# block 1

Figure 1. Clock wiring as the flow saved it (block 1).
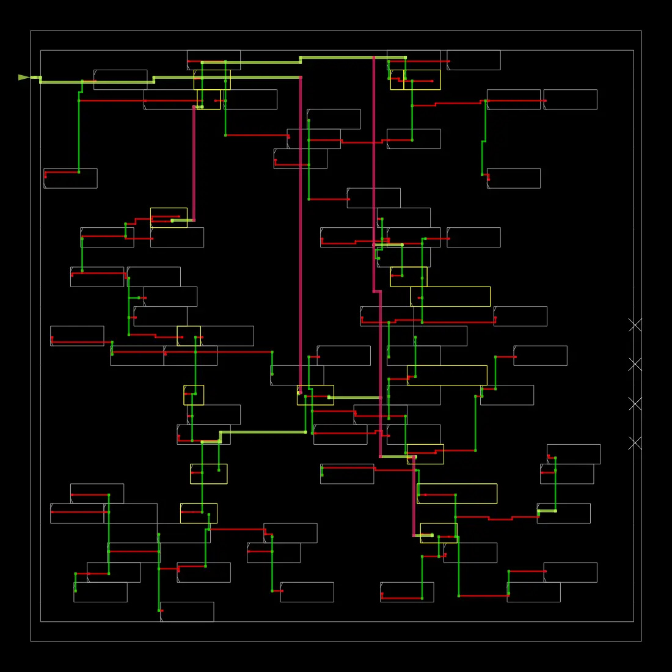

--- config.mk ---
export PLATFORM = sky130hd
export DESIGN_NAME = clkgen_ddr_div
export DESIGN_NICKNAME = d
export VERILOG_FILES = /design/src/rtl/clkgen_pkg.sv /design/src/rtl/clkgen_div_chan.sv /design/src/rtl/clkgen_ddr_div.sv
export SDC_FILE = /design/constraint.sdc
export NUM_CORES = 1
export LEC_CHECK = 0
export CORE_UTILIZATION = 62
export DETAILED_ROUTE_END_ITERATION = 6
export GPL_TIMING_DRIVEN = 0
export PLACE_DENSITY = 0.88
export SETUP_SLACK_MARGIN = 0.15
export SYNTH_ARGS = -nofsm -noshare
export SYNTH_HDL_FRONTEND = slang
export SYNTH_SLANG_ARGS = --single-unit
--- constraint.sdc ---
create_clock -name FSBCLK -period 6 [get_ports FSBCLK]
set_clock_uncertainty 0.2 [all_clocks]
set_input_delay 0.9 -clock FSBCLK [delete_from_list [all_inputs] [get_ports FSBCLK]]
set_output_delay 0.9 -clock FSBCLK [all_outputs]
set_load 0.05 [all_outputs]
--- src/rtl/clkgen_pkg.sv ---
// clkgen_pkg: shared types and decode helpers for the divided-clock generator (gating via CLKGEN_GATE_EN)
package clkgen_pkg;
  localparam int DW = 4;
  typedef logic [DW-1:0] div_t;
  typedef enum logic [1:0] {RUN, DRAIN, HOLD} gate_t;
  function automatic logic [1:0] ddr_decode(div_t cnt, div_t div, logic inv);
    return {({cnt, 1'b0} < {1'b0, div}) ^ inv, ({cnt, 1'b1} < {1'b0, div}) ^ inv};
  endfunction
  function automatic logic tc_decode(div_t cnt, div_t div);
    return div != '0 && cnt == div - div_t'(1);
  endfunction
  function automatic div_t ph_clamp(div_t ph, div_t div);
    return ph >= div ? '0 : ph;
  endfunction
endpackage

--- src/rtl/clkgen_div_chan.sv ---
// clkgen_div_chan: one divided-clock channel with counter, pending ratio and RUN/DRAIN/HOLD gate FSM
module clkgen_div_chan
  import clkgen_pkg::*;
#(
  parameter div_t DIV_RST = div_t'(2),
  parameter logic INV     = 1'b0,
  parameter div_t PH      = '0
) (
  input  logic FSBCLK,
  input  logic RST,
  input  logic sync,
  input  logic div_ld,
  input  div_t div_in,
  input  logic en,
  output logic d0,
  output logic d1,
  output logic tc,
  output logic pend
);
  localparam div_t PH_RST = ph_clamp(PH, DIV_RST);
  gate_t state, state_n;
  div_t cnt, div, pend_div, cnt_n, div_n, pend_div_n;
  logic wrap, apply, pend_n, hold_n;
  assign wrap = div == '0 || cnt == div - div_t'(1);
  // gate state register
  always_ff @(posedge FSBCLK)
    state <= RST ? RUN : state_n;
  // gate next state: a dropped enable lets the current period finish before holding
  always_comb
    state_n = en ? RUN : (state == HOLD || wrap) ? HOLD : DRAIN;
  // gate output: channel parked at cnt=0 with outputs forced inactive
  always_comb
    hold_n = state_n == HOLD;
  // next counter, ratio and pending state; SYNC beats apply beats count
  always_comb begin
    apply      = pend && (sync || wrap || state == HOLD);
    div_n      = apply ? pend_div : div;
    cnt_n      = hold_n ? '0 : sync ? ph_clamp(PH, div_n) : (apply || wrap || state == HOLD) ? '0 : cnt + div_t'(1);
    pend_n     = div_ld || (pend && !apply);
    pend_div_n = div_ld ? div_in : pend_div;
  end
  // state and outputs registered from the next-state decode so outputs match the held count
  always_ff @(posedge FSBCLK)
    if (RST) begin
      cnt      <= PH_RST;
      div      <= DIV_RST;
      pend_div <= DIV_RST;
      pend     <= 1'b0;
      {d0, d1} <= ddr_decode(PH_RST, DIV_RST, INV);
      tc       <= tc_decode(PH_RST, DIV_RST);
    end else begin
      cnt      <= cnt_n;
      div      <= div_n;
      pend_div <= pend_div_n;
      pend     <= pend_n;
      {d0, d1} <= hold_n ? {INV, INV} : ddr_decode(cnt_n, div_n, INV);
      tc       <= !hold_n && tc_decode(cnt_n, div_n);
    end
endmodule

--- src/rtl/clkgen_ddr_div.sv ---
// clkgen_ddr_div: multi-channel FSBCLK/DIV generator producing ODDR2 D0/D1 pairs (EN port with CLKGEN_GATE_EN)
module clkgen_ddr_div
  import clkgen_pkg::*;
#(
  parameter int               NCH     = 4,
  parameter int               DW      = clkgen_pkg::DW,
  parameter logic [NCH*DW-1:0] DIV_RST = {NCH{4'd2}},
  parameter logic [NCH-1:0]    INV     = {NCH{1'b0}},
  parameter logic [NCH*DW-1:0] PH      = {NCH{4'd0}}
) (
  input  logic              FSBCLK,
  input  logic              RST,
  input  logic              SYNC,
  input  logic [NCH-1:0]    DIV_LD,
  input  logic [NCH*DW-1:0] DIV_IN,
`ifdef CLKGEN_GATE_EN
  input  logic [NCH-1:0]    EN,
`endif
  output logic [NCH-1:0]    D0,
  output logic [NCH-1:0]    D1,
  output logic [NCH-1:0]    TC,
  output logic [NCH-1:0]    PEND
);
  logic [NCH-1:0] en;
`ifdef CLKGEN_GATE_EN
  assign en = EN;
`else
  assign en = '1;
`endif
  for (genvar i = 0; i < NCH; i++) begin : g_ch
    clkgen_div_chan #(
      .DIV_RST(DIV_RST[i*DW +: DW]),
      .INV    (INV[i]),
      .PH     (PH[i*DW +: DW])
    ) u_chan (
      .FSBCLK(FSBCLK),
      .RST   (RST),
      .sync  (SYNC),
      .div_ld(DIV_LD[i]),
      .div_in(DIV_IN[i*DW +: DW]),
      .en    (en[i]),
      .d0    (D0[i]),
      .d1    (D1[i]),
      .tc    (TC[i]),
      .pend  (PEND[i])
    );
  end
endmodule

# block 2

`src/rtl/matrix_serializer_pkg.sv`:
```
// -----------------------------------------------------------------------------
// matrix_serializer_pkg
// Shared definitions for the matrix serializer: the control state encoding and
// the element-counter width helper used by the top and the shift unit.
// -----------------------------------------------------------------------------
package matrix_serializer_pkg;

   // IDLE : shifter empty
   // SHIFT: shifter emitting a word, pending register empty
   // FULL : shifter emitting a word, pending register holds the next word
   typedef enum logic [1:0] {
      IDLE  = 2'd0,
      SHIFT = 2'd1,
      FULL  = 2'd2
   } state_t;

   localparam int DEFAULT_SIZE = 16;

   // Element counter width: log2 of the number of elements per word.
   function automatic int cnt_width(input int size);
      return (size < 2) ? 1 : $clog2(size);
   endfunction

endpackage

```
`src/rtl/matrix_shift_unit.sv`:
```
// -----------------------------------------------------------------------------
// matrix_shift_unit
// Shift register holding the word currently being emitted, plus the element
// counter. Emission order is selected by MATRIX_SERIALIZER_MSB_FIRST_EN:
//   undefined -> right shift, element 0 first (out of the low bits)
//   defined   -> left shift, element SIZE-1 first (out of the high bits)
// Ports:
//   clk, rst   clock, synchronous active-high reset
//   load       load load_data into the shifter, counter to 0
//   load_data  packed word to load
//   advance    step to the next element (shift + counter increment)
//   elem       element currently presented
//   cnt        index of the element currently presented (emission order)
// -----------------------------------------------------------------------------
module matrix_shift_unit
   import matrix_serializer_pkg::*;
#(
   parameter int DWIDTH = 4,
   parameter int SIZE   = DEFAULT_SIZE,
   parameter int CW     = cnt_width(SIZE)
) (
   input  logic                   clk,
   input  logic                   rst,
   input  logic                   load,
   input  logic [SIZE*DWIDTH-1:0] load_data,
   input  logic                   advance,
   output logic [DWIDTH-1:0]      elem,
   output logic [CW-1:0]          cnt
);

   logic [SIZE*DWIDTH-1:0] sreg;

   // Advancing past the last element wraps cnt to 0 (SIZE is a power of two)
   // and shifts zeros in, so an idle shifter presents out_data = 0.
   // NOTE: sequential state uses non-blocking assignments so every register
   // samples pre-edge values, independent of process ordering.
   always_ff @(posedge clk) begin
      if (rst) begin
         sreg <= '0;
         cnt  <= '0;
      end else if (load) begin
         sreg <= load_data;
         cnt  <= '0;
      end else if (advance) begin
`ifdef MATRIX_SERIALIZER_MSB_FIRST_EN
         sreg <= sreg << DWIDTH;
`else
         sreg <= sreg >> DWIDTH;
`endif
         cnt  <= cnt + CW'(1);
      end
   end

`ifdef MATRIX_SERIALIZER_MSB_FIRST_EN
   assign elem = sreg[SIZE*DWIDTH-1 -: DWIDTH];
`else
   assign elem = sreg[DWIDTH-1:0];
`endif

endmodule

```
`src/rtl/matrix_serializer.sv`:
```
// -----------------------------------------------------------------------------
// matrix_serializer
// Accepts packed words of SIZE elements (DWIDTH bits each) and emits them one
// element per transfer, with a one-word pending buffer so a new word can be
// taken while the current one drains and streaming continues without gaps.
// Optional macro: MATRIX_SERIALIZER_MSB_FIRST_EN (emit highest index first).
// Ports:
//   clk, rst    clock, synchronous active-high reset
//   in_valid    in_data holds a packed word
//   in_ready    a word can be accepted this cycle
//   in_data     packed word, element k at [k*DWIDTH +: DWIDTH]
//   out_valid   out_data holds a valid element
//   out_ready   downstream takes the element this cycle
//   out_data    current element
//   out_last    current element is the final one of its word
// -----------------------------------------------------------------------------
module matrix_serializer
   import matrix_serializer_pkg::*;
#(
   parameter int DWIDTH = 4,
   parameter int SIZE   = DEFAULT_SIZE
) (
   input  logic                   clk,
   input  logic                   rst,
   input  logic                   in_valid,
   output logic                   in_ready,
   input  logic [SIZE*DWIDTH-1:0] in_data,
   output logic                   out_valid,
   input  logic                   out_ready,
   output logic [DWIDTH-1:0]      out_data,
   output logic                   out_last
);

   localparam int CW = cnt_width(SIZE);

   state_t                 state, state_nxt;
   logic [SIZE*DWIDTH-1:0] pend;
   logic [CW-1:0]          cnt;
   logic                   busy, pend_valid;
   logic                   accept, xfer, last_xfer;
   logic                   load, sel_pend, pend_we;

   assign busy       = (state != IDLE);
   assign pend_valid = (state == FULL);

   assign in_ready   = !pend_valid;
   assign out_valid  = busy;
   assign out_last   = busy && (cnt == CW'(SIZE - 1));

   assign accept     = in_valid && in_ready;
   assign xfer       = out_valid && out_ready;
   assign last_xfer  = xfer && out_last;

   // State register
   always_ff @(posedge clk) begin
      if (rst) state <= IDLE;
      else     state <= state_nxt;
   end

   // Next-state logic
   always_comb begin
      state_nxt = state;
      case (state)
         IDLE:    if (accept) state_nxt = SHIFT;
         SHIFT: begin
            if (last_xfer) state_nxt = accept ? SHIFT : IDLE;
            else if (accept) state_nxt = FULL;
         end
         FULL:    if (last_xfer) state_nxt = SHIFT;
         default: state_nxt = IDLE;
      endcase
   end

   // Datapath controls. A word goes straight into the shifter whenever the
   // shifter is (or is about to become) free; otherwise it is parked.
   // NOTE: every combinational output gets a default first so no path can
   // leave it unassigned and infer a latch.
   always_comb begin
      load     = 1'b0;
      sel_pend = 1'b0;
      pend_we  = 1'b0;
      case (state)
         IDLE:  load = accept;
         SHIFT: begin
            load    = accept && last_xfer;
            pend_we = accept && !last_xfer;
         end
         FULL: begin
            load     = last_xfer;
            sel_pend = 1'b1;
         end
         default: ;
      endcase
   end

   // Pending word register.
   // NOTE: the data register is reset as well as its valid flag, so a discarded
   // word never lingers in the datapath after reset.
   always_ff @(posedge clk) begin
      if (rst)          pend <= '0;
      else if (pend_we) pend <= in_data;
   end

   matrix_shift_unit #(
      .DWIDTH (DWIDTH),
      .SIZE   (SIZE),
      .CW     (CW)
   ) u_shift (
      .clk       (clk),
      .rst       (rst),
      .load      (load),
      .load_data (sel_pend ? pend : in_data),
      .advance   (xfer && !load),
      .elem      (out_data),
      .cnt       (cnt)
   );

endmodule
```
`config.mk`:
```
export PLATFORM = sky130hd
export DESIGN_NAME = matrix_serializer
export DESIGN_NICKNAME = d
export VERILOG_FILES = /design/src/rtl/matrix_serializer_pkg.sv /design/src/rtl/matrix_shift_unit.sv /design/src/rtl/matrix_serializer.sv
export SDC_FILE = /design/constraint.sdc
export NUM_CORES = 1
export LEC_CHECK = 0
export ABC_AREA = 1
export CAP_MARGIN = 20
export CORE_AREA = 2 2 131 133
export DETAILED_ROUTE_END_ITERATION = 7
export DIE_AREA = 0 0 133 135
export MAX_ROUTING_LAYER = met4
export SETUP_SLACK_MARGIN = 0.02
export SLEW_MARGIN = 20
export SYNTH_ARGS = -nofsm -noshare
export SYNTH_HDL_FRONTEND = slang
export SYNTH_SLANG_ARGS = --single-unit
```
`constraint.sdc`:
```
create_clock -name clk -period 1.9 [get_ports clk]
set_input_delay 0.38 -clock clk [delete_from_list [all_inputs] [get_ports clk]]
set_output_delay 0.38 -clock clk [all_outputs]
set_load 0.03 [all_outputs]
```

==> notes/layouts.md <==
Pictures saved along the way, in no particular order.

Selected gate families.
image #1
The bar under the picture is 20 um long.
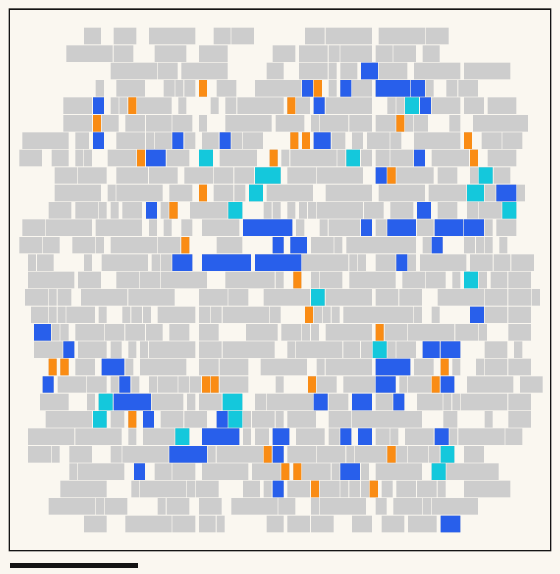
image #2
The bar under the picture is 50 um long.
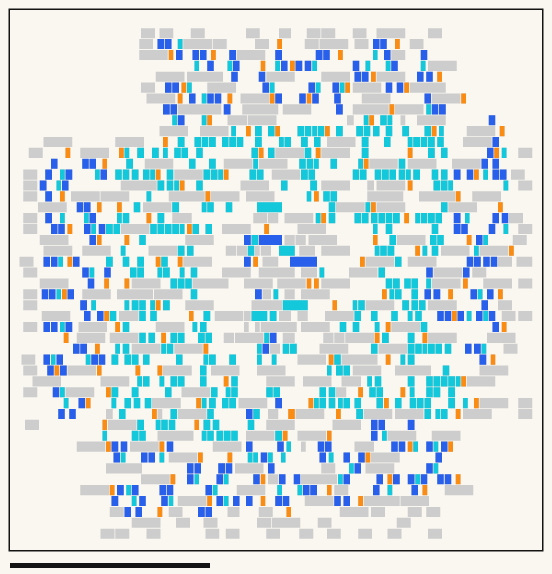
- largest die: image #2
- block 2 = image #2
- block 1 = image #1

Figure 2. Sequential cells grouped by signal name (block 1).
Other sequential cells in the stronger gray, the rest of the logic in the fainter gray.
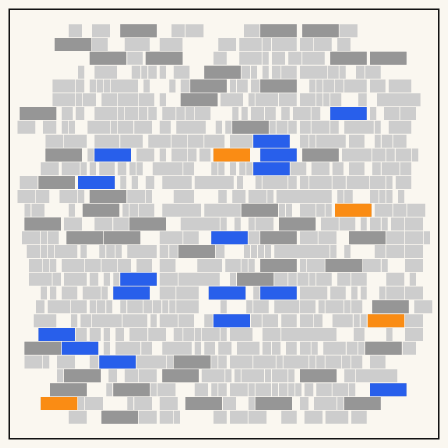
[orange] `g_ch.u_chan.pend` | sequential cells: 4
[blue] `g_ch.u_chan.div` | sequential cells: 16
not colored: 44

## Picture notes: Figure 1
CTS Buf Count: 9
count of flip-flops and latches: 64
Clock group: 0.000459 W
# clk buffers: 9
Clock Sink Count: 64

==> results.toml, block 1 <==
# implementation run metrics
[outcome]
status = "complete, but fails checks"
violations = "design-rule violations"

[sta]
whs_ns = 0.2855

[cells_and_area]
drive_gt1_share_pct = 11.81
final_common_cell = "dfxtp_1"
final_cell_mix = "dfxtp_1 (64), nor2_1 (60), nand2_1 (38)"
comb_share_pct = 53.64
biggestCellCategory = "combinational gates"
reg_top3 = "g_ch.u_chan.cnt (16), g_ch.u_chan.div (16), g_ch.u_chan.pend_div (16)"
syn_to_final_growth_pct = 16.20

[power]
p_int_w = 0.0008899
switching_share_pct = 32.21
worst_ir_drop_vdd_mv = 0.1604
powerSeq_w = 0.000478
clkPwrFrac_pct = 34.9

[critical_path]
critPathMaxFanout = 10
critical-path-top-delay-family = "AND-OR/OR-AND gates"
required_ns = 6.09

[floorplanning]
rows = 29

[yosys]
logic_family = "simple AND/OR/NAND/NOR gates"
synth_flops = 64
simple_gate_area_share_pct = 19.09
synth_cell_types = 74

[place]
dpl.cell_count = 586
portBuffers = 34

[detailed_routing]
drcViolationCount = 4
ant_nets = 0

[cts]
htree_levels = 3

[job]
tool_warnings = 38

[global_route]
met1_usage_pct = 36.94
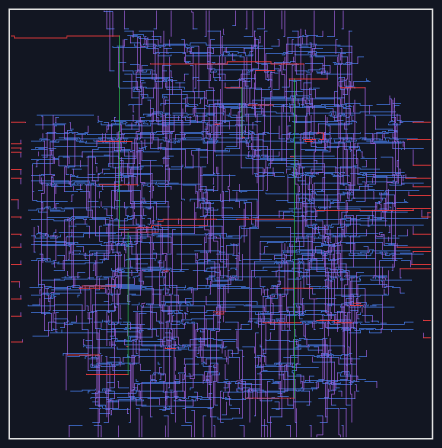
Figure 3: block 2, metal layers overlaid.
[red] met3 | wire length: 515 um
[green] met4 | wire length: 222 um
[purple] met2 | wire length: 6,970 um
[blue] met1 | wire length: 7,340 um
routed len/inst: 12.35 um
Overall Global Routing Usage: 18.26%
vias after detailed routing: 6,047

==> results.toml, block 2 <==
# implementation run metrics
[critical_path]
crit_arrival_ns = 1.44
required_ns = 1.52
critical-path-top-delay-family = "buffers and inverters"
reg2reg_depth = 8
r2r-start = "u_shift.cnt[1]"

[place]
place.gp.congestion = 0.7648
pre_cts_ws_ns = -0.0003652
placed_area_um2 = 7498
dpl.cell_count = 1189
dp_hpwl_um = 9574

[detailed_routing]
drtIter0Drc = 574
dr.max_layer_used = "met4"
drcViolationCount = 0

[yosys]
synth_seq_share_pct = 41.56
syn-cell-area_um2 = 6455
yosys_warnings = 0
synthTopCellsByCount = "nand3_1 (249), nand2_1 (135), dfxtp_1 (134)"
netlist.area_leader.share_pct = 41.56
ys_sh_mux_pct = 0
xor_share_pct = 0.2714
topCellsByArea = "dfxtp_1 (42%), nand3_1 (19%), o21ai_0 (9.1%)"
synthCells = 951
synth-main-ff-cell = "dfxtp_1"

[hold_path]
hold_start = "pend[0]"
min_path_type = "reg2reg"

[cts]
cts_buffers = 17
hold_buffers = 0
cts_tree = "built"

[cells_and_area]
finalNetCount = 1057
bufAreaShareNonClock_pct = 14.01
antenna_cells = 0
final-comb-area_um2 = 2947
final_core_util_pct = 49.26
biggestCellCategory = "combinational gates"
flops = 134
comb_share_pct = 36.46
reg_top3 = "pend (64), u_shift.sreg (64), u_shift.cnt (4)"

[sta]
hold_viol = 0
layout_setup_ws_ns = 0.07712

[outcome]
status = "complete, no violations"

[power]
powerDensity_nw_per_um2 = 963.8
power_w = 0.007789
p_int_w = 0.005646
pg_clk_w = 0.00309
powerSeq_w = 0.00317
combPwrFrac_pct = 19.6

[global_route]
met1_usage_pct = 23.51
grt_pass1_wl_um = 25880
top_usage_layer = "met2"

[floorplanning]
fp.dieH_um = 135
well_tap_count = 220

# block 3

Figure 4. Sequential cells grouped by signal name (block 3).
Other sequential cells in the stronger gray, the rest of the logic in the fainter gray.
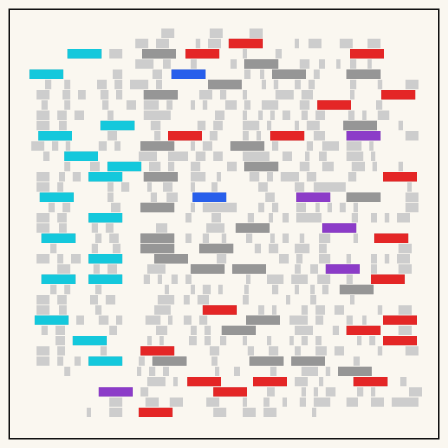

--- src/rtl/bin16_to_bcd_seq.sv ---
// bin16_to_bcd_seq: sequential double-dabble binary-to-BCD converter with sign
// and leading-zero blanking outputs for a numeric display driver.
// Latency: out_valid rises WIDTH edges after the accepting edge; one word per WIDTH+2 cycles.
// Backpressure: result held in DONE until out_ready; in_ready is low outside IDLE.
//
// Ports:
//   clk, rst_n           clock, asynchronous active-low reset
//   in_valid/in_ready    input handshake, in_data = WIDTH-bit word
//   out_valid/out_ready  output handshake
//   bcd                  packed BCD, digit 0 (units) in bits [3:0]
//   digit_en             per-digit display enable (leading-zero blanking)
//   neg                  input was negative (only when SIGNED_IN=1)
module bin16_to_bcd_seq #(
  parameter int WIDTH     = 16,
  parameter int DIGITS    = 5,
  parameter int SIGNED_IN = 0
) (
  input  logic                  clk,
  input  logic                  rst_n,
  input  logic                  in_valid,
  output logic                  in_ready,
  input  logic [WIDTH-1:0]      in_data,
  output logic                  out_valid,
  input  logic                  out_ready,
  output logic [4*DIGITS-1:0]   bcd,
  output logic [DIGITS-1:0]     digit_en,
  output logic                  neg
);

  localparam logic [1:0] IDLE    = 2'd0;
  localparam logic [1:0] CONVERT = 2'd1;
  localparam logic [1:0] DONE    = 2'd2;

  localparam int CW = $clog2(WIDTH + 1);
  localparam int BW = 4 * DIGITS;

  logic [1:0]        state;
  logic [1:0]        state_nxt;
  logic [WIDTH-1:0]  shift_reg;
  logic [BW-1:0]     bcd_acc;
  logic [CW-1:0]     cnt;
  logic              sign_flag;

  logic [BW-1:0]     acc_adj;
  logic [BW-1:0]     acc_nxt;
  logic [WIDTH-1:0]  shift_nxt;
  logic [DIGITS-1:0] en_nxt;
  logic              any_nz;
  logic              last_step;
  logic              in_neg;
  logic [WIDTH-1:0]  magnitude;

  // Two's complement magnitude in WIDTH unsigned bits: the most negative
  // value maps to 2^(WIDTH-1), which still fits.
  always_comb begin
    in_neg    = (SIGNED_IN != 0) && in_data[WIDTH-1];
    magnitude = in_neg ? (~in_data + {{(WIDTH-1){1'b0}}, 1'b1}) : in_data;
  end

  // One double-dabble step: add 3 to every digit >= 5, then shift the
  // combined {bcd_acc, shift_reg} left by one bit.
  always_comb begin
    acc_adj = bcd_acc;
    for (int i = 0; i < DIGITS; i++) begin
      if (bcd_acc[4*i +: 4] >= 4'd5) begin
        acc_adj[4*i +: 4] = bcd_acc[4*i +: 4] + 4'd3;
      end
    end
    acc_nxt   = {acc_adj[BW-2:0], shift_reg[WIDTH-1]};
    shift_nxt = {shift_reg[WIDTH-2:0], 1'b0};
  end

  // Blanking: a digit is shown if it or any more significant digit is
  // nonzero; the units digit is always shown so zero displays as "0".
  always_comb begin
    any_nz = 1'b0;
    en_nxt = '0;
    for (int i = DIGITS - 1; i >= 0; i--) begin
      any_nz    = any_nz | (acc_nxt[4*i +: 4] != 4'd0);
      en_nxt[i] = any_nz;
    end
    en_nxt[0] = 1'b1;
  end

  assign last_step = (cnt == CW'(WIDTH - 1));

  always_comb begin
    state_nxt = state;
    case (state)
      IDLE:    if (in_valid)  state_nxt = CONVERT;
      CONVERT: if (last_step) state_nxt = DONE;
      DONE:    if (out_ready) state_nxt = IDLE;
      default:                state_nxt = IDLE;
    endcase
  end

  // in_ready/out_valid are registered copies of the next state so both
  // read low while reset is asserted.
  always_ff @(posedge clk or negedge rst_n) begin
    if (!rst_n) begin
      state     <= IDLE;
      shift_reg <= '0;
      bcd_acc   <= '0;
      cnt       <= '0;
      sign_flag <= 1'b0;
      bcd       <= '0;
      digit_en  <= '0;
      neg       <= 1'b0;
      in_ready  <= 1'b0;
      out_valid <= 1'b0;
    end else begin
      case (state)
        IDLE: begin
          if (in_valid) begin
            shift_reg <= magnitude;
            sign_flag <= in_neg;
            bcd_acc   <= '0;
            cnt       <= '0;
          end
        end
        CONVERT: begin
          bcd_acc   <= acc_nxt;
          shift_reg <= shift_nxt;
          cnt       <= cnt + 1'b1;
          if (last_step) begin
            bcd      <= acc_nxt;
            digit_en <= en_nxt;
            neg      <= sign_flag;
          end
        end
        default: ;
      endcase
      state     <= state_nxt;
      in_ready  <= (state_nxt == IDLE);
      out_valid <= (state_nxt == DONE);
    end
  end

endmodule

--- config.mk ---
export PLATFORM = sky130hd
export DESIGN_NAME = bin16_to_bcd_seq
export DESIGN_NICKNAME = d
export VERILOG_FILES = /design/src/rtl/bin16_to_bcd_seq.sv
export SDC_FILE = /design/constraint.sdc
export NUM_CORES = 1
export LEC_CHECK = 0
export ABC_AREA = 0
export CELL_PAD_IN_SITES_DETAIL_PLACEMENT = 2
export CELL_PAD_IN_SITES_GLOBAL_PLACEMENT = 2
export CORE_MARGIN = 4
export CORE_UTILIZATION = 31
export CTS_CLUSTER_DIAMETER = 100
export DETAILED_ROUTE_END_ITERATION = 8
export PLACE_DENSITY_LB_ADDON = 0.1
export SLEW_MARGIN = 20
export SYNTH_ARGS = -nofsm -noshare
export SYNTH_HDL_FRONTEND = slang
export SYNTH_SLANG_ARGS = --single-unit
--- constraint.sdc ---
create_clock -name clk -period 1.93 [get_ports clk]
set_input_delay 0.2895 -clock clk [delete_from_list [all_inputs] [get_ports clk]]
set_output_delay 0.2895 -clock clk [all_outputs]
set_load 0.01 [all_outputs]
# block 4

`src/rtl/mem_arbiter.sv`:
```
// mem_arbiter: round-robin arbiter and sequencer sharing one single-ported
// data memory between the pipeline MEM stage (port 0) and the loader (port 1).
// One transaction at a time: IDLE -> ISSUE -> [WAIT] -> ACK -> IDLE.
module mem_arbiter #(
  parameter int unsigned DWIDTH     = 32,
  parameter int unsigned AWIDTH_MEM = 32,
  parameter int unsigned RD_LAT     = 1
) (
  input  logic                  ar_clk,
  input  logic                  ar_rst,
  // requester 0 (MEM stage)
  input  logic                  r0_req,
  input  logic                  r0_we,
  input  logic [AWIDTH_MEM-1:0] r0_addr,
  input  logic [DWIDTH-1:0]     r0_wdata,
  output logic                  r0_ack,
  output logic [DWIDTH-1:0]     r0_rdata,
  // requester 1 (loader)
  input  logic                  r1_req,
  input  logic                  r1_we,
  input  logic [AWIDTH_MEM-1:0] r1_addr,
  input  logic [DWIDTH-1:0]     r1_wdata,
  output logic                  r1_ack,
  output logic [DWIDTH-1:0]     r1_rdata,
  // memory side
  output logic                  ar_o_ce,
  output logic                  ar_o_wr_en,
  output logic                  ar_o_rd_en,
  output logic [AWIDTH_MEM-1:0] ar_o_addr,
  output logic [DWIDTH-1:0]     ar_o_store_data,
  input  logic [DWIDTH-1:0]     ar_i_load_data,
  // status
  output logic                  ar_o_busy,
  output logic                  ar_o_owner
);

  // Wide enough for RD_LAT-1 with RD_LAT up to 15.
  localparam int unsigned CNT_W = 4;

  typedef enum logic [1:0] {
    ST_IDLE  = 2'd0,
    ST_ISSUE = 2'd1,
    ST_WAIT  = 2'd2,
    ST_ACK   = 2'd3
  } state_t;

  state_t                state_q, state_d;
  logic [CNT_W-1:0]      cnt_q, cnt_d;
  logic                  owner_q, owner_d;
  logic                  we_q, we_d;
  logic [AWIDTH_MEM-1:0] addr_q, addr_d;
  logic [DWIDTH-1:0]     wdata_q, wdata_d;
  logic [DWIDTH-1:0]     rdata0_q, rdata0_d;
  logic [DWIDTH-1:0]     rdata1_q, rdata1_d;
  logic                  ce_q, ce_d;
  logic                  wr_en_q, wr_en_d;
  logic                  rd_en_q, rd_en_d;
  logic                  busy_q, busy_d;
  logic                  ack0_q, ack0_d;
  logic                  ack1_q, ack1_d;
  logic                  win;

  // Round-robin winner: on a tie the port that did not hold the last grant wins.
  always_comb begin
    win = 1'b0;
    if (r0_req && r1_req) begin
      win = ~owner_q;
    end else if (r1_req) begin
      win = 1'b1;
    end
  end

  // Next-state, latch and load-data capture logic.
  always_comb begin
    state_d  = state_q;
    cnt_d    = cnt_q;
    owner_d  = owner_q;
    we_d     = we_q;
    addr_d   = addr_q;
    wdata_d  = wdata_q;
    rdata0_d = rdata0_q;
    rdata1_d = rdata1_q;
    unique case (state_q)
      ST_IDLE: begin
        if (r0_req || r1_req) begin
          owner_d = win;
          we_d    = win ? r1_we    : r0_we;
          addr_d  = win ? r1_addr  : r0_addr;
          wdata_d = win ? r1_wdata : r0_wdata;
          state_d = ST_ISSUE;
        end
      end
      ST_ISSUE: begin
        if (we_q) begin
          state_d = ST_ACK;
        end else begin
          cnt_d   = CNT_W'(RD_LAT - 1);
          state_d = ST_WAIT;
        end
      end
      ST_WAIT: begin
        if (cnt_q == '0) begin
          if (owner_q) begin
            rdata1_d = ar_i_load_data;
          end else begin
            rdata0_d = ar_i_load_data;
          end
          state_d = ST_ACK;
        end else begin
          cnt_d = cnt_q - CNT_W'(1);
        end
      end
      ST_ACK: begin
        state_d = ST_IDLE;
      end
      default: begin
        state_d = ST_IDLE;
      end
    endcase
  end

  // Registered outputs decoded from the state being entered.
  always_comb begin
    ce_d    = (state_d == ST_ISSUE) || (state_d == ST_WAIT);
    wr_en_d = (state_d == ST_ISSUE) && we_d;
    rd_en_d = (state_d == ST_ISSUE) && !we_d;
    busy_d  = (state_d != ST_IDLE);
    ack0_d  = (state_d == ST_ACK) && !owner_d;
    ack1_d  = (state_d == ST_ACK) && owner_d;
  end

  // State and output registers; reset drops any in-flight transaction.
  always_ff @(posedge ar_clk or posedge ar_rst) begin
    if (ar_rst) begin
      state_q  <= ST_IDLE;
      cnt_q    <= '0;
      owner_q  <= 1'b1;
      we_q     <= 1'b0;
      addr_q   <= '0;
      wdata_q  <= '0;
      rdata0_q <= '0;
      rdata1_q <= '0;
      ce_q     <= 1'b0;
      wr_en_q  <= 1'b0;
      rd_en_q  <= 1'b0;
      busy_q   <= 1'b0;
      ack0_q   <= 1'b0;
      ack1_q   <= 1'b0;
    end else begin
      state_q  <= state_d;
      cnt_q    <= cnt_d;
      owner_q  <= owner_d;
      we_q     <= we_d;
      addr_q   <= addr_d;
      wdata_q  <= wdata_d;
      rdata0_q <= rdata0_d;
      rdata1_q <= rdata1_d;
      ce_q     <= ce_d;
      wr_en_q  <= wr_en_d;
      rd_en_q  <= rd_en_d;
      busy_q   <= busy_d;
      ack0_q   <= ack0_d;
      ack1_q   <= ack1_d;
    end
  end

  // Latched address/data double as the held memory-side address/store data.
  assign ar_o_ce         = ce_q;
  assign ar_o_wr_en      = wr_en_q;
  assign ar_o_rd_en      = rd_en_q;
  assign ar_o_addr       = addr_q;
  assign ar_o_store_data = wdata_q;
  assign ar_o_busy       = busy_q;
  assign ar_o_owner      = owner_q;
  assign r0_ack          = ack0_q;
  assign r1_ack          = ack1_q;
  assign r0_rdata        = rdata0_q;
  assign r1_rdata        = rdata1_q;

endmodule

```
`config.mk`:
```
export PLATFORM = sky130hd
export DESIGN_NAME = mem_arbiter
export DESIGN_NICKNAME = d
export VERILOG_FILES = /design/src/rtl/mem_arbiter.sv
export SDC_FILE = /design/constraint.sdc
export NUM_CORES = 1
export LEC_CHECK = 0
export ABC_AREA = 1
export CAP_MARGIN = 20
export CORE_ASPECT_RATIO = 1.1
export CORE_MARGIN = 10
export CORE_UTILIZATION = 44
export CTS_CLUSTER_DIAMETER = 150
export DETAILED_ROUTE_END_ITERATION = 10
export PLACE_DENSITY_LB_ADDON = 0.2
export SKIP_CTS_REPAIR_TIMING = 1
export SLEW_MARGIN = 10
export SYNTH_ARGS = -nofsm -noshare
export SYNTH_HDL_FRONTEND = slang
export SYNTH_SLANG_ARGS = --single-unit
```
`constraint.sdc`:
```
create_clock -name ar_clk -period 16.8 [get_ports ar_clk]
set_input_delay 5.04 -clock ar_clk [delete_from_list [all_inputs] [get_ports ar_clk]]
set_output_delay 5.04 -clock ar_clk [all_outputs]
set_load 0.02 [all_outputs]
```
# block 5

[src/rtl/obstacle_lane_ctrl.sv]
// Obstacle lane controller: picks per-wrap obstacle patterns from an LFSR,
// qualifies collision windows against the player lane, and tracks lives/score/state.
module obstacle_lane_ctrl #(
    parameter int         LIVES_INIT = 3,
    parameter logic [7:0] LFSR_SEED  = 8'hA5,
    parameter int         SCORE_MAX  = 999,
    parameter int         INV_WRAPS  = 1
) (
    input  logic       clk,
    input  logic       rst_n,
    input  logic       start,
    input  logic [1:0] car_lane,
    input  logic       on_collision,
    input  logic       wrap_pos,
    output logic [3:0] lane_en,
    output logic [1:0] lives,
    output logic [9:0] score,
    output logic       hit,
    output logic       game_over,
    output logic [1:0] state
);

    typedef enum logic [1:0] {
        S_IDLE  = 2'b00,
        S_RUN   = 2'b01,
        S_INVUL = 2'b10,
        S_OVER  = 2'b11
    } state_t;

    state_t     st, st_nx;
    logic       start_q, coll_q, wrap_q;
    logic       rise_start, rise_coll, rise_wrap;
    logic [1:0] lane_q;
    logic [7:0] lfsr;
    logic [3:0] pat;
    logic [1:0] inv_cnt, inv_cnt_nx;
    logic [3:0] lane_en_nx;
    logic [1:0] lives_nx;
    logic [9:0] score_nx;
    logic       hit_nx;
    logic       is_hit;

    // Edge stage: rising edges are captured into registers so every input
    // event reaches the outputs exactly two cycles after it is applied.
    always_ff @(posedge clk or negedge rst_n) begin
        if (!rst_n) begin
            start_q    <= 1'b0;
            coll_q     <= 1'b0;
            wrap_q     <= 1'b0;
            rise_start <= 1'b0;
            rise_coll  <= 1'b0;
            rise_wrap  <= 1'b0;
            lane_q     <= 2'd0;
        end else begin
            start_q    <= start;
            coll_q     <= on_collision;
            wrap_q     <= wrap_pos;
            rise_start <= start & ~start_q;
            rise_coll  <= on_collision & ~coll_q;
            rise_wrap  <= wrap_pos & ~wrap_q;
            lane_q     <= car_lane;
        end
    end

    // Fibonacci LFSR, taps 8,6,5,4
    always_ff @(posedge clk or negedge rst_n) begin
        if (!rst_n) lfsr <= LFSR_SEED;
        else        lfsr <= {lfsr[6:0], lfsr[7] ^ lfsr[5] ^ lfsr[4] ^ lfsr[3]};
    end

    // Forces at least one free and one blocked lane.
    always_comb begin
        pat = lfsr[3:0];
        if (lfsr[3:0] == 4'hF)      pat[lfsr[5:4]] = 1'b0;
        else if (lfsr[3:0] == 4'h0) pat[lfsr[5:4]] = 1'b1;
    end

    assign is_hit = rise_coll & lane_en[lane_q];

    always_comb begin
        st_nx      = st;
        lane_en_nx = lane_en;
        lives_nx   = lives;
        score_nx   = score;
        inv_cnt_nx = inv_cnt;
        hit_nx     = 1'b0;
        case (st)
            S_IDLE, S_OVER: begin
                lane_en_nx = 4'd0;
                if (rise_start) begin
                    st_nx      = S_RUN;
                    lives_nx   = 2'(LIVES_INIT);
                    score_nx   = 10'd0;
                    lane_en_nx = pat;
                end
            end
            S_RUN: begin
                if (rise_wrap) lane_en_nx = pat;
                if (is_hit) begin
                    hit_nx = 1'b1;
                    if (lives == 2'd1) begin
                        st_nx      = S_OVER;
                        lives_nx   = 2'd0;
                        lane_en_nx = 4'd0;
                    end else begin
                        st_nx      = S_INVUL;
                        lives_nx   = lives - 2'd1;
                        inv_cnt_nx = 2'(INV_WRAPS);
                    end
                end else if (rise_wrap && score < 10'(SCORE_MAX)) begin
                    score_nx = score + 10'd1;
                end
            end
            S_INVUL: begin
                if (rise_wrap) begin
                    lane_en_nx = pat;
                    inv_cnt_nx = inv_cnt - 2'd1;
                    if (inv_cnt == 2'd1) st_nx = S_RUN;
                end
            end
            default: st_nx = S_IDLE;
        endcase
    end

    always_ff @(posedge clk or negedge rst_n) begin
        if (!rst_n) begin
            st      <= S_IDLE;
            lane_en <= 4'd0;
            lives   <= 2'd0;
            score   <= 10'd0;
            inv_cnt <= 2'd0;
            hit     <= 1'b0;
        end else begin
            st      <= st_nx;
            lane_en <= lane_en_nx;
            lives   <= lives_nx;
            score   <= score_nx;
            inv_cnt <= inv_cnt_nx;
            hit     <= hit_nx;
        end
    end

    assign state     = st;
    assign game_over = (st == S_OVER);

endmodule

[config.mk]
export PLATFORM = sky130hd
export DESIGN_NAME = obstacle_lane_ctrl
export DESIGN_NICKNAME = d
export VERILOG_FILES = /design/src/rtl/obstacle_lane_ctrl.sv
export SDC_FILE = /design/constraint.sdc
export NUM_CORES = 1
export LEC_CHECK = 0
export ABC_AREA = 0
export CORE_MARGIN = 2
export CORE_UTILIZATION = 58
export CTS_BUF_LIST = sky130_fd_sc_hd__clkbuf_4 sky130_fd_sc_hd__clkbuf_8 sky130_fd_sc_hd__clkbuf_16
export CTS_CLUSTER_SIZE = 8
export DETAILED_ROUTE_END_ITERATION = 10
export GPL_ROUTABILITY_DRIVEN = 0
export PLACE_DENSITY = 0.92
export SETUP_SLACK_MARGIN = 0.05
export SLEW_MARGIN = 10
export SYNTH_ARGS = -nofsm -noshare
export SYNTH_HDL_FRONTEND = slang
export SYNTH_SLANG_ARGS = --single-unit
[constraint.sdc]
create_clock -name clk -period 3.1 [get_ports clk]
set_input_delay 0.465 -clock clk [delete_from_list [all_inputs] [get_ports clk]]
set_output_delay 0.465 -clock clk [all_outputs]
set_load 0.02 [all_outputs]
Figure 5. Pin map (block 4).
Pins as bars across the die edge, other pins in gray.
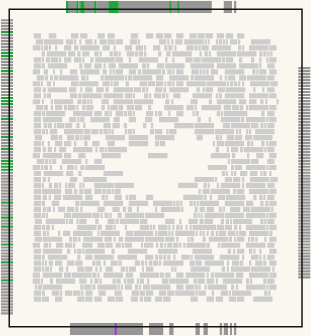
[purple] `r1_we` | pins: 1 | direction: input | edge: bottom
[green] `ar_o_store_data` | pins: 32 | direction: output | edge: 20 left, 12 top

==> results.toml, block 4 <==
# implementation run metrics
[sta]
layout_setup_ws_ns = 9.629
fin_crit_ns = 7.171
clock.fmax_ghz = 0.1394
whs_ns = 0.4875
hold_viol = 0

[hold_path]
min_to = "r0_rdata[0]"

[yosys]
avgSynthCellArea_um2 = 9.070
simple_gate_area_share_pct = 19.78
syn-cell-area_um2 = 6122
synth_flops = 142
yosys_warnings = 0
synth_nets = 848
ys_sh_mux_pct = 0
xor_share_pct = 0.1431
synth_cell_types = 22
ys_area_um2 = 6122
ys_sh_aoi_pct = 12.63

[global_route]
grt_max_degree = 117
grt_util_met2_pct = 36.61
top_usage_layer = "met2"
grt_overflow_total = 0
met1_usage_pct = 22.51

[floorplanning]
fp.dieH_um = 143.7
fp_util_pct = 44.56
fp.coreArea_um2 = 13740

[detailed_routing]
drt_pass1_iterations = 5
ant_nets = 0
wl_met1_um = 7734
wl_per_cell_um = 17.85

[critical_path]
critical-path-top-delay-family = "buffers and inverters"
crit_chain = "buf_2 -> buf_4 -> nor2_1 -> nor2_4 -> buf_4 -> nor2_1 -> a31oi_1"
setup.worst_path.start = "r1_req"
critPathMaxFanout = 116
r2r-start = "state_q[0]"
regToRegSetupSlack_ns = 14.39
cp.depth = 7
path_class = "in2reg"
critPathMaxStageDelay_ns = 0.87
cp-endpoint = "ar_o_store_data[27]"

[cts]
cts_tree = "built"
clock_latency_ns = 0.41
root_buffer = "clkbuf_16"
clkSlewWorstSetupHoldPaths_ns = 0.06

[cells_and_area]
final_area_um2 = 9746
flops = 142
buffers = 305
register_area_um2 = 3555
antenna_cells = 0
nMultiInputCombCells = 436

[outcome]
status = "complete, no violations"

[power]
power_frac_seq_pct = 30.7
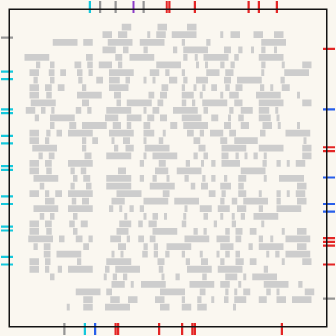
Figure 6: block 3, pin map.
Pins as bars across the die edge, other pins in gray.
[purple] `in_ready` | pins: 1 | direction: output | edge: top
[blue] `digit_en` | pins: 5 | direction: output | edge: 4 right, 1 bottom
[cyan] `in_data` | pins: 16 | direction: input | edge: 14 left, 1 bottom, 1 top
[red] `bcd` | pins: 20 | direction: output | edge: 7 right, 7 bottom, 6 top

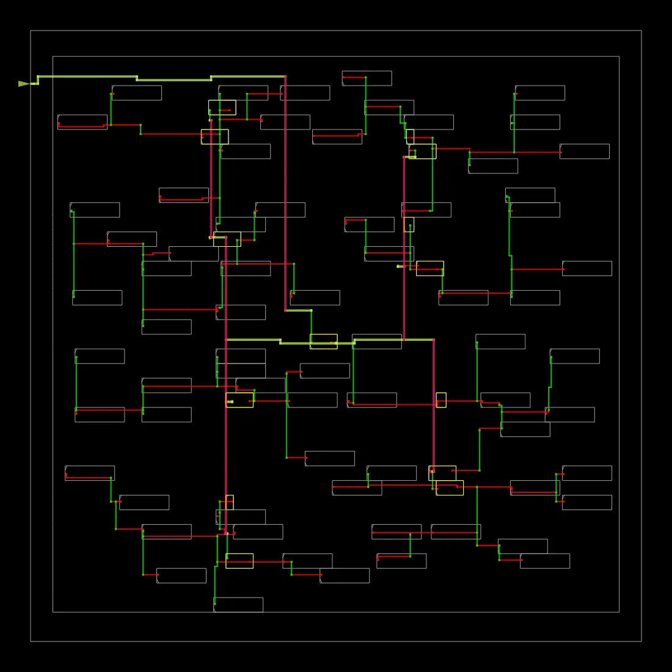
Figure 7: block 3, clock wiring as the flow saved it.
clk latency late pin: 0.35 ns
clock skew after layout: 0.005962 ns

## Picture notes: Figure 4
[red] `bcd` | sequential cells: 20
[purple] `digit_en` | sequential cells: 5
[blue] `state` | sequential cells: 2
[cyan] `shift_reg` | sequential cells: 16
not colored: 27
Util after Layout: 40.38%
seq pwr: 0.00266 W

==> results.toml, block 3 <==
# implementation run metrics
[yosys]
simple_gate_area_share_pct = 17.48
ys_area_um2 = 3457
logic_family = "AND-OR/OR-AND gates"
yosys_warnings = 0

[critical_path]
worst-path-buf-inv = 0
reg2reg_to = "digit_en[1]"
cp_slowest_cell = "dfrtp_1"
critical-path-top-delay-family = "simple AND/OR/NAND/NOR gates"

[sta]
setup_viol = 1
fin_crit_ns = 1.947
layout_setup_ws_ns = -0.01747
hold_viol = 0
report.final.slew_viol_count = 0
clock.fmax_ghz = 0.5135

[global_route]
grt_overflow_total = 0

[place]
dp_hpwl_um = 6354
portBuffers = 46

[floorplanning]
fp.dieW_um = 113.6

[cells_and_area]
final_common_cell = "dfrtp_1"
biggestCellCategory = "flip-flops and latches"
clockBufferCount = 12
sh_seq_area_pct = 39.84

[power]
combPwrFrac_pct = 48.9
switchingPower_w = 0.002918

[outcome]
status = "complete, but fails checks"
violations = "negative setup slack"

[cts]
cts_buffers = 9

[detailed_routing]
met2WireLength_um = 4675
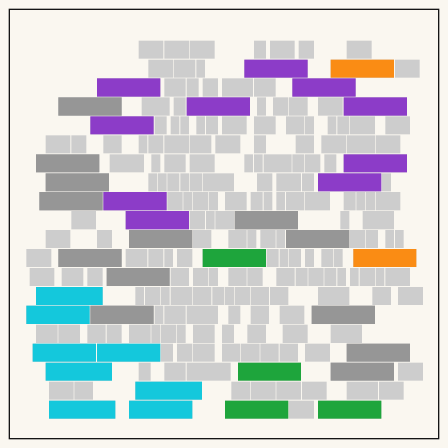
Figure 8: block 5, sequential cells grouped by signal name.
Other sequential cells in the stronger gray, the rest of the logic in the fainter gray.
[orange] `inv_cnt` | sequential cells: 2
[cyan] `lfsr` | sequential cells: 8 | where: bottom left
[green] `lane_en` | sequential cells: 4 | where: bottom middle
[purple] `score` | sequential cells: 10
Seq/total area: 41.13%
seq pwr: 0.000604 W
Util after Layout: 72.94%
FF/Latch Area: 930.9 um2

==> results.toml, block 5 <==
# implementation run metrics
[sta]
layout_setup_ws_ns = 0.8307
report.final.slew_viol_count = 0

[detailed_routing]
drcViolationCount = 0
drtIter0Drc = 98

[hold_path]
min_path_type = "reg2reg"
hold_start = "lfsr[6]"
hold_path_depth = 0

[power]
switchingPower_w = 0.0005755
switching_share_pct = 39.05
worst_ir_drop_vdd_mv = 0.3334

[yosys]
synthTopCellsByCount = "dfrtp_1 (33), nand2_1 (18), a21oi_1 (13), nor2_1 (13), inv_1 (10)"
yosys_cells = 190
ys_area_um2 = 1914
ys_sh_aoi_pct = 20.20

[global_route]
grt_pass1_wl_um = 7182

[outcome]
status = "complete, no violations"

[cells_and_area]
biggestCellCategory = "flip-flops and latches"
final_common_cell = "dfrtp_1"
fillers = 240
inv_count = 10

[cts]
hold_buffers = 0

[critical_path]
regToRegSetupSlack_ns = 0.83

[floorplanning]
die_area_um2 = 3776

## Gallery

Metal layers overlaid.
Plate I
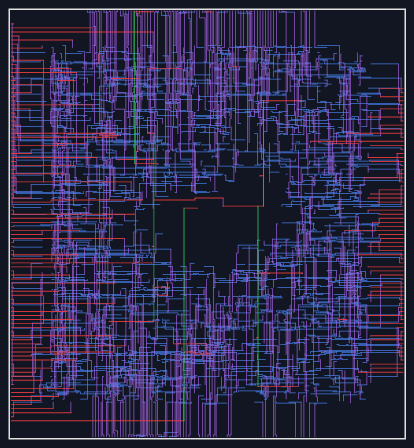
Plate II
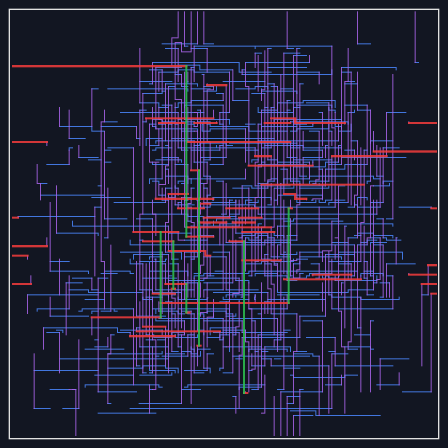
Plate III
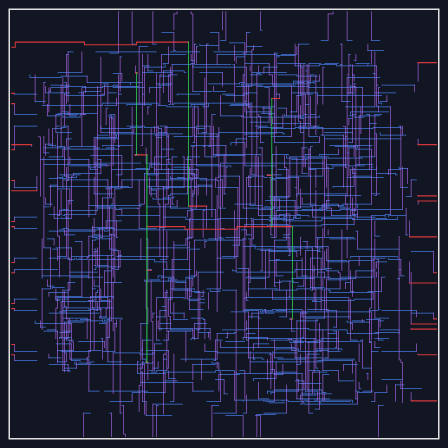
For block 5, see Plate II.
For block 4, see Plate I.
For block 3, see Plate III.


# block 6

==> src/rtl/latch_feed_ctrl_pkg.sv <==
// Shared definitions for the latch feeder: state encodings, parameter defaults
// and the elaboration-time range check used on the phase lengths.
package latch_feed_ctrl_pkg;

    localparam int unsigned DSIZE_DEF     = 8;
    localparam int unsigned SETUP_CYC_DEF = 1;
    localparam int unsigned OPEN_CYC_DEF  = 2;
    localparam int unsigned HOLD_CYC_DEF  = 1;
    localparam int unsigned CW_DEF        = 4;
    localparam int unsigned CNT_W_DEF     = 16;

    typedef enum logic [1:0] {
        ST_IDLE  = 2'd0,
        ST_SETUP = 2'd1,
        ST_OPEN  = 2'd2,
        ST_HOLD  = 2'd3
    } state_e;

    // True when a phase length n can be expressed by a w-bit down-counter.
    function automatic bit cyc_fits(input int unsigned n, input int unsigned w);
        return n <= ((32'd1 << w) - 32'd1);
    endfunction

endpackage

==> src/rtl/latch_feed_ctrl_cycle_timer.sv <==
// Phase timer for the latch feeder: loadable down-counter that stops at zero.
module latch_feed_ctrl_cycle_timer #(
    parameter int unsigned CW = 4
) (
    input  logic          clock,
    input  logic          rst_n,
    input  logic          load,
    input  logic [CW-1:0] load_val,
    output logic          zero_c
);

    logic [CW-1:0] cnt;

    // Counts down to zero and parks there; no wrap inside a phase.
    always_ff @(posedge clock) begin
        if (!rst_n) begin
            cnt <= '0;
        end else if (load) begin
            cnt <= load_val;
        end else if (cnt != '0) begin
            cnt <= cnt - CW'(1);
        end
    end

    assign zero_c = (cnt == '0);

endmodule

==> src/rtl/latch_feed_ctrl.sv <==
// Stream-to-latch feeder: sequences SETUP/OPEN/HOLD windows around each accepted word.
// Optional LATCH_FEED_STATS_EN adds the xfer_cnt completed-transfer counter port.
module latch_feed_ctrl
    import latch_feed_ctrl_pkg::*;
#(
    parameter int unsigned DSIZE     = DSIZE_DEF,
    parameter int unsigned SETUP_CYC = SETUP_CYC_DEF,
    parameter int unsigned OPEN_CYC  = OPEN_CYC_DEF,
    parameter int unsigned HOLD_CYC  = HOLD_CYC_DEF,
    parameter int unsigned CW        = CW_DEF,
    parameter int unsigned CNT_W     = CNT_W_DEF
) (
    input  logic             clock,
    input  logic             rst_n,
    input  logic             in_valid,
    input  logic [DSIZE-1:0] in_data,
    output logic             in_ready,
    output logic             latch_en,
    output logic [DSIZE-1:0] latch_din,
    output logic             busy,
    output logic             done
`ifdef LATCH_FEED_STATS_EN
    ,
    output logic [CNT_W-1:0] xfer_cnt
`endif
);

    if (OPEN_CYC == 0) begin : g_bad_open
        $error("latch_feed_ctrl: OPEN_CYC must be >= 1");
    end
    if (!cyc_fits(SETUP_CYC, CW) || !cyc_fits(OPEN_CYC, CW) || !cyc_fits(HOLD_CYC, CW)) begin : g_bad_cyc
        $error("latch_feed_ctrl: SETUP/OPEN/HOLD_CYC exceed 2**CW-1");
    end
    if (CNT_W == 0) begin : g_bad_cnt
        $error("latch_feed_ctrl: CNT_W must be >= 1");
    end

    localparam logic [CW-1:0] SETUP_LOAD = CW'((SETUP_CYC > 0) ? SETUP_CYC - 32'd1 : 32'd0);
    localparam logic [CW-1:0] OPEN_LOAD  = CW'((OPEN_CYC > 0) ? OPEN_CYC - 32'd1 : 32'd0);
    localparam logic [CW-1:0] HOLD_LOAD  = CW'((HOLD_CYC > 0) ? HOLD_CYC - 32'd1 : 32'd0);

    state_e        state;
    state_e        state_nxt;
    logic          accept_c;
    logic          load_c;
    logic [CW-1:0] load_val_c;
    logic          zero_c;
    logic          done_nxt_c;

    latch_feed_ctrl_cycle_timer #(
        .CW(CW)
    ) u_timer (
        .clock    (clock),
        .rst_n    (rst_n),
        .load     (load_c),
        .load_val (load_val_c),
        .zero_c   (zero_c)
    );

    // Next state, timer reload on every phase entry, and the completion pulse.
    always_comb begin
        state_nxt  = state;
        load_c     = 1'b0;
        load_val_c = '0;
        done_nxt_c = 1'b0;
        accept_c   = in_valid && in_ready;
        case (state)
            ST_IDLE: begin
                if (accept_c) begin
                    load_c = 1'b1;
                    if (SETUP_CYC != 0) begin
                        state_nxt  = ST_SETUP;
                        load_val_c = SETUP_LOAD;
                    end else begin
                        state_nxt  = ST_OPEN;
                        load_val_c = OPEN_LOAD;
                    end
                end
            end
            ST_SETUP: begin
                if (zero_c) begin
                    state_nxt  = ST_OPEN;
                    load_c     = 1'b1;
                    load_val_c = OPEN_LOAD;
                end
            end
            ST_OPEN: begin
                if (zero_c) begin
                    if (HOLD_CYC != 0) begin
                        state_nxt  = ST_HOLD;
                        load_c     = 1'b1;
                        load_val_c = HOLD_LOAD;
                    end else begin
                        state_nxt  = ST_IDLE;
                        done_nxt_c = 1'b1;
                    end
                end
            end
            ST_HOLD: begin
                if (zero_c) begin
                    state_nxt  = ST_IDLE;
                    done_nxt_c = 1'b1;
                end
            end
            default: state_nxt = ST_IDLE;
        endcase
    end

    // State and registered outputs; outputs follow the state being entered.
    always_ff @(posedge clock) begin
        if (!rst_n) begin
            state     <= ST_IDLE;
            in_ready  <= 1'b0;
            latch_en  <= 1'b0;
            latch_din <= '0;
            busy      <= 1'b0;
            done      <= 1'b0;
        end else begin
            state    <= state_nxt;
            in_ready <= (state_nxt == ST_IDLE);
            latch_en <= (state_nxt == ST_OPEN);
            busy     <= (state_nxt != ST_IDLE);
            done     <= done_nxt_c;
            if (accept_c) begin
                latch_din <= in_data;
            end
        end
    end

`ifdef LATCH_FEED_STATS_EN
    always_ff @(posedge clock) begin
        if (!rst_n) begin
            xfer_cnt <= '0;
        end else if (done_nxt_c) begin
            xfer_cnt <= xfer_cnt + CNT_W'(1);
        end
    end
`endif

endmodule

==> config.mk <==
export PLATFORM = sky130hd
export DESIGN_NAME = latch_feed_ctrl
export DESIGN_NICKNAME = d
export VERILOG_FILES = /design/src/rtl/latch_feed_ctrl_pkg.sv /design/src/rtl/latch_feed_ctrl_cycle_timer.sv /design/src/rtl/latch_feed_ctrl.sv
export SDC_FILE = /design/constraint.sdc
export NUM_CORES = 1
export LEC_CHECK = 0
export CAP_MARGIN = 20
export CELL_PAD_IN_SITES_DETAIL_PLACEMENT = 1
export CELL_PAD_IN_SITES_GLOBAL_PLACEMENT = 2
export CORE_MARGIN = 3
export CORE_UTILIZATION = 26
export CTS_CLUSTER_SIZE = 30
export DETAILED_ROUTE_END_ITERATION = 12
export GPL_TIMING_DRIVEN = 0
export PLACE_DENSITY = 0.82
export SLEW_MARGIN = 20
export SYNTH_ARGS = -nofsm -noshare
export SYNTH_HDL_FRONTEND = slang
export SYNTH_SLANG_ARGS = --single-unit
==> constraint.sdc <==
create_clock -name clock -period 2.13 [get_ports clock]
set_input_delay 0.426 -clock clock [delete_from_list [all_inputs] [get_ports clock]]
set_output_delay 0.426 -clock clock [all_outputs]
set_load 0.01 [all_outputs]
# block 7

File: config.mk
export PLATFORM = sky130hd
export DESIGN_NAME = fsk_frame_tx
export DESIGN_NICKNAME = d
export VERILOG_FILES = /design/src/rtl/fsk_pkg.sv /design/src/rtl/fsk_crc8.sv /design/src/rtl/fsk_frame_tx.sv
export SDC_FILE = /design/constraint.sdc
export NUM_CORES = 1
export LEC_CHECK = 0
export CAP_MARGIN = 20
export CORE_ASPECT_RATIO = 1.5
export CORE_UTILIZATION = 50
export CTS_CLUSTER_DIAMETER = 120
export DETAILED_ROUTE_END_ITERATION = 8
export PLACE_DENSITY = 0.7
export SETUP_SLACK_MARGIN = 0.4
export SLEW_MARGIN = 5
export SYNTH_ARGS = -nofsm -noshare
export SYNTH_HDL_FRONTEND = slang
export SYNTH_SLANG_ARGS = --single-unit
File: constraint.sdc
create_clock -name sys_clk -period 4.5 [get_ports sys_clk]
set_input_delay 0.45 -clock sys_clk [delete_from_list [all_inputs] [get_ports sys_clk]]
set_output_delay 0.45 -clock sys_clk [all_outputs]
set_load 0.01 [all_outputs]
File: src/rtl/fsk_pkg.sv
// Shared types and constants for the FSK frame transmitter.
package fsk_pkg;

    typedef enum logic [2:0] {
        ST_IDLE,
        ST_PREAMBLE,
        ST_SYNC,
        ST_LEN,
        ST_PAYLOAD,
        ST_CRC
    } fsk_state_t;

    localparam logic [7:0] PREAMBLE_BYTE = 8'hAA;
    localparam logic [7:0] CRC8_POLY     = 8'h07;

endpackage

File: src/rtl/fsk_crc8.sv
// Byte-wide CRC-8 (MSB first, init 0, no reflection, no final XOR) with its register.
module fsk_crc8
    import fsk_pkg::*;
(
    input  logic       clk,
    input  logic       rst,
    input  logic       clr,
    input  logic       upd,
    input  logic [7:0] din,
    output logic [7:0] crc
);

    logic [7:0] crc_nxt;

    // Eight serial polynomial steps unrolled into one combinational byte update
    always_comb begin
        crc_nxt = crc ^ din;
        for (int i = 0; i < 8; i++) begin
            crc_nxt = crc_nxt[7] ? ((crc_nxt << 1) ^ CRC8_POLY) : (crc_nxt << 1);
        end
    end

    // CRC register: cleared at frame start, advanced once per covered byte
    always_ff @(posedge clk) begin
        if (rst || clr) crc <= 8'h00;
        else if (upd)   crc <= crc_nxt;
    end

endmodule

File: src/rtl/fsk_frame_tx.sv
// FSK frame transmitter: preamble, sync, length, payload (and optional CRC-8)
// serialised MSB first as NRZ bits of CLK_DIV cycles each.
// Optional feature macro: FSK_FRAME_CRC_EN appends a CRC-8 over len + payload.
module fsk_frame_tx
    import fsk_pkg::*;
#(
    parameter int unsigned CLK_DIV        = 5000,
    parameter int unsigned PREAMBLE_BYTES = 2,
    parameter logic [7:0]  SYNC_WORD      = 8'hD3
) (
    input  logic       sys_clk,
    input  logic       sys_rst,
    input  logic       start,
    input  logic [7:0] len,
    input  logic [7:0] tx_data,
    input  logic       tx_valid,
    output logic       tx_ready,
    output logic       tx_bit,
    output logic       bit_strobe,
    output logic       busy,
    output logic       done,
    output logic       underrun
);

    localparam logic [15:0] BIT_LAST = 16'(CLK_DIV - 1);
    localparam logic [3:0]  PRE_LAST = 4'(PREAMBLE_BYTES - 1);

    fsk_state_t state;
    logic [15:0] bit_cnt;
    logic [2:0]  bit_idx;
    logic [3:0]  pre_cnt;
    logic [7:0]  send_left;   // payload bytes not yet moved into the shifter
    logic [7:0]  fetch_left;  // payload bytes not yet pulled into the holding register
    logic [7:0]  len_q;
    logic [7:0]  shreg;
    logic [7:0]  hold;
    logic        hold_vld;

    logic       bit_end, byte_end, accept, take;
    logic       nb_end, nb_abort, nb_pay;
    logic [7:0] nb_byte;
    fsk_state_t nb_state;

`ifdef FSK_FRAME_CRC_EN
    logic [7:0] crc;
    logic       crc_upd;

    // Only bytes actually loaded for transmission (len, payload) feed the CRC
    assign crc_upd = byte_end && !nb_abort && !nb_end && ((state == ST_SYNC) || nb_pay);

    fsk_crc8 u_crc (
        .clk (sys_clk),
        .rst (sys_rst),
        .clr (accept),
        .upd (crc_upd),
        .din (nb_byte),
        .crc (crc)
    );
`endif

    assign busy     = (state != ST_IDLE);
    assign tx_ready = ((state == ST_LEN) || (state == ST_PAYLOAD)) && !hold_vld && (fetch_left != 8'd0);
    assign take     = tx_valid && tx_ready;
    // done high means the frame ended this cycle; a start coinciding with it is dropped
    assign accept   = start && (state == ST_IDLE) && !done;
    assign bit_end  = (bit_cnt == BIT_LAST);
    assign byte_end = bit_end && (bit_idx == 3'd7);

    // Decide what happens at the next byte boundary: next byte/state, frame end or abort
    always_comb begin
        nb_byte  = PREAMBLE_BYTE;
        nb_state = state;
        nb_end   = 1'b0;
        nb_abort = 1'b0;
        nb_pay   = 1'b0;
        case (state)
            ST_PREAMBLE: begin
                if (pre_cnt == PRE_LAST) begin
                    nb_state = ST_SYNC;
                    nb_byte  = SYNC_WORD;
                end
            end
            ST_SYNC: begin
                nb_state = ST_LEN;
                nb_byte  = len_q;
            end
            ST_LEN, ST_PAYLOAD: begin
                if (send_left == 8'd0) begin
`ifdef FSK_FRAME_CRC_EN
                    nb_state = ST_CRC;
                    nb_byte  = crc;
`else
                    nb_end   = 1'b1;
`endif
                end else if (hold_vld) begin
                    nb_state = ST_PAYLOAD;
                    nb_byte  = hold;
                    nb_pay   = 1'b1;
                end else begin
                    nb_abort = 1'b1;
                end
            end
`ifdef FSK_FRAME_CRC_EN
            ST_CRC: nb_end = 1'b1;
`endif
            default: ;
        endcase
    end

    // Main FSM: bit timing, shifter, holding register and registered strobes
    always_ff @(posedge sys_clk) begin
        if (sys_rst) begin
            state      <= ST_IDLE;
            bit_cnt    <= 16'd0;
            bit_idx    <= 3'd0;
            pre_cnt    <= 4'd0;
            send_left  <= 8'd0;
            fetch_left <= 8'd0;
            len_q      <= 8'd0;
            shreg      <= 8'd0;
            hold       <= 8'd0;
            hold_vld   <= 1'b0;
            tx_bit     <= 1'b1;
            bit_strobe <= 1'b0;
            done       <= 1'b0;
            underrun   <= 1'b0;
        end else begin
            bit_strobe <= 1'b0;
            done       <= 1'b0;
            underrun   <= 1'b0;
            if (take) begin
                hold       <= tx_data;
                hold_vld   <= 1'b1;
                fetch_left <= fetch_left - 8'd1;
            end
            if (state == ST_IDLE) begin
                if (accept) begin
                    state      <= ST_PREAMBLE;
                    len_q      <= len;
                    send_left  <= len;
                    fetch_left <= len;
                    pre_cnt    <= 4'd0;
                    bit_cnt    <= 16'd0;
                    bit_idx    <= 3'd0;
                    hold_vld   <= 1'b0;
                    shreg      <= PREAMBLE_BYTE;
                    tx_bit     <= PREAMBLE_BYTE[7];
                    bit_strobe <= 1'b1;
                end
            end else if (!bit_end) begin
                bit_cnt <= bit_cnt + 16'd1;
            end else begin
                bit_cnt <= 16'd0;
                if (!byte_end) begin
                    bit_idx    <= bit_idx + 3'd1;
                    shreg      <= shreg << 1;
                    tx_bit     <= shreg[6];
                    bit_strobe <= 1'b1;
                end else if (nb_abort) begin
                    state    <= ST_IDLE;
                    tx_bit   <= 1'b1;
                    underrun <= 1'b1;
                end else if (nb_end) begin
                    state  <= ST_IDLE;
                    tx_bit <= 1'b1;
                    done   <= 1'b1;
                end else begin
                    state      <= nb_state;
                    bit_idx    <= 3'd0;
                    shreg      <= nb_byte;
                    tx_bit     <= nb_byte[7];
                    bit_strobe <= 1'b1;
                    if (state == ST_PREAMBLE) pre_cnt <= pre_cnt + 4'd1;
                    if (nb_pay) begin
                        hold_vld  <= 1'b0;
                        send_left <= send_left - 8'd1;
                    end
                end
            end
        end
    end

endmodule

Figure 9. Clock wiring as the flow saved it (block 7).
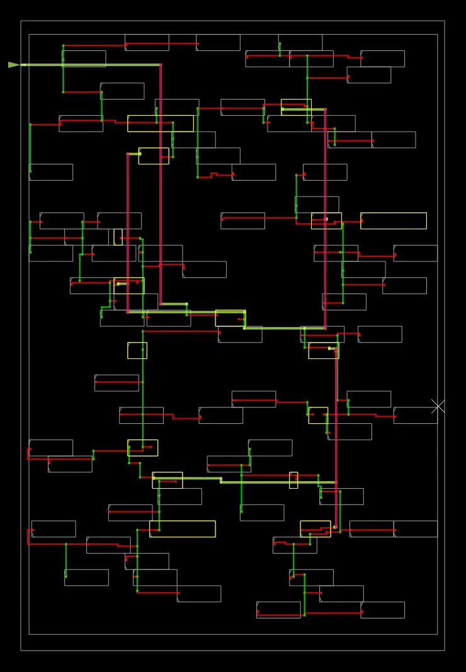
# clk buffers: 11
count of flip-flops and latches: 70
clock skew after layout: 0.01174 ns
clk latency late pin: 0.36 ns
CTS Buf Count: 9

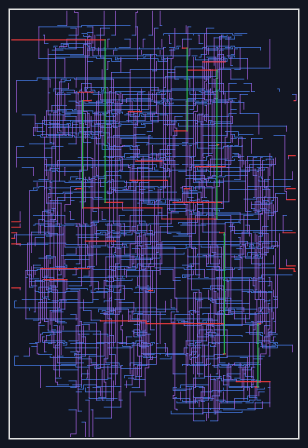
Figure 10: block 7, metal layers overlaid.
[green] met4 | wire length: 169 um
[red] met3 | wire length: 218 um
[purple] met2 | wire length: 4,520 um
[blue] met1 | wire length: 4,030 um

==> results.toml, block 7 <==
# implementation run metrics
[cells_and_area]
biggestCellCategory = "combinational gates"
syn_to_final_growth_pct = 14.05
final_core_util_pct = 59.21
register_area_um2 = 1401

[detailed_routing]
wl_met1_um = 4028
drt_pass1_iterations = 6
drcViolationCount = 1
wl_per_cell_um = 16.25
dr.max_layer_used = "met4"

[place]
dp_hpwl_um = 6274
pre_cts_ws_ns = 1.600
dpl.cell_count = 534
place.gp.congestion = 0.8169

[outcome]
status = "complete, but fails checks"
violations = "design-rule violations"

[floorplanning]
fp.dieH_um = 105.6
die_area_um2 = 7511
fp.coreArea_um2 = 6898
fp.dieW_um = 71.10
fp_util_pct = 51.91

[global_route]
met1_usage_pct = 31.70
grt_pass1_vias = 3044
grt_use_met3_pct = 3.537
grtUsageTotal_pct = 25.53

[power]
switching_share_pct = 27.05
leakage_nw = 1.393
power_w = 0.001522
clkPwrFrac_pct = 40.4

[sta]
report.final.slew_viol_count = 0
clock.fmax_ghz = 0.3377
setup_viol = 0
whs_ns = 0.4584
fin_crit_sh_pct = 65.81

[yosys]
yosys_warnings = 0
synth_nets = 482
xor_share_pct = 2.201
syn-cell-area_um2 = 3581
ys_area_um2 = 3581
synthTopCellsByCount = "nand2_1 (76), dfxtp_1 (70), a21oi_1 (61)"
synth-edff-count = 0
ys_sh_aoi_pct = 23.17
logic_family = "simple AND/OR/NAND/NOR gates"

[critical_path]
critPathMaxFanout = 5
regToRegSetupSlack_ns = 1.56
r2r-start = "bit_cnt[0]"
cp.depth = 4
cp_slowest_cell = "or4_1"
critPathCaptureType = "primary output"

[hold_path]
hold_path_depth = 2

[cts]
cts_tree = "built"
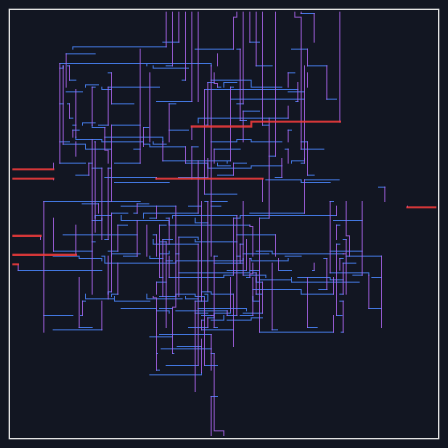
Figure 11: block 6, metal layers overlaid.
[red] met3 | wire length: 66.1 um
[blue] met1 | wire length: 808 um
[purple] met2 | wire length: 967 um

==> results.toml, block 6 <==
# implementation run metrics
[global_route]
grt_max_degree = 11
grt_util_met2_pct = 18.28
grt_use_met3_pct = 4.612

[yosys]
synth-main-ff-cell = "dfxtp_1"
syn-cell-area_um2 = 792.0
synth_cell_types = 23
yosys_warnings = 0
simple_gate_area_share_pct = 21.48

[power]
maxPowerGroup = "combinational cells"
switchingPower_w = 0.0004544
power_w = 0.001265
switching_share_pct = 35.92
powerSeq_w = 0.000475

[detailed_routing]
ant_nets = 0
dr.max_layer_used = "met3"
drtIter0Drc = 12

[cts]
clkSlewWorstSetupHoldPaths_ns = 0.10
hold_buffers = 0
clock_latency_ns = 0.29
cts_buffers = 3

[hold_path]
min_path_type = "reg2reg"
hold_path_depth = 2
min_to = "latch_din[0]"

[outcome]
status = "complete, no violations"

[cells_and_area]
final_core_util_pct = 38.43
final_common_cell = "clkdlybuf4s50_1"

[floorplanning]
fp.coreArea_um2 = 2829
rows = 19

[sta]
finClkSkew_ns = 0.0004719
hold_viol = 0
fin_crit_ns = 1.826

[critical_path]
critical-path-top-delay-family = "buffers and inverters"

[job]
max_cap_viol_count = 0

# block 8

Figure 12. Metal layers overlaid (block 8).
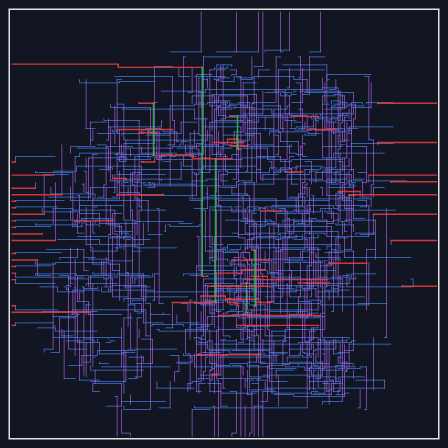

$ cat config.mk
export PLATFORM = sky130hd
export DESIGN_NAME = sigma_gate_driver
export DESIGN_NICKNAME = d
export VERILOG_FILES = /design/src/rtl/gate_drv_pkg.sv /design/src/rtl/sigma_gate_driver_sync_ff.sv /design/src/rtl/sigma_gate_driver.sv
export SDC_FILE = /design/constraint.sdc
export NUM_CORES = 1
export LEC_CHECK = 0
export CAP_MARGIN = 40
export CORE_MARGIN = 5
export CORE_UTILIZATION = 45
export CTS_BUF_LIST = sky130_fd_sc_hd__clkbuf_8
export DETAILED_ROUTE_END_ITERATION = 10
export PLACE_DENSITY = 0.74
export SYNTH_ARGS = -nofsm -noshare
export SYNTH_HDL_FRONTEND = slang
export SYNTH_HIERARCHICAL = 1
export SYNTH_SLANG_ARGS = --single-unit
$ cat constraint.sdc
create_clock -name i_clock -period 2.4 [get_ports i_clock]
set_clock_uncertainty 0.05 [all_clocks]
set_input_delay 0.72 -clock i_clock [delete_from_list [all_inputs] [get_ports i_clock]]
set_output_delay 0.72 -clock i_clock [all_outputs]
set_load 0.005 [all_outputs]
$ cat src/rtl/gate_drv_pkg.sv
// Shared types and default constants for the sigma gate driver slice.
package gate_drv_pkg;

  // Gate driver sequencing states
  typedef enum logic [2:0] {
    IDLE    = 3'd0,
    DT_TO_H = 3'd1,
    H_ON    = 3'd2,
    DT_TO_L = 3'd3,
    L_ON    = 3'd4
  } gate_state_t;

  // Recommended power-on programming values for the dead-time and dwell registers
  localparam int DT_DEFAULT    = 8;
  localparam int DWELL_DEFAULT = 50;

endpackage

$ cat src/rtl/sigma_gate_driver_sync_ff.sv
// Parameterized N-stage flop synchronizer with asynchronous active-high reset.
// The reset value is a parameter so the chain can start at the level the
// upstream logic is expected to present after reset.
module sync_ff #(
  parameter int   STAGES    = 2,
  parameter logic RESET_VAL = 1'b0
) (
  input  logic clock,
  input  logic reset,
  input  logic d,
  output logic q
);

  logic [STAGES-1:0] chain;

  // Shift the raw input through the flop chain, oldest sample at the top
  always_ff @(posedge clock or posedge reset) begin
    if (reset) begin
      chain <= {STAGES{RESET_VAL}};
    end else begin
      chain[0] <= d;
      for (int i = 1; i < STAGES; i++) begin
        chain[i] <= chain[i-1];
      end
    end
  end

  assign q = chain[STAGES-1];

endmodule

$ cat src/rtl/sigma_gate_driver.sv
// Complementary half-bridge gate driver fed by the hybrid controller's sigma.
// Synchronizes sigma, inserts a programmable dead time between legs, enforces
// a minimum on-time per leg against chattering, and counts leg turn-ons.
module sigma_gate_driver
  import gate_drv_pkg::*;
#(
  parameter int SYNC_STAGES = 2,
  parameter int DT_W        = 8,
  parameter int DWELL_W     = 16,
  parameter int CNT_W       = 16
) (
  input  logic               i_clock,
  input  logic               i_RESET,
  input  logic               i_enable,
  input  logic               i_sigma,
  input  logic [DT_W-1:0]    i_deadtime,
  input  logic [DWELL_W-1:0] i_min_dwell,
  output logic               o_gate_H,
  output logic               o_gate_L,
  output logic               o_busy,
  output logic [CNT_W-1:0]   o_sw_count
);

  localparam logic [DT_W-1:0]    DT_ONE    = DT_W'(1);
  localparam logic [DWELL_W-1:0] DWELL_ONE = DWELL_W'(1);
  localparam logic [CNT_W-1:0]   CNT_ONE   = CNT_W'(1);

  gate_state_t        state;
  logic               sigma_s;
  logic               gate_h;
  logic               gate_l;
  logic               busy;
  logic [DT_W-1:0]    dt_cnt;
  logic [DWELL_W-1:0] dwell_cnt;
  logic [CNT_W-1:0]   sw_count;
  logic [DT_W-1:0]    dt_load;

  // The controller starts with sigma high, so the synchronizer resets to 1
  sync_ff #(
    .STAGES    (SYNC_STAGES),
    .RESET_VAL (1'b1)
  ) u_sigma_sync (
    .clock (i_clock),
    .reset (i_RESET),
    .d     (i_sigma),
    .q     (sigma_s)
  );

  // A zero dead time is clamped to one cycle so the legs never switch together
  always_comb begin
    dt_load = i_deadtime;
    if (i_deadtime == '0) begin
      dt_load = DT_ONE;
    end
  end

  // Leg sequencing FSM with dead-time, dwell and event counters, all outputs registered
  always_ff @(posedge i_clock or posedge i_RESET) begin
    if (i_RESET) begin
      state     <= IDLE;
      gate_h    <= 1'b0;
      gate_l    <= 1'b0;
      busy      <= 1'b0;
      dt_cnt    <= '0;
      dwell_cnt <= '0;
      sw_count  <= '0;
    end else if (!i_enable) begin
      state     <= IDLE;
      gate_h    <= 1'b0;
      gate_l    <= 1'b0;
      busy      <= 1'b0;
      dt_cnt    <= '0;
      dwell_cnt <= '0;
    end else begin
      case (state)
        IDLE: begin
          gate_h <= 1'b0;
          gate_l <= 1'b0;
          busy   <= 1'b1;
          dt_cnt <= dt_load;
          if (sigma_s) begin
            state <= DT_TO_H;
          end else begin
            state <= DT_TO_L;
          end
        end

        DT_TO_H: begin
          if (dt_cnt <= DT_ONE) begin
            state     <= H_ON;
            gate_h    <= 1'b1;
            gate_l    <= 1'b0;
            busy      <= 1'b0;
            dt_cnt    <= '0;
            dwell_cnt <= i_min_dwell;
            sw_count  <= sw_count + CNT_ONE;
          end else begin
            dt_cnt <= dt_cnt - DT_ONE;
          end
        end

        DT_TO_L: begin
          if (dt_cnt <= DT_ONE) begin
            state     <= L_ON;
            gate_h    <= 1'b0;
            gate_l    <= 1'b1;
            busy      <= 1'b0;
            dt_cnt    <= '0;
            dwell_cnt <= i_min_dwell;
            sw_count  <= sw_count + CNT_ONE;
          end else begin
            dt_cnt <= dt_cnt - DT_ONE;
          end
        end

        H_ON: begin
          if (dwell_cnt != '0) begin
            dwell_cnt <= dwell_cnt - DWELL_ONE;
          end
          if ((dwell_cnt == '0) && !sigma_s) begin
            state  <= DT_TO_L;
            gate_h <= 1'b0;
            busy   <= 1'b1;
            dt_cnt <= dt_load;
          end
        end

        L_ON: begin
          if (dwell_cnt != '0) begin
            dwell_cnt <= dwell_cnt - DWELL_ONE;
          end
          if ((dwell_cnt == '0) && sigma_s) begin
            state  <= DT_TO_H;
            gate_l <= 1'b0;
            busy   <= 1'b1;
            dt_cnt <= dt_load;
          end
        end

        default: begin
          state     <= IDLE;
          gate_h    <= 1'b0;
          gate_l    <= 1'b0;
          busy      <= 1'b0;
          dt_cnt    <= '0;
          dwell_cnt <= '0;
        end
      endcase
    end
  end

  assign o_gate_H   = gate_h;
  assign o_gate_L   = gate_l;
  assign o_busy     = busy;
  assign o_sw_count = sw_count;

endmodule

# block 9

`src/rtl/tlut_prod_gen.sv`:
```
// Temporal-LUT product generator: sweeps a shared time counter, captures running ramps into prod[j][i] = b[j]*a[i].
// Optional build macro EARLY_EXIT_EN ends the sweep after the largest B value instead of the full 2^W range.
module tlut_prod_gen #(
    parameter int DIM_ROW1   = 2,
    parameter int DIM_COL1   = 2,
    parameter int DIM_ROW2   = 2,
    parameter int DIM_COL2   = 2,
    parameter int DATA_WIDTH = 4,
    parameter int ACC_WIDTH  = 16
) (
    input  logic                                                             clk,
    input  logic                                                             rst_n,
    input  logic                                                             in_valid,
    output logic                                                             in_ready,
    input  logic [DIM_ROW1*DIM_COL1-1:0][DATA_WIDTH-1:0]                     a_in,
    input  logic [DIM_ROW2*DIM_COL2-1:0][DATA_WIDTH-1:0]                     b_in,
    output logic [DIM_ROW2*DIM_COL2-1:0][DIM_ROW1*DIM_COL1-1:0][ACC_WIDTH-1:0] prod,
    output logic                                                             prod_valid,
    input  logic                                                             prod_ready
);
    localparam int NA = DIM_ROW1 * DIM_COL1;
    localparam int NB = DIM_ROW2 * DIM_COL2;
    localparam int W  = DATA_WIDTH;

    if (ACC_WIDTH < 2 * DATA_WIDTH) begin : g_acc_width_check
        $error("ACC_WIDTH must be at least 2*DATA_WIDTH");
    end

    typedef enum logic [1:0] {IDLE, SWEEP, DONE} state_t;

    state_t                                   state_q, state_d;
    logic [W:0]                               t_q, t_d;
    logic [NA-1:0][W-1:0]                     a_q, a_d;
    logic [NB-1:0][W-1:0]                     b_q, b_d;
    logic [NA-1:0][ACC_WIDTH-1:0]             ramp_q, ramp_d;
    logic [NB-1:0]                            cap_q, cap_d;
    logic [NB-1:0][NA-1:0][ACC_WIDTH-1:0]     prod_q, prod_d;
    logic                                     sweep_end;

`ifdef EARLY_EXIT_EN
    logic [W-1:0] bmax_q, bmax_d, bmax_in;

    always_comb begin
        bmax_in = '0;
        for (int j = 0; j < NB; j++) begin
            if (b_in[j] > bmax_in) bmax_in = b_in[j];
        end
    end

    // The last capture happens at t == bmax; the following cycle hands over to DONE.
    assign sweep_end = (t_q == ({1'b0, bmax_q} + (W+1)'(1)));
`else
    // t is one bit wider than the operands, so its MSB flags that every value 0..2^W-1 has been swept.
    assign sweep_end = t_q[W];
`endif

    always_comb begin
        // NOTE: every combinational output gets its hold value first, so no branch can leave a latch behind.
        state_d = state_q;
        t_d     = t_q;
        a_d     = a_q;
        b_d     = b_q;
        ramp_d  = ramp_q;
        cap_d   = cap_q;
        prod_d  = prod_q;
`ifdef EARLY_EXIT_EN
        bmax_d  = bmax_q;
`endif
        case (state_q)
            IDLE: begin
                if (in_valid) begin
                    a_d     = a_in;
                    b_d     = b_in;
                    t_d     = '0;
                    ramp_d  = '0;
                    cap_d   = '0;
                    state_d = SWEEP;
`ifdef EARLY_EXIT_EN
                    bmax_d  = bmax_in;
`endif
                end
            end
            SWEEP: begin
                if (sweep_end) begin
                    state_d = DONE;
                end else begin
                    for (int j = 0; j < NB; j++) begin
                        if (({1'b0, b_q[j]} == t_q) && !cap_q[j]) begin
                            prod_d[j] = ramp_q;
                            cap_d[j]  = 1'b1;
                        end
                    end
                    for (int i = 0; i < NA; i++) begin
                        ramp_d[i] = ramp_q[i] + ACC_WIDTH'(a_q[i]);
                    end
                    t_d = t_q + (W+1)'(1);
                end
            end
            DONE: begin
                if (prod_ready) state_d = IDLE;
            end
            default: state_d = IDLE;
        endcase
    end

    // NOTE: prod is a visible output that must read zero after reset, so this storage array is reset like any flop.
    always_ff @(posedge clk or negedge rst_n) begin
        if (!rst_n) begin
            state_q <= IDLE;
            t_q     <= '0;
            a_q     <= '0;
            b_q     <= '0;
            ramp_q  <= '0;
            cap_q   <= '0;
            prod_q  <= '0;
`ifdef EARLY_EXIT_EN
            bmax_q  <= '0;
`endif
        end else begin
            // NOTE: non-blocking updates so every register samples the pre-edge values of the others.
            state_q <= state_d;
            t_q     <= t_d;
            a_q     <= a_d;
            b_q     <= b_d;
            ramp_q  <= ramp_d;
            cap_q   <= cap_d;
            prod_q  <= prod_d;
`ifdef EARLY_EXIT_EN
            bmax_q  <= bmax_d;
`endif
        end
    end

    assign in_ready   = (state_q == IDLE);
    assign prod_valid = (state_q == DONE);
    assign prod       = prod_q;

endmodule

```
`config.mk`:
```
export PLATFORM = sky130hd
export DESIGN_NAME = tlut_prod_gen
export DESIGN_NICKNAME = d
export VERILOG_FILES = /design/src/rtl/tlut_prod_gen.sv
export SDC_FILE = /design/constraint.sdc
export NUM_CORES = 1
export LEC_CHECK = 0
export ABC_CLOCK_PERIOD_IN_PS = 2600
export CAP_MARGIN = 10
export CELL_PAD_IN_SITES_DETAIL_PLACEMENT = 1
export CELL_PAD_IN_SITES_GLOBAL_PLACEMENT = 2
export CORE_MARGIN = 1.5
export CORE_UTILIZATION = 35
export CTS_CLUSTER_DIAMETER = 100
export DETAILED_ROUTE_END_ITERATION = 8
export GPL_ROUTABILITY_DRIVEN = 0
export PLACE_DENSITY = 0.9
export SYNTH_ARGS = -nofsm -noshare
export SYNTH_HDL_FRONTEND = slang
export SYNTH_SLANG_ARGS = --single-unit
```
`constraint.sdc`:
```
create_clock -name clk -period 2.6 [get_ports clk]
set_input_delay 0.26 -clock clk [delete_from_list [all_inputs] [get_ports clk]]
set_output_delay 0.26 -clock clk [all_outputs]
set_load 0.005 [all_outputs]
```
# block 10

## config.mk

```make
export PLATFORM = sky130hd
export DESIGN_NAME = uart_dec_cmd_parser_flat
export DESIGN_NICKNAME = d
export VERILOG_FILES = /design/src/rtl/uart_dec_cmd_parser_pkg.sv /design/src/rtl/uart_dec_cmd_parser_if.sv /design/src/rtl/uart_dec_cmd_parser_timer.sv /design/src/rtl/uart_dec_cmd_parser.sv /design/src/flat_wrapper.sv
export SDC_FILE = /design/constraint.sdc
export NUM_CORES = 1
export LEC_CHECK = 0
export CORE_UTILIZATION = 55
export DETAILED_ROUTE_END_ITERATION = 10
export MAX_ROUTING_LAYER = met4
export PLACE_DENSITY = 0.75
export SLEW_MARGIN = 20
export SYNTH_ARGS = -nofsm -noshare
export SYNTH_HDL_FRONTEND = slang
export SYNTH_SLANG_ARGS = --single-unit
```

## constraint.sdc

```tcl
create_clock -name clk -period 4.1 [get_ports clk]
set_input_delay 0.41 -clock clk [delete_from_list [all_inputs] [get_ports clk]]
set_output_delay 0.41 -clock clk [all_outputs]
set_load 0.03 [all_outputs]
```

## src/rtl/uart_dec_cmd_parser_pkg.sv

```systemverilog
// ----------------------------------------------------------------------------
// uart_cmd_pkg
// Shared types and constants for the decimal command parser that sits between
// uart_rx and the sine-PWM generator.
//   - parser_state_t : parser FSM states (IDLE / ACCUM / DISCARD)
//   - ASCII_*        : byte values the parser recognises
//   - ERR_*          : values reported on err_code
//   - is_digit / is_term : byte classification helpers
// ----------------------------------------------------------------------------
package uart_cmd_pkg;

    typedef enum logic [1:0] {
        ST_IDLE    = 2'd0,
        ST_ACCUM   = 2'd1,
        ST_DISCARD = 2'd2
    } parser_state_t;

    localparam logic [7:0] ASCII_ZERO = 8'h30;
    localparam logic [7:0] ASCII_NINE = 8'h39;
    localparam logic [7:0] ASCII_CR   = 8'h0D;
    localparam logic [7:0] ASCII_LF   = 8'h0A;

    localparam logic [1:0] ERR_BAD_CHAR = 2'd0;
    localparam logic [1:0] ERR_TOO_LONG = 2'd1;
    localparam logic [1:0] ERR_RANGE    = 2'd2;
    localparam logic [1:0] ERR_TIMEOUT  = 2'd3;

    function automatic logic is_digit(input logic [7:0] b);
        return (b >= ASCII_ZERO) && (b <= ASCII_NINE);
    endfunction

    function automatic logic is_term(input logic [7:0] b);
        return (b == ASCII_CR) || (b == ASCII_LF);
    endfunction

endpackage

```

## src/rtl/uart_dec_cmd_parser_if.sv

```systemverilog
// ----------------------------------------------------------------------------
// uart_dec_cmd_parser_if
// Bundles the received-byte stream and the parser results.
//   rx_valid / rx_data / rx_break : byte stream from uart_rx
//   value / value_valid           : committed step divider and its strobe
//   err / err_code                : error strobe and last error cause
//   busy                          : a command is being received or discarded
// Modports:
//   master : byte source (drives rx_*, observes results)
//   slave  : the parser (consumes rx_*, drives results)
// ----------------------------------------------------------------------------
interface uart_dec_cmd_parser_if #(
    parameter int VALUE_W = 20
);
    logic               rx_valid;
    logic [7:0]         rx_data;
    logic               rx_break;
    logic [VALUE_W-1:0] value;
    logic               value_valid;
    logic               err;
    logic [1:0]         err_code;
    logic               busy;

    modport master (
        output rx_valid, rx_data, rx_break,
        input  value, value_valid, err, err_code, busy
    );

    modport slave (
        input  rx_valid, rx_data, rx_break,
        output value, value_valid, err, err_code, busy
    );
endinterface

```

## src/rtl/uart_dec_cmd_parser_timer.sv

```systemverilog
// ----------------------------------------------------------------------------
// uart_idle_timer
// Reloadable down-counter guarding the gap between received bytes.
//   clk, resetn : system clock, asynchronous active-low reset
//   reload      : load TIMEOUT_CYC (every received byte)
//   run         : count down while a command is in progress
//   expire      : one-cycle pulse on the edge where the count reaches zero
// ----------------------------------------------------------------------------
module uart_idle_timer #(
    parameter int TIMEOUT_CYC = 2500000
) (
    input  logic clk,
    input  logic resetn,
    input  logic reload,
    input  logic run,
    output logic expire
);
    localparam int                CNT_W = $clog2(TIMEOUT_CYC + 1);
    localparam logic [CNT_W-1:0]  LOAD  = CNT_W'(TIMEOUT_CYC);

    logic [CNT_W-1:0] count;

    // Count parks at zero after expiring so only a single pulse is produced;
    // the next received byte reloads it.
    always_ff @(posedge clk or negedge resetn) begin
        if (!resetn) begin
            count <= '0;
        end else if (reload) begin
            count <= LOAD;
        end else if (run && (count != '0)) begin
            count <= count - CNT_W'(1);
        end
    end

    // A reload in the same cycle masks the expiry: the byte wins.
    assign expire = run && !reload && (count == CNT_W'(1));

endmodule

```

## src/rtl/uart_dec_cmd_parser.sv

```systemverilog
// ----------------------------------------------------------------------------
// uart_dec_cmd_parser
// Accumulates ASCII decimal digits from the UART byte stream and, on a CR/LF
// terminator, range-checks the number and publishes it as the PWM step
// divider with a one-cycle strobe. Malformed input, over-long numbers,
// out-of-range values and stalled commands are reported on err/err_code.
// Ports:
//   clk, resetn : system clock, asynchronous active-low reset
//   bus (slave) : rx_valid/rx_data/rx_break in; value/value_valid/err/
//                 err_code/busy out
// ----------------------------------------------------------------------------
module uart_dec_cmd_parser
    import uart_cmd_pkg::*;
#(
    parameter int CLK_HZ     = 25000000,
    parameter int MAX_DIGITS = 5,
    parameter int VALUE_W    = 20,
    parameter int MIN_VAL    = 1,
    parameter int MAX_VAL    = 65535,
    parameter int RESET_VAL  = 1600,
    parameter int TIMEOUT_MS = 100
) (
    input  logic                  clk,
    input  logic                  resetn,
    uart_dec_cmd_parser_if.slave  bus
);
    localparam int TIMEOUT_CYC = CLK_HZ / 1000 * TIMEOUT_MS;
    localparam int CNT_W       = $clog2(MAX_DIGITS + 1);
    localparam int EXT_W       = VALUE_W + 4;

    localparam logic [VALUE_W-1:0] MIN_V   = VALUE_W'(MIN_VAL);
    localparam logic [VALUE_W-1:0] MAX_V   = VALUE_W'(MAX_VAL);
    localparam logic [VALUE_W-1:0] RESET_V = VALUE_W'(RESET_VAL);
    localparam logic [CNT_W-1:0]   MAX_CNT = CNT_W'(MAX_DIGITS);

    parser_state_t      state, state_n;
    logic [VALUE_W-1:0] acc, acc_n;
    logic [CNT_W-1:0]   cnt, cnt_n;
    logic [VALUE_W-1:0] value_r, value_n;
    logic               value_valid_r, value_valid_n;
    logic               err_r, err_n;
    logic [1:0]         err_code_r, err_code_n;

    logic               expire;
    logic               byte_digit, byte_term;
    logic [VALUE_W-1:0] digit_val;
    logic [EXT_W-1:0]   acc_ext, digit_ext, acc_x10;
    logic [VALUE_W-1:0] acc_shifted;
    logic               in_range;

    uart_idle_timer #(
        .TIMEOUT_CYC (TIMEOUT_CYC)
    ) u_idle_timer (
        .clk    (clk),
        .resetn (resetn),
        .reload (bus.rx_valid),
        .run    (state != ST_IDLE),
        .expire (expire)
    );

    assign byte_digit = is_digit(bus.rx_data);
    assign byte_term  = is_term(bus.rx_data);

    // Digit bytes 0x30-0x39 carry their value in the low nibble.
    assign digit_val = {{(VALUE_W-4){1'b0}}, bus.rx_data[3:0]};
    assign digit_ext = {{VALUE_W{1'b0}}, bus.rx_data[3:0]};
    assign acc_ext   = {4'b0000, acc};

    // acc*10 + d as shift-and-add in a widened accumulator. Anything that
    // would not fit VALUE_W saturates, which is always beyond MAX_VAL and so
    // is later rejected as RANGE instead of wrapping to a plausible number.
    assign acc_x10     = (acc_ext << 3) + (acc_ext << 1) + digit_ext;
    assign acc_shifted = (|acc_x10[EXT_W-1:VALUE_W]) ? '1 : acc_x10[VALUE_W-1:0];

    assign in_range = (acc >= MIN_V) && (acc <= MAX_V);

    always_ff @(posedge clk or negedge resetn) begin
        if (!resetn) begin
            state         <= ST_IDLE;
            acc           <= '0;
            cnt           <= '0;
            value_r       <= RESET_V;
            value_valid_r <= 1'b0;
            err_r         <= 1'b0;
            err_code_r    <= ERR_BAD_CHAR;
        end else begin
            state         <= state_n;
            acc           <= acc_n;
            cnt           <= cnt_n;
            value_r       <= value_n;
            value_valid_r <= value_valid_n;
            err_r         <= err_n;
            err_code_r    <= err_code_n;
        end
    end

    // Priority: break, then a received byte, then timer expiry. A byte in the
    // expiry cycle is processed normally because the timer suppresses expire
    // when it reloads.
    always_comb begin
        state_n       = state;
        acc_n         = acc;
        cnt_n         = cnt;
        value_n       = value_r;
        value_valid_n = 1'b0;
        err_n         = 1'b0;
        err_code_n    = err_code_r;

        if (bus.rx_break) begin
            state_n = ST_IDLE;
            acc_n   = '0;
            cnt_n   = '0;
        end else if (bus.rx_valid) begin
            unique case (state)
                ST_IDLE: begin
                    if (byte_digit) begin
                        acc_n   = digit_val;
                        cnt_n   = CNT_W'(1);
                        state_n = ST_ACCUM;
                    end else if (!byte_term) begin
                        err_n      = 1'b1;
                        err_code_n = ERR_BAD_CHAR;
                        state_n    = ST_DISCARD;
                    end
                end
                ST_ACCUM: begin
                    if (byte_digit) begin
                        if (cnt < MAX_CNT) begin
                            acc_n = acc_shifted;
                            cnt_n = cnt + CNT_W'(1);
                        end else begin
                            err_n      = 1'b1;
                            err_code_n = ERR_TOO_LONG;
                            state_n    = ST_DISCARD;
                        end
                    end else if (byte_term) begin
                        if (in_range) begin
                            value_n       = acc;
                            value_valid_n = 1'b1;
                        end else begin
                            err_n      = 1'b1;
                            err_code_n = ERR_RANGE;
                        end
                        acc_n   = '0;
                        cnt_n   = '0;
                        state_n = ST_IDLE;
                    end else begin
                        err_n      = 1'b1;
                        err_code_n = ERR_BAD_CHAR;
                        state_n    = ST_DISCARD;
                    end
                end
                ST_DISCARD: begin
                    if (byte_term) begin
                        acc_n   = '0;
                        cnt_n   = '0;
                        state_n = ST_IDLE;
                    end
                end
                default: begin
                    state_n = ST_IDLE;
                end
            endcase
        end else if (expire) begin
            // A stalled DISCARD already reported its cause, so only an
            // abandoned number is flagged.
            if (state == ST_ACCUM) begin
                err_n      = 1'b1;
                err_code_n = ERR_TIMEOUT;
            end
            acc_n   = '0;
            cnt_n   = '0;
            state_n = ST_IDLE;
        end
    end

    assign bus.value       = value_r;
    assign bus.value_valid = value_valid_r;
    assign bus.err         = err_r;
    assign bus.err_code    = err_code_r;
    assign bus.busy        = (state != ST_IDLE);

endmodule

```

## src/flat_wrapper.sv

```systemverilog
// flat-port wrapper written by rule: the top's interface ports become plain ports
module uart_dec_cmd_parser_flat import uart_cmd_pkg::*;
#(
    parameter int CLK_HZ     = 25000000,
    parameter int MAX_DIGITS = 5,
    parameter int VALUE_W    = 20,
    parameter int MIN_VAL    = 1,
    parameter int MAX_VAL    = 65535,
    parameter int RESET_VAL  = 1600,
    parameter int TIMEOUT_MS = 100
)
  (clk, resetn, bus_rx_valid, bus_rx_data, bus_rx_break, bus_value, bus_value_valid, bus_err, bus_err_code, bus_busy);
  uart_dec_cmd_parser_if #(.VALUE_W(VALUE_W)) bus_i ();
  input  logic clk;
  input  logic resetn;
  input wire logic [$bits(bus_i.rx_valid)-1:0] bus_rx_valid;
  input wire logic [$bits(bus_i.rx_data)-1:0] bus_rx_data;
  input wire logic [$bits(bus_i.rx_break)-1:0] bus_rx_break;
  output wire logic [$bits(bus_i.value)-1:0] bus_value;
  output wire logic [$bits(bus_i.value_valid)-1:0] bus_value_valid;
  output wire logic [$bits(bus_i.err)-1:0] bus_err;
  output wire logic [$bits(bus_i.err_code)-1:0] bus_err_code;
  output wire logic [$bits(bus_i.busy)-1:0] bus_busy;
  assign bus_i.rx_valid = bus_rx_valid;
  assign bus_i.rx_data = bus_rx_data;
  assign bus_i.rx_break = bus_rx_break;
  assign bus_value = bus_i.value;
  assign bus_value_valid = bus_i.value_valid;
  assign bus_err = bus_i.err;
  assign bus_err_code = bus_i.err_code;
  assign bus_busy = bus_i.busy;
  uart_dec_cmd_parser #(.CLK_HZ(CLK_HZ), .MAX_DIGITS(MAX_DIGITS), .VALUE_W(VALUE_W), .MIN_VAL(MIN_VAL), .MAX_VAL(MAX_VAL), .RESET_VAL(RESET_VAL), .TIMEOUT_MS(TIMEOUT_MS)) u_core (.clk(clk), .resetn(resetn), .bus(bus_i));
endmodule
```

# block 11

[src/rtl/round_robin_arbiter.sv]
// Rotating-priority arbiter: one-hot grant, binary index and valid/ready transfer handshake.
// Optional ARB_LOCK_EN adds a lock input that holds the grant on its owner across transfers.
module round_robin_arbiter #(
   parameter int p_width = 4,
   parameter int p_mode  = 1,
   localparam int IW     = (p_width > 1) ? $clog2(p_width) : 1
) (
   input  logic               clk,
   input  logic               rst,
   input  logic [p_width-1:0] req,
   output logic [p_width-1:0] gnt,
   output logic [IW-1:0]      gnt_idx,
   output logic               gnt_val,
   input  logic               gnt_rdy
`ifdef ARB_LOCK_EN
   ,
   input  logic               lock
`endif
);

   localparam logic [p_width-1:0] PTR_RST = p_width'(1);

   logic [p_width-1:0] ptr_q, ptr_d;
   logic [p_width-1:0] pick;
   logic [p_width-1:0] rot;
   logic               xfer;

   // Scan upward from the pointer position, wrapping at the top.
   always_comb begin : sel
      int base;
      int j;
      logic hit;
      base = 0;
      j    = 0;
      hit  = 1'b0;
      pick = '0;
      for (int i = 0; i < p_width; i++)
         if (ptr_q[i]) base = i;
      for (int k = 0; k < p_width; k++) begin
         j = base + k;
         if (j >= p_width) j = j - p_width;
         if (!hit && req[j]) begin
            pick[j] = 1'b1;
            hit     = 1'b1;
         end
      end
   end

`ifdef ARB_LOCK_EN
   logic               locked_q, locked_d;
   logic [p_width-1:0] owner_q, owner_d;

   assign gnt = locked_q ? (owner_q & req) : pick;
`else
   assign gnt = pick;
`endif

   assign gnt_val = |gnt;
   assign xfer    = gnt_val & gnt_rdy;

   always_comb begin
      rot     = '0;
      gnt_idx = '0;
      for (int i = 0; i < p_width; i++) begin
         rot[(i + 1) % p_width] = gnt[i];
         if (gnt[i]) gnt_idx = IW'(i);
      end
   end

   always_comb begin
      ptr_d = ptr_q;
`ifdef ARB_LOCK_EN
      locked_d = locked_q;
      owner_d  = owner_q;
      if (locked_q) begin
         if (xfer && !lock) begin
            locked_d = 1'b0;
            ptr_d    = rot;
         end else if (~|(req & owner_q)) begin
            locked_d = 1'b0;
         end
      end else if (xfer) begin
         if (lock) begin
            locked_d = 1'b1;
            owner_d  = gnt;
         end else begin
            ptr_d = rot;
         end
      end
`else
      if (xfer) ptr_d = rot;
`endif
      // Fixed-priority mode keeps bit 0 on top regardless of transfers.
      if (p_mode == 0) ptr_d = PTR_RST;
   end

   always_ff @(posedge clk or negedge rst) begin
      if (!rst) begin
         ptr_q    <= PTR_RST;
`ifdef ARB_LOCK_EN
         locked_q <= 1'b0;
         owner_q  <= '0;
`endif
      end else begin
         ptr_q    <= ptr_d;
`ifdef ARB_LOCK_EN
         locked_q <= locked_d;
         owner_q  <= owner_d;
`endif
      end
   end

endmodule

[config.mk]
export PLATFORM = sky130hd
export DESIGN_NAME = round_robin_arbiter
export DESIGN_NICKNAME = d
export VERILOG_FILES = /design/src/rtl/round_robin_arbiter.sv
export SDC_FILE = /design/constraint.sdc
export NUM_CORES = 1
export LEC_CHECK = 0
export ABC_CLOCK_PERIOD_IN_PS = 4100
export CORE_UTILIZATION = 49
export DETAILED_ROUTE_END_ITERATION = 6
export GPL_ROUTABILITY_DRIVEN = 0
export PLACE_DENSITY_LB_ADDON = 0.15
export SLEW_MARGIN = 20
export SYNTH_ARGS = -nofsm -noshare
export SYNTH_HDL_FRONTEND = slang
export SYNTH_SLANG_ARGS = --single-unit
[constraint.sdc]
create_clock -name clk -period 4.1 [get_ports clk]
set_input_delay 0.41 -clock clk [delete_from_list [all_inputs] [get_ports clk]]
set_output_delay 0.41 -clock clk [all_outputs]
set_load 0.02 [all_outputs]
Figure 13. Clock wiring as the flow saved it (block 11).
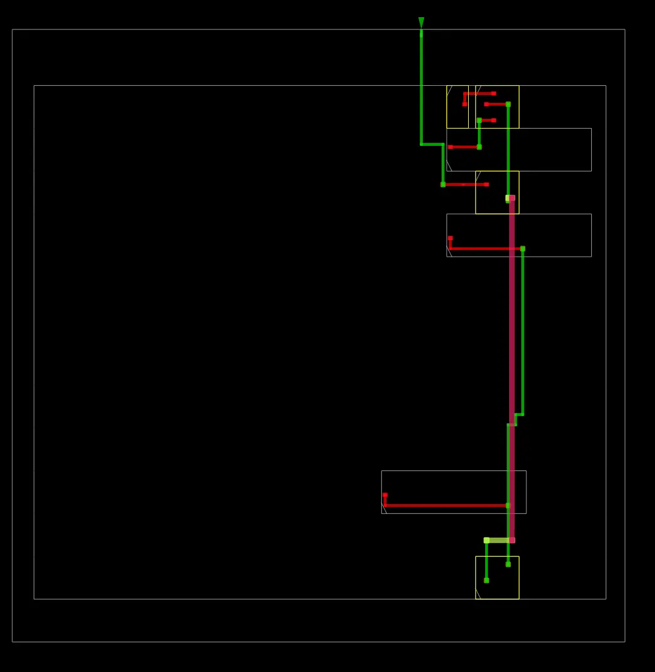
clock skew after layout: 0.01199 ns

==> results.toml, block 11 <==
# implementation run metrics
[place]
placed_area_um2 = 818.3

[critical_path]
critPathCaptureType = "primary output"
r2r-start = "ptr_q[1]"

[yosys]
synth_top_cell_by_area = "ha_1"

[cells_and_area]
final_common_cell = "clkdlybuf4s50_1"
nMultiInputCombCells = 58
clockBufferCount = 4
sh_seq_area_pct = 8.759

[outcome]
status = "complete, no violations"

[detailed_routing]
ant_nets = 0
dr.max_layer_used = "met4"
drcViolationCount = 0

[global_route]
grt_overflow_total = 0

[sta]
whs_ns = 0.3547
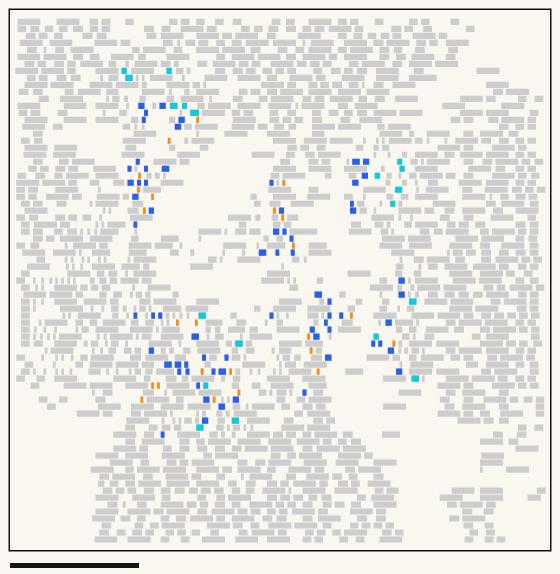
Figure 14: block 9, selected gate families.
The bar under the picture is 50 um long.
[orange] inverters | cells: 24
[blue] inverting AOI/OAI gates | cells: 68
[cyan] AND and OR gates | cells: 19

==> results.toml, block 9 <==
# implementation run metrics
[detailed_routing]
wl_met1_um = 18010
drt_pass1_iterations = 4
routed_wl_um = 41730
dr_wl_met3_um = 1574
wl_per_cell_um = 20.86

[sta]
fin_crit_sh_pct = 90.08
setup_tns_ns = 0
slew_headroom_pct = 58.72

[cells_and_area]
sh_seq_area_pct = 45.29
clock_cell_area_share_pct = 6.562
flops = 363
syn_to_final_growth_pct = 33.79
final-comb-area_um2 = 5493
final_cell_mix = "dfrtp_1 (363), clkdlybuf4s50_1 (292), mux2_2 (222)"

[yosys]
syn-cell-area_um2 = 14990
synth_nets = 1174
logic_family = "multiplexers"
ys_sh_aoi_pct = 3.747
synth-edff-count = 0

[cts]
cts_resized = 0
clkSlewWorstSetupHoldPaths_ns = 0.06

[outcome]
status = "complete, no violations"

[floorplanning]
fp.dieH_um = 210.0

[global_route]
grtUsageTotal_pct = 19.58
grt_use_met3_pct = 3.203

[critical_path]
critPathMaxStageDelay_ns = 0.51
crit_chain = "xor2_1 -> nor4_1 -> nand2_1 -> nor2_4 -> buf_12 -> mux2_2"

[hold_path]
hold_start = "a_in[2]"
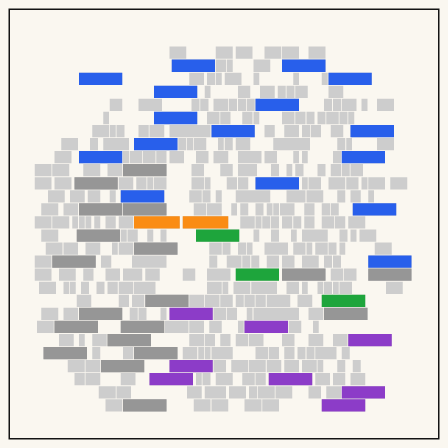
Figure 15: block 8, sequential cells grouped by signal name.
Other sequential cells in the stronger gray, the rest of the logic in the fainter gray.
[orange] `u_sigma_sync/chain` | sequential cells: 2
[purple] `dt_cnt` | sequential cells: 8
[blue] `dwell_cnt` | sequential cells: 16
[green] `state` | sequential cells: 3
not colored: 19

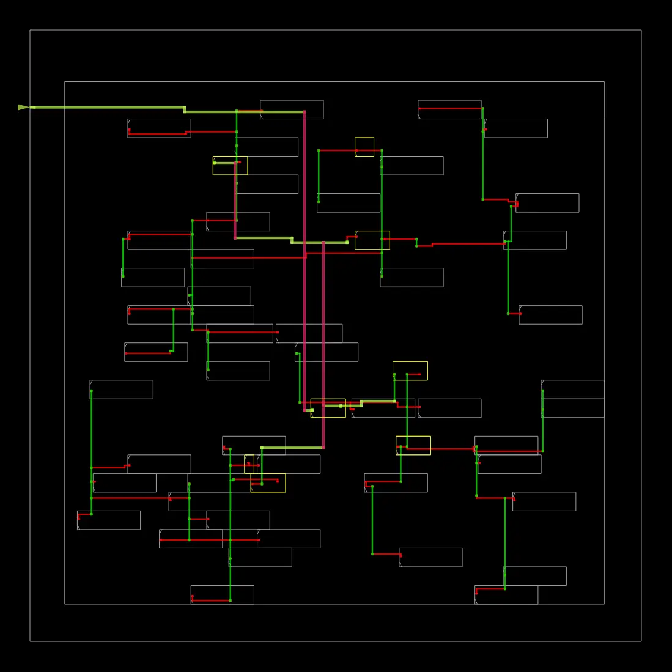
Figure 16: block 8, clock wiring as the flow saved it.
Clock Sink Count: 48
count of flip-flops and latches: 48

About Figure 12:
[green] met4 | wire length: 109 um
[purple] met2 | wire length: 3,350 um
[red] met3 | wire length: 456 um
[blue] met1 | wire length: 3,520 um

==> results.toml, block 8 <==
# implementation run metrics
[outcome]
status = "complete, no violations"

[yosys]
yosys_cells = 303
synth_cell_types = 57
logic_family = "AND-OR/OR-AND gates"
synth_adder_area_share_pct = 1.776
synth_top_cell_by_area = "dfrtp_1"
netlist.area_leader.share_pct = 40.85
avgSynthCellArea_um2 = 9.299
top_cell = "dfrtp_1"

[floorplanning]
fp_util_pct = 47.03

[critical_path]
cp_slowest_cell = "o2111ai_2"
reg2reg_depth = 7
path_class = "reg2reg"
critPathMaxStageDelay_ns = 0.43
cp.depth = 7
setup.worst_path.start = "dwell_cnt[0]"
critPathMaxFanout = 7

[detailed_routing]
wl_per_cell_um = 16.85
dr.max_layer_used = "met4"
ant_nets = 0

[cts]
cts_tree = "built"
cts_resized = 2
clkSlewWorstSetupHoldPaths_ns = 0.09
cts_buffers = 5
cts_buffer_depth = 2

[hold_path]
hold_path_depth = 0
min_path_type = "reg2reg"

[global_route]
grt_overflow_total = 0
grt_pass1_wl_um = 12250
grt_max_degree = 34
grt_use_met3_pct = 3.871
grt_pass1_vias = 2515

[job]
tool_warnings = 28

[sta]
hold_viol = 0

[cells_and_area]
syn_to_final_growth_pct = 29.35
bufAreaShareNonClock_pct = 17.95
fillers = 509
register_area_um2 = 1204
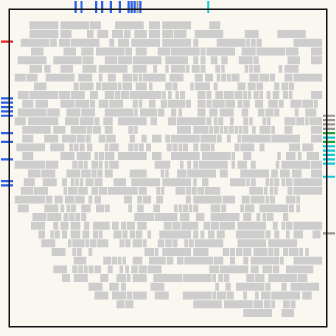
Figure 17: block 10, pin map.
Pins as bars across the die edge, other pins in gray.
[cyan] `bus_rx_data` | pins: 8 | direction: input | edge: 7 right, 1 top
[red] `clk` | pins: 1 | direction: input | edge: left
[green] `bus_err_code` | pins: 2 | direction: output | edge: right
[blue] `bus_value` | pins: 20 | direction: output | edge: 10 top, 10 left
die height: 98.63 um
Die Wd: 98.63 um

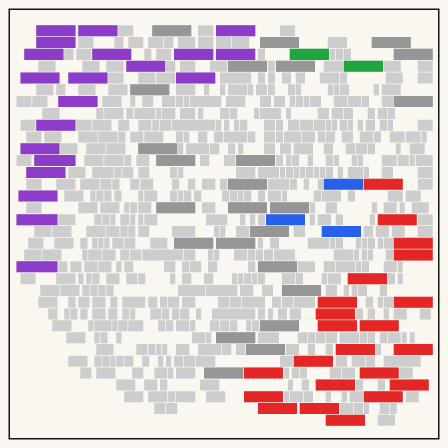
Figure 18: block 10, sequential cells grouped by signal name.
Other sequential cells in the stronger gray, the rest of the logic in the fainter gray.
[red] `u_core.u_idle_timer.count` | sequential cells: 22 | where: bottom right
[green] `u_core.state` | sequential cells: 2
[purple] `u_core.bus.value` | sequential cells: 20
[blue] `u_core.cnt` | sequential cells: 3
not colored: 24
Seq/total area: 30.37%
Util after Layout: 65.93%

==> results.toml, block 10 <==
# implementation run metrics
[outcome]
status = "complete, no violations"

[critical_path]
critPathCaptureType = "flip-flop"
crit_chain = "clkdlybuf4s50_1 -> inv_1 -> fa_1 -> inv_1 -> ha_1 -> nor2b_1 -> o2111ai_1 -> a211oi_1 -> nand3b_2 -> nor4_1 -> buf_4 -> o2111ai_4 -> buf_4 -> a2111oi_1 -> nor2_1"
setup.worst_path.start = "bus_rx_data[3]"
cp.depth = 15
critical-path-top-delay-family = "buffers and inverters"
r2r-start = "u_core.acc[0]"
regToRegSetupSlack_ns = 0.39

[detailed_routing]
dr.max_layer_used = "met4"
vias_per_cell = 6.371
dr_wl_met3_um = 841
wl_per_cell_um = 18.89
ant_nets = 0
drcViolationCount = 0
routed-via-count = 4549
drtIter0Drc = 315

[yosys]
xor_share_pct = 4.605
top_cell = "dfrtp_1"
topCellsByArea = "dfrtp_1 (33%), ha_1 (11%), o21ai_0 (4.0%)"
synth-main-ff-cell = "dfrtp_1"
synth_seq_share_pct = 34.67
yosys_warnings = 0
simple_gate_area_share_pct = 19.32
synth-edff-count = 0
async_flop_share_pct = 100.0

[cts]
htree_levels = 3
post_cts_buffers = 0
cts_sinks = 71
root_buffer = "clkbuf_8"
hold_buffers = 0

[place]
pre_cts_ws_ns = -0.005397
dp_hpwl_um = 10080
place.gp.congestion = 0.9075

[hold_path]
min_path_type = "in2async"

[global_route]
grtUsageTotal_pct = 30.16
grt_pass1_wl_um = 22470
met1_usage_pct = 38.18

[sta]
rsz0062_at_grt = "no"
hold_viol = 0
report.final.slew_viol_count = 0
fin_crit_sh_pct = 93.55
setup_tns_ns = 0

[cells_and_area]
finalNetCount = 661
nMultiInputCombCells = 440
clockBufferCount = 11
fillers = 721
clock_cell_area_share_pct = 2.796
buffers = 55
drive_gt1_share_pct = 13.37

[job]
max_cap_viol_count = 0

[floorplanning]
die_area_um2 = 9727

## Gallery

Metal layers overlaid.
shot_01.png
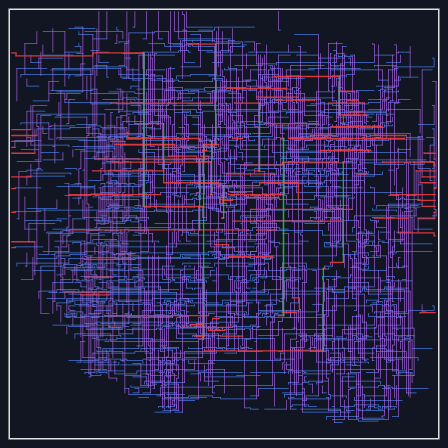
shot_02.png
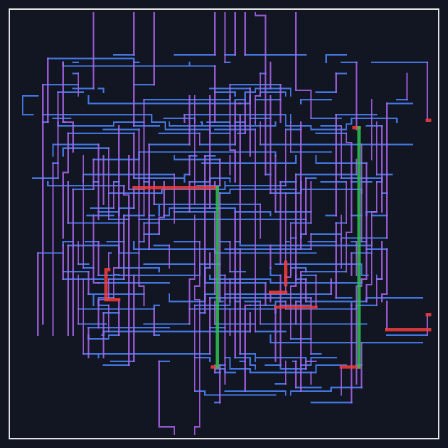
shot_03.png
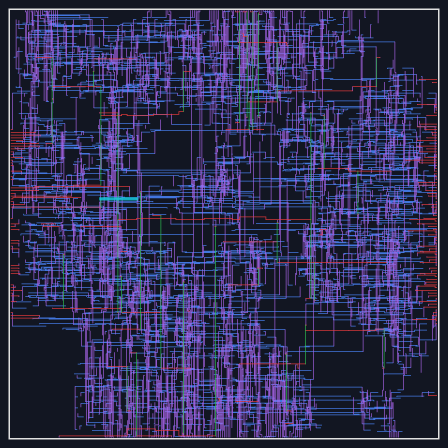
Of these, most wire: shot_03.png
shot_02.png comes from block 11.
shot_03.png comes from block 9.
shot_01.png comes from block 10.


# block 12

Figure 19. Clock wiring as the flow saved it (block 12).
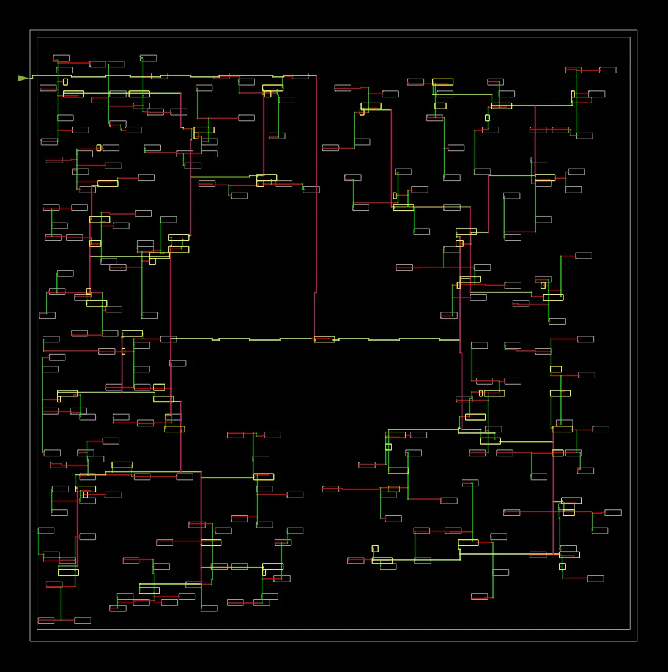

<file path="config.mk">
export PLATFORM = sky130hd
export DESIGN_NAME = fcvt96_arbiter
export DESIGN_NICKNAME = d
export VERILOG_FILES = /design/src/rtl/fcvt96_arbiter.sv
export SDC_FILE = /design/constraint.sdc
export NUM_CORES = 1
export LEC_CHECK = 0
export CELL_PAD_IN_SITES_DETAIL_PLACEMENT = 1
export CELL_PAD_IN_SITES_GLOBAL_PLACEMENT = 2
export CORE_AREA = 3 3 273 275
export CTS_CLUSTER_DIAMETER = 60
export DETAILED_ROUTE_END_ITERATION = 10
export DIE_AREA = 0 0 276 278
export PLACE_DENSITY_LB_ADDON = 0.1
export SETUP_SLACK_MARGIN = 0.5
export SLEW_MARGIN = 20
export SYNTH_ARGS = -nofsm -noshare
export SYNTH_HDL_FRONTEND = slang
export SYNTH_SLANG_ARGS = --single-unit
</file>
<file path="constraint.sdc">
create_clock -name clk -period 4 [get_ports clk]
set_input_delay 0.6 -clock clk [delete_from_list [all_inputs] [get_ports clk]]
set_output_delay 0.6 -clock clk [all_outputs]
set_load 0.05 [all_outputs]
</file>
<file path="src/rtl/fcvt96_arbiter.sv">
// rtl/fcvt96_arbiter.sv - round-robin arbiter/sequencer sharing one f2i96 converter among NREQ requesters
// Optional sticky per-requester overflow flags when FCVT96_OVF_STICKY_EN is defined.
module fcvt96_arbiter #(
    parameter int NREQ = 4,
    parameter int WID  = 96,
    parameter int IDW  = $clog2(NREQ)
) (
    input  logic                 clk,
    input  logic                 rst_n,
    input  logic [NREQ-1:0]      req_valid,
    output logic [NREQ-1:0]      req_ready,
    input  logic [NREQ-1:0]      req_op,
    input  logic [NREQ*WID-1:0]  req_data,
    output logic                 cvt_ce,
    output logic                 cvt_op,
    output logic [WID-1:0]       cvt_i,
    input  logic [WID-1:0]       cvt_o,
    input  logic                 cvt_ovf,
    output logic                 rsp_valid,
    input  logic                 rsp_ready,
    output logic [WID-1:0]       rsp_data,
    output logic                 rsp_ovf,
    output logic [IDW-1:0]       rsp_id,
    output logic [NREQ-1:0]      ovf_sticky,
    input  logic [NREQ-1:0]      ovf_clr
);

    typedef enum logic [1:0] {
        S_IDLE  = 2'd0,
        S_ISSUE = 2'd1,
        S_CAPT  = 2'd2,
        S_RSP   = 2'd3
    } state_t;

    state_t         state;
    state_t         state_nx;
    logic [IDW-1:0] last;
    logic [IDW-1:0] win;
    logic [IDW-1:0] idx_v;
    int             idx;
    logic           any_req;
    logic           grant_en;
    logic           grant;

    logic           op_q;
    logic [WID-1:0] data_q;
    logic [IDW-1:0] id_q;
    logic           ovf_q;

    // Scan from last+NREQ down to last+1 so the nearest successor of last wins.
    always_comb begin
        win     = last;
        any_req = 1'b0;
        idx     = 0;
        idx_v   = '0;
        for (int i = NREQ; i >= 1; i--) begin
            idx   = (int'(last) + i) % NREQ;
            idx_v = IDW'(idx);
            if (req_valid[idx_v]) begin
                win     = idx_v;
                any_req = 1'b1;
            end
        end
    end

    // The converter is free in IDLE, and in RSP once the response is consumed.
    assign grant_en  = (state == S_IDLE) || ((state == S_RSP) && rsp_ready);
    assign grant     = grant_en && any_req;
    assign req_ready = grant ? (NREQ'(1) << win) : '0;

    always_comb begin
        state_nx = state;
        case (state)
            S_IDLE:  if (grant) state_nx = S_ISSUE;
            S_ISSUE: state_nx = S_CAPT;
            S_CAPT:  state_nx = S_RSP;
            S_RSP: begin
                if (rsp_ready) state_nx = grant ? S_ISSUE : S_IDLE;
            end
            default: state_nx = S_IDLE;
        endcase
    end

    assign cvt_ce    = (state == S_ISSUE);
    assign rsp_valid = (state == S_RSP);
    assign cvt_op    = op_q;
    assign cvt_i     = data_q;

    // Operands stay put through CAPT: the converter's sign fix-up reads live op.
    always_ff @(posedge clk) begin
        if (!rst_n) begin
            state    <= S_IDLE;
            last     <= IDW'(NREQ - 1);
            op_q     <= 1'b0;
            data_q   <= '0;
            id_q     <= '0;
            ovf_q    <= 1'b0;
            rsp_data <= '0;
            rsp_ovf  <= 1'b0;
            rsp_id   <= '0;
        end else begin
            state <= state_nx;
            if (grant) begin
                op_q   <= req_op[win];
                data_q <= req_data[int'(win)*WID +: WID];
                id_q   <= win;
                last   <= win;
            end
            if (state == S_ISSUE) ovf_q <= cvt_ovf;
            if (state == S_CAPT) begin
                rsp_data <= cvt_o;
                rsp_ovf  <= ovf_q;
                rsp_id   <= id_q;
            end
        end
    end

`ifdef FCVT96_OVF_STICKY_EN
    logic [NREQ-1:0] sticky_q;
    logic [NREQ-1:0] sticky_set;

    always_comb begin
        sticky_set = '0;
        if (rsp_valid && rsp_ready && rsp_ovf) sticky_set = NREQ'(1) << rsp_id;
    end

    // Set is OR-ed after the clear so a coincident set wins.
    always_ff @(posedge clk) begin
        if (!rst_n) sticky_q <= '0;
        else        sticky_q <= (sticky_q & ~ovf_clr) | sticky_set;
    end

    assign ovf_sticky = sticky_q;
`else
    logic unused_clr;
    assign unused_clr = ^ovf_clr;
    assign ovf_sticky = '0;
`endif

endmodule

</file>
# block 13

`config.mk`:
```
export PLATFORM = sky130hd
export DESIGN_NAME = preamble_peak_detector
export DESIGN_NICKNAME = d
export VERILOG_FILES = /design/src/rtl/preamble_peak_detector.sv
export SDC_FILE = /design/constraint.sdc
export NUM_CORES = 1
export LEC_CHECK = 0
export CORE_ASPECT_RATIO = 2
export CORE_MARGIN = 8
export CORE_UTILIZATION = 55
export DETAILED_ROUTE_END_ITERATION = 16
export PLACE_DENSITY_LB_ADDON = 0.2
export SYNTH_ARGS = -nofsm -noshare
export SYNTH_HDL_FRONTEND = slang
export SYNTH_SLANG_ARGS = --single-unit
```
`constraint.sdc`:
```
create_clock -name s00_axis_aclk -period 4.1 [get_ports s00_axis_aclk]
set_clock_uncertainty 0.2 [all_clocks]
set_input_delay 0.615 -clock s00_axis_aclk [delete_from_list [all_inputs] [get_ports s00_axis_aclk]]
set_output_delay 0.615 -clock s00_axis_aclk [all_outputs]
set_load 0.02 [all_outputs]
```
`src/rtl/preamble_peak_detector.sv`:
```
// Strict local-maximum detector over a symmetric sample window with threshold,
// holdoff and a single-entry AXI-Stream output register that counts lost beats.
module preamble_peak_detector #(
  parameter int unsigned C_S00_AXIS_TDATA_WIDTH = 32,
  parameter int unsigned HALF_WINDOW            = 1,
  parameter int unsigned C_M00_AXIS_TDATA_WIDTH = C_S00_AXIS_TDATA_WIDTH + 32
) (
  input  logic                                  s00_axis_aclk,
  input  logic                                  s00_axis_aresetn,
  input  logic                                  s00_axis_tvalid,
  input  logic [C_S00_AXIS_TDATA_WIDTH-1:0]     s00_axis_tdata,
  input  logic                                  s00_axis_tlast,
  input  logic [C_S00_AXIS_TDATA_WIDTH/8-1:0]   s00_axis_tstrb,
  output logic                                  s00_axis_tready,
  input  logic                                  enable,
  input  logic [C_S00_AXIS_TDATA_WIDTH-1:0]     preamble_detector_threshold,
  input  logic [15:0]                           holdoff_len,
  output logic                                  trigger,
  output logic                                  m00_axis_tvalid,
  output logic                                  m00_axis_tlast,
  output logic [C_M00_AXIS_TDATA_WIDTH-1:0]     m00_axis_tdata,
  input  logic                                  m00_axis_tready,
  output logic [15:0]                           dropped_count
);

  localparam int unsigned DW     = C_S00_AXIS_TDATA_WIDTH;
  localparam int unsigned IDX_W  = 32;
  localparam int unsigned WIN    = 2 * HALF_WINDOW + 1;
  localparam int unsigned FILL_W = $clog2(WIN + 1);
  localparam int unsigned HOLD_W = 16;
  localparam int unsigned DROP_W = 16;

  typedef enum logic [1:0] {ST_IDLE, ST_ARMED, ST_HOLDOFF} state_e;

  typedef struct packed {
    logic [IDX_W-1:0] idx;
    logic [DW-1:0]    value;
  } beat_t;

  // Window: entry 0 is the newest sample, entry HALF_WINDOW is the centre.
  logic [DW-1:0]     win_q [WIN];
  logic [DW-1:0]     win_d [WIN];
  logic [IDX_W-1:0]  idx_q, idx_d;
  logic [FILL_W-1:0] fill_q, fill_d;
  logic              eval_q, eval_d;
  state_e            state_q, state_d;
  logic [HOLD_W-1:0] hold_q, hold_d;
  logic              trig_q, trig_d;
  logic              mvalid_q, mvalid_d;
  beat_t             beat_q, beat_d;
  logic [DROP_W-1:0] drop_q, drop_d;

  logic              is_peak_c;
  logic              detect_c;
  logic              eval_now_c;
  logic              consume_c;
  logic [IDX_W-1:0]  centre_idx_c;
  logic              unused_c;

  assign unused_c = ^{s00_axis_tlast, s00_axis_tstrb};

  // Centre must be strictly above every other entry; ties never qualify.
  always_comb begin
    is_peak_c = 1'b1;
    for (int unsigned i = 0; i < WIN; i++) begin
      if (i != HALF_WINDOW && !(win_q[HALF_WINDOW] > win_q[i])) is_peak_c = 1'b0;
    end
  end

  // idx_q has already advanced past the newest sample in the window.
  assign centre_idx_c = idx_q - IDX_W'(HALF_WINDOW) - IDX_W'(1);
  assign eval_now_c   = eval_q & enable;
  assign consume_c    = mvalid_q & m00_axis_tready;
  assign detect_c     = eval_now_c && (state_q == ST_ARMED) && is_peak_c &&
                        (win_q[HALF_WINDOW] >= preamble_detector_threshold);

  // Next-state: window shift, fill tracking, arming/holdoff and output beat.
  always_comb begin
    win_d    = win_q;
    idx_d    = idx_q;
    fill_d   = fill_q;
    eval_d   = s00_axis_tvalid & enable;
    state_d  = state_q;
    hold_d   = hold_q;
    trig_d   = 1'b0;
    mvalid_d = mvalid_q;
    beat_d   = beat_q;
    drop_d   = drop_q;

    if (s00_axis_tvalid) begin
      win_d[0] = s00_axis_tdata;
      for (int unsigned i = 1; i < WIN; i++) win_d[i] = win_q[i-1];
      idx_d = idx_q + IDX_W'(1);
    end

    if (!enable) begin
      fill_d = '0;
    end else if (s00_axis_tvalid && fill_q < FILL_W'(WIN)) begin
      fill_d = fill_q + FILL_W'(1);
    end

    if (consume_c) mvalid_d = 1'b0;

    if (detect_c) begin
      trig_d = 1'b1;
      if (!mvalid_q || consume_c) begin
        mvalid_d = 1'b1;
        beat_d   = '{idx: centre_idx_c, value: win_q[HALF_WINDOW]};
      end else if (drop_q != {DROP_W{1'b1}}) begin
        drop_d = drop_q + DROP_W'(1);
      end
    end

    case (state_q)
      ST_IDLE: begin
        if (enable && fill_d == FILL_W'(WIN)) state_d = ST_ARMED;
      end
      ST_ARMED: begin
        if (detect_c && holdoff_len != '0) begin
          hold_d  = holdoff_len;
          state_d = ST_HOLDOFF;
        end
      end
      ST_HOLDOFF: begin
        if (eval_now_c) begin
          hold_d = hold_q - HOLD_W'(1);
          if (hold_q == HOLD_W'(1)) state_d = ST_ARMED;
        end
      end
      default: state_d = ST_IDLE;
    endcase

    if (!enable) begin
      state_d = ST_IDLE;
      hold_d  = '0;
    end
  end

  // State register with asynchronous active-low reset.
  always_ff @(posedge s00_axis_aclk or negedge s00_axis_aresetn) begin
    if (!s00_axis_aresetn) begin
      for (int unsigned i = 0; i < WIN; i++) win_q[i] <= '0;
      idx_q    <= '0;
      fill_q   <= '0;
      eval_q   <= 1'b0;
      state_q  <= ST_IDLE;
      hold_q   <= '0;
      trig_q   <= 1'b0;
      mvalid_q <= 1'b0;
      beat_q   <= '0;
      drop_q   <= '0;
    end else begin
      for (int unsigned i = 0; i < WIN; i++) win_q[i] <= win_d[i];
      idx_q    <= idx_d;
      fill_q   <= fill_d;
      eval_q   <= eval_d;
      state_q  <= state_d;
      hold_q   <= hold_d;
      trig_q   <= trig_d;
      mvalid_q <= mvalid_d;
      beat_q   <= beat_d;
      drop_q   <= drop_d;
    end
  end

  assign s00_axis_tready = 1'b1;
  assign trigger         = trig_q;
  assign m00_axis_tvalid = mvalid_q;
  assign m00_axis_tlast  = mvalid_q;
  assign m00_axis_tdata  = C_M00_AXIS_TDATA_WIDTH'(beat_q);
  assign dropped_count   = drop_q;

endmodule

```

==> screenshots <==
Pin map.
Pins as bars across the die edge, other pins in gray.
picture 1
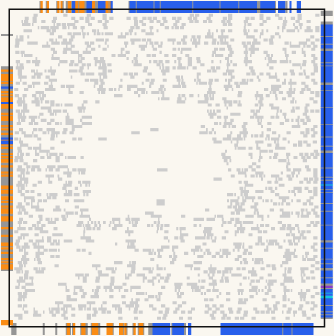
picture 2
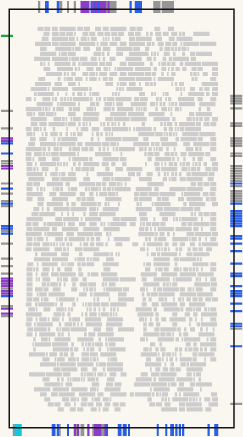
The one with the most pins is picture 1.
Picture 1 comes from block 12.
Picture 2 comes from block 13.

Figure 20. Clock wiring as the flow saved it (block 13).
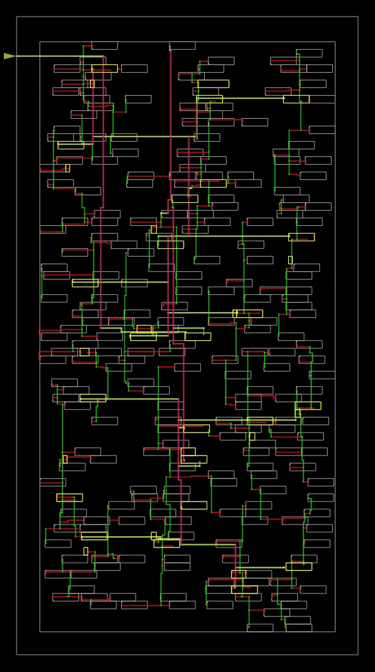
CTS Buf Count: 22
clk latency late pin: 0.52 ns
Clock group: 0.00201 W
# clk buffers: 32
count of flip-flops and latches: 231

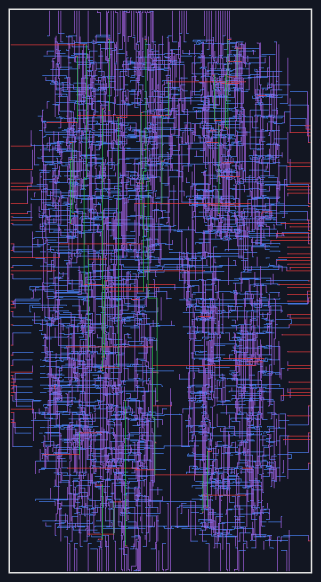
Figure 21: block 13, metal layers overlaid.
[blue] met1 | wire length: 10,500 um
[green] met4 | wire length: 1,070 um
[purple] met2 | wire length: 15,400 um
[red] met3 | wire length: 1,130 um
drt total wl: 28,070 um
vias after detailed routing: 9,237
routed len/inst: 16.86 um
Overall Global Routing Usage: 20.89%

==> results.toml, block 13 <==
# implementation run metrics
[global_route]
top_usage_layer = "met2"
grt_util_met2_pct = 39.48
grt_use_met3_pct = 2.843
met1_usage_pct = 22.13
grt_max_degree = 104

[detailed_routing]
drt_pass1_iterations = 4
wl_met1_um = 10510
drcViolationCount = 0

[sta]
fin_crit_ns = 3.623
whs_ns = 0.2306
fin_crit_sh_pct = 88.38
hold_viol = 0
report.final.slew_viol_count = 0

[place]
dpl.cell_count = 1626
place.gp.congestion = 0.8709
placed_area_um2 = 14270
dp_hpwl_um = 21020

[critical_path]
worst-path-buf-inv = 2
critPathMaxStageDelay_ns = 0.49
timing.critical_path.from_type = "flip-flop"
crit_arrival_ns = 3.84
regToRegSetupSlack_ns = 0.48
critPathCaptureType = "flip-flop"
cp_slowest_cell = "dfrtp_1"
required_ns = 4.31

[cts]
cts_resized = 0
cts_tree = "built"
cts_buffer_depth = 3

[floorplanning]
rows = 77
well_tap_count = 276

[yosys]
synthTopCellsByCount = "dfrtp_1 (231), nand2_1 (124), inv_1 (108)"
simple_gate_area_share_pct = 13.97
xor_share_pct = 5.318
syn-cell-area_um2 = 12190
logic_family = "simple AND/OR/NAND/NOR gates"
ys_sh_mux_pct = 6.796
netlist.area_leader.share_pct = 47.43
synth_seq_share_pct = 47.43
top_cell = "dfrtp_1"
ys_area_um2 = 12190

[cells_and_area]
stdcell_count = 1665
antenna_cells = 0
nMultiInputCombCells = 811
bufAreaShareNonClock_pct = 13.18
syn_to_final_growth_pct = 22.91
top_register = "win_q"

[hold_path]
min_to = "idx_q[2]"

[job]
max_cap_viol_count = 0

[outcome]
status = "complete, no violations"

[power]
leakage_nw = 7.124
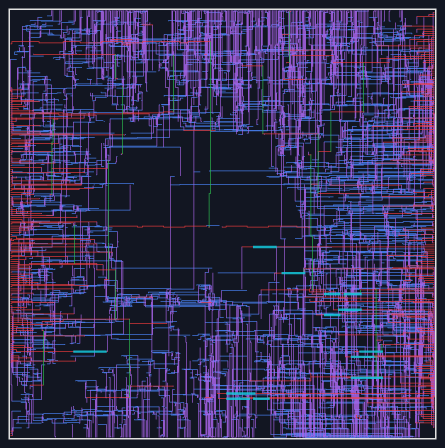
Figure 22: block 12, metal layers overlaid.
[blue] met1 | wire length: 24.0 mm
[cyan] met5 | wire length: 178 um
[green] met4 | wire length: 824 um
[purple] met2 | wire length: 31.5 mm
[red] met3 | wire length: 6,420 um
vias after detailed routing: 10,900
routed len/inst: 23.35 um
Overall Global Routing Usage: 15.75%

Notes on Figure 19 above:
clk latency late pin: 0.55 ns
Clock group: 0.00330 W

==> results.toml, block 12 <==
# implementation run metrics
[outcome]
status = "complete, no violations"

[yosys]
synthCells = 1044
syn-cell-area_um2 = 9603

[power]
p_int_w = 0.007184
combPwrFrac_pct = 52.7
powerDensity_nw_per_um2 = 686.3

[detailed_routing]
vias_per_cell = 4.041

[place]
dp_hpwl_um = 48090
portBuffers = 693
placed_area_um2 = 17640

[floorplanning]
fp.coreArea_um2 = 72590
fp.dieW_um = 276

[job]
max_cap_viol_count = 0

[cts]
cts_sinks = 203

[cells_and_area]
final_core_util_pct = 26.11

# block 14

$ cat config.mk
export PLATFORM = sky130hd
export DESIGN_NAME = regfile_scoreboard
export DESIGN_NICKNAME = d
export VERILOG_FILES = /design/src/rtl/regfile_scoreboard.sv
export SDC_FILE = /design/constraint.sdc
export NUM_CORES = 2
export LEC_CHECK = 0
export CAP_MARGIN = 40
export CORE_ASPECT_RATIO = 2
export CORE_MARGIN = 2
export CORE_UTILIZATION = 44
export DETAILED_ROUTE_END_ITERATION = 8
export PLACE_DENSITY_LB_ADDON = 0.2
export SLEW_MARGIN = 5
export SYNTH_ARGS = -nofsm -noshare
export SYNTH_HDL_FRONTEND = slang
export SYNTH_SLANG_ARGS = --single-unit
$ cat constraint.sdc
create_clock -name clk -period 1.7 [get_ports clk]
set_input_delay 0.425 -clock clk [delete_from_list [all_inputs] [get_ports clk]]
set_output_delay 0.425 -clock clk [all_outputs]
set_load 0.02 [all_outputs]
$ cat src/rtl/regfile_scoreboard.sv
// 32-entry register file with two registered read ports, one write-back port and a per-register busy scoreboard.
// Optional macro RF_BYPASS_EN: same-cycle write-back forwarding to the read ports, with post-update busy reads.
module regfile_scoreboard #(
  parameter int DATA_W = 32,
  parameter int ADDR_W = 5
) (
  input  logic              clk,
  input  logic              rst_n,
  input  logic [ADDR_W-1:0] rs_addr,
  input  logic [ADDR_W-1:0] rt_addr,
  output logic [DATA_W-1:0] rs_data,
  output logic [DATA_W-1:0] rt_data,
  output logic              rs_busy,
  output logic              rt_busy,
  input  logic              alloc_en,
  input  logic [ADDR_W-1:0] alloc_addr,
  input  logic              wb_en,
  input  logic [ADDR_W-1:0] wb_addr,
  input  logic [DATA_W-1:0] wb_data,
  output logic              wb_err
);

  localparam int unsigned NREG = 2 ** ADDR_W;

  logic [DATA_W-1:0] regs [NREG];
  logic [NREG-1:0]   busy;
  logic [NREG-1:0]   busy_nxt;
  logic              wb_hit;
  logic              alloc_hit;
  logic [DATA_W-1:0] rs_data_nxt;
  logic [DATA_W-1:0] rt_data_nxt;
  logic              rs_busy_nxt;
  logic              rt_busy_nxt;

  assign wb_hit    = wb_en && (wb_addr != '0);
  assign alloc_hit = alloc_en && (alloc_addr != '0);

  // Clear first, then set, so a same-cycle alloc of the written index wins.
  always_comb begin
    busy_nxt = busy;
    if (wb_hit) busy_nxt[wb_addr] = 1'b0;
    if (alloc_hit) busy_nxt[alloc_addr] = 1'b1;
    busy_nxt[0] = 1'b0;
  end

  always_comb begin
`ifdef RF_BYPASS_EN
    rs_data_nxt = (wb_hit && (wb_addr == rs_addr)) ? wb_data : regs[rs_addr];
    rt_data_nxt = (wb_hit && (wb_addr == rt_addr)) ? wb_data : regs[rt_addr];
    rs_busy_nxt = busy_nxt[rs_addr];
    rt_busy_nxt = busy_nxt[rt_addr];
`else
    rs_data_nxt = regs[rs_addr];
    rt_data_nxt = regs[rt_addr];
    rs_busy_nxt = busy[rs_addr];
    rt_busy_nxt = busy[rt_addr];
`endif
  end

  // regs[0] is never written (wb_hit excludes index 0), so it stays at its reset value of zero.
  always_ff @(posedge clk or negedge rst_n) begin
    if (!rst_n) begin
      for (int unsigned i = 0; i < NREG; i++) regs[i] <= '0;
    end else if (wb_hit) begin
      regs[wb_addr] <= wb_data;
    end
  end

  always_ff @(posedge clk or negedge rst_n) begin
    if (!rst_n) begin
      busy    <= '0;
      rs_data <= '0;
      rt_data <= '0;
      rs_busy <= 1'b0;
      rt_busy <= 1'b0;
      wb_err  <= 1'b0;
    end else begin
      busy    <= busy_nxt;
      rs_data <= rs_data_nxt;
      rt_data <= rt_data_nxt;
      rs_busy <= rs_busy_nxt;
      rt_busy <= rt_busy_nxt;
      if (wb_hit && !busy[wb_addr]) wb_err <= 1'b1;
    end
  end

endmodule

# block 15

--- config.mk ---
export PLATFORM = sky130hd
export DESIGN_NAME = alarm_ring_ctrl
export DESIGN_NICKNAME = d
export VERILOG_FILES = /design/src/rtl/alarm_pkg.sv /design/src/rtl/beep_pattern_gen.sv /design/src/rtl/alarm_ring_ctrl.sv
export SDC_FILE = /design/constraint.sdc
export NUM_CORES = 1
export LEC_CHECK = 0
export CELL_PAD_IN_SITES_DETAIL_PLACEMENT = 0
export CELL_PAD_IN_SITES_GLOBAL_PLACEMENT = 1
export CORE_MARGIN = 2
export CORE_UTILIZATION = 36
export DETAILED_ROUTE_END_ITERATION = 16
export PLACE_DENSITY = 0.76
export SYNTH_ARGS = -nofsm -noshare
export SYNTH_HDL_FRONTEND = slang
export SYNTH_SLANG_ARGS = --single-unit
--- constraint.sdc ---
create_clock -name MCLK -period 2.1 [get_ports MCLK]
set_clock_uncertainty 0.15 [all_clocks]
set_input_delay 0.42 -clock MCLK [delete_from_list [all_inputs] [get_ports MCLK]]
set_output_delay 0.42 -clock MCLK [all_outputs]
set_load 0.01 [all_outputs]
--- src/rtl/alarm_pkg.sv ---
// Shared encodings and field widths for the alarm sequencer.
package alarm_pkg;

    localparam int HOUR_W   = 5;
    localparam int MIN_W    = 6;
    localparam int SEC_W    = 6;
    localparam int SNOOZE_W = 9;
    localparam int MS_W     = 10;

    typedef enum logic [1:0] {
        ST_IDLE    = 2'd0,
        ST_ARMED   = 2'd1,
        ST_RINGING = 2'd2,
        ST_SNOOZE  = 2'd3
    } state_e;

endpackage

--- src/rtl/beep_pattern_gen.sv ---
// Buzzer on/off cadence, advanced by the 1 ms tick while the alarm rings.
module beep_pattern_gen
    import alarm_pkg::*;
#(
    parameter int unsigned BEEP_ON_MS  = 200,
    parameter int unsigned BEEP_OFF_MS = 300
) (
    input  logic MCLK,
    input  logic RESET_IN,
    input  logic START,
    input  logic RUN,
    input  logic TICK_1MS,
    output logic BEEP
);

    localparam logic [MS_W-1:0] ON_L  = MS_W'(BEEP_ON_MS);
    localparam logic [MS_W-1:0] OFF_L = MS_W'(BEEP_OFF_MS);

    logic            on_q, on_d;
    logic [MS_W-1:0] ms_q, ms_d, ms_inc;

    assign ms_inc = ms_q + MS_W'(1);

    // START wins over a coincident tick so the first ON phase is full length
    always_comb begin
        on_d = on_q;
        ms_d = ms_q;
        if (START) begin
            on_d = 1'b1;
            ms_d = '0;
        end else if (!RUN) begin
            on_d = 1'b0;
            ms_d = '0;
        end else if (TICK_1MS) begin
            if (on_q && ms_inc == ON_L) begin
                on_d = 1'b0;
                ms_d = '0;
            end else if (!on_q && ms_inc == OFF_L) begin
                on_d = 1'b1;
                ms_d = '0;
            end else begin
                ms_d = ms_inc;
            end
        end
    end

    always_ff @(posedge MCLK or negedge RESET_IN) begin
        if (!RESET_IN) begin
            on_q <= 1'b0;
            ms_q <= '0;
        end else begin
            on_q <= on_d;
            ms_q <= ms_d;
        end
    end

    assign BEEP = on_q;

endmodule

--- src/rtl/alarm_ring_ctrl.sv ---
// Alarm sequencer: match detection, ring/snooze/stop/timeout FSM and buzzer drive.
module alarm_ring_ctrl
    import alarm_pkg::*;
#(
    parameter int unsigned SNOOZE_SEC       = 300,
    parameter int unsigned RING_TIMEOUT_SEC = 60,
    parameter int unsigned MAX_SNOOZE       = 3,
    parameter int unsigned BEEP_ON_MS       = 200,
    parameter int unsigned BEEP_OFF_MS      = 300
) (
    input  logic                MCLK,
    input  logic                RESET_IN,
    input  logic                TICK_1MS,
    input  logic                TICK_1S,
    input  logic [HOUR_W-1:0]   CUR_HOUR,
    input  logic [MIN_W-1:0]    CUR_MIN,
    input  logic [SEC_W-1:0]    CUR_SEC,
    input  logic [HOUR_W-1:0]   ALM_HOUR,
    input  logic [MIN_W-1:0]    ALM_MIN,
    input  logic                ALM_EN,
    input  logic                BTN_SNOOZE,
    input  logic                BTN_STOP,
    output logic                BUZZER,
    output logic                RINGING,
    output logic [1:0]          STATE,
    output logic [SNOOZE_W-1:0] SNOOZE_LEFT
);

    localparam logic [SNOOZE_W-1:0] SN_L  = SNOOZE_W'(SNOOZE_SEC);
    localparam logic [7:0]          TO_L  = 8'(RING_TIMEOUT_SEC);
    localparam logic [7:0]          MAX_L = 8'(MAX_SNOOZE);

    state_e              state_q, state_d;
    logic [SNOOZE_W-1:0] left_q, left_d;
    logic [7:0]          ring_q, ring_d, ring_inc;
    logic [7:0]          scnt_q, scnt_d;
    logic                match, match_q, trig;
    logic                ringing_q;
    logic                beep_start, beep_run;

    assign match = (CUR_HOUR == ALM_HOUR) && (CUR_MIN == ALM_MIN)
                && (CUR_SEC == '0);
    // Edge-only trigger: enabling or stopping inside the matching second never re-rings
    assign trig     = match & ~match_q;
    assign ring_inc = ring_q + 8'd1;

    always_comb begin
        state_d = state_q;
        left_d  = left_q;
        ring_d  = ring_q;
        scnt_d  = scnt_q;
        if (!ALM_EN) begin
            state_d = ST_IDLE;
            left_d  = '0;
            scnt_d  = '0;
        end else begin
            case (state_q)
                ST_IDLE: state_d = ST_ARMED;
                ST_ARMED: begin
                    if (trig) begin
                        state_d = ST_RINGING;
                        ring_d  = '0;
                    end
                end
                ST_RINGING: begin
                    if (BTN_STOP || (BTN_SNOOZE && scnt_q >= MAX_L)) begin
                        state_d = ST_ARMED;
                        scnt_d  = '0;
                    end else if (BTN_SNOOZE) begin
                        state_d = ST_SNOOZE;
                        left_d  = SN_L;
                        scnt_d  = scnt_q + 8'd1;
                    end else if (TICK_1S) begin
                        ring_d = ring_inc;
                        if (ring_inc == TO_L) begin
                            state_d = ST_ARMED;
                            scnt_d  = '0;
                        end
                    end
                end
                ST_SNOOZE: begin
                    if (BTN_STOP) begin
                        state_d = ST_ARMED;
                        scnt_d  = '0;
                        left_d  = '0;
                    end else if (TICK_1S) begin
                        left_d = left_q - SNOOZE_W'(1);
                        if (left_q == SNOOZE_W'(1)) begin
                            state_d = ST_RINGING;
                            ring_d  = '0;
                        end
                    end
                end
                default: state_d = ST_IDLE;
            endcase
        end
    end

    assign beep_run   = (state_d == ST_RINGING);
    assign beep_start = beep_run && (state_q != ST_RINGING);

    always_ff @(posedge MCLK or negedge RESET_IN) begin
        if (!RESET_IN) begin
            state_q   <= ST_IDLE;
            left_q    <= '0;
            ring_q    <= '0;
            scnt_q    <= '0;
            match_q   <= 1'b0;
            ringing_q <= 1'b0;
        end else begin
            state_q   <= state_d;
            left_q    <= left_d;
            ring_q    <= ring_d;
            scnt_q    <= scnt_d;
            match_q   <= match;
            ringing_q <= beep_run;
        end
    end

    beep_pattern_gen #(
        .BEEP_ON_MS  (BEEP_ON_MS),
        .BEEP_OFF_MS (BEEP_OFF_MS)
    ) u_beep (
        .MCLK     (MCLK),
        .RESET_IN (RESET_IN),
        .START    (beep_start),
        .RUN      (beep_run),
        .TICK_1MS (TICK_1MS),
        .BEEP     (BUZZER)
    );

    assign RINGING     = ringing_q;
    assign STATE       = state_q;
    assign SNOOZE_LEFT = left_q;

endmodule

Figure 23. Selected gate families (block 15).
The bar under the picture is 20 um long.
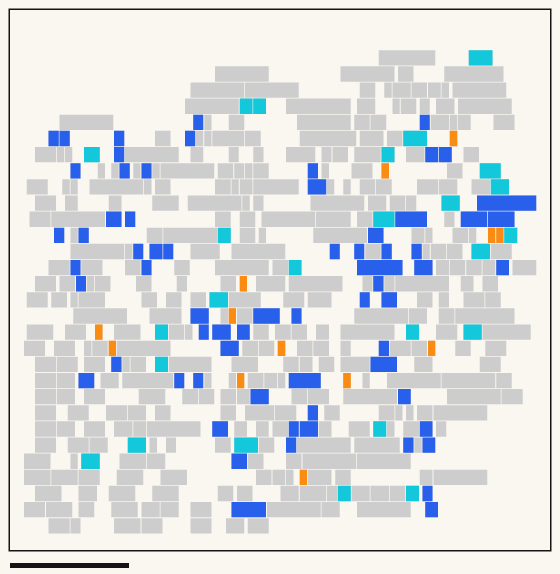
[cyan] AND and OR gates | cells: 25 | where: widely spread
[orange] inverters | cells: 13
[blue] inverting AOI/OAI gates | cells: 67
fin cells: 523
Comb area share: 44.06%
most frequent logic cell in the layout: buf_4

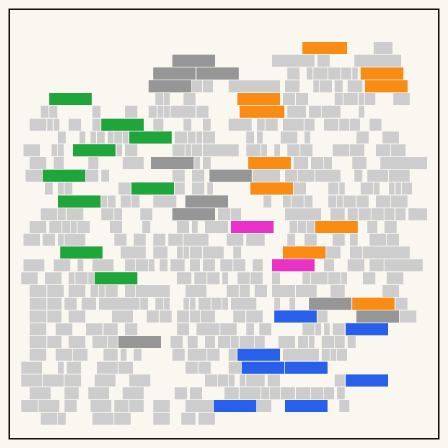
Figure 24: block 15, sequential cells grouped by signal name.
Other sequential cells in the stronger gray, the rest of the logic in the fainter gray.
[blue] `ring_q` | sequential cells: 8
[magenta] `STATE` | sequential cells: 2
[orange] `u_beep.ms_q` | sequential cells: 10
[green] `SNOOZE_LEFT` | sequential cells: 9

==> results.toml, block 15 <==
# implementation run metrics
[outcome]
status = "complete, but fails checks"
violations = "negative setup slack"

[power]
switchingPower_w = 0.0004514

[sta]
layout_setup_ws_ns = -0.01705
slew_headroom_pct = 64.05
setup_viol = 4

[yosys]
ys_sh_mux_pct = 1.147
syn-cell-area_um2 = 2726
synth_cell_types = 58
avgSynthCellArea_um2 = 8.823
synth_nets = 350
synth-edff-count = 0

[place]
portBuffers = 47

[critical_path]
cp_slowest_cell = "dfrtp_1"
cp.depth = 8
regToRegSetupSlack_ns = -0.02
critPathMaxStageDelay_ns = 0.41
crit_top_cell = "buf_4"

[floorplanning]
boundaryPins = 48
fp.dieW_um = 91.03

[cells_and_area]
sh_seq_area_pct = 23.93
nMultiInputCombCells = 244
bufAreaShareNonClock_pct = 25.24
register_area_um2 = 1003
final_cell_mix = "buf_4 (68), dfrtp_1 (38), clkdlybuf4s50_1 (33)"

[detailed_routing]
routed_wl_um = 7575
wl_met1_um = 3440

[global_route]
met1_usage_pct = 23.60
top_usage_layer = "met2"
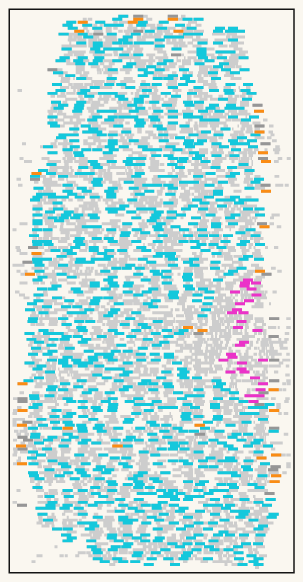
Figure 25: block 14, sequential cells grouped by signal name.
Other sequential cells in the stronger gray, the rest of the logic in the fainter gray.
[cyan] `regs` | sequential cells: 1,024 | where: widely spread
[magenta] `busy` | sequential cells: 31 | where: right middle
[orange] `rt_data` | sequential cells: 32 | where: widely spread

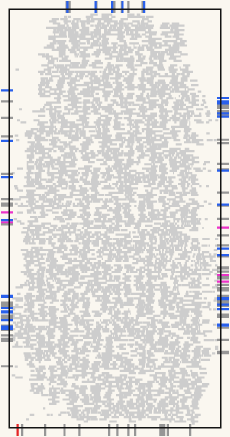
Figure 26: block 14, pin map.
Pins as bars across the die edge, other pins in gray.
[blue] `rs_data` | pins: 32 | direction: output | edge: 15 right, 12 left, 5 top
[red] `clk` | pins: 1 | direction: input | edge: bottom
[magenta] `rs_addr` | pins: 5 | direction: input | edge: 3 right, 2 left
all pins by edge: 54 right, 37 left, 17 bottom, 15 top

==> results.toml, block 14 <==
# implementation run metrics
[sta]
setup_viol = 24
layout_setup_ws_ns = -0.1206

[global_route]
top_usage_layer = "met2"

[yosys]
yosys_warnings = 0
synth_top_cell_by_area = "dfrtp_1"
ys_sh_aoi_pct = 0.7251
ys_sh_mux_pct = 45.34
synthTopCellsByCount = "dfrtp_1 (1,122), mux2_2 (998), mux4_2 (655)"
synth_cell_types = 44

[detailed_routing]
met2WireLength_um = 96540

[cts]
post_cts_buffers = 19

[job]
max_cap_viol_count = 0

[outcome]
status = "complete, but fails checks"
violations = "negative setup slack"

[cells_and_area]
bufAreaShareNonClock_pct = 11.02

==> notes/layouts.md <==
Pictures saved along the way, in no particular order.

Metal layers overlaid.
(a)
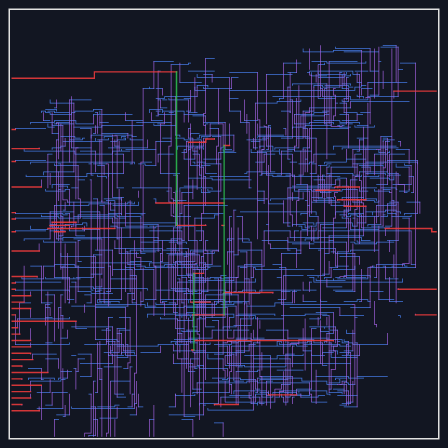
(b)
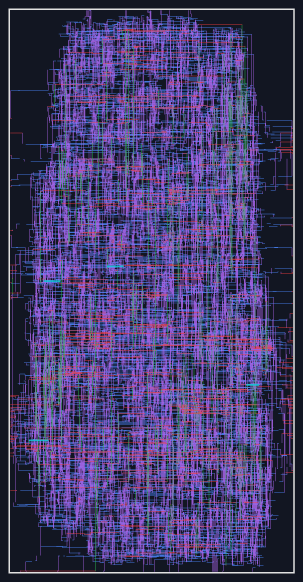
- (a) = block 15
- (b) = block 14
Of these, most wire: (b)

Key to (b):
[purple] met2 | wire length: 96.5 mm
[blue] met1 | wire length: 72.0 mm
[red] met3 | wire length: 10,900 um
[cyan] met5 | wire length: 54.3 um
[green] met4 | wire length: 9,620 um


# block 16

<file path="config.mk">
export PLATFORM = sky130hd
export DESIGN_NAME = dcache_controller
export DESIGN_NICKNAME = d
export VERILOG_FILES = /design/src/rtl/dcache_pkg.sv /design/src/rtl/dcache_store.sv /design/src/rtl/dcache_controller.sv
export SDC_FILE = /design/constraint.sdc
export NUM_CORES = 2
export LEC_CHECK = 0
export CORE_MARGIN = 4
export CORE_UTILIZATION = 40
export DETAILED_ROUTE_END_ITERATION = 10
export GPL_ROUTABILITY_DRIVEN = 0
export HOLD_SLACK_MARGIN = 0.1
export PLACE_DENSITY = 0.6
export RECOVER_POWER = 25
export REMOVE_ABC_BUFFERS = 1
export SLEW_MARGIN = 0
export SYNTH_ARGS = -nofsm -noshare
export SYNTH_HDL_FRONTEND = slang
export SYNTH_SLANG_ARGS = --single-unit
</file>
<file path="constraint.sdc">
create_clock -name clk -period 15.8 [get_ports clk]
set_input_delay 3.16 -clock clk [delete_from_list [all_inputs] [get_ports clk]]
set_output_delay 3.16 -clock clk [all_outputs]
set_load 0.02 [all_outputs]
</file>
<file path="src/rtl/dcache_pkg.sv">
// Geometry, state encoding and address-field helpers for the direct-mapped data cache.
// Latency: n/a (constants and pure functions only).
// Backpressure: n/a.
package dcache_pkg;

  // Cache geometry lives here so every file slices addresses the same way.
  localparam int ADDR_W         = 32;
  localparam int NUM_LINES      = 16;
  localparam int WORDS_PER_LINE = 4;
  localparam int OFF_W          = $clog2(WORDS_PER_LINE * 4);
  localparam int IDX_W          = $clog2(NUM_LINES);
  localparam int TAG_W          = ADDR_W - IDX_W - OFF_W;
  localparam int WOFF_W         = $clog2(WORDS_PER_LINE);
  localparam int LINE_W         = 32 * WORDS_PER_LINE;

  typedef enum logic [1:0] {IDLE, WRITEBACK, ALLOCATE, RETRY} dcache_state_t;

  function automatic logic [TAG_W-1:0] addr_tag(input logic [ADDR_W-1:0] addr);
    return TAG_W'(addr >> (OFF_W + IDX_W));
  endfunction

  function automatic logic [IDX_W-1:0] addr_idx(input logic [ADDR_W-1:0] addr);
    return IDX_W'(addr >> OFF_W);
  endfunction

  // Word offset within the line; byte bits [1:0] are dropped (word access only).
  function automatic logic [WOFF_W-1:0] addr_off(input logic [ADDR_W-1:0] addr);
    return WOFF_W'(addr >> 2);
  endfunction

  function automatic logic [ADDR_W-1:0] line_addr(input logic [TAG_W-1:0] tag,
                                                  input logic [IDX_W-1:0] idx);
    return {tag, idx, {OFF_W{1'b0}}};
  endfunction

endpackage

</file>
<file path="src/rtl/dcache_store.sv">
// Tag/valid/dirty/data arrays of the data cache: one comb read port, one word write, one line fill.
// Latency: reads combinational; writes and fills visible after the next rising edge.
// Backpressure: none; fill has priority over the word write, reset invalidates every line.
// Ports: clk/reset; rd_* read port (index in, tag/valid/dirty/line out); wr_* word store;
//        fill_* whole-line install (sets valid, clears dirty).
module dcache_store
  import dcache_pkg::*;
(
  input  logic              clk,
  input  logic              reset,
  input  logic [IDX_W-1:0]  rd_idx,
  output logic [TAG_W-1:0]  rd_tag,
  output logic              rd_valid,
  output logic              rd_dirty,
  output logic [LINE_W-1:0] rd_line,
  input  logic              wr_en,
  input  logic [IDX_W-1:0]  wr_idx,
  input  logic [WOFF_W-1:0] wr_off,
  input  logic [31:0]       wr_data,
  input  logic              fill_en,
  input  logic [IDX_W-1:0]  fill_idx,
  input  logic [TAG_W-1:0]  fill_tag,
  input  logic [LINE_W-1:0] fill_line
);

  logic [NUM_LINES-1:0] valid_q;
  logic [NUM_LINES-1:0] dirty_q;
  logic [TAG_W-1:0]     tag_q  [NUM_LINES];
  logic [LINE_W-1:0]    data_q [NUM_LINES];

  assign rd_valid = valid_q[rd_idx];
  assign rd_dirty = dirty_q[rd_idx];
  assign rd_tag   = tag_q[rd_idx];
  assign rd_line  = data_q[rd_idx];

  // Only the status bits are reset; tags and data are meaningless while invalid.
  always_ff @(posedge clk) begin
    if (reset) begin
      valid_q <= '0;
      dirty_q <= '0;
    end else if (fill_en) begin
      valid_q[fill_idx] <= 1'b1;
      dirty_q[fill_idx] <= 1'b0;
    end else if (wr_en) begin
      dirty_q[wr_idx] <= 1'b1;
    end
  end

  always_ff @(posedge clk) begin
    if (fill_en) begin
      tag_q[fill_idx]  <= fill_tag;
      data_q[fill_idx] <= fill_line;
    end else if (wr_en) begin
      data_q[wr_idx][32*wr_off +: 32] <= wr_data;
    end
  end

endmodule

</file>
<file path="src/rtl/dcache_controller.sv">
// Direct-mapped write-back/write-allocate data cache: hit logic, miss FSM, memory-side registers.
// Latency: hits 0 cycles; miss releases after 2 + writeback wait + refill wait cycles.
// Backpressure: cpu_stall held high from the miss cycle until the retried access hits.
// Ports: cpu_* core data port (read/write/addr/wdata in, rdata/stall out);
//        mem_* line-wide memory port (req/we/addr/wdata out, rdata/ready in).
module dcache_controller
  import dcache_pkg::*;
(
  input  logic              clk,
  input  logic              reset,
  input  logic              cpu_read,
  input  logic              cpu_write,
  input  logic [ADDR_W-1:0] cpu_addr,
  input  logic [31:0]       cpu_wdata,
  output logic [31:0]       cpu_rdata,
  output logic              cpu_stall,
  output logic              mem_req,
  output logic              mem_we,
  output logic [ADDR_W-1:0] mem_addr,
  output logic [LINE_W-1:0] mem_wdata,
  input  logic [LINE_W-1:0] mem_rdata,
  input  logic              mem_ready
);

  dcache_state_t      state_q, state_d;
  logic [TAG_W-1:0]   miss_tag_q, miss_tag_d;
  logic [IDX_W-1:0]   miss_idx_q, miss_idx_d;
  logic               mem_req_d, mem_we_d;
  logic [ADDR_W-1:0]  mem_addr_d;
  logic [LINE_W-1:0]  mem_wdata_d;

  logic [TAG_W-1:0]   cpu_tag, rd_tag;
  logic [IDX_W-1:0]   cpu_idx;
  logic [WOFF_W-1:0]  cpu_off;
  logic               rd_valid, rd_dirty, req, hit, wr_en, fill_en;
  logic [LINE_W-1:0]  rd_line;
  logic [31:0]        hit_word;

  assign cpu_tag  = addr_tag(cpu_addr);
  assign cpu_idx  = addr_idx(cpu_addr);
  assign cpu_off  = addr_off(cpu_addr);
  assign req      = cpu_read | cpu_write;
  assign hit      = rd_valid && (rd_tag == cpu_tag);
  assign hit_word = rd_line[32*cpu_off +: 32];

  // The missing tag/index are latched so refill and install do not depend on
  // the core keeping its request stable while stalled.
  dcache_store u_store (
    .clk       (clk),
    .reset     (reset),
    .rd_idx    (cpu_idx),
    .rd_tag    (rd_tag),
    .rd_valid  (rd_valid),
    .rd_dirty  (rd_dirty),
    .rd_line   (rd_line),
    .wr_en     (wr_en),
    .wr_idx    (cpu_idx),
    .wr_off    (cpu_off),
    .wr_data   (cpu_wdata),
    .fill_en   (fill_en),
    .fill_idx  (miss_idx_q),
    .fill_tag  (miss_tag_q),
    .fill_line (mem_rdata)
  );

  always_ff @(posedge clk) begin
    if (reset) begin
      state_q    <= IDLE;
      miss_tag_q <= '0;
      miss_idx_q <= '0;
      mem_req    <= 1'b0;
      mem_we     <= 1'b0;
      mem_addr   <= '0;
      mem_wdata  <= '0;
    end else begin
      state_q    <= state_d;
      miss_tag_q <= miss_tag_d;
      miss_idx_q <= miss_idx_d;
      mem_req    <= mem_req_d;
      mem_we     <= mem_we_d;
      mem_addr   <= mem_addr_d;
      mem_wdata  <= mem_wdata_d;
    end
  end

  // Memory-side outputs are loaded one edge ahead of the state they belong to,
  // so they are registered and stable for the whole transaction.
  always_comb begin
    state_d     = state_q;
    miss_tag_d  = miss_tag_q;
    miss_idx_d  = miss_idx_q;
    mem_req_d   = mem_req;
    mem_we_d    = mem_we;
    mem_addr_d  = mem_addr;
    mem_wdata_d = mem_wdata;
    wr_en       = 1'b0;
    fill_en     = 1'b0;
    cpu_stall   = 1'b0;
    cpu_rdata   = '0;
    case (state_q)
      IDLE: begin
        if (req && hit) begin
          if (cpu_write) wr_en = 1'b1;   // write wins over a simultaneous read
          else           cpu_rdata = hit_word;
        end else if (req) begin
          cpu_stall  = 1'b1;
          miss_tag_d = cpu_tag;
          miss_idx_d = cpu_idx;
          mem_req_d  = 1'b1;
          if (rd_valid && rd_dirty) begin
            state_d     = WRITEBACK;
            mem_we_d    = 1'b1;
            mem_addr_d  = line_addr(rd_tag, cpu_idx);
            mem_wdata_d = rd_line;
          end else begin
            state_d     = ALLOCATE;
            mem_we_d    = 1'b0;
            mem_addr_d  = line_addr(cpu_tag, cpu_idx);
            mem_wdata_d = '0;
          end
        end
      end
      WRITEBACK: begin
        cpu_stall = 1'b1;
        if (mem_ready) begin
          state_d     = ALLOCATE;
          mem_we_d    = 1'b0;
          mem_addr_d  = line_addr(miss_tag_q, miss_idx_q);
          mem_wdata_d = '0;
        end
      end
      ALLOCATE: begin
        cpu_stall = 1'b1;
        if (mem_ready) begin
          fill_en     = 1'b1;
          state_d     = RETRY;
          mem_req_d   = 1'b0;
          mem_we_d    = 1'b0;
          mem_addr_d  = '0;
          mem_wdata_d = '0;
        end
      end
      RETRY: begin
        // Gives the freshly installed line one edge to appear on the read port.
        cpu_stall = 1'b1;
        state_d   = IDLE;
      end
      default: state_d = IDLE;
    endcase
  end

endmodule

</file>
# block 17

$ cat src/rtl/seq_pkg.sv
// Shared types and constants for the serial capture path: detector state encoding,
// default word width and the saturation ceiling of the pattern counter.
package seq_pkg;

  localparam int WORD_W_DEFAULT = 8;
  localparam logic [7:0] MATCH_MAX = 8'd255;

  typedef enum logic [1:0] {
    IDLE = 2'd0,
    S1   = 2'd1,
    S11  = 2'd2,
    S110 = 2'd3
  } det_state_t;

  function automatic logic [7:0] sat_inc(input logic [7:0] value);
    return (value == MATCH_MAX) ? value : value + 8'd1;
  endfunction

endpackage

$ cat src/rtl/seq_detect_1101.sv
// Overlapping 1101 detector advanced only on qualified bits; match is registered,
// high the cycle after the edge that accepts the final 1. No backpressure.
module seq_detect_1101
  import seq_pkg::*;
(
  input  logic clk,
  input  logic reset,
  input  logic bit_in,
  input  logic bit_valid,
  output logic match
);

  det_state_t state;
  det_state_t state_next;
  logic       hit;

  always_comb begin
    state_next = state;
    hit        = 1'b0;
    if (bit_valid) begin
      case (state)
        IDLE:    state_next = bit_in ? S1  : IDLE;
        S1:      state_next = bit_in ? S11 : IDLE;
        S11:     state_next = bit_in ? S11 : S110;
        S110: begin
          // The trailing 1 of a hit is also the leading 1 of the next pattern.
          state_next = bit_in ? S1 : IDLE;
          hit        = bit_in;
        end
        default: state_next = IDLE;
      endcase
    end
  end

  always_ff @(posedge clk or posedge reset) begin
    if (reset) begin
      state <= IDLE;
      match <= 1'b0;
    end else begin
      state <= state_next;
      match <= hit;
    end
  end

endmodule

$ cat src/rtl/seq_capture.sv
// MSB-first deserializer with a one-word valid/ready holding register (1 clock after last bit),
// a saturating 1101 counter and a sticky overrun flag; a word completing against a full, stalled register is dropped.
module seq_capture
  import seq_pkg::*;
#(
  parameter int WORD_W = WORD_W_DEFAULT
) (
  input  logic              clk,
  input  logic              reset,
  input  logic              bit_in,
  input  logic              bit_valid,
  output logic [WORD_W-1:0] word_data,
  output logic              word_valid,
  input  logic              word_ready,
  output logic              match,
  output logic [7:0]        match_count,
  output logic              overrun
);

  localparam int CNT_W = $clog2(WORD_W);
  localparam logic [CNT_W-1:0] LAST_BIT = CNT_W'(WORD_W - 1);

  // Only the first WORD_W-1 bits need storage; the last bit goes straight into the word.
  logic [WORD_W-2:0] shift_reg;
  logic [CNT_W-1:0]  bit_cnt;
  logic              word_done;
  logic              transfer;
  logic              load;
  logic [WORD_W-1:0] full_word;

  assign word_done = bit_valid && (bit_cnt == LAST_BIT);
  assign transfer  = word_valid && word_ready;
  assign load      = word_done && (!word_valid || transfer);
  assign full_word = {shift_reg, bit_in};

  always_ff @(posedge clk or posedge reset) begin
    if (reset) begin
      shift_reg <= '0;
      bit_cnt   <= '0;
    end else if (bit_valid) begin
      shift_reg <= full_word[WORD_W-2:0];
      bit_cnt   <= word_done ? '0 : bit_cnt + 1'b1;
    end
  end

  always_ff @(posedge clk or posedge reset) begin
    if (reset) begin
      word_data  <= '0;
      word_valid <= 1'b0;
    end else if (load) begin
      word_data  <= full_word;
      word_valid <= 1'b1;
    end else if (transfer) begin
      word_valid <= 1'b0;
    end
  end

  always_ff @(posedge clk or posedge reset) begin
    if (reset) begin
      overrun <= 1'b0;
    end else if (word_done && word_valid && !word_ready) begin
      overrun <= 1'b1;
    end
  end

  seq_detect_1101 u_detect (
    .clk       (clk),
    .reset     (reset),
    .bit_in    (bit_in),
    .bit_valid (bit_valid),
    .match     (match)
  );

  always_ff @(posedge clk or posedge reset) begin
    if (reset) begin
      match_count <= '0;
    end else if (match) begin
      match_count <= sat_inc(match_count);
    end
  end

endmodule
$ cat config.mk
export PLATFORM = sky130hd
export DESIGN_NAME = seq_capture
export DESIGN_NICKNAME = d
export VERILOG_FILES = /design/src/rtl/seq_pkg.sv /design/src/rtl/seq_detect_1101.sv /design/src/rtl/seq_capture.sv
export SDC_FILE = /design/constraint.sdc
export NUM_CORES = 1
export LEC_CHECK = 0
export ABC_AREA = 1
export CAP_MARGIN = 25
export CORE_UTILIZATION = 48
export CTS_CLUSTER_SIZE = 25
export DETAILED_ROUTE_END_ITERATION = 16
export PLACE_DENSITY = 0.76
export SLEW_MARGIN = 20
export SYNTH_ARGS = -nofsm -noshare
export SYNTH_HDL_FRONTEND = slang
export SYNTH_SLANG_ARGS = --single-unit
$ cat constraint.sdc
create_clock -name clk -period 3.4 [get_ports clk]
set_input_delay 0.85 -clock clk [delete_from_list [all_inputs] [get_ports clk]]
set_output_delay 0.85 -clock clk [all_outputs]
set_load 0.03 [all_outputs]

==> gallery <==
Sequential cells grouped by signal name.
Other sequential cells in the stronger gray, the rest of the logic in the fainter gray.
panel A
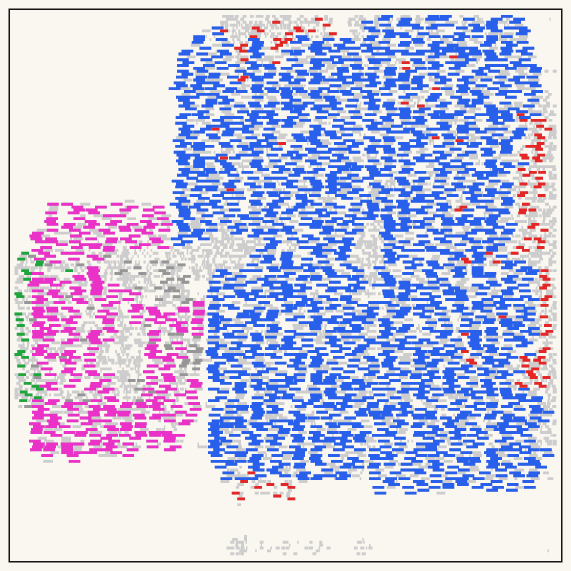
panel B
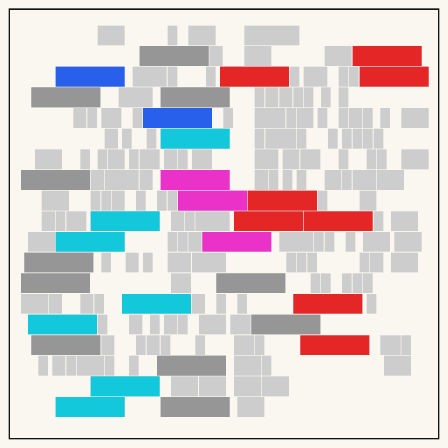
- panel A = block 16
- panel B = block 17

Key to panel A:
[red] `mem_wdata` | sequential cells: 128
[green] `mem_addr` | sequential cells: 28 | where: left middle
[magenta] `u_store.tag_q` | sequential cells: 384
[blue] `u_store.data_q` | sequential cells: 2,048
not colored: 64

Figure 27. Selected gate families (block 17).
The bar under the picture is 20 um long.
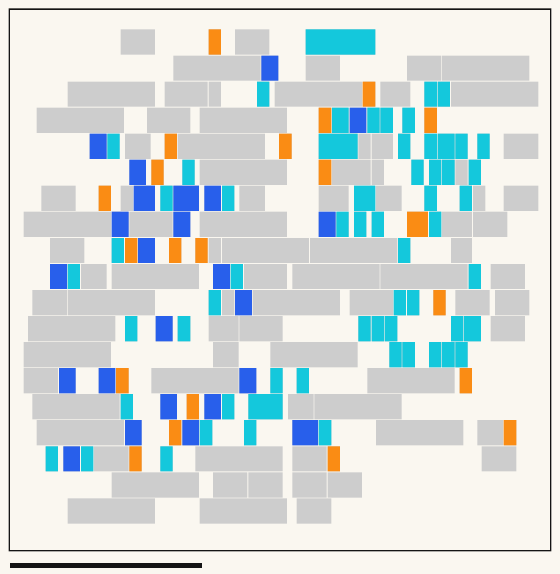
[orange] inverters | cells: 21
[cyan] NAND gates | cells: 60
[blue] inverting AOI/OAI gates | cells: 24

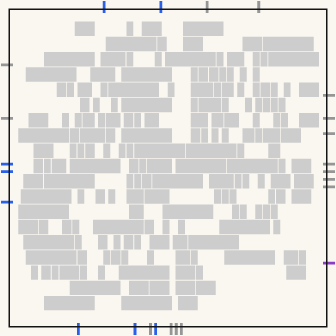
Figure 28: block 17, pin map.
Pins as bars across the die edge, other pins in gray.
[blue] `word_data` | pins: 8 | direction: output | edge: 3 left, 3 bottom, 2 top
[purple] `reset` | pins: 1 | direction: input | edge: right
all pins by edge: 8 right, 7 bottom, 5 left, 4 top

==> results.toml, block 17 <==
# implementation run metrics
[yosys]
synth_flops = 31
synthCells = 159
netlist.area_leader.share_pct = 54.63
topCellsByArea = "dfrtp_1 (55%), nand2_1 (14%), ha_1 (5.3%)"
ys_sh_mux_pct = 0
yosys_warnings = 0
syn-cell-area_um2 = 1420
synth_adder_area_share_pct = 5.286
synth_top_cell_by_area = "dfrtp_1"

[power]
maxPowerGroup = "registers"
pg_clk_w = 0.000185
pg_comb_w = 0.000432
leakage_nw = 0.8501
power_w = 0.001146

[sta]
fin_crit_sh_pct = 68.93
setup_viol = 0
rsz0062_at_grt = "no"
layout_setup_ws_ns = 1.057
whs_ns = 0.4840
clock.fmax_ghz = 0.4267
slew_headroom_pct = 74.11

[cells_and_area]
fillers = 249
final_area_um2 = 1730
clockBufferCount = 6
nMultiInputCombCells = 104
final_common_cell = "nand2_1"

[cts]
cts_sinks = 31
post_cts_buffers = 0
clkSlewWorstSetupHoldPaths_ns = 0.08
hold_buffers = 0
cts_tree = "built"

[critical_path]
cp_slowest_cell = "clkdlybuf4s50_1"
critPathMaxStageDelay_ns = 0.71
critical-path-top-delay-family = "buffers and inverters"
path_class = "reg2out"

[hold_path]
min_path_type = "reg2reg"

[place]
dp_hpwl_um = 1778

[outcome]
status = "complete, no violations"

[global_route]
grt_pass1_wl_um = 4353
top_usage_layer = "met2"
grt_use_met3_pct = 4.839

[detailed_routing]
drcViolationCount = 0
routed_wl_um = 2463
wl_per_cell_um = 11.30

[floorplanning]
fp.coreArea_um2 = 2781
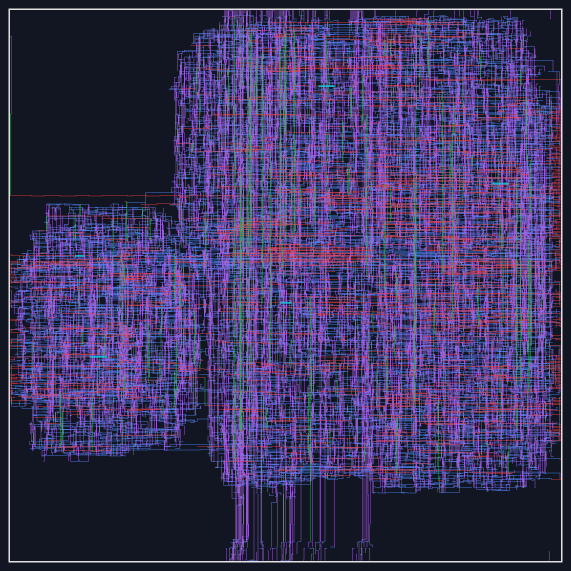
Figure 29: block 16, metal layers overlaid.
[blue] met1 | wire length: 119 mm
[purple] met2 | wire length: 149 mm
[green] met4 | wire length: 13,100 um
[cyan] met5 | wire length: 58.9 um
[red] met3 | wire length: 29.3 mm

==> results.toml, block 16 <==
# implementation run metrics
[power]
worst_ir_drop_vdd_mv = 0.1253
power_frac_seq_pct = 51.3
power_w = 0.01533
powerDensity_nw_per_um2 = 125.6
powerSeq_w = 0.00787
pg_clk_w = 0.00622

[critical_path]
crit_chain = "buf_8 -> buf_12 -> mux4_2 -> mux2i_1 -> xor2_1 -> a21oi_1 -> or4_2 -> nor4_1 -> nand3_2 -> a31oi_1 -> clkbuf_1 -> buf_4 -> a22o_1"
crit_arrival_ns = 14.04
timing.critical_path.from_type = "input pin"
required_ns = 16.66
cp_slowest_cell = "clkbuf_1"
reg2reg_depth = 11
critical-path-top-delay-family = "buffers and inverters"
critPathCaptureType = "flip-flop"
r2r-start = "u_store.tag_q[15][3]"

[yosys]
ys_sh_aoi_pct = 3.005
async_flop_share_pct = 0
synth_top_cell_by_area = "edfxtp_1"
syn-cell-area_um2 = 104400
synth-edff-count = 2432
yosys_cells = 5082
logic_family = "multiplexers"
ys_sh_mux_pct = 17.81

[cells_and_area]
fillers = 21540
final_cell_mix = "edfxtp_1 (2,432), mux4_2 (763), clkbuf_16 (291)"
clockBufferCount = 380
buffers = 653
syn_to_final_growth_pct = 16.99
clock_cell_area_share_pct = 7.025
finalNetCount = 5903
reg_top3 = "u_store.data_q (2048), u_store.tag_q (384), mem_wdata (128)"
nMultiInputCombCells = 1959
final_area_um2 = 122100
sh_seq_area_pct = 63.43

[outcome]
violations = "max-capacitance violations, max-slew violations"
status = "complete, but fails checks"

[sta]
report.final.slew_viol_count = 595
fin_crit_ns = 13.18
hold_viol = 0
tightest_slew_ns = 4.411
setup_viol = 0

[hold_path]
hold_path_depth = 2

[cts]
htree_levels = 5

[job]
max_cap_viol_count = 24

[place]
placed_area_um2 = 113700
dp_hpwl_um = 179400

[floorplanning]
fp.dieW_um = 518.8
boundaryPins = 392
fp.dieH_um = 518.8
well_tap_count = 3402

[detailed_routing]
dr_wl_met3_um = 29290
wl_met1_um = 118500

[global_route]
grt_pass1_wl_um = 426800
grt_overflow_total = 0
grt_use_met3_pct = 5.197
top_usage_layer = "met2"

# block 18

Figure 30. Metal layers overlaid (block 18).
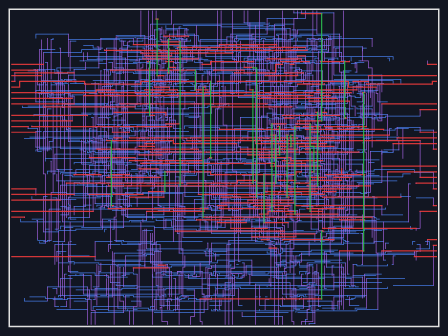

$ cat src/rtl/decode_interlock.sv
// Decode-stage interlock: register scoreboard, load-use/WAW stall detection,
// branch flush sequencing and a saturating stall-cycle counter.
module decode_interlock #(
  parameter int CNT_W = 16
) (
  input  logic             clk,
  input  logic             rst_n,
  input  logic             id_valid,
  input  logic [4:0]       id_rs1,
  input  logic [4:0]       id_rs2,
  input  logic [4:0]       id_rd,
  input  logic             id_uses_rs1,
  input  logic             id_uses_rs2,
  input  logic             id_regwrite,
  input  logic             ex_branch_taken,
  input  logic             wb_valid,
  input  logic [4:0]       wb_rd,
  output logic             id_issue,
  output logic             id_stall,
  output logic             flush,
  output logic [31:0]      pending,
  output logic [CNT_W-1:0] stall_count
);

  typedef enum logic [1:0] {
    RUN   = 2'd0,
    STALL = 2'd1,
    FLUSH = 2'd2
  } state_t;

  state_t           state_reg, state_next;
  logic [31:0]      pending_reg, pending_next;
  logic [31:0]      pend_eff;
  logic [CNT_W-1:0] stall_count_reg, stall_count_next;
  logic             hazard;
  logic             kill;

  // A retiring writeback releases its bit in the same cycle; a new issue to the
  // same register re-arms it, so the set term is OR-ed after the clear.
  generate
    for (genvar gi = 0; gi < 32; gi++) begin : g_score
      assign pend_eff[gi] = pending_reg[gi] & ~(wb_valid & (wb_rd == 5'(gi)));
      if (gi == 0) begin : g_x0
        assign pending_next[gi] = 1'b0;
      end else begin : g_xn
        assign pending_next[gi] = pend_eff[gi] |
                                  (id_issue & id_regwrite & (id_rd == 5'(gi)));
      end
    end
  endgenerate

  assign hazard = (id_uses_rs1 & pend_eff[id_rs1]) |
                  (id_uses_rs2 & pend_eff[id_rs2]) |
                  (id_regwrite & (id_rd != 5'd0) & pend_eff[id_rd]);

  assign kill = ex_branch_taken | (state_reg == FLUSH);

  // State register
  always_ff @(posedge clk) begin
    if (!rst_n) begin
      state_reg       <= RUN;
      pending_reg     <= '0;
      stall_count_reg <= '0;
    end else begin
      state_reg       <= state_next;
      pending_reg     <= pending_next;
      stall_count_reg <= stall_count_next;
    end
  end

  // Next-state logic
  always_comb begin
    state_next = RUN;
    if (ex_branch_taken) begin
      state_next = FLUSH;
    end else if (id_stall) begin
      state_next = STALL;
    end
  end

  // Output logic
  always_comb begin
    id_issue = id_valid & ~hazard & ~kill;
    id_stall = id_valid &  hazard & ~kill;
    flush    = kill;
  end

  always_comb begin
    stall_count_next = stall_count_reg;
    if (id_stall && (stall_count_reg != {CNT_W{1'b1}})) begin
      stall_count_next = stall_count_reg + 1'b1;
    end
  end

  assign pending     = pending_reg;
  assign stall_count = stall_count_reg;

endmodule
$ cat config.mk
export PLATFORM = sky130hd
export DESIGN_NAME = decode_interlock
export DESIGN_NICKNAME = d
export VERILOG_FILES = /design/src/rtl/decode_interlock.sv
export SDC_FILE = /design/constraint.sdc
export NUM_CORES = 1
export LEC_CHECK = 0
export CAP_MARGIN = 20
export CORE_AREA = 2 2 101 74
export CTS_BUF_LIST = sky130_fd_sc_hd__clkbuf_8
export CTS_CLUSTER_SIZE = 40
export DETAILED_ROUTE_END_ITERATION = 8
export DIE_AREA = 0 0 103 76
export DONT_BUFFER_PORTS = 1
export PLACE_DENSITY = 0.69
export SKIP_LAST_GASP = 1
export SLEW_MARGIN = 20
export SYNTH_ARGS = -nofsm -noshare
export SYNTH_HDL_FRONTEND = slang
export SYNTH_SLANG_ARGS = --single-unit
$ cat constraint.sdc
create_clock -name clk -period 4.3 [get_ports clk]
set_input_delay 0.86 -clock clk [delete_from_list [all_inputs] [get_ports clk]]
set_output_delay 0.86 -clock clk [all_outputs]
set_load 0.05 [all_outputs]
# block 19

`src/rtl/ascon_pkg.sv`:
```
// ============================================================================
// Module      : ascon_pkg
// Description : Shared constants, FSM encoding and word-level helpers for the
//               Ascon permutation controller.
// Revision    : 1.0 - initial release
// ============================================================================
`default_nettype none

package ascon_pkg;

    localparam int MAX_ROUNDS = 12;

    typedef enum logic [1:0] {
        IDLE = 2'd0,
        RUN  = 2'd1,
        DONE = 2'd2
    } fsm_t;

    // Round constant for rc_idx 0..11; indices past the table yield zero.
    function automatic logic [7:0] rc_lookup(input logic [3:0] idx);
        logic [7:0] rc;
        case (idx)
            4'd0:    rc = 8'hf0;
            4'd1:    rc = 8'he1;
            4'd2:    rc = 8'hd2;
            4'd3:    rc = 8'hc3;
            4'd4:    rc = 8'hb4;
            4'd5:    rc = 8'ha5;
            4'd6:    rc = 8'h96;
            4'd7:    rc = 8'h87;
            4'd8:    rc = 8'h78;
            4'd9:    rc = 8'h69;
            4'd10:   rc = 8'h5a;
            4'd11:   rc = 8'h4b;
            default: rc = 8'h00;
        endcase
        return rc;
    endfunction

    function automatic logic [63:0] ror64(input logic [63:0] x, input int unsigned r);
        return (x >> r) | (x << (64 - r));
    endfunction

    // Word layout {x0..x4} -> 64 five-bit columns, x0 at the column MSB.
    function automatic logic [319:0] interleave(input logic [319:0] s);
        logic [319:0] v;
        v = '0;
        for (int i = 0; i < 64; i++) begin
            v[5*i +: 5] = {s[256+i], s[192+i], s[128+i], s[64+i], s[i]};
        end
        return v;
    endfunction

    function automatic logic [319:0] deinterleave(input logic [319:0] v);
        logic [319:0] s;
        s = '0;
        for (int i = 0; i < 64; i++) begin
            {s[256+i], s[192+i], s[128+i], s[64+i], s[i]} = v[5*i +: 5];
        end
        return s;
    endfunction

    function automatic logic [319:0] linear_layer(input logic [319:0] s);
        logic [63:0] x0, x1, x2, x3, x4;
        x0 = s[319:256];
        x1 = s[255:192];
        x2 = s[191:128];
        x3 = s[127:64];
        x4 = s[63:0];
        return {x0 ^ ror64(x0, 19) ^ ror64(x0, 28),
                x1 ^ ror64(x1, 61) ^ ror64(x1, 39),
                x2 ^ ror64(x2,  1) ^ ror64(x2,  6),
                x3 ^ ror64(x3, 10) ^ ror64(x3, 17),
                x4 ^ ror64(x4,  7) ^ ror64(x4, 41)};
    endfunction

endpackage

`default_nettype wire

```
`src/rtl/ascon_ps.sv`:
```
// ============================================================================
// Module      : ascon_ps
// Description : 320-bit Ascon substitution layer, 64 parallel 5-bit S-boxes on
//               an interleaved state (column bit 4 = x0).
// Revision    : 1.0 - initial release
// ============================================================================
`default_nettype none

module ascon_ps (
    input  logic [319:0] i_state,
    output logic [319:0] o_state
);

    for (genvar gi = 0; gi < 64; gi++) begin : g_sbox
        logic w_a0, w_a1, w_a2, w_a3, w_a4;
        logic w_b0, w_b2, w_b4;
        logic w_c0, w_c1, w_c2, w_c3, w_c4;

        assign {w_a0, w_a1, w_a2, w_a3, w_a4} = i_state[5*gi +: 5];

        assign w_b0 = w_a0 ^ w_a4;
        assign w_b4 = w_a4 ^ w_a3;
        assign w_b2 = w_a2 ^ w_a1;

        // Chi-like nonlinear core followed by the output mixing
        assign w_c0 = w_b0 ^ (~w_a1 & w_b2);
        assign w_c1 = w_a1 ^ (~w_b2 & w_a3);
        assign w_c2 = w_b2 ^ (~w_a3 & w_b4);
        assign w_c3 = w_a3 ^ (~w_b4 & w_b0);
        assign w_c4 = w_b4 ^ (~w_b0 & w_a1);

        assign o_state[5*gi +: 5] = {w_c0 ^ w_c4, w_c1 ^ w_c0, ~w_c2, w_c3 ^ w_c2, w_c4};
    end

endmodule

`default_nettype wire

```
`src/rtl/ascon_perm_ctrl.sv`:
```
// ============================================================================
// Module      : ascon_perm_ctrl
// Description : Iterative Ascon p^n controller, one round per clock.
// Revision    : 1.0 - initial release
// ============================================================================
`default_nettype none

module ascon_perm_ctrl #(
    parameter int MAX_ROUNDS = ascon_pkg::MAX_ROUNDS
) (
    input  logic         clk,
    input  logic         rst,
    input  logic         start_i,
    input  logic [3:0]   rounds_i,
    input  logic [319:0] state_i,
    output logic         ready_o,
    output logic         busy_o,
    output logic         done_o,
    output logic [319:0] state_o
);

    import ascon_pkg::*;

    localparam logic [3:0] c_max_n = 4'(MAX_ROUNDS);

    fsm_t         r_fsm, w_fsm_nxt;
    logic [3:0]   r_cnt, w_cnt_nxt;
    logic [3:0]   r_rc_idx, w_rc_idx_nxt;
    logic [319:0] r_state, w_state_nxt;

    logic [3:0]   w_n;
    logic [319:0] w_pc, w_ps_out, w_round;

    // Round datapath: constant addition, substitution, linear diffusion
    assign w_pc = {r_state[319:136], r_state[135:128] ^ rc_lookup(r_rc_idx), r_state[127:0]};

    ascon_ps u_ps (
        .i_state (interleave(w_pc)),
        .o_state (w_ps_out)
    );

    assign w_round = linear_layer(deinterleave(w_ps_out));
    assign w_n     = (rounds_i > c_max_n) ? c_max_n : rounds_i;

    always_comb begin
        w_fsm_nxt    = r_fsm;
        w_cnt_nxt    = r_cnt;
        w_rc_idx_nxt = r_rc_idx;
        w_state_nxt  = r_state;
        case (r_fsm)
            IDLE: begin
                if (start_i) begin
                    w_state_nxt  = state_i;
                    w_cnt_nxt    = w_n;
                    w_rc_idx_nxt = c_max_n - w_n;
                    w_fsm_nxt    = (w_n == 4'd0) ? DONE : RUN;
                end
            end
            RUN: begin
                w_state_nxt  = w_round;
                w_cnt_nxt    = r_cnt - 4'd1;
                w_rc_idx_nxt = r_rc_idx + 4'd1;
                if (r_cnt == 4'd1) begin
                    w_fsm_nxt = DONE;
                end
            end
            DONE:    w_fsm_nxt = IDLE;
            default: w_fsm_nxt = IDLE;
        endcase
    end

    always_ff @(posedge clk) begin
        if (rst) begin
            r_fsm    <= IDLE;
            r_cnt    <= 4'd0;
            r_rc_idx <= 4'd0;
            r_state  <= '0;
        end else begin
            r_fsm    <= w_fsm_nxt;
            r_cnt    <= w_cnt_nxt;
            r_rc_idx <= w_rc_idx_nxt;
            r_state  <= w_state_nxt;
        end
    end

    assign ready_o = (r_fsm == IDLE);
    assign busy_o  = (r_fsm == RUN) || (r_fsm == DONE);
    assign done_o  = (r_fsm == DONE);
    assign state_o = r_state;

endmodule

`default_nettype wire

```
`config.mk`:
```
export PLATFORM = sky130hd
export DESIGN_NAME = ascon_perm_ctrl
export DESIGN_NICKNAME = d
export VERILOG_FILES = /design/src/rtl/ascon_pkg.sv /design/src/rtl/ascon_ps.sv /design/src/rtl/ascon_perm_ctrl.sv
export SDC_FILE = /design/constraint.sdc
export NUM_CORES = 2
export LEC_CHECK = 0
export CORE_AREA = 2 2 254 256
export CTS_CLUSTER_SIZE = 20
export DETAILED_ROUTE_END_ITERATION = 7
export DIE_AREA = 0 0 256 258
export PLACE_DENSITY = 0.78
export SYNTH_ARGS = -nofsm -noshare
export SYNTH_HDL_FRONTEND = slang
export SYNTH_SLANG_ARGS = --single-unit
```
`constraint.sdc`:
```
create_clock -name clk -period 2.65 [get_ports clk]
set_input_delay 0.265 -clock clk [delete_from_list [all_inputs] [get_ports clk]]
set_output_delay 0.265 -clock clk [all_outputs]
set_load 0.03 [all_outputs]
```
# block 20

File: config.mk
export PLATFORM = sky130hd
export DESIGN_NAME = mem_port_arbiter
export DESIGN_NICKNAME = d
export VERILOG_FILES = /design/src/rtl/mem_port_arbiter.sv
export SDC_FILE = /design/constraint.sdc
export NUM_CORES = 1
export LEC_CHECK = 0
export CAP_MARGIN = 15
export CORE_MARGIN = 4
export CORE_UTILIZATION = 25
export CTS_CLUSTER_DIAMETER = 30
export DETAILED_ROUTE_END_ITERATION = 8
export GPL_TIMING_DRIVEN = 0
export PLACE_DENSITY = 0.66
export SYNTH_ARGS = -nofsm -noshare
export SYNTH_HDL_FRONTEND = slang
export SYNTH_SLANG_ARGS = --single-unit
File: constraint.sdc
create_clock -name clk -period 1.9 [get_ports clk]
set_input_delay 0.19 -clock clk [delete_from_list [all_inputs] [get_ports clk]]
set_output_delay 0.19 -clock clk [all_outputs]
set_load 0.02 [all_outputs]
File: src/rtl/mem_port_arbiter.sv
// Two-requester round-robin front end for a single-port synchronous RAM.
// Issues one registered access per cycle and routes read data back with a fixed two-cycle latency.
module mem_port_arbiter #(
  parameter int ADDR_LINES = 10,
  parameter int LOC_SIZE   = 32
) (
  input  logic                  clk,
  input  logic                  rst,

  input  logic                  req0,
  input  logic                  we0,
  input  logic [ADDR_LINES-1:0] addr0,
  input  logic [LOC_SIZE-1:0]   wdata0,
  output logic                  gnt0,
  output logic                  rvalid0,
  output logic [LOC_SIZE-1:0]   rdata0,

  input  logic                  req1,
  input  logic                  we1,
  input  logic [ADDR_LINES-1:0] addr1,
  input  logic [LOC_SIZE-1:0]   wdata1,
  output logic                  gnt1,
  output logic                  rvalid1,
  output logic [LOC_SIZE-1:0]   rdata1,

  output logic                  mem_en,
  output logic                  mem_wr,
  output logic [ADDR_LINES-1:0] mem_rd_addr,
  output logic [ADDR_LINES-1:0] mem_wr_addr,
  output logic [LOC_SIZE-1:0]   mem_wr_data,
  input  logic [LOC_SIZE-1:0]   mem_rd_data
);

  // ptr names the requester that wins when both are asking.
  logic                  ptr;
  logic [1:0]            win;
  logic                  any_gnt;
  logic                  sel;
  logic                  sel_we;
  logic [ADDR_LINES-1:0] sel_addr;
  logic [LOC_SIZE-1:0]   sel_wdata;

  logic                  vld_p0;
  logic                  id_p0;
  logic                  vld_p1;
  logic                  id_p1;

  function automatic logic [1:0] arbitrate(input logic r0, input logic r1, input logic p);
    logic [1:0] g;
    g = 2'b00;
    if (r0 && (!r1 || !p))
      g = 2'b01;
    else if (r1)
      g = 2'b10;
    return g;
  endfunction

  assign win       = rst ? 2'b00 : arbitrate(req0, req1, ptr);
  assign gnt0      = win[0];
  assign gnt1      = win[1];
  assign any_gnt   = win[0] | win[1];
  assign sel       = win[1];
  assign sel_we    = sel ? we1    : we0;
  assign sel_addr  = sel ? addr1  : addr0;
  assign sel_wdata = sel ? wdata1 : wdata0;

  // Stage p0: winning command registered onto the RAM pins.
  always_ff @(posedge clk) begin
    if (rst) begin
      ptr         <= 1'b0;
      mem_en      <= 1'b0;
      mem_wr      <= 1'b0;
      mem_rd_addr <= '0;
      mem_wr_addr <= '0;
      mem_wr_data <= '0;
      vld_p0      <= 1'b0;
      id_p0       <= 1'b0;
    end else begin
      mem_en <= any_gnt;
      mem_wr <= any_gnt & sel_we;
      vld_p0 <= any_gnt & ~sel_we;
      id_p0  <= sel;
      if (any_gnt) begin
        ptr         <= ~sel;
        mem_rd_addr <= sel_addr;
        mem_wr_addr <= sel_addr;
        mem_wr_data <= sel_wdata;
      end
    end
  end

  // Stage p1: tag lines up with the RAM's registered read data.
  always_ff @(posedge clk) begin
    if (rst) begin
      vld_p1 <= 1'b0;
      id_p1  <= 1'b0;
    end else begin
      vld_p1 <= vld_p0;
      id_p1  <= id_p0;
    end
  end

  assign rvalid0 = ~rst & vld_p1 & ~id_p1;
  assign rvalid1 = ~rst & vld_p1 &  id_p1;
  assign rdata0  = mem_rd_data;
  assign rdata1  = mem_rd_data;

endmodule

# block 21

==> config.mk <==
export PLATFORM = sky130hd
export DESIGN_NAME = gray_counter_n
export DESIGN_NICKNAME = d
export VERILOG_FILES = /design/src/rtl/gray_counter_n.sv
export SDC_FILE = /design/constraint.sdc
export NUM_CORES = 1
export LEC_CHECK = 0
export CORE_AREA = 2 2 39 41
export CTS_BUF_LIST = sky130_fd_sc_hd__clkbuf_4 sky130_fd_sc_hd__clkbuf_8
export CTS_CLUSTER_DIAMETER = 150
export CTS_CLUSTER_SIZE = 25
export DETAILED_ROUTE_END_ITERATION = 12
export DIE_AREA = 0 0 41 43
export HOLD_SLACK_MARGIN = 0.05
export PLACE_DENSITY = 0.62
export SYNTH_ARGS = -nofsm -noshare
export SYNTH_HDL_FRONTEND = slang
export SYNTH_SLANG_ARGS = --single-unit
==> constraint.sdc <==
create_clock -name clk -period 4.95 [get_ports clk]
set_clock_uncertainty 0.1 [all_clocks]
set_input_delay 0.7425 -clock clk [delete_from_list [all_inputs] [get_ports clk]]
set_output_delay 0.7425 -clock clk [all_outputs]
set_load 0.005 [all_outputs]
==> src/rtl/gray_counter_n.sv <==
// Parametrised Gray-code counter: binary state register with registered binary,
// Gray and terminal-count outputs, plus enable, direction, parallel load and optional saturation.
module gray_counter_n #(
  parameter int unsigned WIDTH     = 3,
  parameter bit          SATURATE  = 1'b0,
  parameter bit          LOAD_GRAY = 1'b0
) (
  input  logic             clk,
  input  logic             reset,
  input  logic             en,
  input  logic             up,
  input  logic             load,
  input  logic [WIDTH-1:0] load_val,
  output logic [WIDTH-1:0] bin_out,
  output logic [WIDTH-1:0] gray_out,
  output logic             tc
);

  localparam logic [WIDTH-1:0] ONE = {{(WIDTH-1){1'b0}}, 1'b1};

  logic [WIDTH-1:0] r_bin;
  logic [WIDTH-1:0] r_gray;
  logic             r_tc;

  logic [WIDTH-1:0] w_load_bin;
  logic [WIDTH-1:0] w_next_bin;
  logic [WIDTH-1:0] w_next_gray;
  logic             w_next_tc;
  logic             w_at_term;

  // Gray-to-binary: each binary bit is the XOR of all Gray bits at or above it.
  generate
    if (LOAD_GRAY) begin : g_gray_load
      always_comb begin
        w_load_bin = '0;
        for (int i = 0; i < int'(WIDTH); i++) begin
          w_load_bin[i] = ^(load_val >> i);
        end
      end
    end else begin : g_bin_load
      assign w_load_bin = load_val;
    end
  endgenerate

  assign w_at_term = up ? (&r_bin) : ~(|r_bin);

  // NOTE: every output of this block gets a default first, so no path can infer a latch.
  always_comb begin
    w_next_bin = r_bin;
    w_next_tc  = 1'b0;
    if (load) begin
      w_next_bin = w_load_bin;
    end else if (en) begin
      w_next_tc = w_at_term;
      if (!(SATURATE && w_at_term)) begin
        w_next_bin = up ? (r_bin + ONE) : (r_bin - ONE);
      end
    end
  end

  // Gray is computed from the next binary value so both outputs land on the same edge.
  assign w_next_gray = w_next_bin ^ (w_next_bin >> 1);

  // NOTE: state is updated with non-blocking assignments so all registers sample together.
  always_ff @(posedge clk or posedge reset) begin
    if (reset) begin
      r_bin  <= '0;
      r_gray <= '0;
      r_tc   <= 1'b0;
    end else begin
      r_bin  <= w_next_bin;
      r_gray <= w_next_gray;
      r_tc   <= w_next_tc;
    end
  end

  assign bin_out  = r_bin;
  assign gray_out = r_gray;
  assign tc       = r_tc;

endmodule

Figure 31. Pin map (block 19).
Pins as bars across the die edge, other pins in gray.
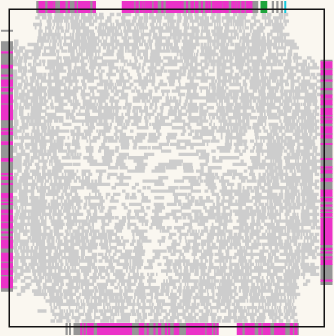
[magenta] `state_o` | pins: 320 | direction: output | edge: 90 top, 89 bottom, 74 left, 67 right
[cyan] `done_o` | pins: 1 | direction: output | edge: top
[green] `rounds_i` | pins: 4 | direction: input | edge: top

==> results.toml, block 19 <==
# implementation run metrics
[place]
portBuffers = 649
dp_hpwl_um = 128800
placed_area_um2 = 41950
pre_cts_ws_ns = -0.04920

[yosys]
async_flop_share_pct = 0
synth_nets = 3892
yosys_cells = 3430
syn-cell-area_um2 = 31850
synthTopCellsByCount = "xnor2_1 (470), nor2_1 (407), dfxtp_1 (338)"
synth-edff-count = 0
synth_flops = 338
topCellsByArea = "dfxtp_1 (21%), xnor2_1 (13%), xnor3_1 (11%)"
synth-main-ff-cell = "dfxtp_1"
logic_family = "XOR/XNOR gates"
yosys_warnings = 0

[cells_and_area]
sh_seq_area_pct = 15.59
final_common_cell = "clkdlybuf4s50_1"
syn_to_final_growth_pct = 36.25
bufAreaShareNonClock_pct = 22.30
antenna_cells = 1
final-comb-area_um2 = 23690
drive_gt1_share_pct = 17.32
buffers = 1032
inv_count = 200

[detailed_routing]
vias_per_cell = 5.897
dr_wl_met3_um = 19340
wl_met1_um = 57060
routed_wl_um = 157700
dr.max_layer_used = "met5"
drt_pass1_iterations = 7
drtIter0Drc = 3642

[global_route]
grt_use_met3_pct = 13.03
top_usage_layer = "met2"
grt_util_met2_pct = 70.95

[floorplanning]
boundaryPins = 650
well_tap_count = 855

[critical_path]
path_class = "reg2reg"
required_ns = 3.09
crit_arrival_ns = 2.98
timing.critical_path.from_type = "flip-flop"
setup.worst_path.start = "state_o[130]"
crit_top_cell = "xor2_1"

[sta]
slew_headroom_pct = 27.48
setup_tns_ns = 0
layout_setup_ws_ns = 0.1124
tightest_slew_ns = 1.080
clock.fmax_ghz = 0.3941
fin_crit_sh_pct = 95.76

[cts]
post_cts_buffers = 0
root_buffer = "clkbuf_16"

[job]
tool_warnings = 29

[outcome]
status = "complete, no violations"
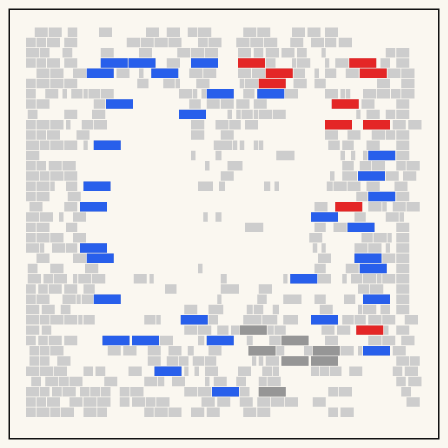
Figure 32: block 20, sequential cells grouped by signal name.
Other sequential cells in the stronger gray, the rest of the logic in the fainter gray.
[blue] `mem_wr_data` | sequential cells: 32 | where: widely spread
[red] `mem_wr_addr` | sequential cells: 10 | where: top right
not colored: 7
Seq/total area: 19.03%
Util after Layout: 47.54%

==> results.toml, block 20 <==
# implementation run metrics
[yosys]
ys_sh_mux_pct = 0
synthCells = 296
topCellsByArea = "dfxtp_1 (35%), buf_4 (20%), a221o_1 (15%)"
synthTopCellsByCount = "buf_4 (74), dfxtp_1 (49), inv_1 (43)"
syn-cell-area_um2 = 2773
yosys_cells = 296
top_cell = "buf_4"
xor_share_pct = 0

[floorplanning]
fp_util_pct = 25.58
die_area_um2 = 12840
fp.coreArea_um2 = 10840

[cells_and_area]
clock_cell_area_share_pct = 1.602
biggestCellCategory = "buffers"
inv_count = 43
flops = 49

[sta]
hold_viol = 0
fin_crit_ns = 1.785
rsz0062_at_grt = "no"
layout_setup_ws_ns = 0.1155

[detailed_routing]
drt_pass1_iterations = 4
met2WireLength_um = 5292
vias_per_cell = 4.607
drtIter0Drc = 149
ant_nets = 0

[outcome]
status = "complete, no violations"

[critical_path]
regToRegSetupSlack_ns = 0.41
critical-path-top-delay-family = "buffers and inverters"
r2r-start = "ptr"
cp.depth = 4
crit_arrival_ns = 1.59
critPathMaxFanout = 10
cp-endpoint = "rvalid0"

[global_route]
grt_pass1_vias = 3248
grtUsageTotal_pct = 15.97
top_usage_layer = "met2"
met1_usage_pct = 18.34
antenna_found_initial = 0

[place]
dp_hpwl_um = 8487

[cts]
htree_levels = 2
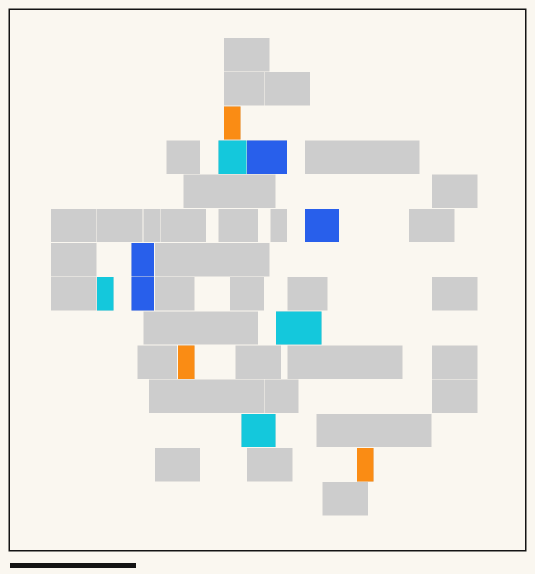
Figure 33: block 21, selected gate families.
The bar under the picture is 10 um long.
[blue] inverting AOI/OAI gates | cells: 4
[cyan] NAND gates | cells: 4
[orange] inverters | cells: 3

==> results.toml, block 21 <==
# implementation run metrics
[cells_and_area]
finalNetCount = 55
largest_reg_flops = 3
syn_to_final_growth_pct = 55.78
flops = 6
final_cell_mix = "clkdlybuf4s50_1 (14), dfrtp_1 (6), inv_1 (3), xnor2_1 (3), clkbuf_4 (3)"
final_area_um2 = 489.2

[cts]
clkSlewWorstSetupHoldPaths_ns = 0.05
hold_buffers = 0
cts_sinks = 6
clock_latency_ns = 0.25

[yosys]
synth_nets = 37
synth_adder_area_share_pct = 6.375
syn-cell-area_um2 = 314.1
netlist.area_leader.share_pct = 47.81
synth_seq_share_pct = 47.81
top_cell = "dfrtp_1"
synth_top_cell_by_area = "dfrtp_1"
async_flop_share_pct = 100.0

[floorplanning]
fp.dieH_um = 43
fp_util_pct = 22.69

[critical_path]
required_ns = 5.02
setup.worst_path.start = "up"
crit_chain = "clkdlybuf4s50_1 -> inv_1 -> fa_1 -> xor2_1 -> or4b_1 -> nand3_2 -> xnor2_1"
critPathMaxStageDelay_ns = 0.53

[sta]
fin_crit_ns = 2.611
rsz0062_at_grt = "no"
report.final.slew_viol_count = 0

[place]
dp_hpwl_um = 531.2
portBuffers = 14

[job]
max_cap_viol_count = 0

[global_route]
grt_pass1_wl_um = 1131
grt_use_met3_pct = 4.712
met1_usage_pct = 11.40

[detailed_routing]
drt_pass1_iterations = 4
vias_per_cell = 4.633

[outcome]
status = "complete, no violations"
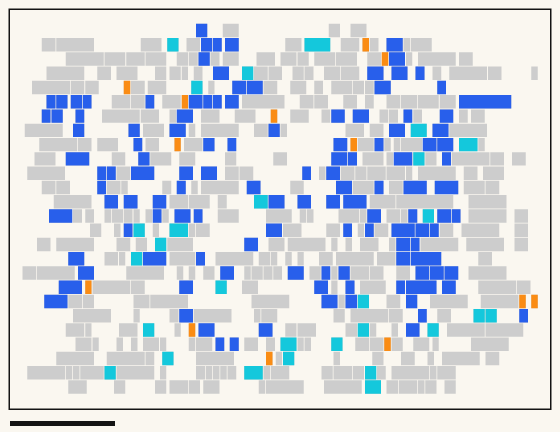
Figure 34: block 18, selected gate families.
The bar under the picture is 20 um long.
[orange] inverters | cells: 13 | where: widely spread
[cyan] AND and OR gates | cells: 28
[blue] inverting AOI/OAI gates | cells: 123

## Picture notes: Figure 30
[red] met3 | wire length: 2,160 um
[purple] met2 | wire length: 5,290 um
[blue] met1 | wire length: 5,840 um
[green] met4 | wire length: 426 um
vias after detailed routing: 4,032
Overall Global Routing Usage: 35.06%

==> results.toml, block 18 <==
# implementation run metrics
[yosys]
synth-main-ff-cell = "dfxtp_1"
synth-edff-count = 0
yosys_warnings = 0
ys_area_um2 = 3677
synth_cell_types = 70
topCellsByArea = "dfxtp_1 (27%), mux2i_1 (6.3%), mux2_2 (4.9%)"
synthTopCellsByCount = "dfxtp_1 (49), nand2_1 (34), nor2_1 (33)"

[detailed_routing]
dr.max_layer_used = "met4"
wl_met1_um = 5841
met2WireLength_um = 5290
wl_per_cell_um = 23.69

[cts]
clkSlewWorstSetupHoldPaths_ns = 0.09
cts_buffer_depth = 2

[place]
placed_area_um2 = 4078
pre_cts_ws_ns = 0.02162

[cells_and_area]
antenna_cells = 0
final-comb-area_um2 = 2479
clockBufferCount = 5
fillers = 659
drive_gt1_share_pct = 22.04
final_core_util_pct = 60.12

[sta]
layout_setup_ws_ns = 0.09976
clock.fmax_ghz = 0.2381
slew_headroom_pct = 23.95
setup_tns_ns = 0
finClkSkew_ns = 0.006926

[critical_path]
crit_chain = "nand2b_1 -> o21ai_1 -> buf_4 -> o311ai_1 -> a222oi_1 -> nor3_1 -> o41ai_4 -> a21oi_1"
regToRegSetupSlack_ns = 1.17
cp_slowest_cell = "a21oi_1"
critical-path-top-delay-family = "AND-OR/OR-AND gates"

[floorplanning]
die_area_um2 = 7828
fp.dieH_um = 76

[outcome]
status = "complete, no violations"

# block 22

Figure 35. Pin map (block 22).
Pins as bars across the die edge, other pins in gray.
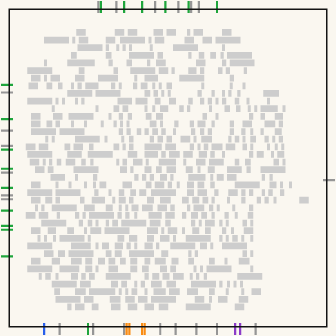

## src/rtl/seq_shift_unit_if.sv

```systemverilog
// rtl/seq_shift_unit_if.sv - request/result bundle between the ALU control FSM and the shift unit
interface seq_shift_unit_if #(
   parameter int WIDTH = 16,
   parameter int SHW   = $clog2(WIDTH)
);
   logic             start;
   logic [1:0]       mode;
   logic [SHW-1:0]   s;
   logic [WIDTH-1:0] d_in;
   logic [WIDTH-1:0] d_out;
   logic             carry;
   logic             busy;
   logic             done;

   modport master (
      output start, mode, s, d_in,
      input  d_out, carry, busy, done
   );

   modport slave (
      input  start, mode, s, d_in,
      output d_out, carry, busy, done
   );
endinterface

```

## src/rtl/seq_shift_unit.sv

```systemverilog
// rtl/seq_shift_unit.sv - multi-cycle SRL/SRA/SLL/ROR shifter, up to STEP bits per cycle
module seq_shift_unit #(
   parameter int WIDTH = 16,
   parameter int SHW   = $clog2(WIDTH),
   parameter int STEP  = 1
) (
   input  logic          clk,
   input  logic          rst_n,
   seq_shift_unit_if.slave bus
);
   localparam logic [31:0] MAX_S  = 32'(WIDTH - 1);
   localparam logic [31:0] STEP_U = 32'(STEP);

   localparam logic [1:0] M_SRL = 2'b00;
   localparam logic [1:0] M_SRA = 2'b01;
   localparam logic [1:0] M_SLL = 2'b10;

   typedef enum logic [1:0] {
      ST_IDLE,
      ST_SHIFT,
      ST_DONE
   } state_t;

   state_t           state_q, state_d;
   logic [WIDTH-1:0] acc_q, acc_d;
   logic [SHW-1:0]   cnt_q, cnt_d;
   logic [1:0]       mode_q, mode_d;
   logic [WIDTH-1:0] d_out_q, d_out_d;
   logic             carry_q, carry_d;
   logic             busy_q, busy_d;
   logic             done_q, done_d;

   logic [SHW-1:0]   s_clamped;
   logic [31:0]      cnt_ext;
   logic [31:0]      k;
   logic [31:0]      rest;
   logic [SHW-1:0]   lsb_idx;
   logic [SHW-1:0]   msb_idx;
   logic [WIDTH-1:0] shifted;
   logic             step_carry;

   // Only reachable with a non-power-of-two WIDTH; otherwise s already fits.
   always_comb begin
      s_clamped = bus.s;
      if (32'(bus.s) > MAX_S) begin
         s_clamped = SHW'(MAX_S);
      end
   end

   // k is never 0 in SHIFT and never exceeds WIDTH-1, so both indices stay in range.
   always_comb begin
      cnt_ext    = 32'(cnt_q);
      k          = (cnt_ext > STEP_U) ? STEP_U : cnt_ext;
      rest       = cnt_ext - k;
      lsb_idx    = SHW'(k - 32'd1);
      msb_idx    = SHW'(32'(WIDTH) - k);
      shifted    = acc_q;
      step_carry = 1'b0;
      case (mode_q)
         M_SRL: begin
            shifted    = acc_q >> k;
            step_carry = acc_q[lsb_idx];
         end
         M_SRA: begin
            shifted    = $signed(acc_q) >>> k;
            step_carry = acc_q[lsb_idx];
         end
         M_SLL: begin
            shifted    = acc_q << k;
            step_carry = acc_q[msb_idx];
         end
         default: begin
            shifted    = (acc_q >> k) | (acc_q << (32'(WIDTH) - k));
            step_carry = acc_q[lsb_idx];
         end
      endcase
   end

   always_comb begin
      state_d = state_q;
      acc_d   = acc_q;
      cnt_d   = cnt_q;
      mode_d  = mode_q;
      d_out_d = d_out_q;
      carry_d = carry_q;
      case (state_q)
         ST_IDLE: begin
            if (bus.start) begin
               acc_d  = bus.d_in;
               cnt_d  = s_clamped;
               mode_d = bus.mode;
               if (s_clamped == '0) begin
                  state_d = ST_DONE;
                  d_out_d = bus.d_in;
                  carry_d = 1'b0;
               end else begin
                  state_d = ST_SHIFT;
               end
            end
         end
         ST_SHIFT: begin
            acc_d = shifted;
            cnt_d = SHW'(rest);
            if (rest == 32'd0) begin
               state_d = ST_DONE;
               d_out_d = shifted;
               carry_d = step_carry;
            end
         end
         ST_DONE: begin
            state_d = ST_IDLE;
         end
         default: begin
            state_d = ST_IDLE;
         end
      endcase
      // Status flags are registered copies of the upcoming state.
      busy_d = (state_d == ST_SHIFT);
      done_d = (state_d == ST_DONE);
   end

   always_ff @(posedge clk or negedge rst_n) begin
      if (!rst_n) begin
         state_q <= ST_IDLE;
         acc_q   <= '0;
         cnt_q   <= '0;
         mode_q  <= '0;
         d_out_q <= '0;
         carry_q <= 1'b0;
         busy_q  <= 1'b0;
         done_q  <= 1'b0;
      end else begin
         state_q <= state_d;
         acc_q   <= acc_d;
         cnt_q   <= cnt_d;
         mode_q  <= mode_d;
         d_out_q <= d_out_d;
         carry_q <= carry_d;
         busy_q  <= busy_d;
         done_q  <= done_d;
      end
   end

   assign bus.d_out = d_out_q;
   assign bus.carry = carry_q;
   assign bus.busy  = busy_q;
   assign bus.done  = done_q;
endmodule

```

## src/flat_wrapper.sv

```systemverilog
// flat-port wrapper written by rule: the top's interface ports become plain ports
module seq_shift_unit_flat 
#(
   parameter int WIDTH = 16,
   parameter int SHW   = $clog2(WIDTH),
   parameter int STEP  = 1
)
  (clk, rst_n, bus_start, bus_mode, bus_s, bus_d_in, bus_d_out, bus_carry, bus_busy, bus_done);
  seq_shift_unit_if #(.WIDTH(WIDTH), .SHW(SHW)) bus_i ();
  input  logic clk;
  input  logic rst_n;
  input wire logic [$bits(bus_i.start)-1:0] bus_start;
  input wire logic [$bits(bus_i.mode)-1:0] bus_mode;
  input wire logic [$bits(bus_i.s)-1:0] bus_s;
  input wire logic [$bits(bus_i.d_in)-1:0] bus_d_in;
  output wire logic [$bits(bus_i.d_out)-1:0] bus_d_out;
  output wire logic [$bits(bus_i.carry)-1:0] bus_carry;
  output wire logic [$bits(bus_i.busy)-1:0] bus_busy;
  output wire logic [$bits(bus_i.done)-1:0] bus_done;
  assign bus_i.start = bus_start;
  assign bus_i.mode = bus_mode;
  assign bus_i.s = bus_s;
  assign bus_i.d_in = bus_d_in;
  assign bus_d_out = bus_i.d_out;
  assign bus_carry = bus_i.carry;
  assign bus_busy = bus_i.busy;
  assign bus_done = bus_i.done;
  seq_shift_unit #(.WIDTH(WIDTH), .SHW(SHW), .STEP(STEP)) u_core (.clk(clk), .rst_n(rst_n), .bus(bus_i));
endmodule
```

## config.mk

```make
export PLATFORM = sky130hd
export DESIGN_NAME = seq_shift_unit_flat
export DESIGN_NICKNAME = d
export VERILOG_FILES = /design/src/rtl/seq_shift_unit_if.sv /design/src/rtl/seq_shift_unit.sv /design/src/flat_wrapper.sv
export SDC_FILE = /design/constraint.sdc
export NUM_CORES = 1
export LEC_CHECK = 0
export ABC_AREA = 1
export CELL_PAD_IN_SITES_DETAIL_PLACEMENT = 1
export CELL_PAD_IN_SITES_GLOBAL_PLACEMENT = 2
export CORE_MARGIN = 5
export CORE_UTILIZATION = 27
export CTS_CLUSTER_SIZE = 16
export DETAILED_ROUTE_END_ITERATION = 10
export GPL_TIMING_DRIVEN = 0
export HOLD_SLACK_MARGIN = 0.08
export PLACE_DENSITY = 0.74
export SYNTH_ARGS = -nofsm -noshare
export SYNTH_HDL_FRONTEND = slang
export SYNTH_SLANG_ARGS = --single-unit
```

## constraint.sdc

```tcl
create_clock -name clk -period 1.96 [get_ports clk]
set_input_delay 0.588 -clock clk [delete_from_list [all_inputs] [get_ports clk]]
set_output_delay 0.588 -clock clk [all_outputs]
set_load 0.01 [all_outputs]
```

# block 23

===== config.mk =====
export PLATFORM = sky130hd
export DESIGN_NAME = uart_cmd_ctrl
export DESIGN_NICKNAME = d
export VERILOG_FILES = /design/src/rtl/uart_cmd_ctrl.sv
export SDC_FILE = /design/constraint.sdc
export NUM_CORES = 1
export LEC_CHECK = 0
export CAP_MARGIN = 10
export CORE_MARGIN = 2
export CORE_UTILIZATION = 47
export DETAILED_ROUTE_END_ITERATION = 7
export GPL_ROUTABILITY_DRIVEN = 0
export PLACE_DENSITY_LB_ADDON = 0.05
export SLEW_MARGIN = 20
export SYNTH_ARGS = -nofsm -noshare
export SYNTH_HDL_FRONTEND = slang
export SYNTH_SLANG_ARGS = --single-unit

===== constraint.sdc =====
create_clock -name clk -period 1.9 [get_ports clk]
set_clock_uncertainty 0.05 [all_clocks]
set_input_delay 0.38 -clock clk [delete_from_list [all_inputs] [get_ports clk]]
set_output_delay 0.38 -clock clk [all_outputs]
set_load 0.02 [all_outputs]

===== src/rtl/uart_cmd_ctrl.sv =====
// rtl/uart_cmd_ctrl.sv - UART command-frame assembler, validator and register write requester
module uart_cmd_ctrl #(
    parameter logic [7:0]  HEADER      = 8'hA5,
    parameter int unsigned TIMEOUT_CYC = 43400
) (
    input  logic        clk,
    input  logic        rst,
    input  logic        rx_done,
    input  logic [7:0]  rx_byte,
    output logic        wr_req,
    output logic [6:0]  wr_addr,
    output logic [15:0] wr_data,
    input  logic        wr_ack,
    output logic        err,
    output logic [1:0]  err_code,
    output logic        busy,
    output logic [7:0]  frame_cnt
);

    localparam logic [15:0] TMO_LAST = 16'(TIMEOUT_CYC - 1);

    localparam logic [1:0] CODE_CHK     = 2'd1;
    localparam logic [1:0] CODE_TIMEOUT = 2'd2;
    localparam logic [1:0] CODE_OVERRUN = 2'd3;

    typedef enum logic [2:0] {
        IDLE  = 3'd0,
        S_CMD = 3'd1,
        S_DH  = 3'd2,
        S_DL  = 3'd3,
        S_CHK = 3'd4,
        WREQ  = 3'd5
    } state_t;

    state_t      state_q, state_d;
    logic [6:0]  addr_q, addr_d;
    logic [15:0] data_q, data_d;
    logic [7:0]  acc_q, acc_d;
    logic [15:0] tmo_q, tmo_d;
    logic        err_q, err_d;
    logic [1:0]  code_q, code_d;
    logic [7:0]  cnt_q, cnt_d;

    always_ff @(posedge clk or posedge rst) begin
        if (rst) begin
            state_q <= IDLE;
            addr_q  <= '0;
            data_q  <= '0;
            acc_q   <= '0;
            tmo_q   <= '0;
            err_q   <= 1'b0;
            code_q  <= '0;
            cnt_q   <= '0;
        end else begin
            state_q <= state_d;
            addr_q  <= addr_d;
            data_q  <= data_d;
            acc_q   <= acc_d;
            tmo_q   <= tmo_d;
            err_q   <= err_d;
            code_q  <= code_d;
            cnt_q   <= cnt_d;
        end
    end

    always_comb begin
        state_d = state_q;
        addr_d  = addr_q;
        data_d  = data_q;
        acc_d   = acc_q;
        tmo_d   = tmo_q;
        err_d   = 1'b0;
        code_d  = code_q;
        cnt_d   = cnt_q;

        case (state_q)
            IDLE: begin
                tmo_d = '0;
                if (rx_done && rx_byte == HEADER) begin
                    state_d = S_CMD;
                end
            end

            S_CMD, S_DH, S_DL, S_CHK: begin
                // A byte arriving in the expiry cycle wins over the timeout.
                if (rx_done) begin
                    tmo_d = '0;
                    case (state_q)
                        S_CMD: begin
                            addr_d  = rx_byte[6:0];
                            acc_d   = rx_byte;
                            state_d = S_DH;
                        end
                        S_DH: begin
                            data_d[15:8] = rx_byte;
                            acc_d        = acc_q ^ rx_byte;
                            state_d      = S_DL;
                        end
                        S_DL: begin
                            data_d[7:0] = rx_byte;
                            acc_d       = acc_q ^ rx_byte;
                            state_d     = S_CHK;
                        end
                        default: begin
                            if (rx_byte == acc_q) begin
                                state_d = WREQ;
                            end else begin
                                err_d   = 1'b1;
                                code_d  = CODE_CHK;
                                state_d = IDLE;
                            end
                        end
                    endcase
                end else if (tmo_q == TMO_LAST) begin
                    tmo_d   = '0;
                    err_d   = 1'b1;
                    code_d  = CODE_TIMEOUT;
                    state_d = IDLE;
                end else begin
                    tmo_d = tmo_q + 16'd1;
                end
            end

            WREQ: begin
                tmo_d = '0;
                if (wr_ack) begin
                    state_d = IDLE;
                    cnt_d   = cnt_q + 8'd1;
                end
                if (rx_done) begin
                    err_d  = 1'b1;
                    code_d = CODE_OVERRUN;
                end
            end

            default: begin
                state_d = IDLE;
                tmo_d   = '0;
            end
        endcase
    end

    assign wr_req    = (state_q == WREQ);
    assign wr_addr   = addr_q;
    assign wr_data   = data_q;
    assign err       = err_q;
    assign err_code  = code_q;
    assign busy      = (state_q != IDLE);
    assign frame_cnt = cnt_q;

endmodule


Figure 36. Metal layers overlaid (block 23).
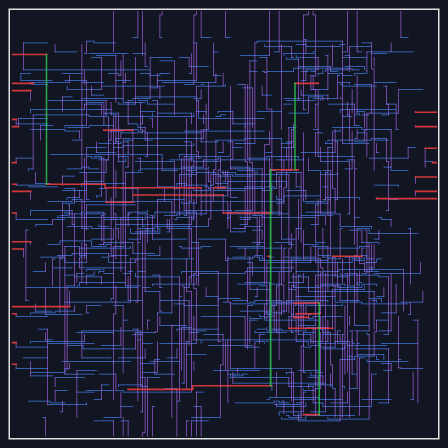
[blue] met1 | wire length: 2,810 um
[red] met3 | wire length: 204 um
[purple] met2 | wire length: 2,990 um
[green] met4 | wire length: 103 um
routed len/inst: 14.48 um
Overall Global Routing Usage: 20.37%
drt total wl: 6109 um
vias after detailed routing: 2,150

==> results.toml, block 23 <==
# implementation run metrics
[cells_and_area]
final_common_cell = "dfrtp_1"
buffers = 95
clockBufferCount = 12
comb_share_pct = 31.49
drive_gt1_share_pct = 28.00
antenna_cells = 0
bufAreaShareNonClock_pct = 21.77
final-comb-area_um2 = 1236
biggestCellCategory = "flip-flops and latches"

[detailed_routing]
drcViolationCount = 0
ant_nets = 0
met2WireLength_um = 2989

[sta]
layout_setup_ws_ns = -0.1793
slew_headroom_pct = 77.35
setup_viol = 6
setup_tns_ns = -0.5878
fin_crit_ns = 2.079
clock.fmax_ghz = 0.4809

[floorplanning]
fp.dieW_um = 80.84
fp_util_pct = 49.49
fp.dieH_um = 80.84
well_tap_count = 72

[critical_path]
reg2reg_depth = 5
cp-endpoint = "err_code[1]"
critPathMaxStageDelay_ns = 0.57
crit_chain = "or4b_4 -> nor4_4 -> nor2_4 -> a211oi_4 -> mux2_4"
cp_slowest_cell = "or4b_4"

[yosys]
simple_gate_area_share_pct = 16.95
yosys_warnings = 0
synthCells = 247
syn-cell-area_um2 = 2775
synth_top_cell_by_area = "dfrtp_1"
topCellsByArea = "dfrtp_1 (55%), mux2_2 (8.9%), xor2_1 (6.0%)"

[power]
worst_ir_drop_vdd_mv = 0.6224
switchingPower_w = 0.0009578

[cts]
hold_buffers = 0
cts_buffers = 9
cts_buffer_depth = 2

[outcome]
status = "complete, but fails checks"
violations = "negative setup slack"

[global_route]
grt_pass1_wl_um = 10110
grt_use_met3_pct = 5.444

[hold_path]
hold_start = "frame_cnt[7]"

[place]
dpl.cell_count = 401
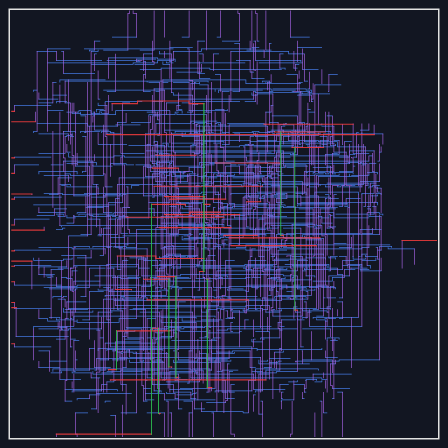
Figure 37: block 22, metal layers overlaid.
[blue] met1 | wire length: 5,910 um
[green] met4 | wire length: 286 um
[red] met3 | wire length: 568 um
[purple] met2 | wire length: 5,900 um

## Picture notes: Figure 35
[purple] `bus_mode` | pins: 2 | direction: input | edge: bottom
[blue] `clk` | pins: 1 | direction: input | edge: bottom
[green] `bus_d_out` | pins: 16 | direction: output | edge: 9 left, 6 top, 1 bottom
[orange] `bus_s` | pins: 4 | direction: input | edge: bottom

==> results.toml, block 22 <==
# implementation run metrics
[yosys]
synth_cell_types = 30
syn-cell-area_um2 = 2849
synth_top_cell_by_area = "dfrtp_1"
simple_gate_area_share_pct = 40.54
async_flop_share_pct = 100.0
top_cell = "nand2_1"
synth_adder_area_share_pct = 1.757
synth_seq_share_pct = 37.77
yosys_cells = 423
topCellsByArea = "dfrtp_1 (38%), nand2_1 (18%), nand3_1 (15%)"
avgSynthCellArea_um2 = 6.735

[power]
power_w = 0.008905
worst_ir_drop_vdd_mv = 0.8434
powerDensity_nw_per_um2 = 1976

[cells_and_area]
comb_share_pct = 43.67
inv_count = 37
syn_to_final_growth_pct = 58.19
bufAreaShareNonClock_pct = 23.35
final_cell_mix = "nand2_1 (113), nand3_1 (53), clkdlybuf4s50_1 (42), dfrtp_1 (42), buf_4 (39)"
nMultiInputCombCells = 327
clock_cell_area_share_pct = 1.888
fillers = 1243
finalNetCount = 553
final_area_um2 = 4507
register_area_um2 = 1077

[job]
tool_warnings = 29

[floorplanning]
fp.dieW_um = 112.7
rows = 37
fp.coreArea_um2 = 10320
die_area_um2 = 12710

[critical_path]
critPathCaptureType = "flip-flop"
regToRegSetupSlack_ns = -0.17
r2r-start = "u_core.cnt_q[2]"
timing.critical_path.from_type = "flip-flop"
required_ns = 2.22
cp-endpoint = "u_core.bus.d_out[4]"
reg2reg_depth = 15
cp_slowest_cell = "dfrtp_2"

[global_route]
grt_overflow_total = 0
top_usage_layer = "met2"

[cts]
htree_levels = 2
hold_buffers = 0
cts_buffers = 5
root_buffer = "clkbuf_8"
cts_buffer_depth = 2
cts_sinks = 43

[detailed_routing]
drcViolationCount = 0
dr_wl_met3_um = 568

[outcome]
status = "complete, but fails checks"
violations = "negative setup slack"

[sta]
whs_ns = 0.1840
rsz0062_at_grt = "yes"
setup_viol = 31
fin_crit_ns = 2.128
layout_setup_ws_ns = -0.1680

[place]
portBuffers = 43
dp_hpwl_um = 8529
pre_cts_ws_ns = -0.6304
dpl.cell_count = 604

==> layout pictures side by side <==
Selected gate families.
The bar under the picture is 20 um long.
panel A
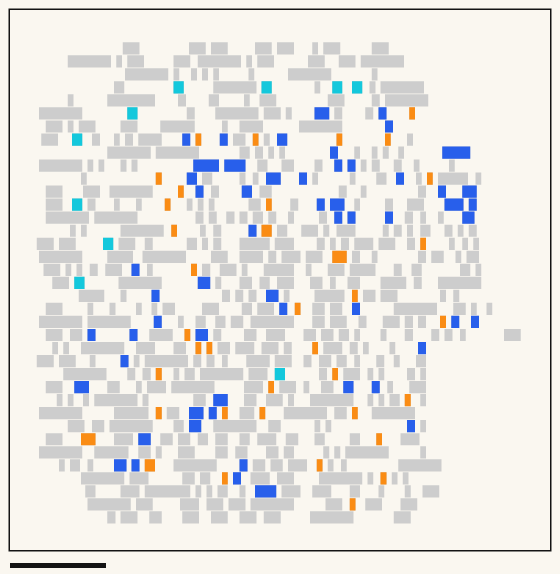
panel B
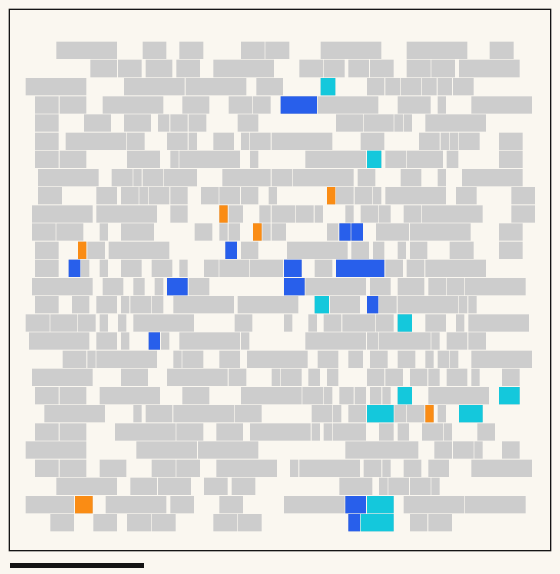
- panel B = block 23
- panel A = block 22
- most cells: panel A

Key to panel A:
[cyan] AND and OR gates | cells: 10
[orange] inverters | cells: 37
[blue] inverting AOI/OAI gates | cells: 57


# block 24

Figure 38. Clock wiring as the flow saved it (block 24).
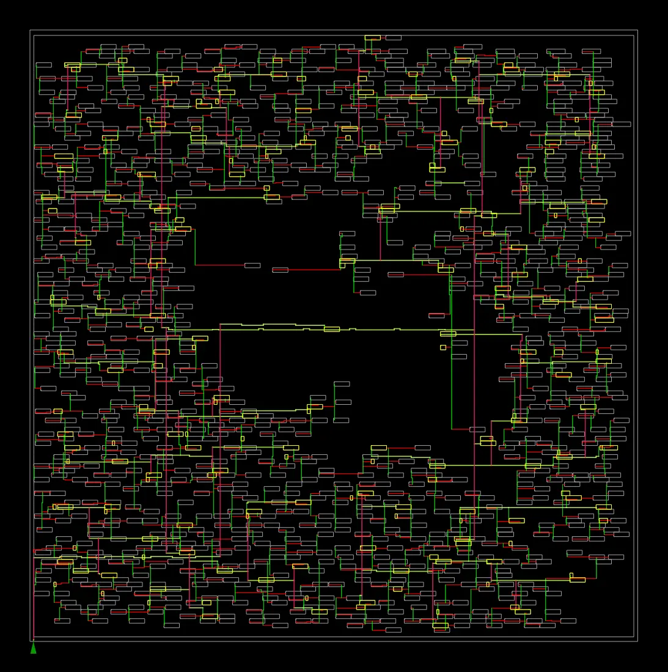

<file path="src/rtl/mining_job_dispatcher_pkg.sv">
// Shared definitions for the mining job dispatcher: FSM encoding,
// job word map, default miner latency and SHA-256 initial hash words.
package mining_job_dispatcher_pkg;

  typedef enum logic [2:0] {
    S_IDLE  = 3'd0,
    S_LOAD  = 3'd1,
    S_FLUSH = 3'd2,
    S_MINE  = 3'd3,
    S_DONE  = 3'd4
  } state_e;

  localparam int unsigned JOB_WORDS        = 27;
  localparam int unsigned DEF_PIPE_LATENCY = 203;
  localparam int unsigned FLUSH_CYCLES     = 2;

  localparam logic [4:0] W_VERSION      = 5'd0;
  localparam logic [4:0] W_PREV_FIRST   = 5'd1;
  localparam logic [4:0] W_PREV_LAST    = 5'd8;
  localparam logic [4:0] W_MERKLE_FIRST = 5'd9;
  localparam logic [4:0] W_MERKLE_LAST  = 5'd16;
  localparam logic [4:0] W_TIME         = 5'd17;
  localparam logic [4:0] W_BITS         = 5'd18;
  localparam logic [4:0] W_TARGET_FIRST = 5'd19;
  localparam logic [4:0] W_TARGET_LAST  = 5'(JOB_WORDS - 1);

  localparam logic [255:0] SHA256_H0 = {
    32'h6a09e667, 32'hbb67ae85, 32'h3c6ef372, 32'ha54ff53a,
    32'h510e527f, 32'h9b05688c, 32'h1f83d9ab, 32'h5be0cd19
  };

  // 256-bit fields arrive MSW first, so shifting left lands
  // the first word in the top slot after eight words.
  function automatic logic [255:0] shift_in(
    input logic [255:0] f,
    input logic [31:0]  w
  );
    return {f[223:0], w};
  endfunction

endpackage

</file>
<file path="src/rtl/mining_job_dispatcher_fifo.sv">
// nonce_result_fifo: 32-bit found-nonce FIFO, push in, valid/ready pop out.
// Ports: clk, rst_n, clr_i, push_i/push_data_i, pop_*, full_o, empty_o.
module nonce_result_fifo #(
  parameter int unsigned FIFO_DEPTH = 4
) (
  input  logic        clk,
  input  logic        rst_n,
  input  logic        clr_i,
  input  logic        push_i,
  input  logic [31:0] push_data_i,
  output logic        pop_valid_o,
  output logic [31:0] pop_data_o,
  input  logic        pop_ready_i,
  output logic        full_o,
  output logic        empty_o
);

  localparam int unsigned AW =
    (FIFO_DEPTH > 1) ? $clog2(FIFO_DEPTH) : 1;

  logic [AW:0]  wr_q, wr_d;
  logic [AW:0]  rd_q, rd_d;
  logic [31:0]  mem_q [FIFO_DEPTH];
  logic         pop;
  logic         wr_en;

  assign empty_o = (wr_q == rd_q);
  assign full_o  = (wr_q[AW] != rd_q[AW]) &&
                   (wr_q[AW-1:0] == rd_q[AW-1:0]);

  assign pop_valid_o = !empty_o;
  assign pop_data_o  = empty_o ? 32'd0 : mem_q[rd_q[AW-1:0]];

  assign pop   = pop_valid_o && pop_ready_i;
  // A pop frees the slot the push is about to fill.
  assign wr_en = push_i && (!full_o || pop);

  always_comb begin
    wr_d = wr_q;
    rd_d = rd_q;
    if (clr_i) begin
      wr_d = '0;
      rd_d = '0;
    end else begin
      if (wr_en) wr_d = wr_q + 1'b1;
      if (pop)   rd_d = rd_q + 1'b1;
    end
  end

  always_ff @(posedge clk or negedge rst_n) begin
    if (!rst_n) begin
      wr_q <= '0;
      rd_q <= '0;
    end else begin
      wr_q <= wr_d;
      rd_q <= rd_d;
    end
  end

  always_ff @(posedge clk) begin
    if (wr_en && !clr_i) mem_q[wr_q[AW-1:0]] <= push_data_i;
  end

endmodule

</file>
<file path="src/rtl/mining_job_dispatcher.sv">
// Loads a 27-word block header job, runs the miner and queues found nonces.
// Ports: job load handshake, miner fields/reset/hit, result FIFO, status.
module mining_job_dispatcher
  import mining_job_dispatcher_pkg::*;
#(
  parameter int unsigned PIPE_LATENCY = DEF_PIPE_LATENCY,
  parameter int unsigned FIFO_DEPTH   = 4
) (
  input  logic         clk,
  input  logic         reset,
  input  logic [31:0]  job_data,
  input  logic         job_valid,
  output logic         job_ready,
  input  logic         job_abort,
  output logic [31:0]  version,
  output logic [31:0]  timestamp,
  output logic [31:0]  bits,
  output logic [255:0] prev_block_hash,
  output logic [255:0] merkle_root,
  output logic [255:0] target,
  output logic         miner_reset,
  input  logic         miner_valid,
  output logic [31:0]  result_nonce,
  output logic         result_valid,
  input  logic         result_ready,
  output logic         busy,
  output logic         exhausted,
  output logic         overflow
);

  localparam logic [32:0] PL33     = 33'(PIPE_LATENCY);
  localparam logic [32:0] CNT_LAST = 33'h1_0000_0000 + PL33 - 33'd1;
  localparam logic [1:0]  FL_LAST  = 2'(FLUSH_CYCLES - 1);

  state_e       state_q, state_d;
  logic [4:0]   widx_q, widx_d;
  logic [32:0]  cnt_q, cnt_d;
  logic [1:0]   fl_q, fl_d;
  logic         exh_q, exh_d;
  logic         ovf_q, ovf_d;

  logic [31:0]  version_q, time_q, bits_q;
  logic [255:0] prev_q, merkle_q, target_q;

  logic         accept;
  logic         push;
  logic         pop;
  logic         fifo_clr;
  logic         fifo_full;
  logic         fifo_empty;
  logic [31:0]  nonce;

  // Abort wins over a concurrent handshake.
  assign accept = job_valid && job_ready && !job_abort;
  assign push   = (state_q == S_MINE) && miner_valid &&
                  (cnt_q >= PL33);
  assign pop    = result_valid && result_ready;
  assign nonce  = cnt_q[31:0] - PL33[31:0];

  always_comb begin
    state_d  = state_q;
    widx_d   = widx_q;
    cnt_d    = cnt_q;
    fl_d     = fl_q;
    exh_d    = exh_q;
    ovf_d    = ovf_q;
    fifo_clr = 1'b0;
    if (job_abort) begin
      state_d  = S_IDLE;
      widx_d   = '0;
      cnt_d    = '0;
      fl_d     = '0;
      fifo_clr = 1'b1;
    end else begin
      if (push && fifo_full && !pop) ovf_d = 1'b1;
      unique case (state_q)
        S_IDLE: begin
          if (accept) begin
            state_d = S_LOAD;
            widx_d  = 5'd1;
            exh_d   = 1'b0;
            ovf_d   = 1'b0;
          end
        end
        S_LOAD: begin
          if (accept) begin
            if (widx_q == W_TARGET_LAST) begin
              state_d = S_FLUSH;
              widx_d  = '0;
              fl_d    = '0;
            end else begin
              widx_d = widx_q + 5'd1;
            end
          end
        end
        S_FLUSH: begin
          if (fl_q == FL_LAST) begin
            state_d = S_MINE;
            cnt_d   = '0;
            fl_d    = '0;
          end else begin
            fl_d = fl_q + 2'd1;
          end
        end
        S_MINE: begin
          if (cnt_q == CNT_LAST) begin
            state_d = S_DONE;
            exh_d   = 1'b1;
          end else begin
            cnt_d = cnt_q + 33'd1;
          end
        end
        S_DONE: begin
          if (fifo_empty) state_d = S_IDLE;
        end
        default: state_d = S_IDLE;
      endcase
    end
  end

  always_ff @(posedge clk or negedge reset) begin
    if (!reset) begin
      state_q <= S_IDLE;
      widx_q  <= '0;
      cnt_q   <= '0;
      fl_q    <= '0;
      exh_q   <= 1'b0;
      ovf_q   <= 1'b0;
    end else begin
      state_q <= state_d;
      widx_q  <= widx_d;
      cnt_q   <= cnt_d;
      fl_q    <= fl_d;
      exh_q   <= exh_d;
      ovf_q   <= ovf_d;
    end
  end

  always_ff @(posedge clk or negedge reset) begin
    if (!reset) begin
      version_q <= '0;
      time_q    <= '0;
      bits_q    <= '0;
      prev_q    <= '0;
      merkle_q  <= '0;
      target_q  <= '0;
    end else if (accept) begin
      unique case (1'b1)
        (widx_q == W_VERSION):
          version_q <= job_data;
        (widx_q >= W_PREV_FIRST && widx_q <= W_PREV_LAST):
          prev_q <= shift_in(prev_q, job_data);
        (widx_q >= W_MERKLE_FIRST && widx_q <= W_MERKLE_LAST):
          merkle_q <= shift_in(merkle_q, job_data);
        (widx_q == W_TIME):
          time_q <= job_data;
        (widx_q == W_BITS):
          bits_q <= job_data;
        (widx_q >= W_TARGET_FIRST && widx_q <= W_TARGET_LAST):
          target_q <= shift_in(target_q, job_data);
        default: ;
      endcase
    end
  end

  nonce_result_fifo #(
    .FIFO_DEPTH(FIFO_DEPTH)
  ) u_fifo (
    .clk        (clk),
    .rst_n      (reset),
    .clr_i      (fifo_clr),
    .push_i     (push),
    .push_data_i(nonce),
    .pop_valid_o(result_valid),
    .pop_data_o (result_nonce),
    .pop_ready_i(result_ready),
    .full_o     (fifo_full),
    .empty_o    (fifo_empty)
  );

  assign version         = version_q;
  assign timestamp       = time_q;
  assign bits            = bits_q;
  assign prev_block_hash = prev_q;
  assign merkle_root     = merkle_q;
  assign target          = target_q;

  // Ready is held low while reset is asserted.
  assign job_ready   = reset &&
                       (state_q == S_IDLE || state_q == S_LOAD);
  assign miner_reset = (state_q != S_MINE);
  assign busy        = (state_q == S_LOAD) || (state_q == S_FLUSH) ||
                       (state_q == S_MINE);
  assign exhausted   = exh_q;
  assign overflow    = ovf_q;

endmodule

</file>
<file path="config.mk">
export PLATFORM = sky130hd
export DESIGN_NAME = mining_job_dispatcher
export DESIGN_NICKNAME = d
export VERILOG_FILES = /design/src/rtl/mining_job_dispatcher_pkg.sv /design/src/rtl/mining_job_dispatcher_fifo.sv /design/src/rtl/mining_job_dispatcher.sv
export SDC_FILE = /design/constraint.sdc
export NUM_CORES = 1
export LEC_CHECK = 0
export CORE_AREA = 2 2 361 363
export DETAILED_ROUTE_END_ITERATION = 8
export DIE_AREA = 0 0 363 365
export GPL_TIMING_DRIVEN = 0
export HOLD_SLACK_MARGIN = 0.05
export PLACE_DENSITY_LB_ADDON = 0.15
export SETUP_SLACK_MARGIN = 0.15
export SYNTH_ARGS = -nofsm -noshare
export SYNTH_HDL_FRONTEND = slang
export SYNTH_SLANG_ARGS = --single-unit
</file>
<file path="constraint.sdc">
create_clock -name clk -period 5.7 [get_ports clk]
set_input_delay 0.57 -clock clk [delete_from_list [all_inputs] [get_ports clk]]
set_output_delay 0.57 -clock clk [all_outputs]
set_load 0.1 [all_outputs]
</file>
# block 25

`config.mk`:
```
export PLATFORM = sky130hd
export DESIGN_NAME = led_ctrl_mmio
export DESIGN_NICKNAME = d
export VERILOG_FILES = /design/src/rtl/led_ctrl_mmio.sv
export SDC_FILE = /design/constraint.sdc
export NUM_CORES = 1
export LEC_CHECK = 0
export CAP_MARGIN = 20
export CORE_MARGIN = 2
export CORE_UTILIZATION = 49
export DETAILED_ROUTE_END_ITERATION = 8
export PLACE_DENSITY = 0.78
export SYNTH_ARGS = -nofsm -noshare
export SYNTH_HDL_FRONTEND = slang
export SYNTH_SLANG_ARGS = --single-unit
```
`constraint.sdc`:
```
create_clock -name clk -period 2.9 [get_ports clk]
set_input_delay 0.58 -clock clk [delete_from_list [all_inputs] [get_ports clk]]
set_output_delay 0.58 -clock clk [all_outputs]
set_load 0.05 [all_outputs]
```
`src/rtl/led_ctrl_mmio.sv`:
```
// led_ctrl_mmio: memory-mapped LED controller with static pattern, per-LED blink mask and blink period; `LED_PWM_EN adds a DUTY register with PWM dimming
module led_ctrl_mmio #(
  parameter int ANCHO      = 32,
  parameter int NLEDS      = 16,
  parameter int BASE       = 'h310,
  parameter int PRESC_W    = 26,
  parameter int PERIOD_RST = 49_999_999
) (
  input  logic             clk,
  input  logic             rst,
  input  logic [ANCHO-1:0] Dir,
  input  logic [ANCHO-1:0] Entrada,
  input  logic             WE,
  output logic [ANCHO-1:0] Salida,
  output logic [NLEDS-1:0] led
);
  localparam logic [ANCHO-3:0] B = (ANCHO-2)'(BASE >> 2);
  logic [ANCHO-3:0] wa;
  logic sel_data, sel_mode, sel_period;
  logic [NLEDS-1:0] data, mode, led_next;
  logic [PRESC_W-1:0] period, cnt;
  logic phase, pwm_on;
  logic [ANCHO-1:0] rd_duty;
  logic unused;
  assign wa = Dir[ANCHO-1:2];
  assign sel_data = wa == B;
  assign sel_mode = wa == B + (ANCHO-2)'(1);
  assign sel_period = wa == B + (ANCHO-2)'(2);
  assign unused = ^{Dir[1:0], Entrada};
`ifdef LED_PWM_EN
  logic sel_duty;
  logic [7:0] duty, pwm;
  assign sel_duty = wa == B + (ANCHO-2)'(3);
  assign pwm_on = (duty == 8'hFF) | (pwm < duty);
  assign rd_duty = sel_duty ? ANCHO'(duty) : '0;
  // DUTY register and free-running 8-bit PWM counter
  always_ff @(posedge clk) begin
    if (!rst) begin
      duty <= 8'hFF;
      pwm <= '0;
    end else begin
      pwm <= pwm + 8'd1;
      if (WE && sel_duty) duty <= Entrada[7:0];
    end
  end
`else
  assign pwm_on = 1'b1;
  assign rd_duty = '0;
`endif
  // Read-back mux: addressed register zero-extended, everything else reads 0
  always_comb begin
    Salida = sel_data ? ANCHO'(data) : sel_mode ? ANCHO'(mode) : sel_period ? ANCHO'(period) : rd_duty;
  end
  // Pattern and mode registers
  always_ff @(posedge clk) begin
    if (!rst) begin
      data <= '0;
      mode <= '0;
    end else begin
      if (WE && sel_data) data <= Entrada[NLEDS-1:0];
      if (WE && sel_mode) mode <= Entrada[NLEDS-1:0];
    end
  end
  // Blink engine; a PERIOD write restarts the phase from zero
  always_ff @(posedge clk) begin
    if (!rst) begin
      period <= PRESC_W'(PERIOD_RST);
      cnt <= '0;
      phase <= 1'b0;
    end else if (WE && sel_period) begin
      period <= Entrada[PRESC_W-1:0];
      cnt <= '0;
      phase <= 1'b0;
    end else if (cnt == period) begin
      cnt <= '0;
      phase <= ~phase;
    end else begin
      cnt <= cnt + PRESC_W'(1);
    end
  end
  // Blinking LEDs follow phase, static ones follow DATA; all gated by PWM
  always_comb begin
    led_next = data & (~mode | {NLEDS{phase}}) & {NLEDS{pwm_on}};
  end
  // Registered LED drive
  always_ff @(posedge clk) begin
    if (!rst) led <= '0;
    else led <= led_next;
  end
endmodule

```

==> gallery <==
Sequential cells grouped by signal name.
Other sequential cells in the stronger gray, the rest of the logic in the fainter gray.
panel A
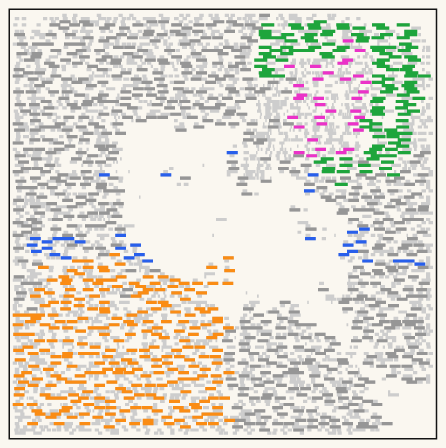
panel B
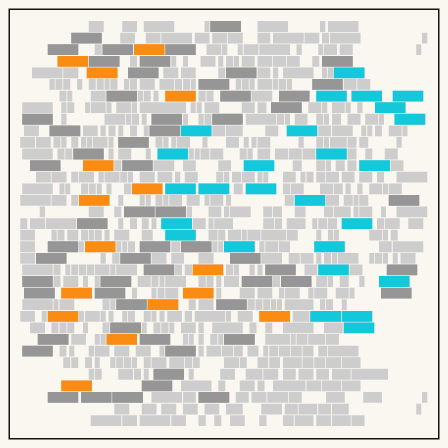
panel B: block 25
panel A: block 24
- most cells: panel A
- most sequential cells: panel A

Figure 39. Pin map (block 24).
Pins as bars across the die edge, other pins in gray.
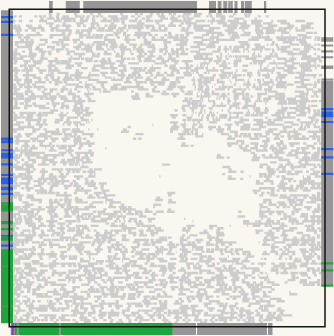
[blue] `timestamp` | pins: 32 | direction: output | edge: 23 left, 9 right
[green] `prev_block_hash` | pins: 256 | direction: output | edge: 185 bottom, 68 left, 3 right
[purple] `reset` | pins: 1 | direction: input | edge: bottom

Notes on Figure 38 above:
# clk buffers: 171
Clock group: 0.00751 W
CTS Buf Count: 116
clock skew after layout: 0.02232 ns
count of flip-flops and latches: 1,043

==> results.toml, block 24 <==
# implementation run metrics
[place]
place.gp.congestion = 0.8382
dp_hpwl_um = 116300

[cells_and_area]
final_core_util_pct = 43.72
final_cell_mix = "clkdlybuf4s50_1 (938), dfrtp_1 (915), mux2_2 (867)"
final_common_cell = "clkdlybuf4s50_1"
buffers = 1107

[sta]
fin_crit_ns = 5.132
tightest_slew_ns = 1.333
hold_viol = 0
whs_ns = 0.4565
layout_setup_ws_ns = 0.5684

[yosys]
logic_family = "multiplexers"
synth_nets = 2530
xor_share_pct = 0.9312
topCellsByArea = "dfrtp_1 (57%), mux2_2 (24%), edfxtp_1 (9.5%)"

[critical_path]
required_ns = 5.13
critPathMaxStageDelay_ns = 1.26
reg2reg_depth = 11
crit_top_cell = "buf_16"
timing.critical_path.from_type = "input pin"

[global_route]
grt_pass1_vias = 26570
grt_util_met2_pct = 38.38

[outcome]
status = "complete, no violations"

[cts]
cts_buffer_depth = 3

[power]
powerSeq_w = 0.00838
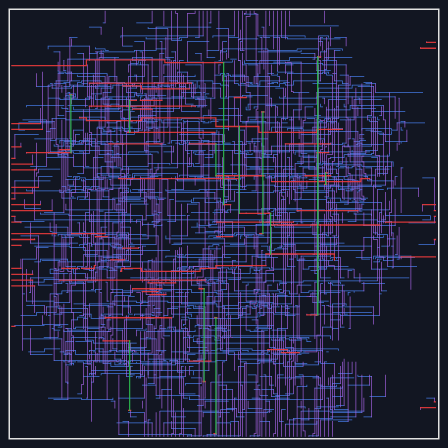
Figure 40: block 25, metal layers overlaid.
[green] met4 | wire length: 249 um
[purple] met2 | wire length: 6,260 um
[blue] met1 | wire length: 5,260 um
[red] met3 | wire length: 704 um
Overall Global Routing Usage: 25.72%
routed len/inst: 16.33 um
drt total wl: 12,480 um
vias after detailed routing: 4,215

==> results.toml, block 25 <==
# implementation run metrics
[power]
clkPwrFrac_pct = 38.1
power_frac_seq_pct = 54.6

[cells_and_area]
register_area_um2 = 2022
finalNetCount = 716
syn_to_final_growth_pct = 36.88
clock_cell_area_share_pct = 3.511

[outcome]
status = "complete, no violations"

[floorplanning]
rows = 35

[hold_path]
min_path_type = "reg2reg"
hold_path_depth = 1

[critical_path]
path_class = "in2out"
critPathCaptureType = "primary output"
worst-path-buf-inv = 3

[yosys]
synth-edff-count = 0
synth_cell_types = 40
avgSynthCellArea_um2 = 8.300

[cts]
clock_latency_ns = 0.38

[sta]
report.final.slew_viol_count = 0

# block 26

Figure 41. Sequential cells grouped by signal name (block 26).
Other sequential cells in the stronger gray, the rest of the logic in the fainter gray.
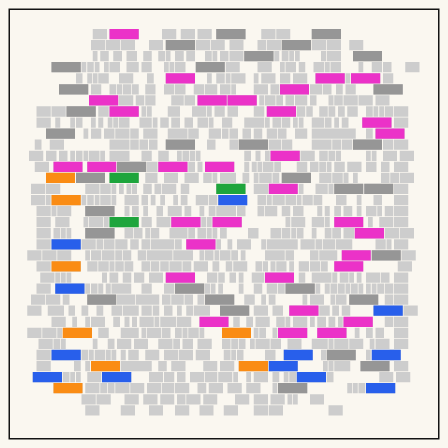

==> src/rtl/peripheral_bus.sv <==
// Memory-mapped timer, LED and 7-segment registers for the MEM stage of a simple CPU.
// Optional free-running SYSTICK counter is built only when PERIPH_SYSTICK_EN is defined.
module peripheral_bus #(
    parameter logic [31:0] BASE_ADDR = 32'h4000_0000
) (
    input  logic        clk,
    input  logic        reset,
    input  logic        MemRead,
    input  logic        MemWrite,
    input  logic [31:0] address,
    input  logic [31:0] write_data,
    output logic [31:0] read_data,
    output logic        irq,
    output logic [7:0]  leds,
    output logic [11:0] digits
);

    localparam logic [29:0] OffTh      = 30'd0;
    localparam logic [29:0] OffTl      = 30'd1;
    localparam logic [29:0] OffTcon    = 30'd2;
    localparam logic [29:0] OffLed     = 30'd3;
    localparam logic [29:0] OffDigits  = 30'd4;
    localparam logic [29:0] OffSystick = 30'd5;

    logic [31:0] th_q, th_d;
    logic [31:0] tl_q, tl_d;
    logic [2:0]  tcon_q, tcon_d;
    logic [7:0]  led_q, led_d;
    logic [11:0] dig_q, dig_d;
    logic [31:0] systick_val;

    logic [29:0] word_off;
    logic        sel_th, sel_tl, sel_tcon, sel_led, sel_dig, sel_systick;
    logic        overflow;
    logic        unused_addr_bits;

    // Byte lanes are irrelevant: decode on the word offset only. Addresses below
    // BASE_ADDR wrap to a large offset and so fall into the unmapped default.
    assign word_off         = address[31:2] - BASE_ADDR[31:2];
    assign unused_addr_bits = ^address[1:0];

    always_comb begin
        sel_th      = 1'b0;
        sel_tl      = 1'b0;
        sel_tcon    = 1'b0;
        sel_led     = 1'b0;
        sel_dig     = 1'b0;
        sel_systick = 1'b0;
        case (word_off)
            OffTh:      sel_th      = 1'b1;
            OffTl:      sel_tl      = 1'b1;
            OffTcon:    sel_tcon    = 1'b1;
            OffLed:     sel_led     = 1'b1;
            OffDigits:  sel_dig     = 1'b1;
            OffSystick: sel_systick = 1'b1;
            default:    ;
        endcase
    end

    assign overflow = tcon_q[0] && (tl_q == 32'hFFFF_FFFF);

    always_comb begin
        th_d   = th_q;
        tl_d   = tl_q;
        tcon_d = tcon_q;
        led_d  = led_q;
        dig_d  = dig_q;

        if (tcon_q[0]) begin
            if (overflow) begin
                tl_d = th_q;
                if (tcon_q[1]) begin
                    tcon_d[2] = 1'b1;
                end
            end else begin
                tl_d = tl_q + 32'd1;
            end
        end

        // CPU writes override the timer's own update for the same register.
        if (MemWrite) begin
            if (sel_th) begin
                th_d = write_data;
            end
            if (sel_tl) begin
                tl_d = write_data;
            end
            if (sel_tcon) begin
                tcon_d = write_data[2:0];
                if (overflow && !write_data[0]) begin
                    tl_d = tl_q;
                end
            end
            if (sel_led) begin
                led_d = write_data[7:0];
            end
            if (sel_dig) begin
                dig_d = write_data[11:0];
            end
        end
    end

    always_ff @(posedge clk) begin
        if (reset) begin
            th_q   <= 32'd0;
            tl_q   <= 32'd0;
            tcon_q <= 3'd0;
            led_q  <= 8'd0;
            dig_q  <= 12'd0;
        end else begin
            th_q   <= th_d;
            tl_q   <= tl_d;
            tcon_q <= tcon_d;
            led_q  <= led_d;
            dig_q  <= dig_d;
        end
    end

`ifdef PERIPH_SYSTICK_EN
    logic [31:0] systick_q, systick_d;

    assign systick_d = systick_q + 32'd1;

    always_ff @(posedge clk) begin
        if (reset) begin
            systick_q <= 32'd0;
        end else begin
            systick_q <= systick_d;
        end
    end

    assign systick_val = systick_q;
`else
    assign systick_val = 32'd0;
`endif

    always_comb begin
        read_data = 32'd0;
        if (MemRead) begin
            if (sel_th) begin
                read_data = th_q;
            end else if (sel_tl) begin
                read_data = tl_q;
            end else if (sel_tcon) begin
                read_data = {29'd0, tcon_q};
            end else if (sel_led) begin
                read_data = {24'd0, led_q};
            end else if (sel_dig) begin
                read_data = {20'd0, dig_q};
            end else if (sel_systick) begin
                read_data = systick_val;
            end
        end
    end

    assign irq    = tcon_q[1] & tcon_q[2];
    assign leds   = led_q;
    assign digits = dig_q;

endmodule

==> config.mk <==
export PLATFORM = sky130hd
export DESIGN_NAME = peripheral_bus
export DESIGN_NICKNAME = d
export VERILOG_FILES = /design/src/rtl/peripheral_bus.sv
export SDC_FILE = /design/constraint.sdc
export NUM_CORES = 1
export LEC_CHECK = 0
export CAP_MARGIN = 10
export CORE_MARGIN = 4
export CORE_UTILIZATION = 55
export DETAILED_ROUTE_END_ITERATION = 16
export PLACE_DENSITY_LB_ADDON = 0.25
export SKIP_LAST_GASP = 1
export SLEW_MARGIN = 15
export SYNTH_ARGS = -nofsm -noshare
export SYNTH_HDL_FRONTEND = slang
export SYNTH_SLANG_ARGS = --single-unit
==> constraint.sdc <==
create_clock -name clk -period 8.52 [get_ports clk]
set_clock_uncertainty 0.15 [all_clocks]
set_input_delay 1.278 -clock clk [delete_from_list [all_inputs] [get_ports clk]]
set_output_delay 1.278 -clock clk [all_outputs]
set_load 0.01 [all_outputs]
# block 27

[src/rtl/bit_trace_recorder_if.sv]
// Control, probe and drain-stream signals of the bit trace recorder.
// The recorder takes the slave side; whoever drives start/stop/probes and consumes the stream takes the master side.
interface bit_trace_recorder_if #(
  parameter int ADDR_W = 8
);
  logic              start;
  logic              stop;
  logic              smp_in;
  logic              smp_load;
  logic              smp_out;
  logic              busy;
  logic              full;
  logic [ADDR_W:0]   cap_count;
  logic              rd_valid;
  logic [2:0]        rd_data;
  logic              rd_last;
  logic              rd_ready;

  modport slave (
    input  start, stop, smp_in, smp_load, smp_out, rd_ready,
    output busy, full, cap_count, rd_valid, rd_data, rd_last
  );

  modport master (
    output start, stop, smp_in, smp_load, smp_out, rd_ready,
    input  busy, full, cap_count, rd_valid, rd_data, rd_last
  );
endinterface

[src/rtl/bit_trace_recorder.sv]
// Records {in, load, out} once per clock into a DEPTH-entry buffer, then drains it as a valid/ready stream.
// First entry is valid 1 cycle after DRAIN entry; back-to-back thereafter; rd_ready low holds the registered output.
module bit_trace_recorder #(
  parameter int DEPTH  = 256,
  parameter int ADDR_W = 8
) (
  input  logic                 clk,
  input  logic                 rst_n,
  bit_trace_recorder_if.slave  bus
);
  localparam logic [1:0] IDLE    = 2'd0;
  localparam logic [1:0] CAPTURE = 2'd1;
  localparam logic [1:0] DRAIN   = 2'd2;

  localparam logic [ADDR_W:0] ONE      = (ADDR_W+1)'(1);
  localparam logic [ADDR_W:0] LAST_IDX = (ADDR_W+1)'(DEPTH - 1);

  logic [1:0]      state;
  logic [ADDR_W:0] cnt;
  logic [ADDR_W:0] rd_ptr;
  logic            full_q;
  logic            rd_valid_q;
  logic            rd_last_q;
  logic [2:0]      rd_data_q;
  logic [2:0]      mem [DEPTH];

  logic wr_en;
  logic rd_en;
  logic hs;

  always_comb begin
    wr_en = (state == CAPTURE) && !bus.stop;
    hs    = rd_valid_q && bus.rd_ready;
    // Refill the output register whenever it is empty or being consumed this cycle.
    rd_en = (state == DRAIN) && (rd_ptr != cnt) && (!rd_valid_q || bus.rd_ready);
  end

  always_ff @(posedge clk or negedge rst_n) begin
    if (!rst_n) begin
      state      <= IDLE;
      cnt        <= '0;
      rd_ptr     <= '0;
      full_q     <= 1'b0;
      rd_valid_q <= 1'b0;
      rd_last_q  <= 1'b0;
    end else begin
      case (state)
        IDLE: begin
          if (bus.start) begin
            state  <= CAPTURE;
            cnt    <= '0;
            full_q <= 1'b0;
          end
        end
        CAPTURE: begin
          if (bus.stop) begin
            state  <= DRAIN;
            rd_ptr <= '0;
          end else begin
            cnt <= cnt + ONE;
            if (cnt == LAST_IDX) begin
              full_q <= 1'b1;
              state  <= DRAIN;
              rd_ptr <= '0;
            end
          end
        end
        DRAIN: begin
          if (rd_en) begin
            rd_valid_q <= 1'b1;
            rd_last_q  <= (rd_ptr == cnt - ONE);
            rd_ptr     <= rd_ptr + ONE;
          end else if (hs) begin
            rd_valid_q <= 1'b0;
            rd_last_q  <= 1'b0;
          end
          if ((hs && rd_last_q) || (cnt == '0)) begin
            state <= IDLE;
          end
        end
        default: state <= IDLE;
      endcase
    end
  end

  // Storage and read register carry no reset; rd_data is only meaningful under rd_valid.
  always_ff @(posedge clk) begin
    if (wr_en) begin
      mem[cnt[ADDR_W-1:0]] <= {bus.smp_in, bus.smp_load, bus.smp_out};
    end
    if (rd_en) begin
      rd_data_q <= mem[rd_ptr[ADDR_W-1:0]];
    end
  end

  assign bus.busy      = (state == CAPTURE);
  assign bus.full      = full_q;
  assign bus.cap_count = cnt;
  assign bus.rd_valid  = rd_valid_q;
  assign bus.rd_data   = rd_data_q;
  assign bus.rd_last   = rd_last_q;
endmodule

[src/flat_wrapper.sv]
// flat-port wrapper written by rule: the top's interface ports become plain ports
module bit_trace_recorder_flat 
#(
  parameter int DEPTH  = 256,
  parameter int ADDR_W = 8
)
  (clk, rst_n, bus_start, bus_stop, bus_smp_in, bus_smp_load, bus_smp_out, bus_rd_ready, bus_busy, bus_full, bus_cap_count, bus_rd_valid, bus_rd_data, bus_rd_last);
  bit_trace_recorder_if #(.ADDR_W(ADDR_W)) bus_i ();
  input  logic clk;
  input  logic rst_n;
  input wire logic [$bits(bus_i.start)-1:0] bus_start;
  input wire logic [$bits(bus_i.stop)-1:0] bus_stop;
  input wire logic [$bits(bus_i.smp_in)-1:0] bus_smp_in;
  input wire logic [$bits(bus_i.smp_load)-1:0] bus_smp_load;
  input wire logic [$bits(bus_i.smp_out)-1:0] bus_smp_out;
  input wire logic [$bits(bus_i.rd_ready)-1:0] bus_rd_ready;
  output wire logic [$bits(bus_i.busy)-1:0] bus_busy;
  output wire logic [$bits(bus_i.full)-1:0] bus_full;
  output wire logic [$bits(bus_i.cap_count)-1:0] bus_cap_count;
  output wire logic [$bits(bus_i.rd_valid)-1:0] bus_rd_valid;
  output wire logic [$bits(bus_i.rd_data)-1:0] bus_rd_data;
  output wire logic [$bits(bus_i.rd_last)-1:0] bus_rd_last;
  assign bus_i.start = bus_start;
  assign bus_i.stop = bus_stop;
  assign bus_i.smp_in = bus_smp_in;
  assign bus_i.smp_load = bus_smp_load;
  assign bus_i.smp_out = bus_smp_out;
  assign bus_i.rd_ready = bus_rd_ready;
  assign bus_busy = bus_i.busy;
  assign bus_full = bus_i.full;
  assign bus_cap_count = bus_i.cap_count;
  assign bus_rd_valid = bus_i.rd_valid;
  assign bus_rd_data = bus_i.rd_data;
  assign bus_rd_last = bus_i.rd_last;
  bit_trace_recorder #(.DEPTH(DEPTH), .ADDR_W(ADDR_W)) u_core (.clk(clk), .rst_n(rst_n), .bus(bus_i));
endmodule
[config.mk]
export PLATFORM = sky130hd
export DESIGN_NAME = bit_trace_recorder_flat
export DESIGN_NICKNAME = d
export VERILOG_FILES = /design/src/rtl/bit_trace_recorder_if.sv /design/src/rtl/bit_trace_recorder.sv /design/src/flat_wrapper.sv
export SDC_FILE = /design/constraint.sdc
export NUM_CORES = 1
export LEC_CHECK = 0
export CAP_MARGIN = 20
export CORE_MARGIN = 3
export CORE_UTILIZATION = 33
export CTS_CLUSTER_SIZE = 28
export DETAILED_ROUTE_END_ITERATION = 7
export PLACE_DENSITY_LB_ADDON = 0.12
export REMOVE_ABC_BUFFERS = 1
export SLEW_MARGIN = 30
export SYNTH_ARGS = -nofsm -noshare
export SYNTH_HDL_FRONTEND = slang
export SYNTH_SLANG_ARGS = --single-unit
[constraint.sdc]
create_clock -name clk -period 2.5 [get_ports clk]
set_input_delay 0.75 -clock clk [delete_from_list [all_inputs] [get_ports clk]]
set_output_delay 0.75 -clock clk [all_outputs]
set_load 0.05 [all_outputs]
Figure 42. Sequential cells grouped by signal name (block 27).
Other sequential cells in the stronger gray, the rest of the logic in the fainter gray.
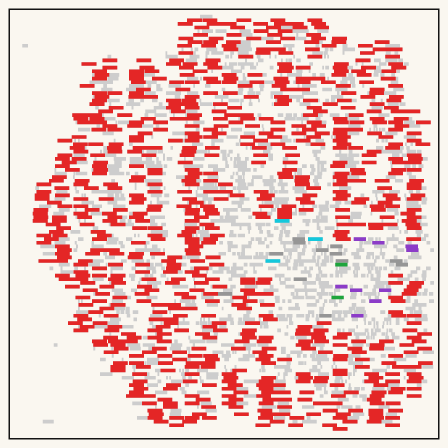
[red] `u_core.mem` | sequential cells: 768 | where: widely spread
[purple] `u_core.bus.cap_count` | sequential cells: 9
[green] `u_core.state` | sequential cells: 2
[cyan] `u_core.bus.rd_data` | sequential cells: 3
not colored: 12

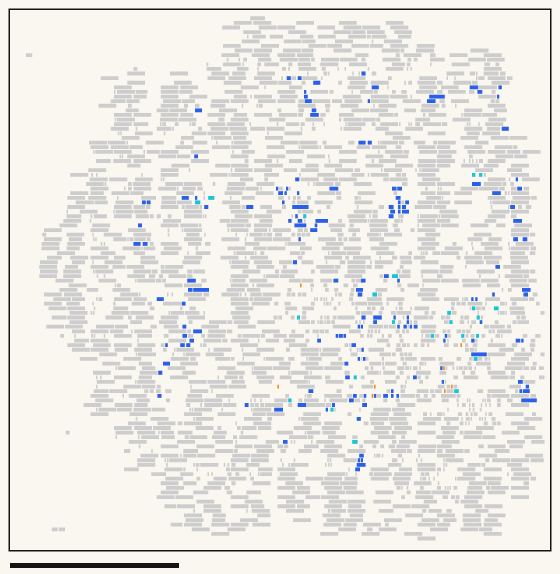
Figure 43: block 27, selected gate families.
The bar under the picture is 100 um long.
[blue] inverting AOI/OAI gates | cells: 155
[orange] inverters | cells: 8
[cyan] AND and OR gates | cells: 23
fin cells: 3,506
most frequent logic cell in the layout: edfxtp_1
Comb area share: 20.71%

==> results.toml, block 27 <==
# implementation run metrics
[sta]
setup_viol = 3
finClkSkew_ns = 0.02632
layout_setup_ws_ns = -0.3032

[outcome]
status = "complete, but fails checks"
violations = "negative setup slack"

[critical_path]
reg2reg_depth = 9
critPathMaxStageDelay_ns = 0.54
regToRegSetupSlack_ns = -0.30
setup.worst_path.start = "u_core.rd_ptr[0]"
cp.depth = 9
crit_top_cell = "buf_12"

[detailed_routing]
drcViolationCount = 0

[yosys]
topCellsByArea = "edfxtp_1 (72%), mux4_2 (11%), nor2_1 (3.3%)"

[place]
portBuffers = 23
place.gp.congestion = 0.8377

[global_route]
grt_use_met3_pct = 2.989

[power]
power_frac_seq_pct = 41.9

[cells_and_area]
nMultiInputCombCells = 899

[cts]
post_cts_buffers = 19

[hold_path]
min_path_type = "in2reg"
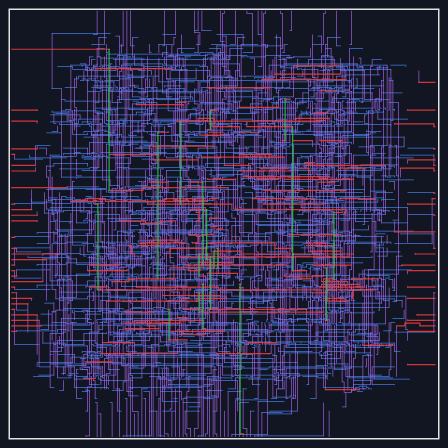
Figure 44: block 26, metal layers overlaid.
[purple] met2 | wire length: 8,180 um
[green] met4 | wire length: 311 um
[red] met3 | wire length: 1,580 um
[blue] met1 | wire length: 6,910 um
drt total wl: 16,990 um
Overall Global Routing Usage: 30.17%

Notes on Figure 41 above:
[blue] `digits` | sequential cells: 12
[green] `tcon_q` | sequential cells: 3
[orange] `leds` | sequential cells: 8
[magenta] `tl_q` | sequential cells: 32
Seq/total area: 26.61%
FF/Latch Area: 1742 um2
seq pwr: 0.000410 W
Util after Layout: 71.17%

==> results.toml, block 26 <==
# implementation run metrics
[yosys]
simple_gate_area_share_pct = 29.17
ys_sh_aoi_pct = 24.37
synth-main-ff-cell = "dfxtp_1"
synth_nets = 737
async_flop_share_pct = 0
synth_cell_types = 59
syn-cell-area_um2 = 5195

[cts]
cts_tree = "built"
cts_resized = 0
root_buffer = "clkbuf_8"
clock_latency_ns = 0.37

[power]
maxPowerGroup = "registers"
switching_share_pct = 24.28
switchingPower_w = 0.0001882
pg_clk_w = 0.000304
pg_comb_w = 0.0000618
p_int_w = 0.0005869

[cells_and_area]
bufAreaShareNonClock_pct = 18.66
syn_to_final_growth_pct = 25.99
final-comb-area_um2 = 3163
final_area_um2 = 6545
drive_gt1_share_pct = 6.192
fillers = 749

[place]
portBuffers = 118

[floorplanning]
well_tap_count = 111
boundaryPins = 121

[outcome]
status = "complete, no violations"

[hold_path]
min_to = "th_q[22]"

[sta]
whs_ns = 0.3251
layout_setup_ws_ns = 2.595
report.final.slew_viol_count = 0
clock.fmax_ghz = 0.1688

[critical_path]
crit_top_cell = "clkdlybuf4s50_1"
reg2reg_to = "tl_q[25]"
required_ns = 7.09
critical-path-top-delay-family = "simple AND/OR/NAND/NOR gates"
timing.critical_path.from_type = "input pin"

[detailed_routing]
met2WireLength_um = 8184

## Gallery

Clock wiring as the flow saved it.
shot_01.png
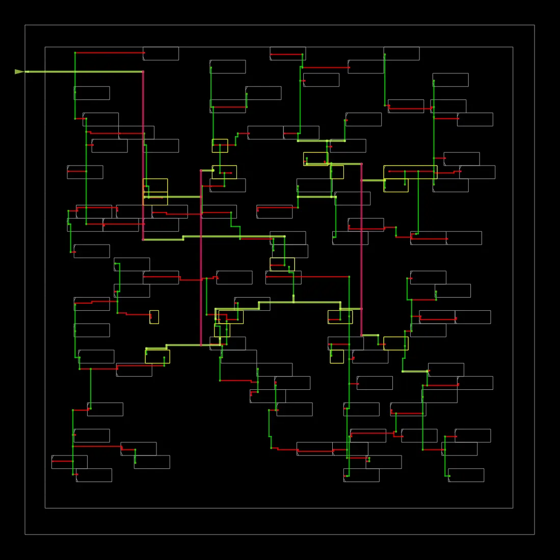
shot_02.png
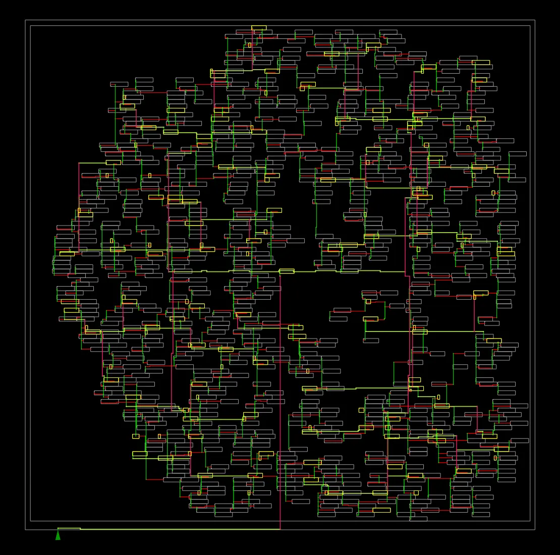
Of these, most sequential cells: shot_02.png
Of these, most clock buffers: shot_02.png
block 26: shot_01.png
block 27: shot_02.png



==> notes/layouts.md <==
Pictures saved along the way, in no particular order.

Metal layers overlaid.
panel A
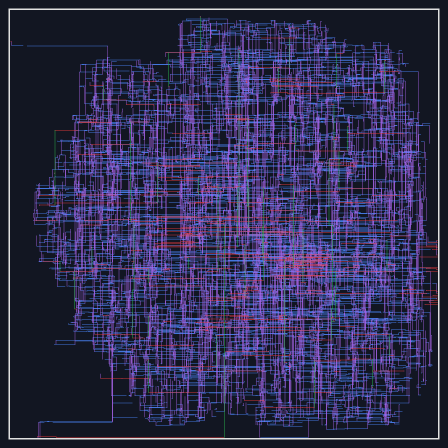
panel B
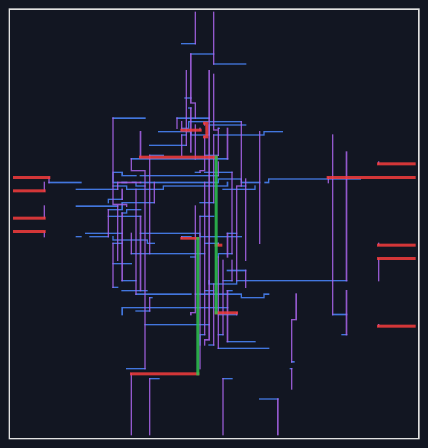
panel C
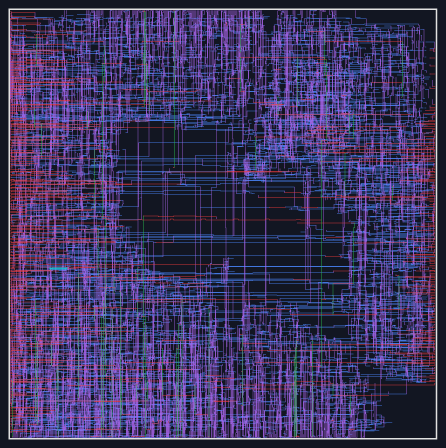
panel D
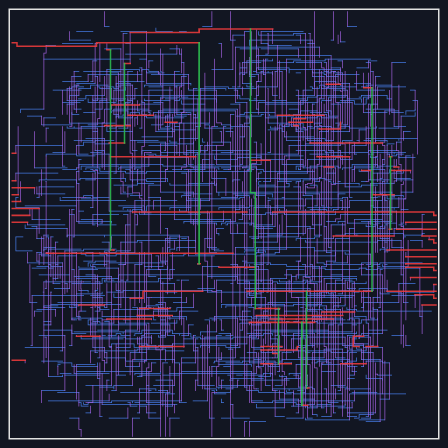
panel E
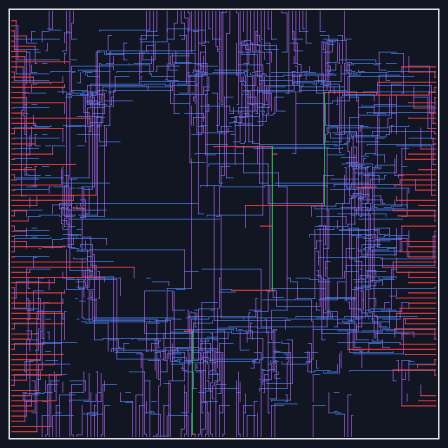
panel F
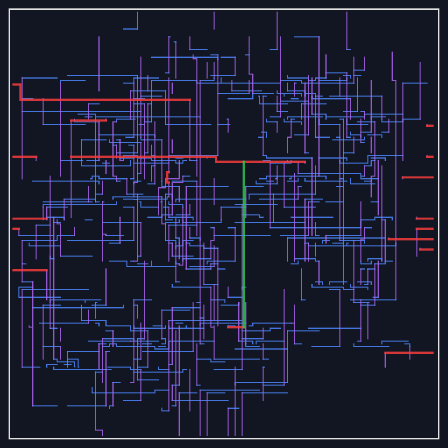
- least wire: panel B
- most wire: panel C
For block 24, see panel C.
For block 17, see panel F.
For block 20, see panel E.
For block 1, see panel D.
For block 27, see panel A.
For block 21, see panel B.


==> gallery <==
Pin map.
Pins as bars across the die edge, other pins in gray.
picture 1
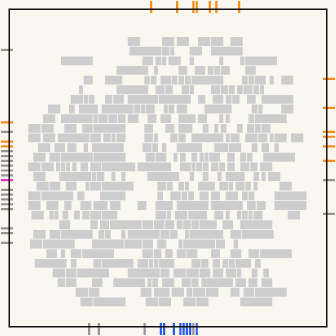
picture 2
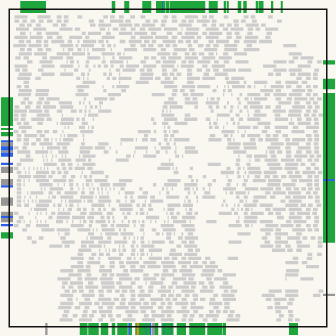
picture 3
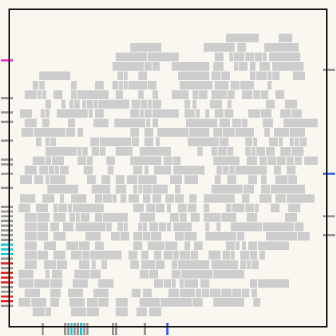
picture 4
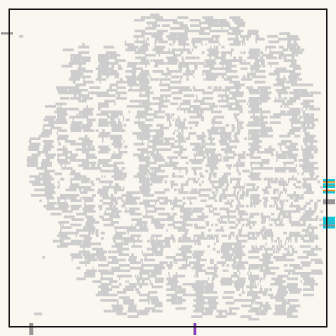
picture 5
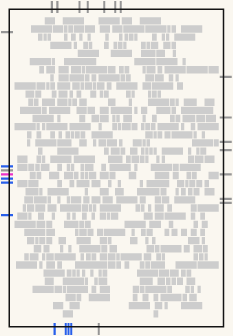
picture 6
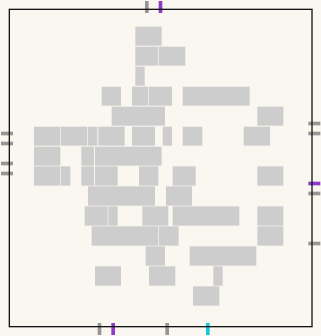
block 8: picture 1
block 21: picture 6
block 15: picture 3
block 27: picture 4
block 9: picture 2
block 7: picture 5
Of these, fewest pins: picture 6

Key to picture 2:
[green] `prod` | pins: 256 | direction: output | edge: 79 top, 79 right, 78 bottom, 20 left
[blue] `a_in` | pins: 16 | direction: input | edge: 9 left, 5 bottom, 1 top, 1 right
[orange] `prod_valid` | pins: 1 | direction: output | edge: bottom

Power is estimated from default activity; no workload was simulated.
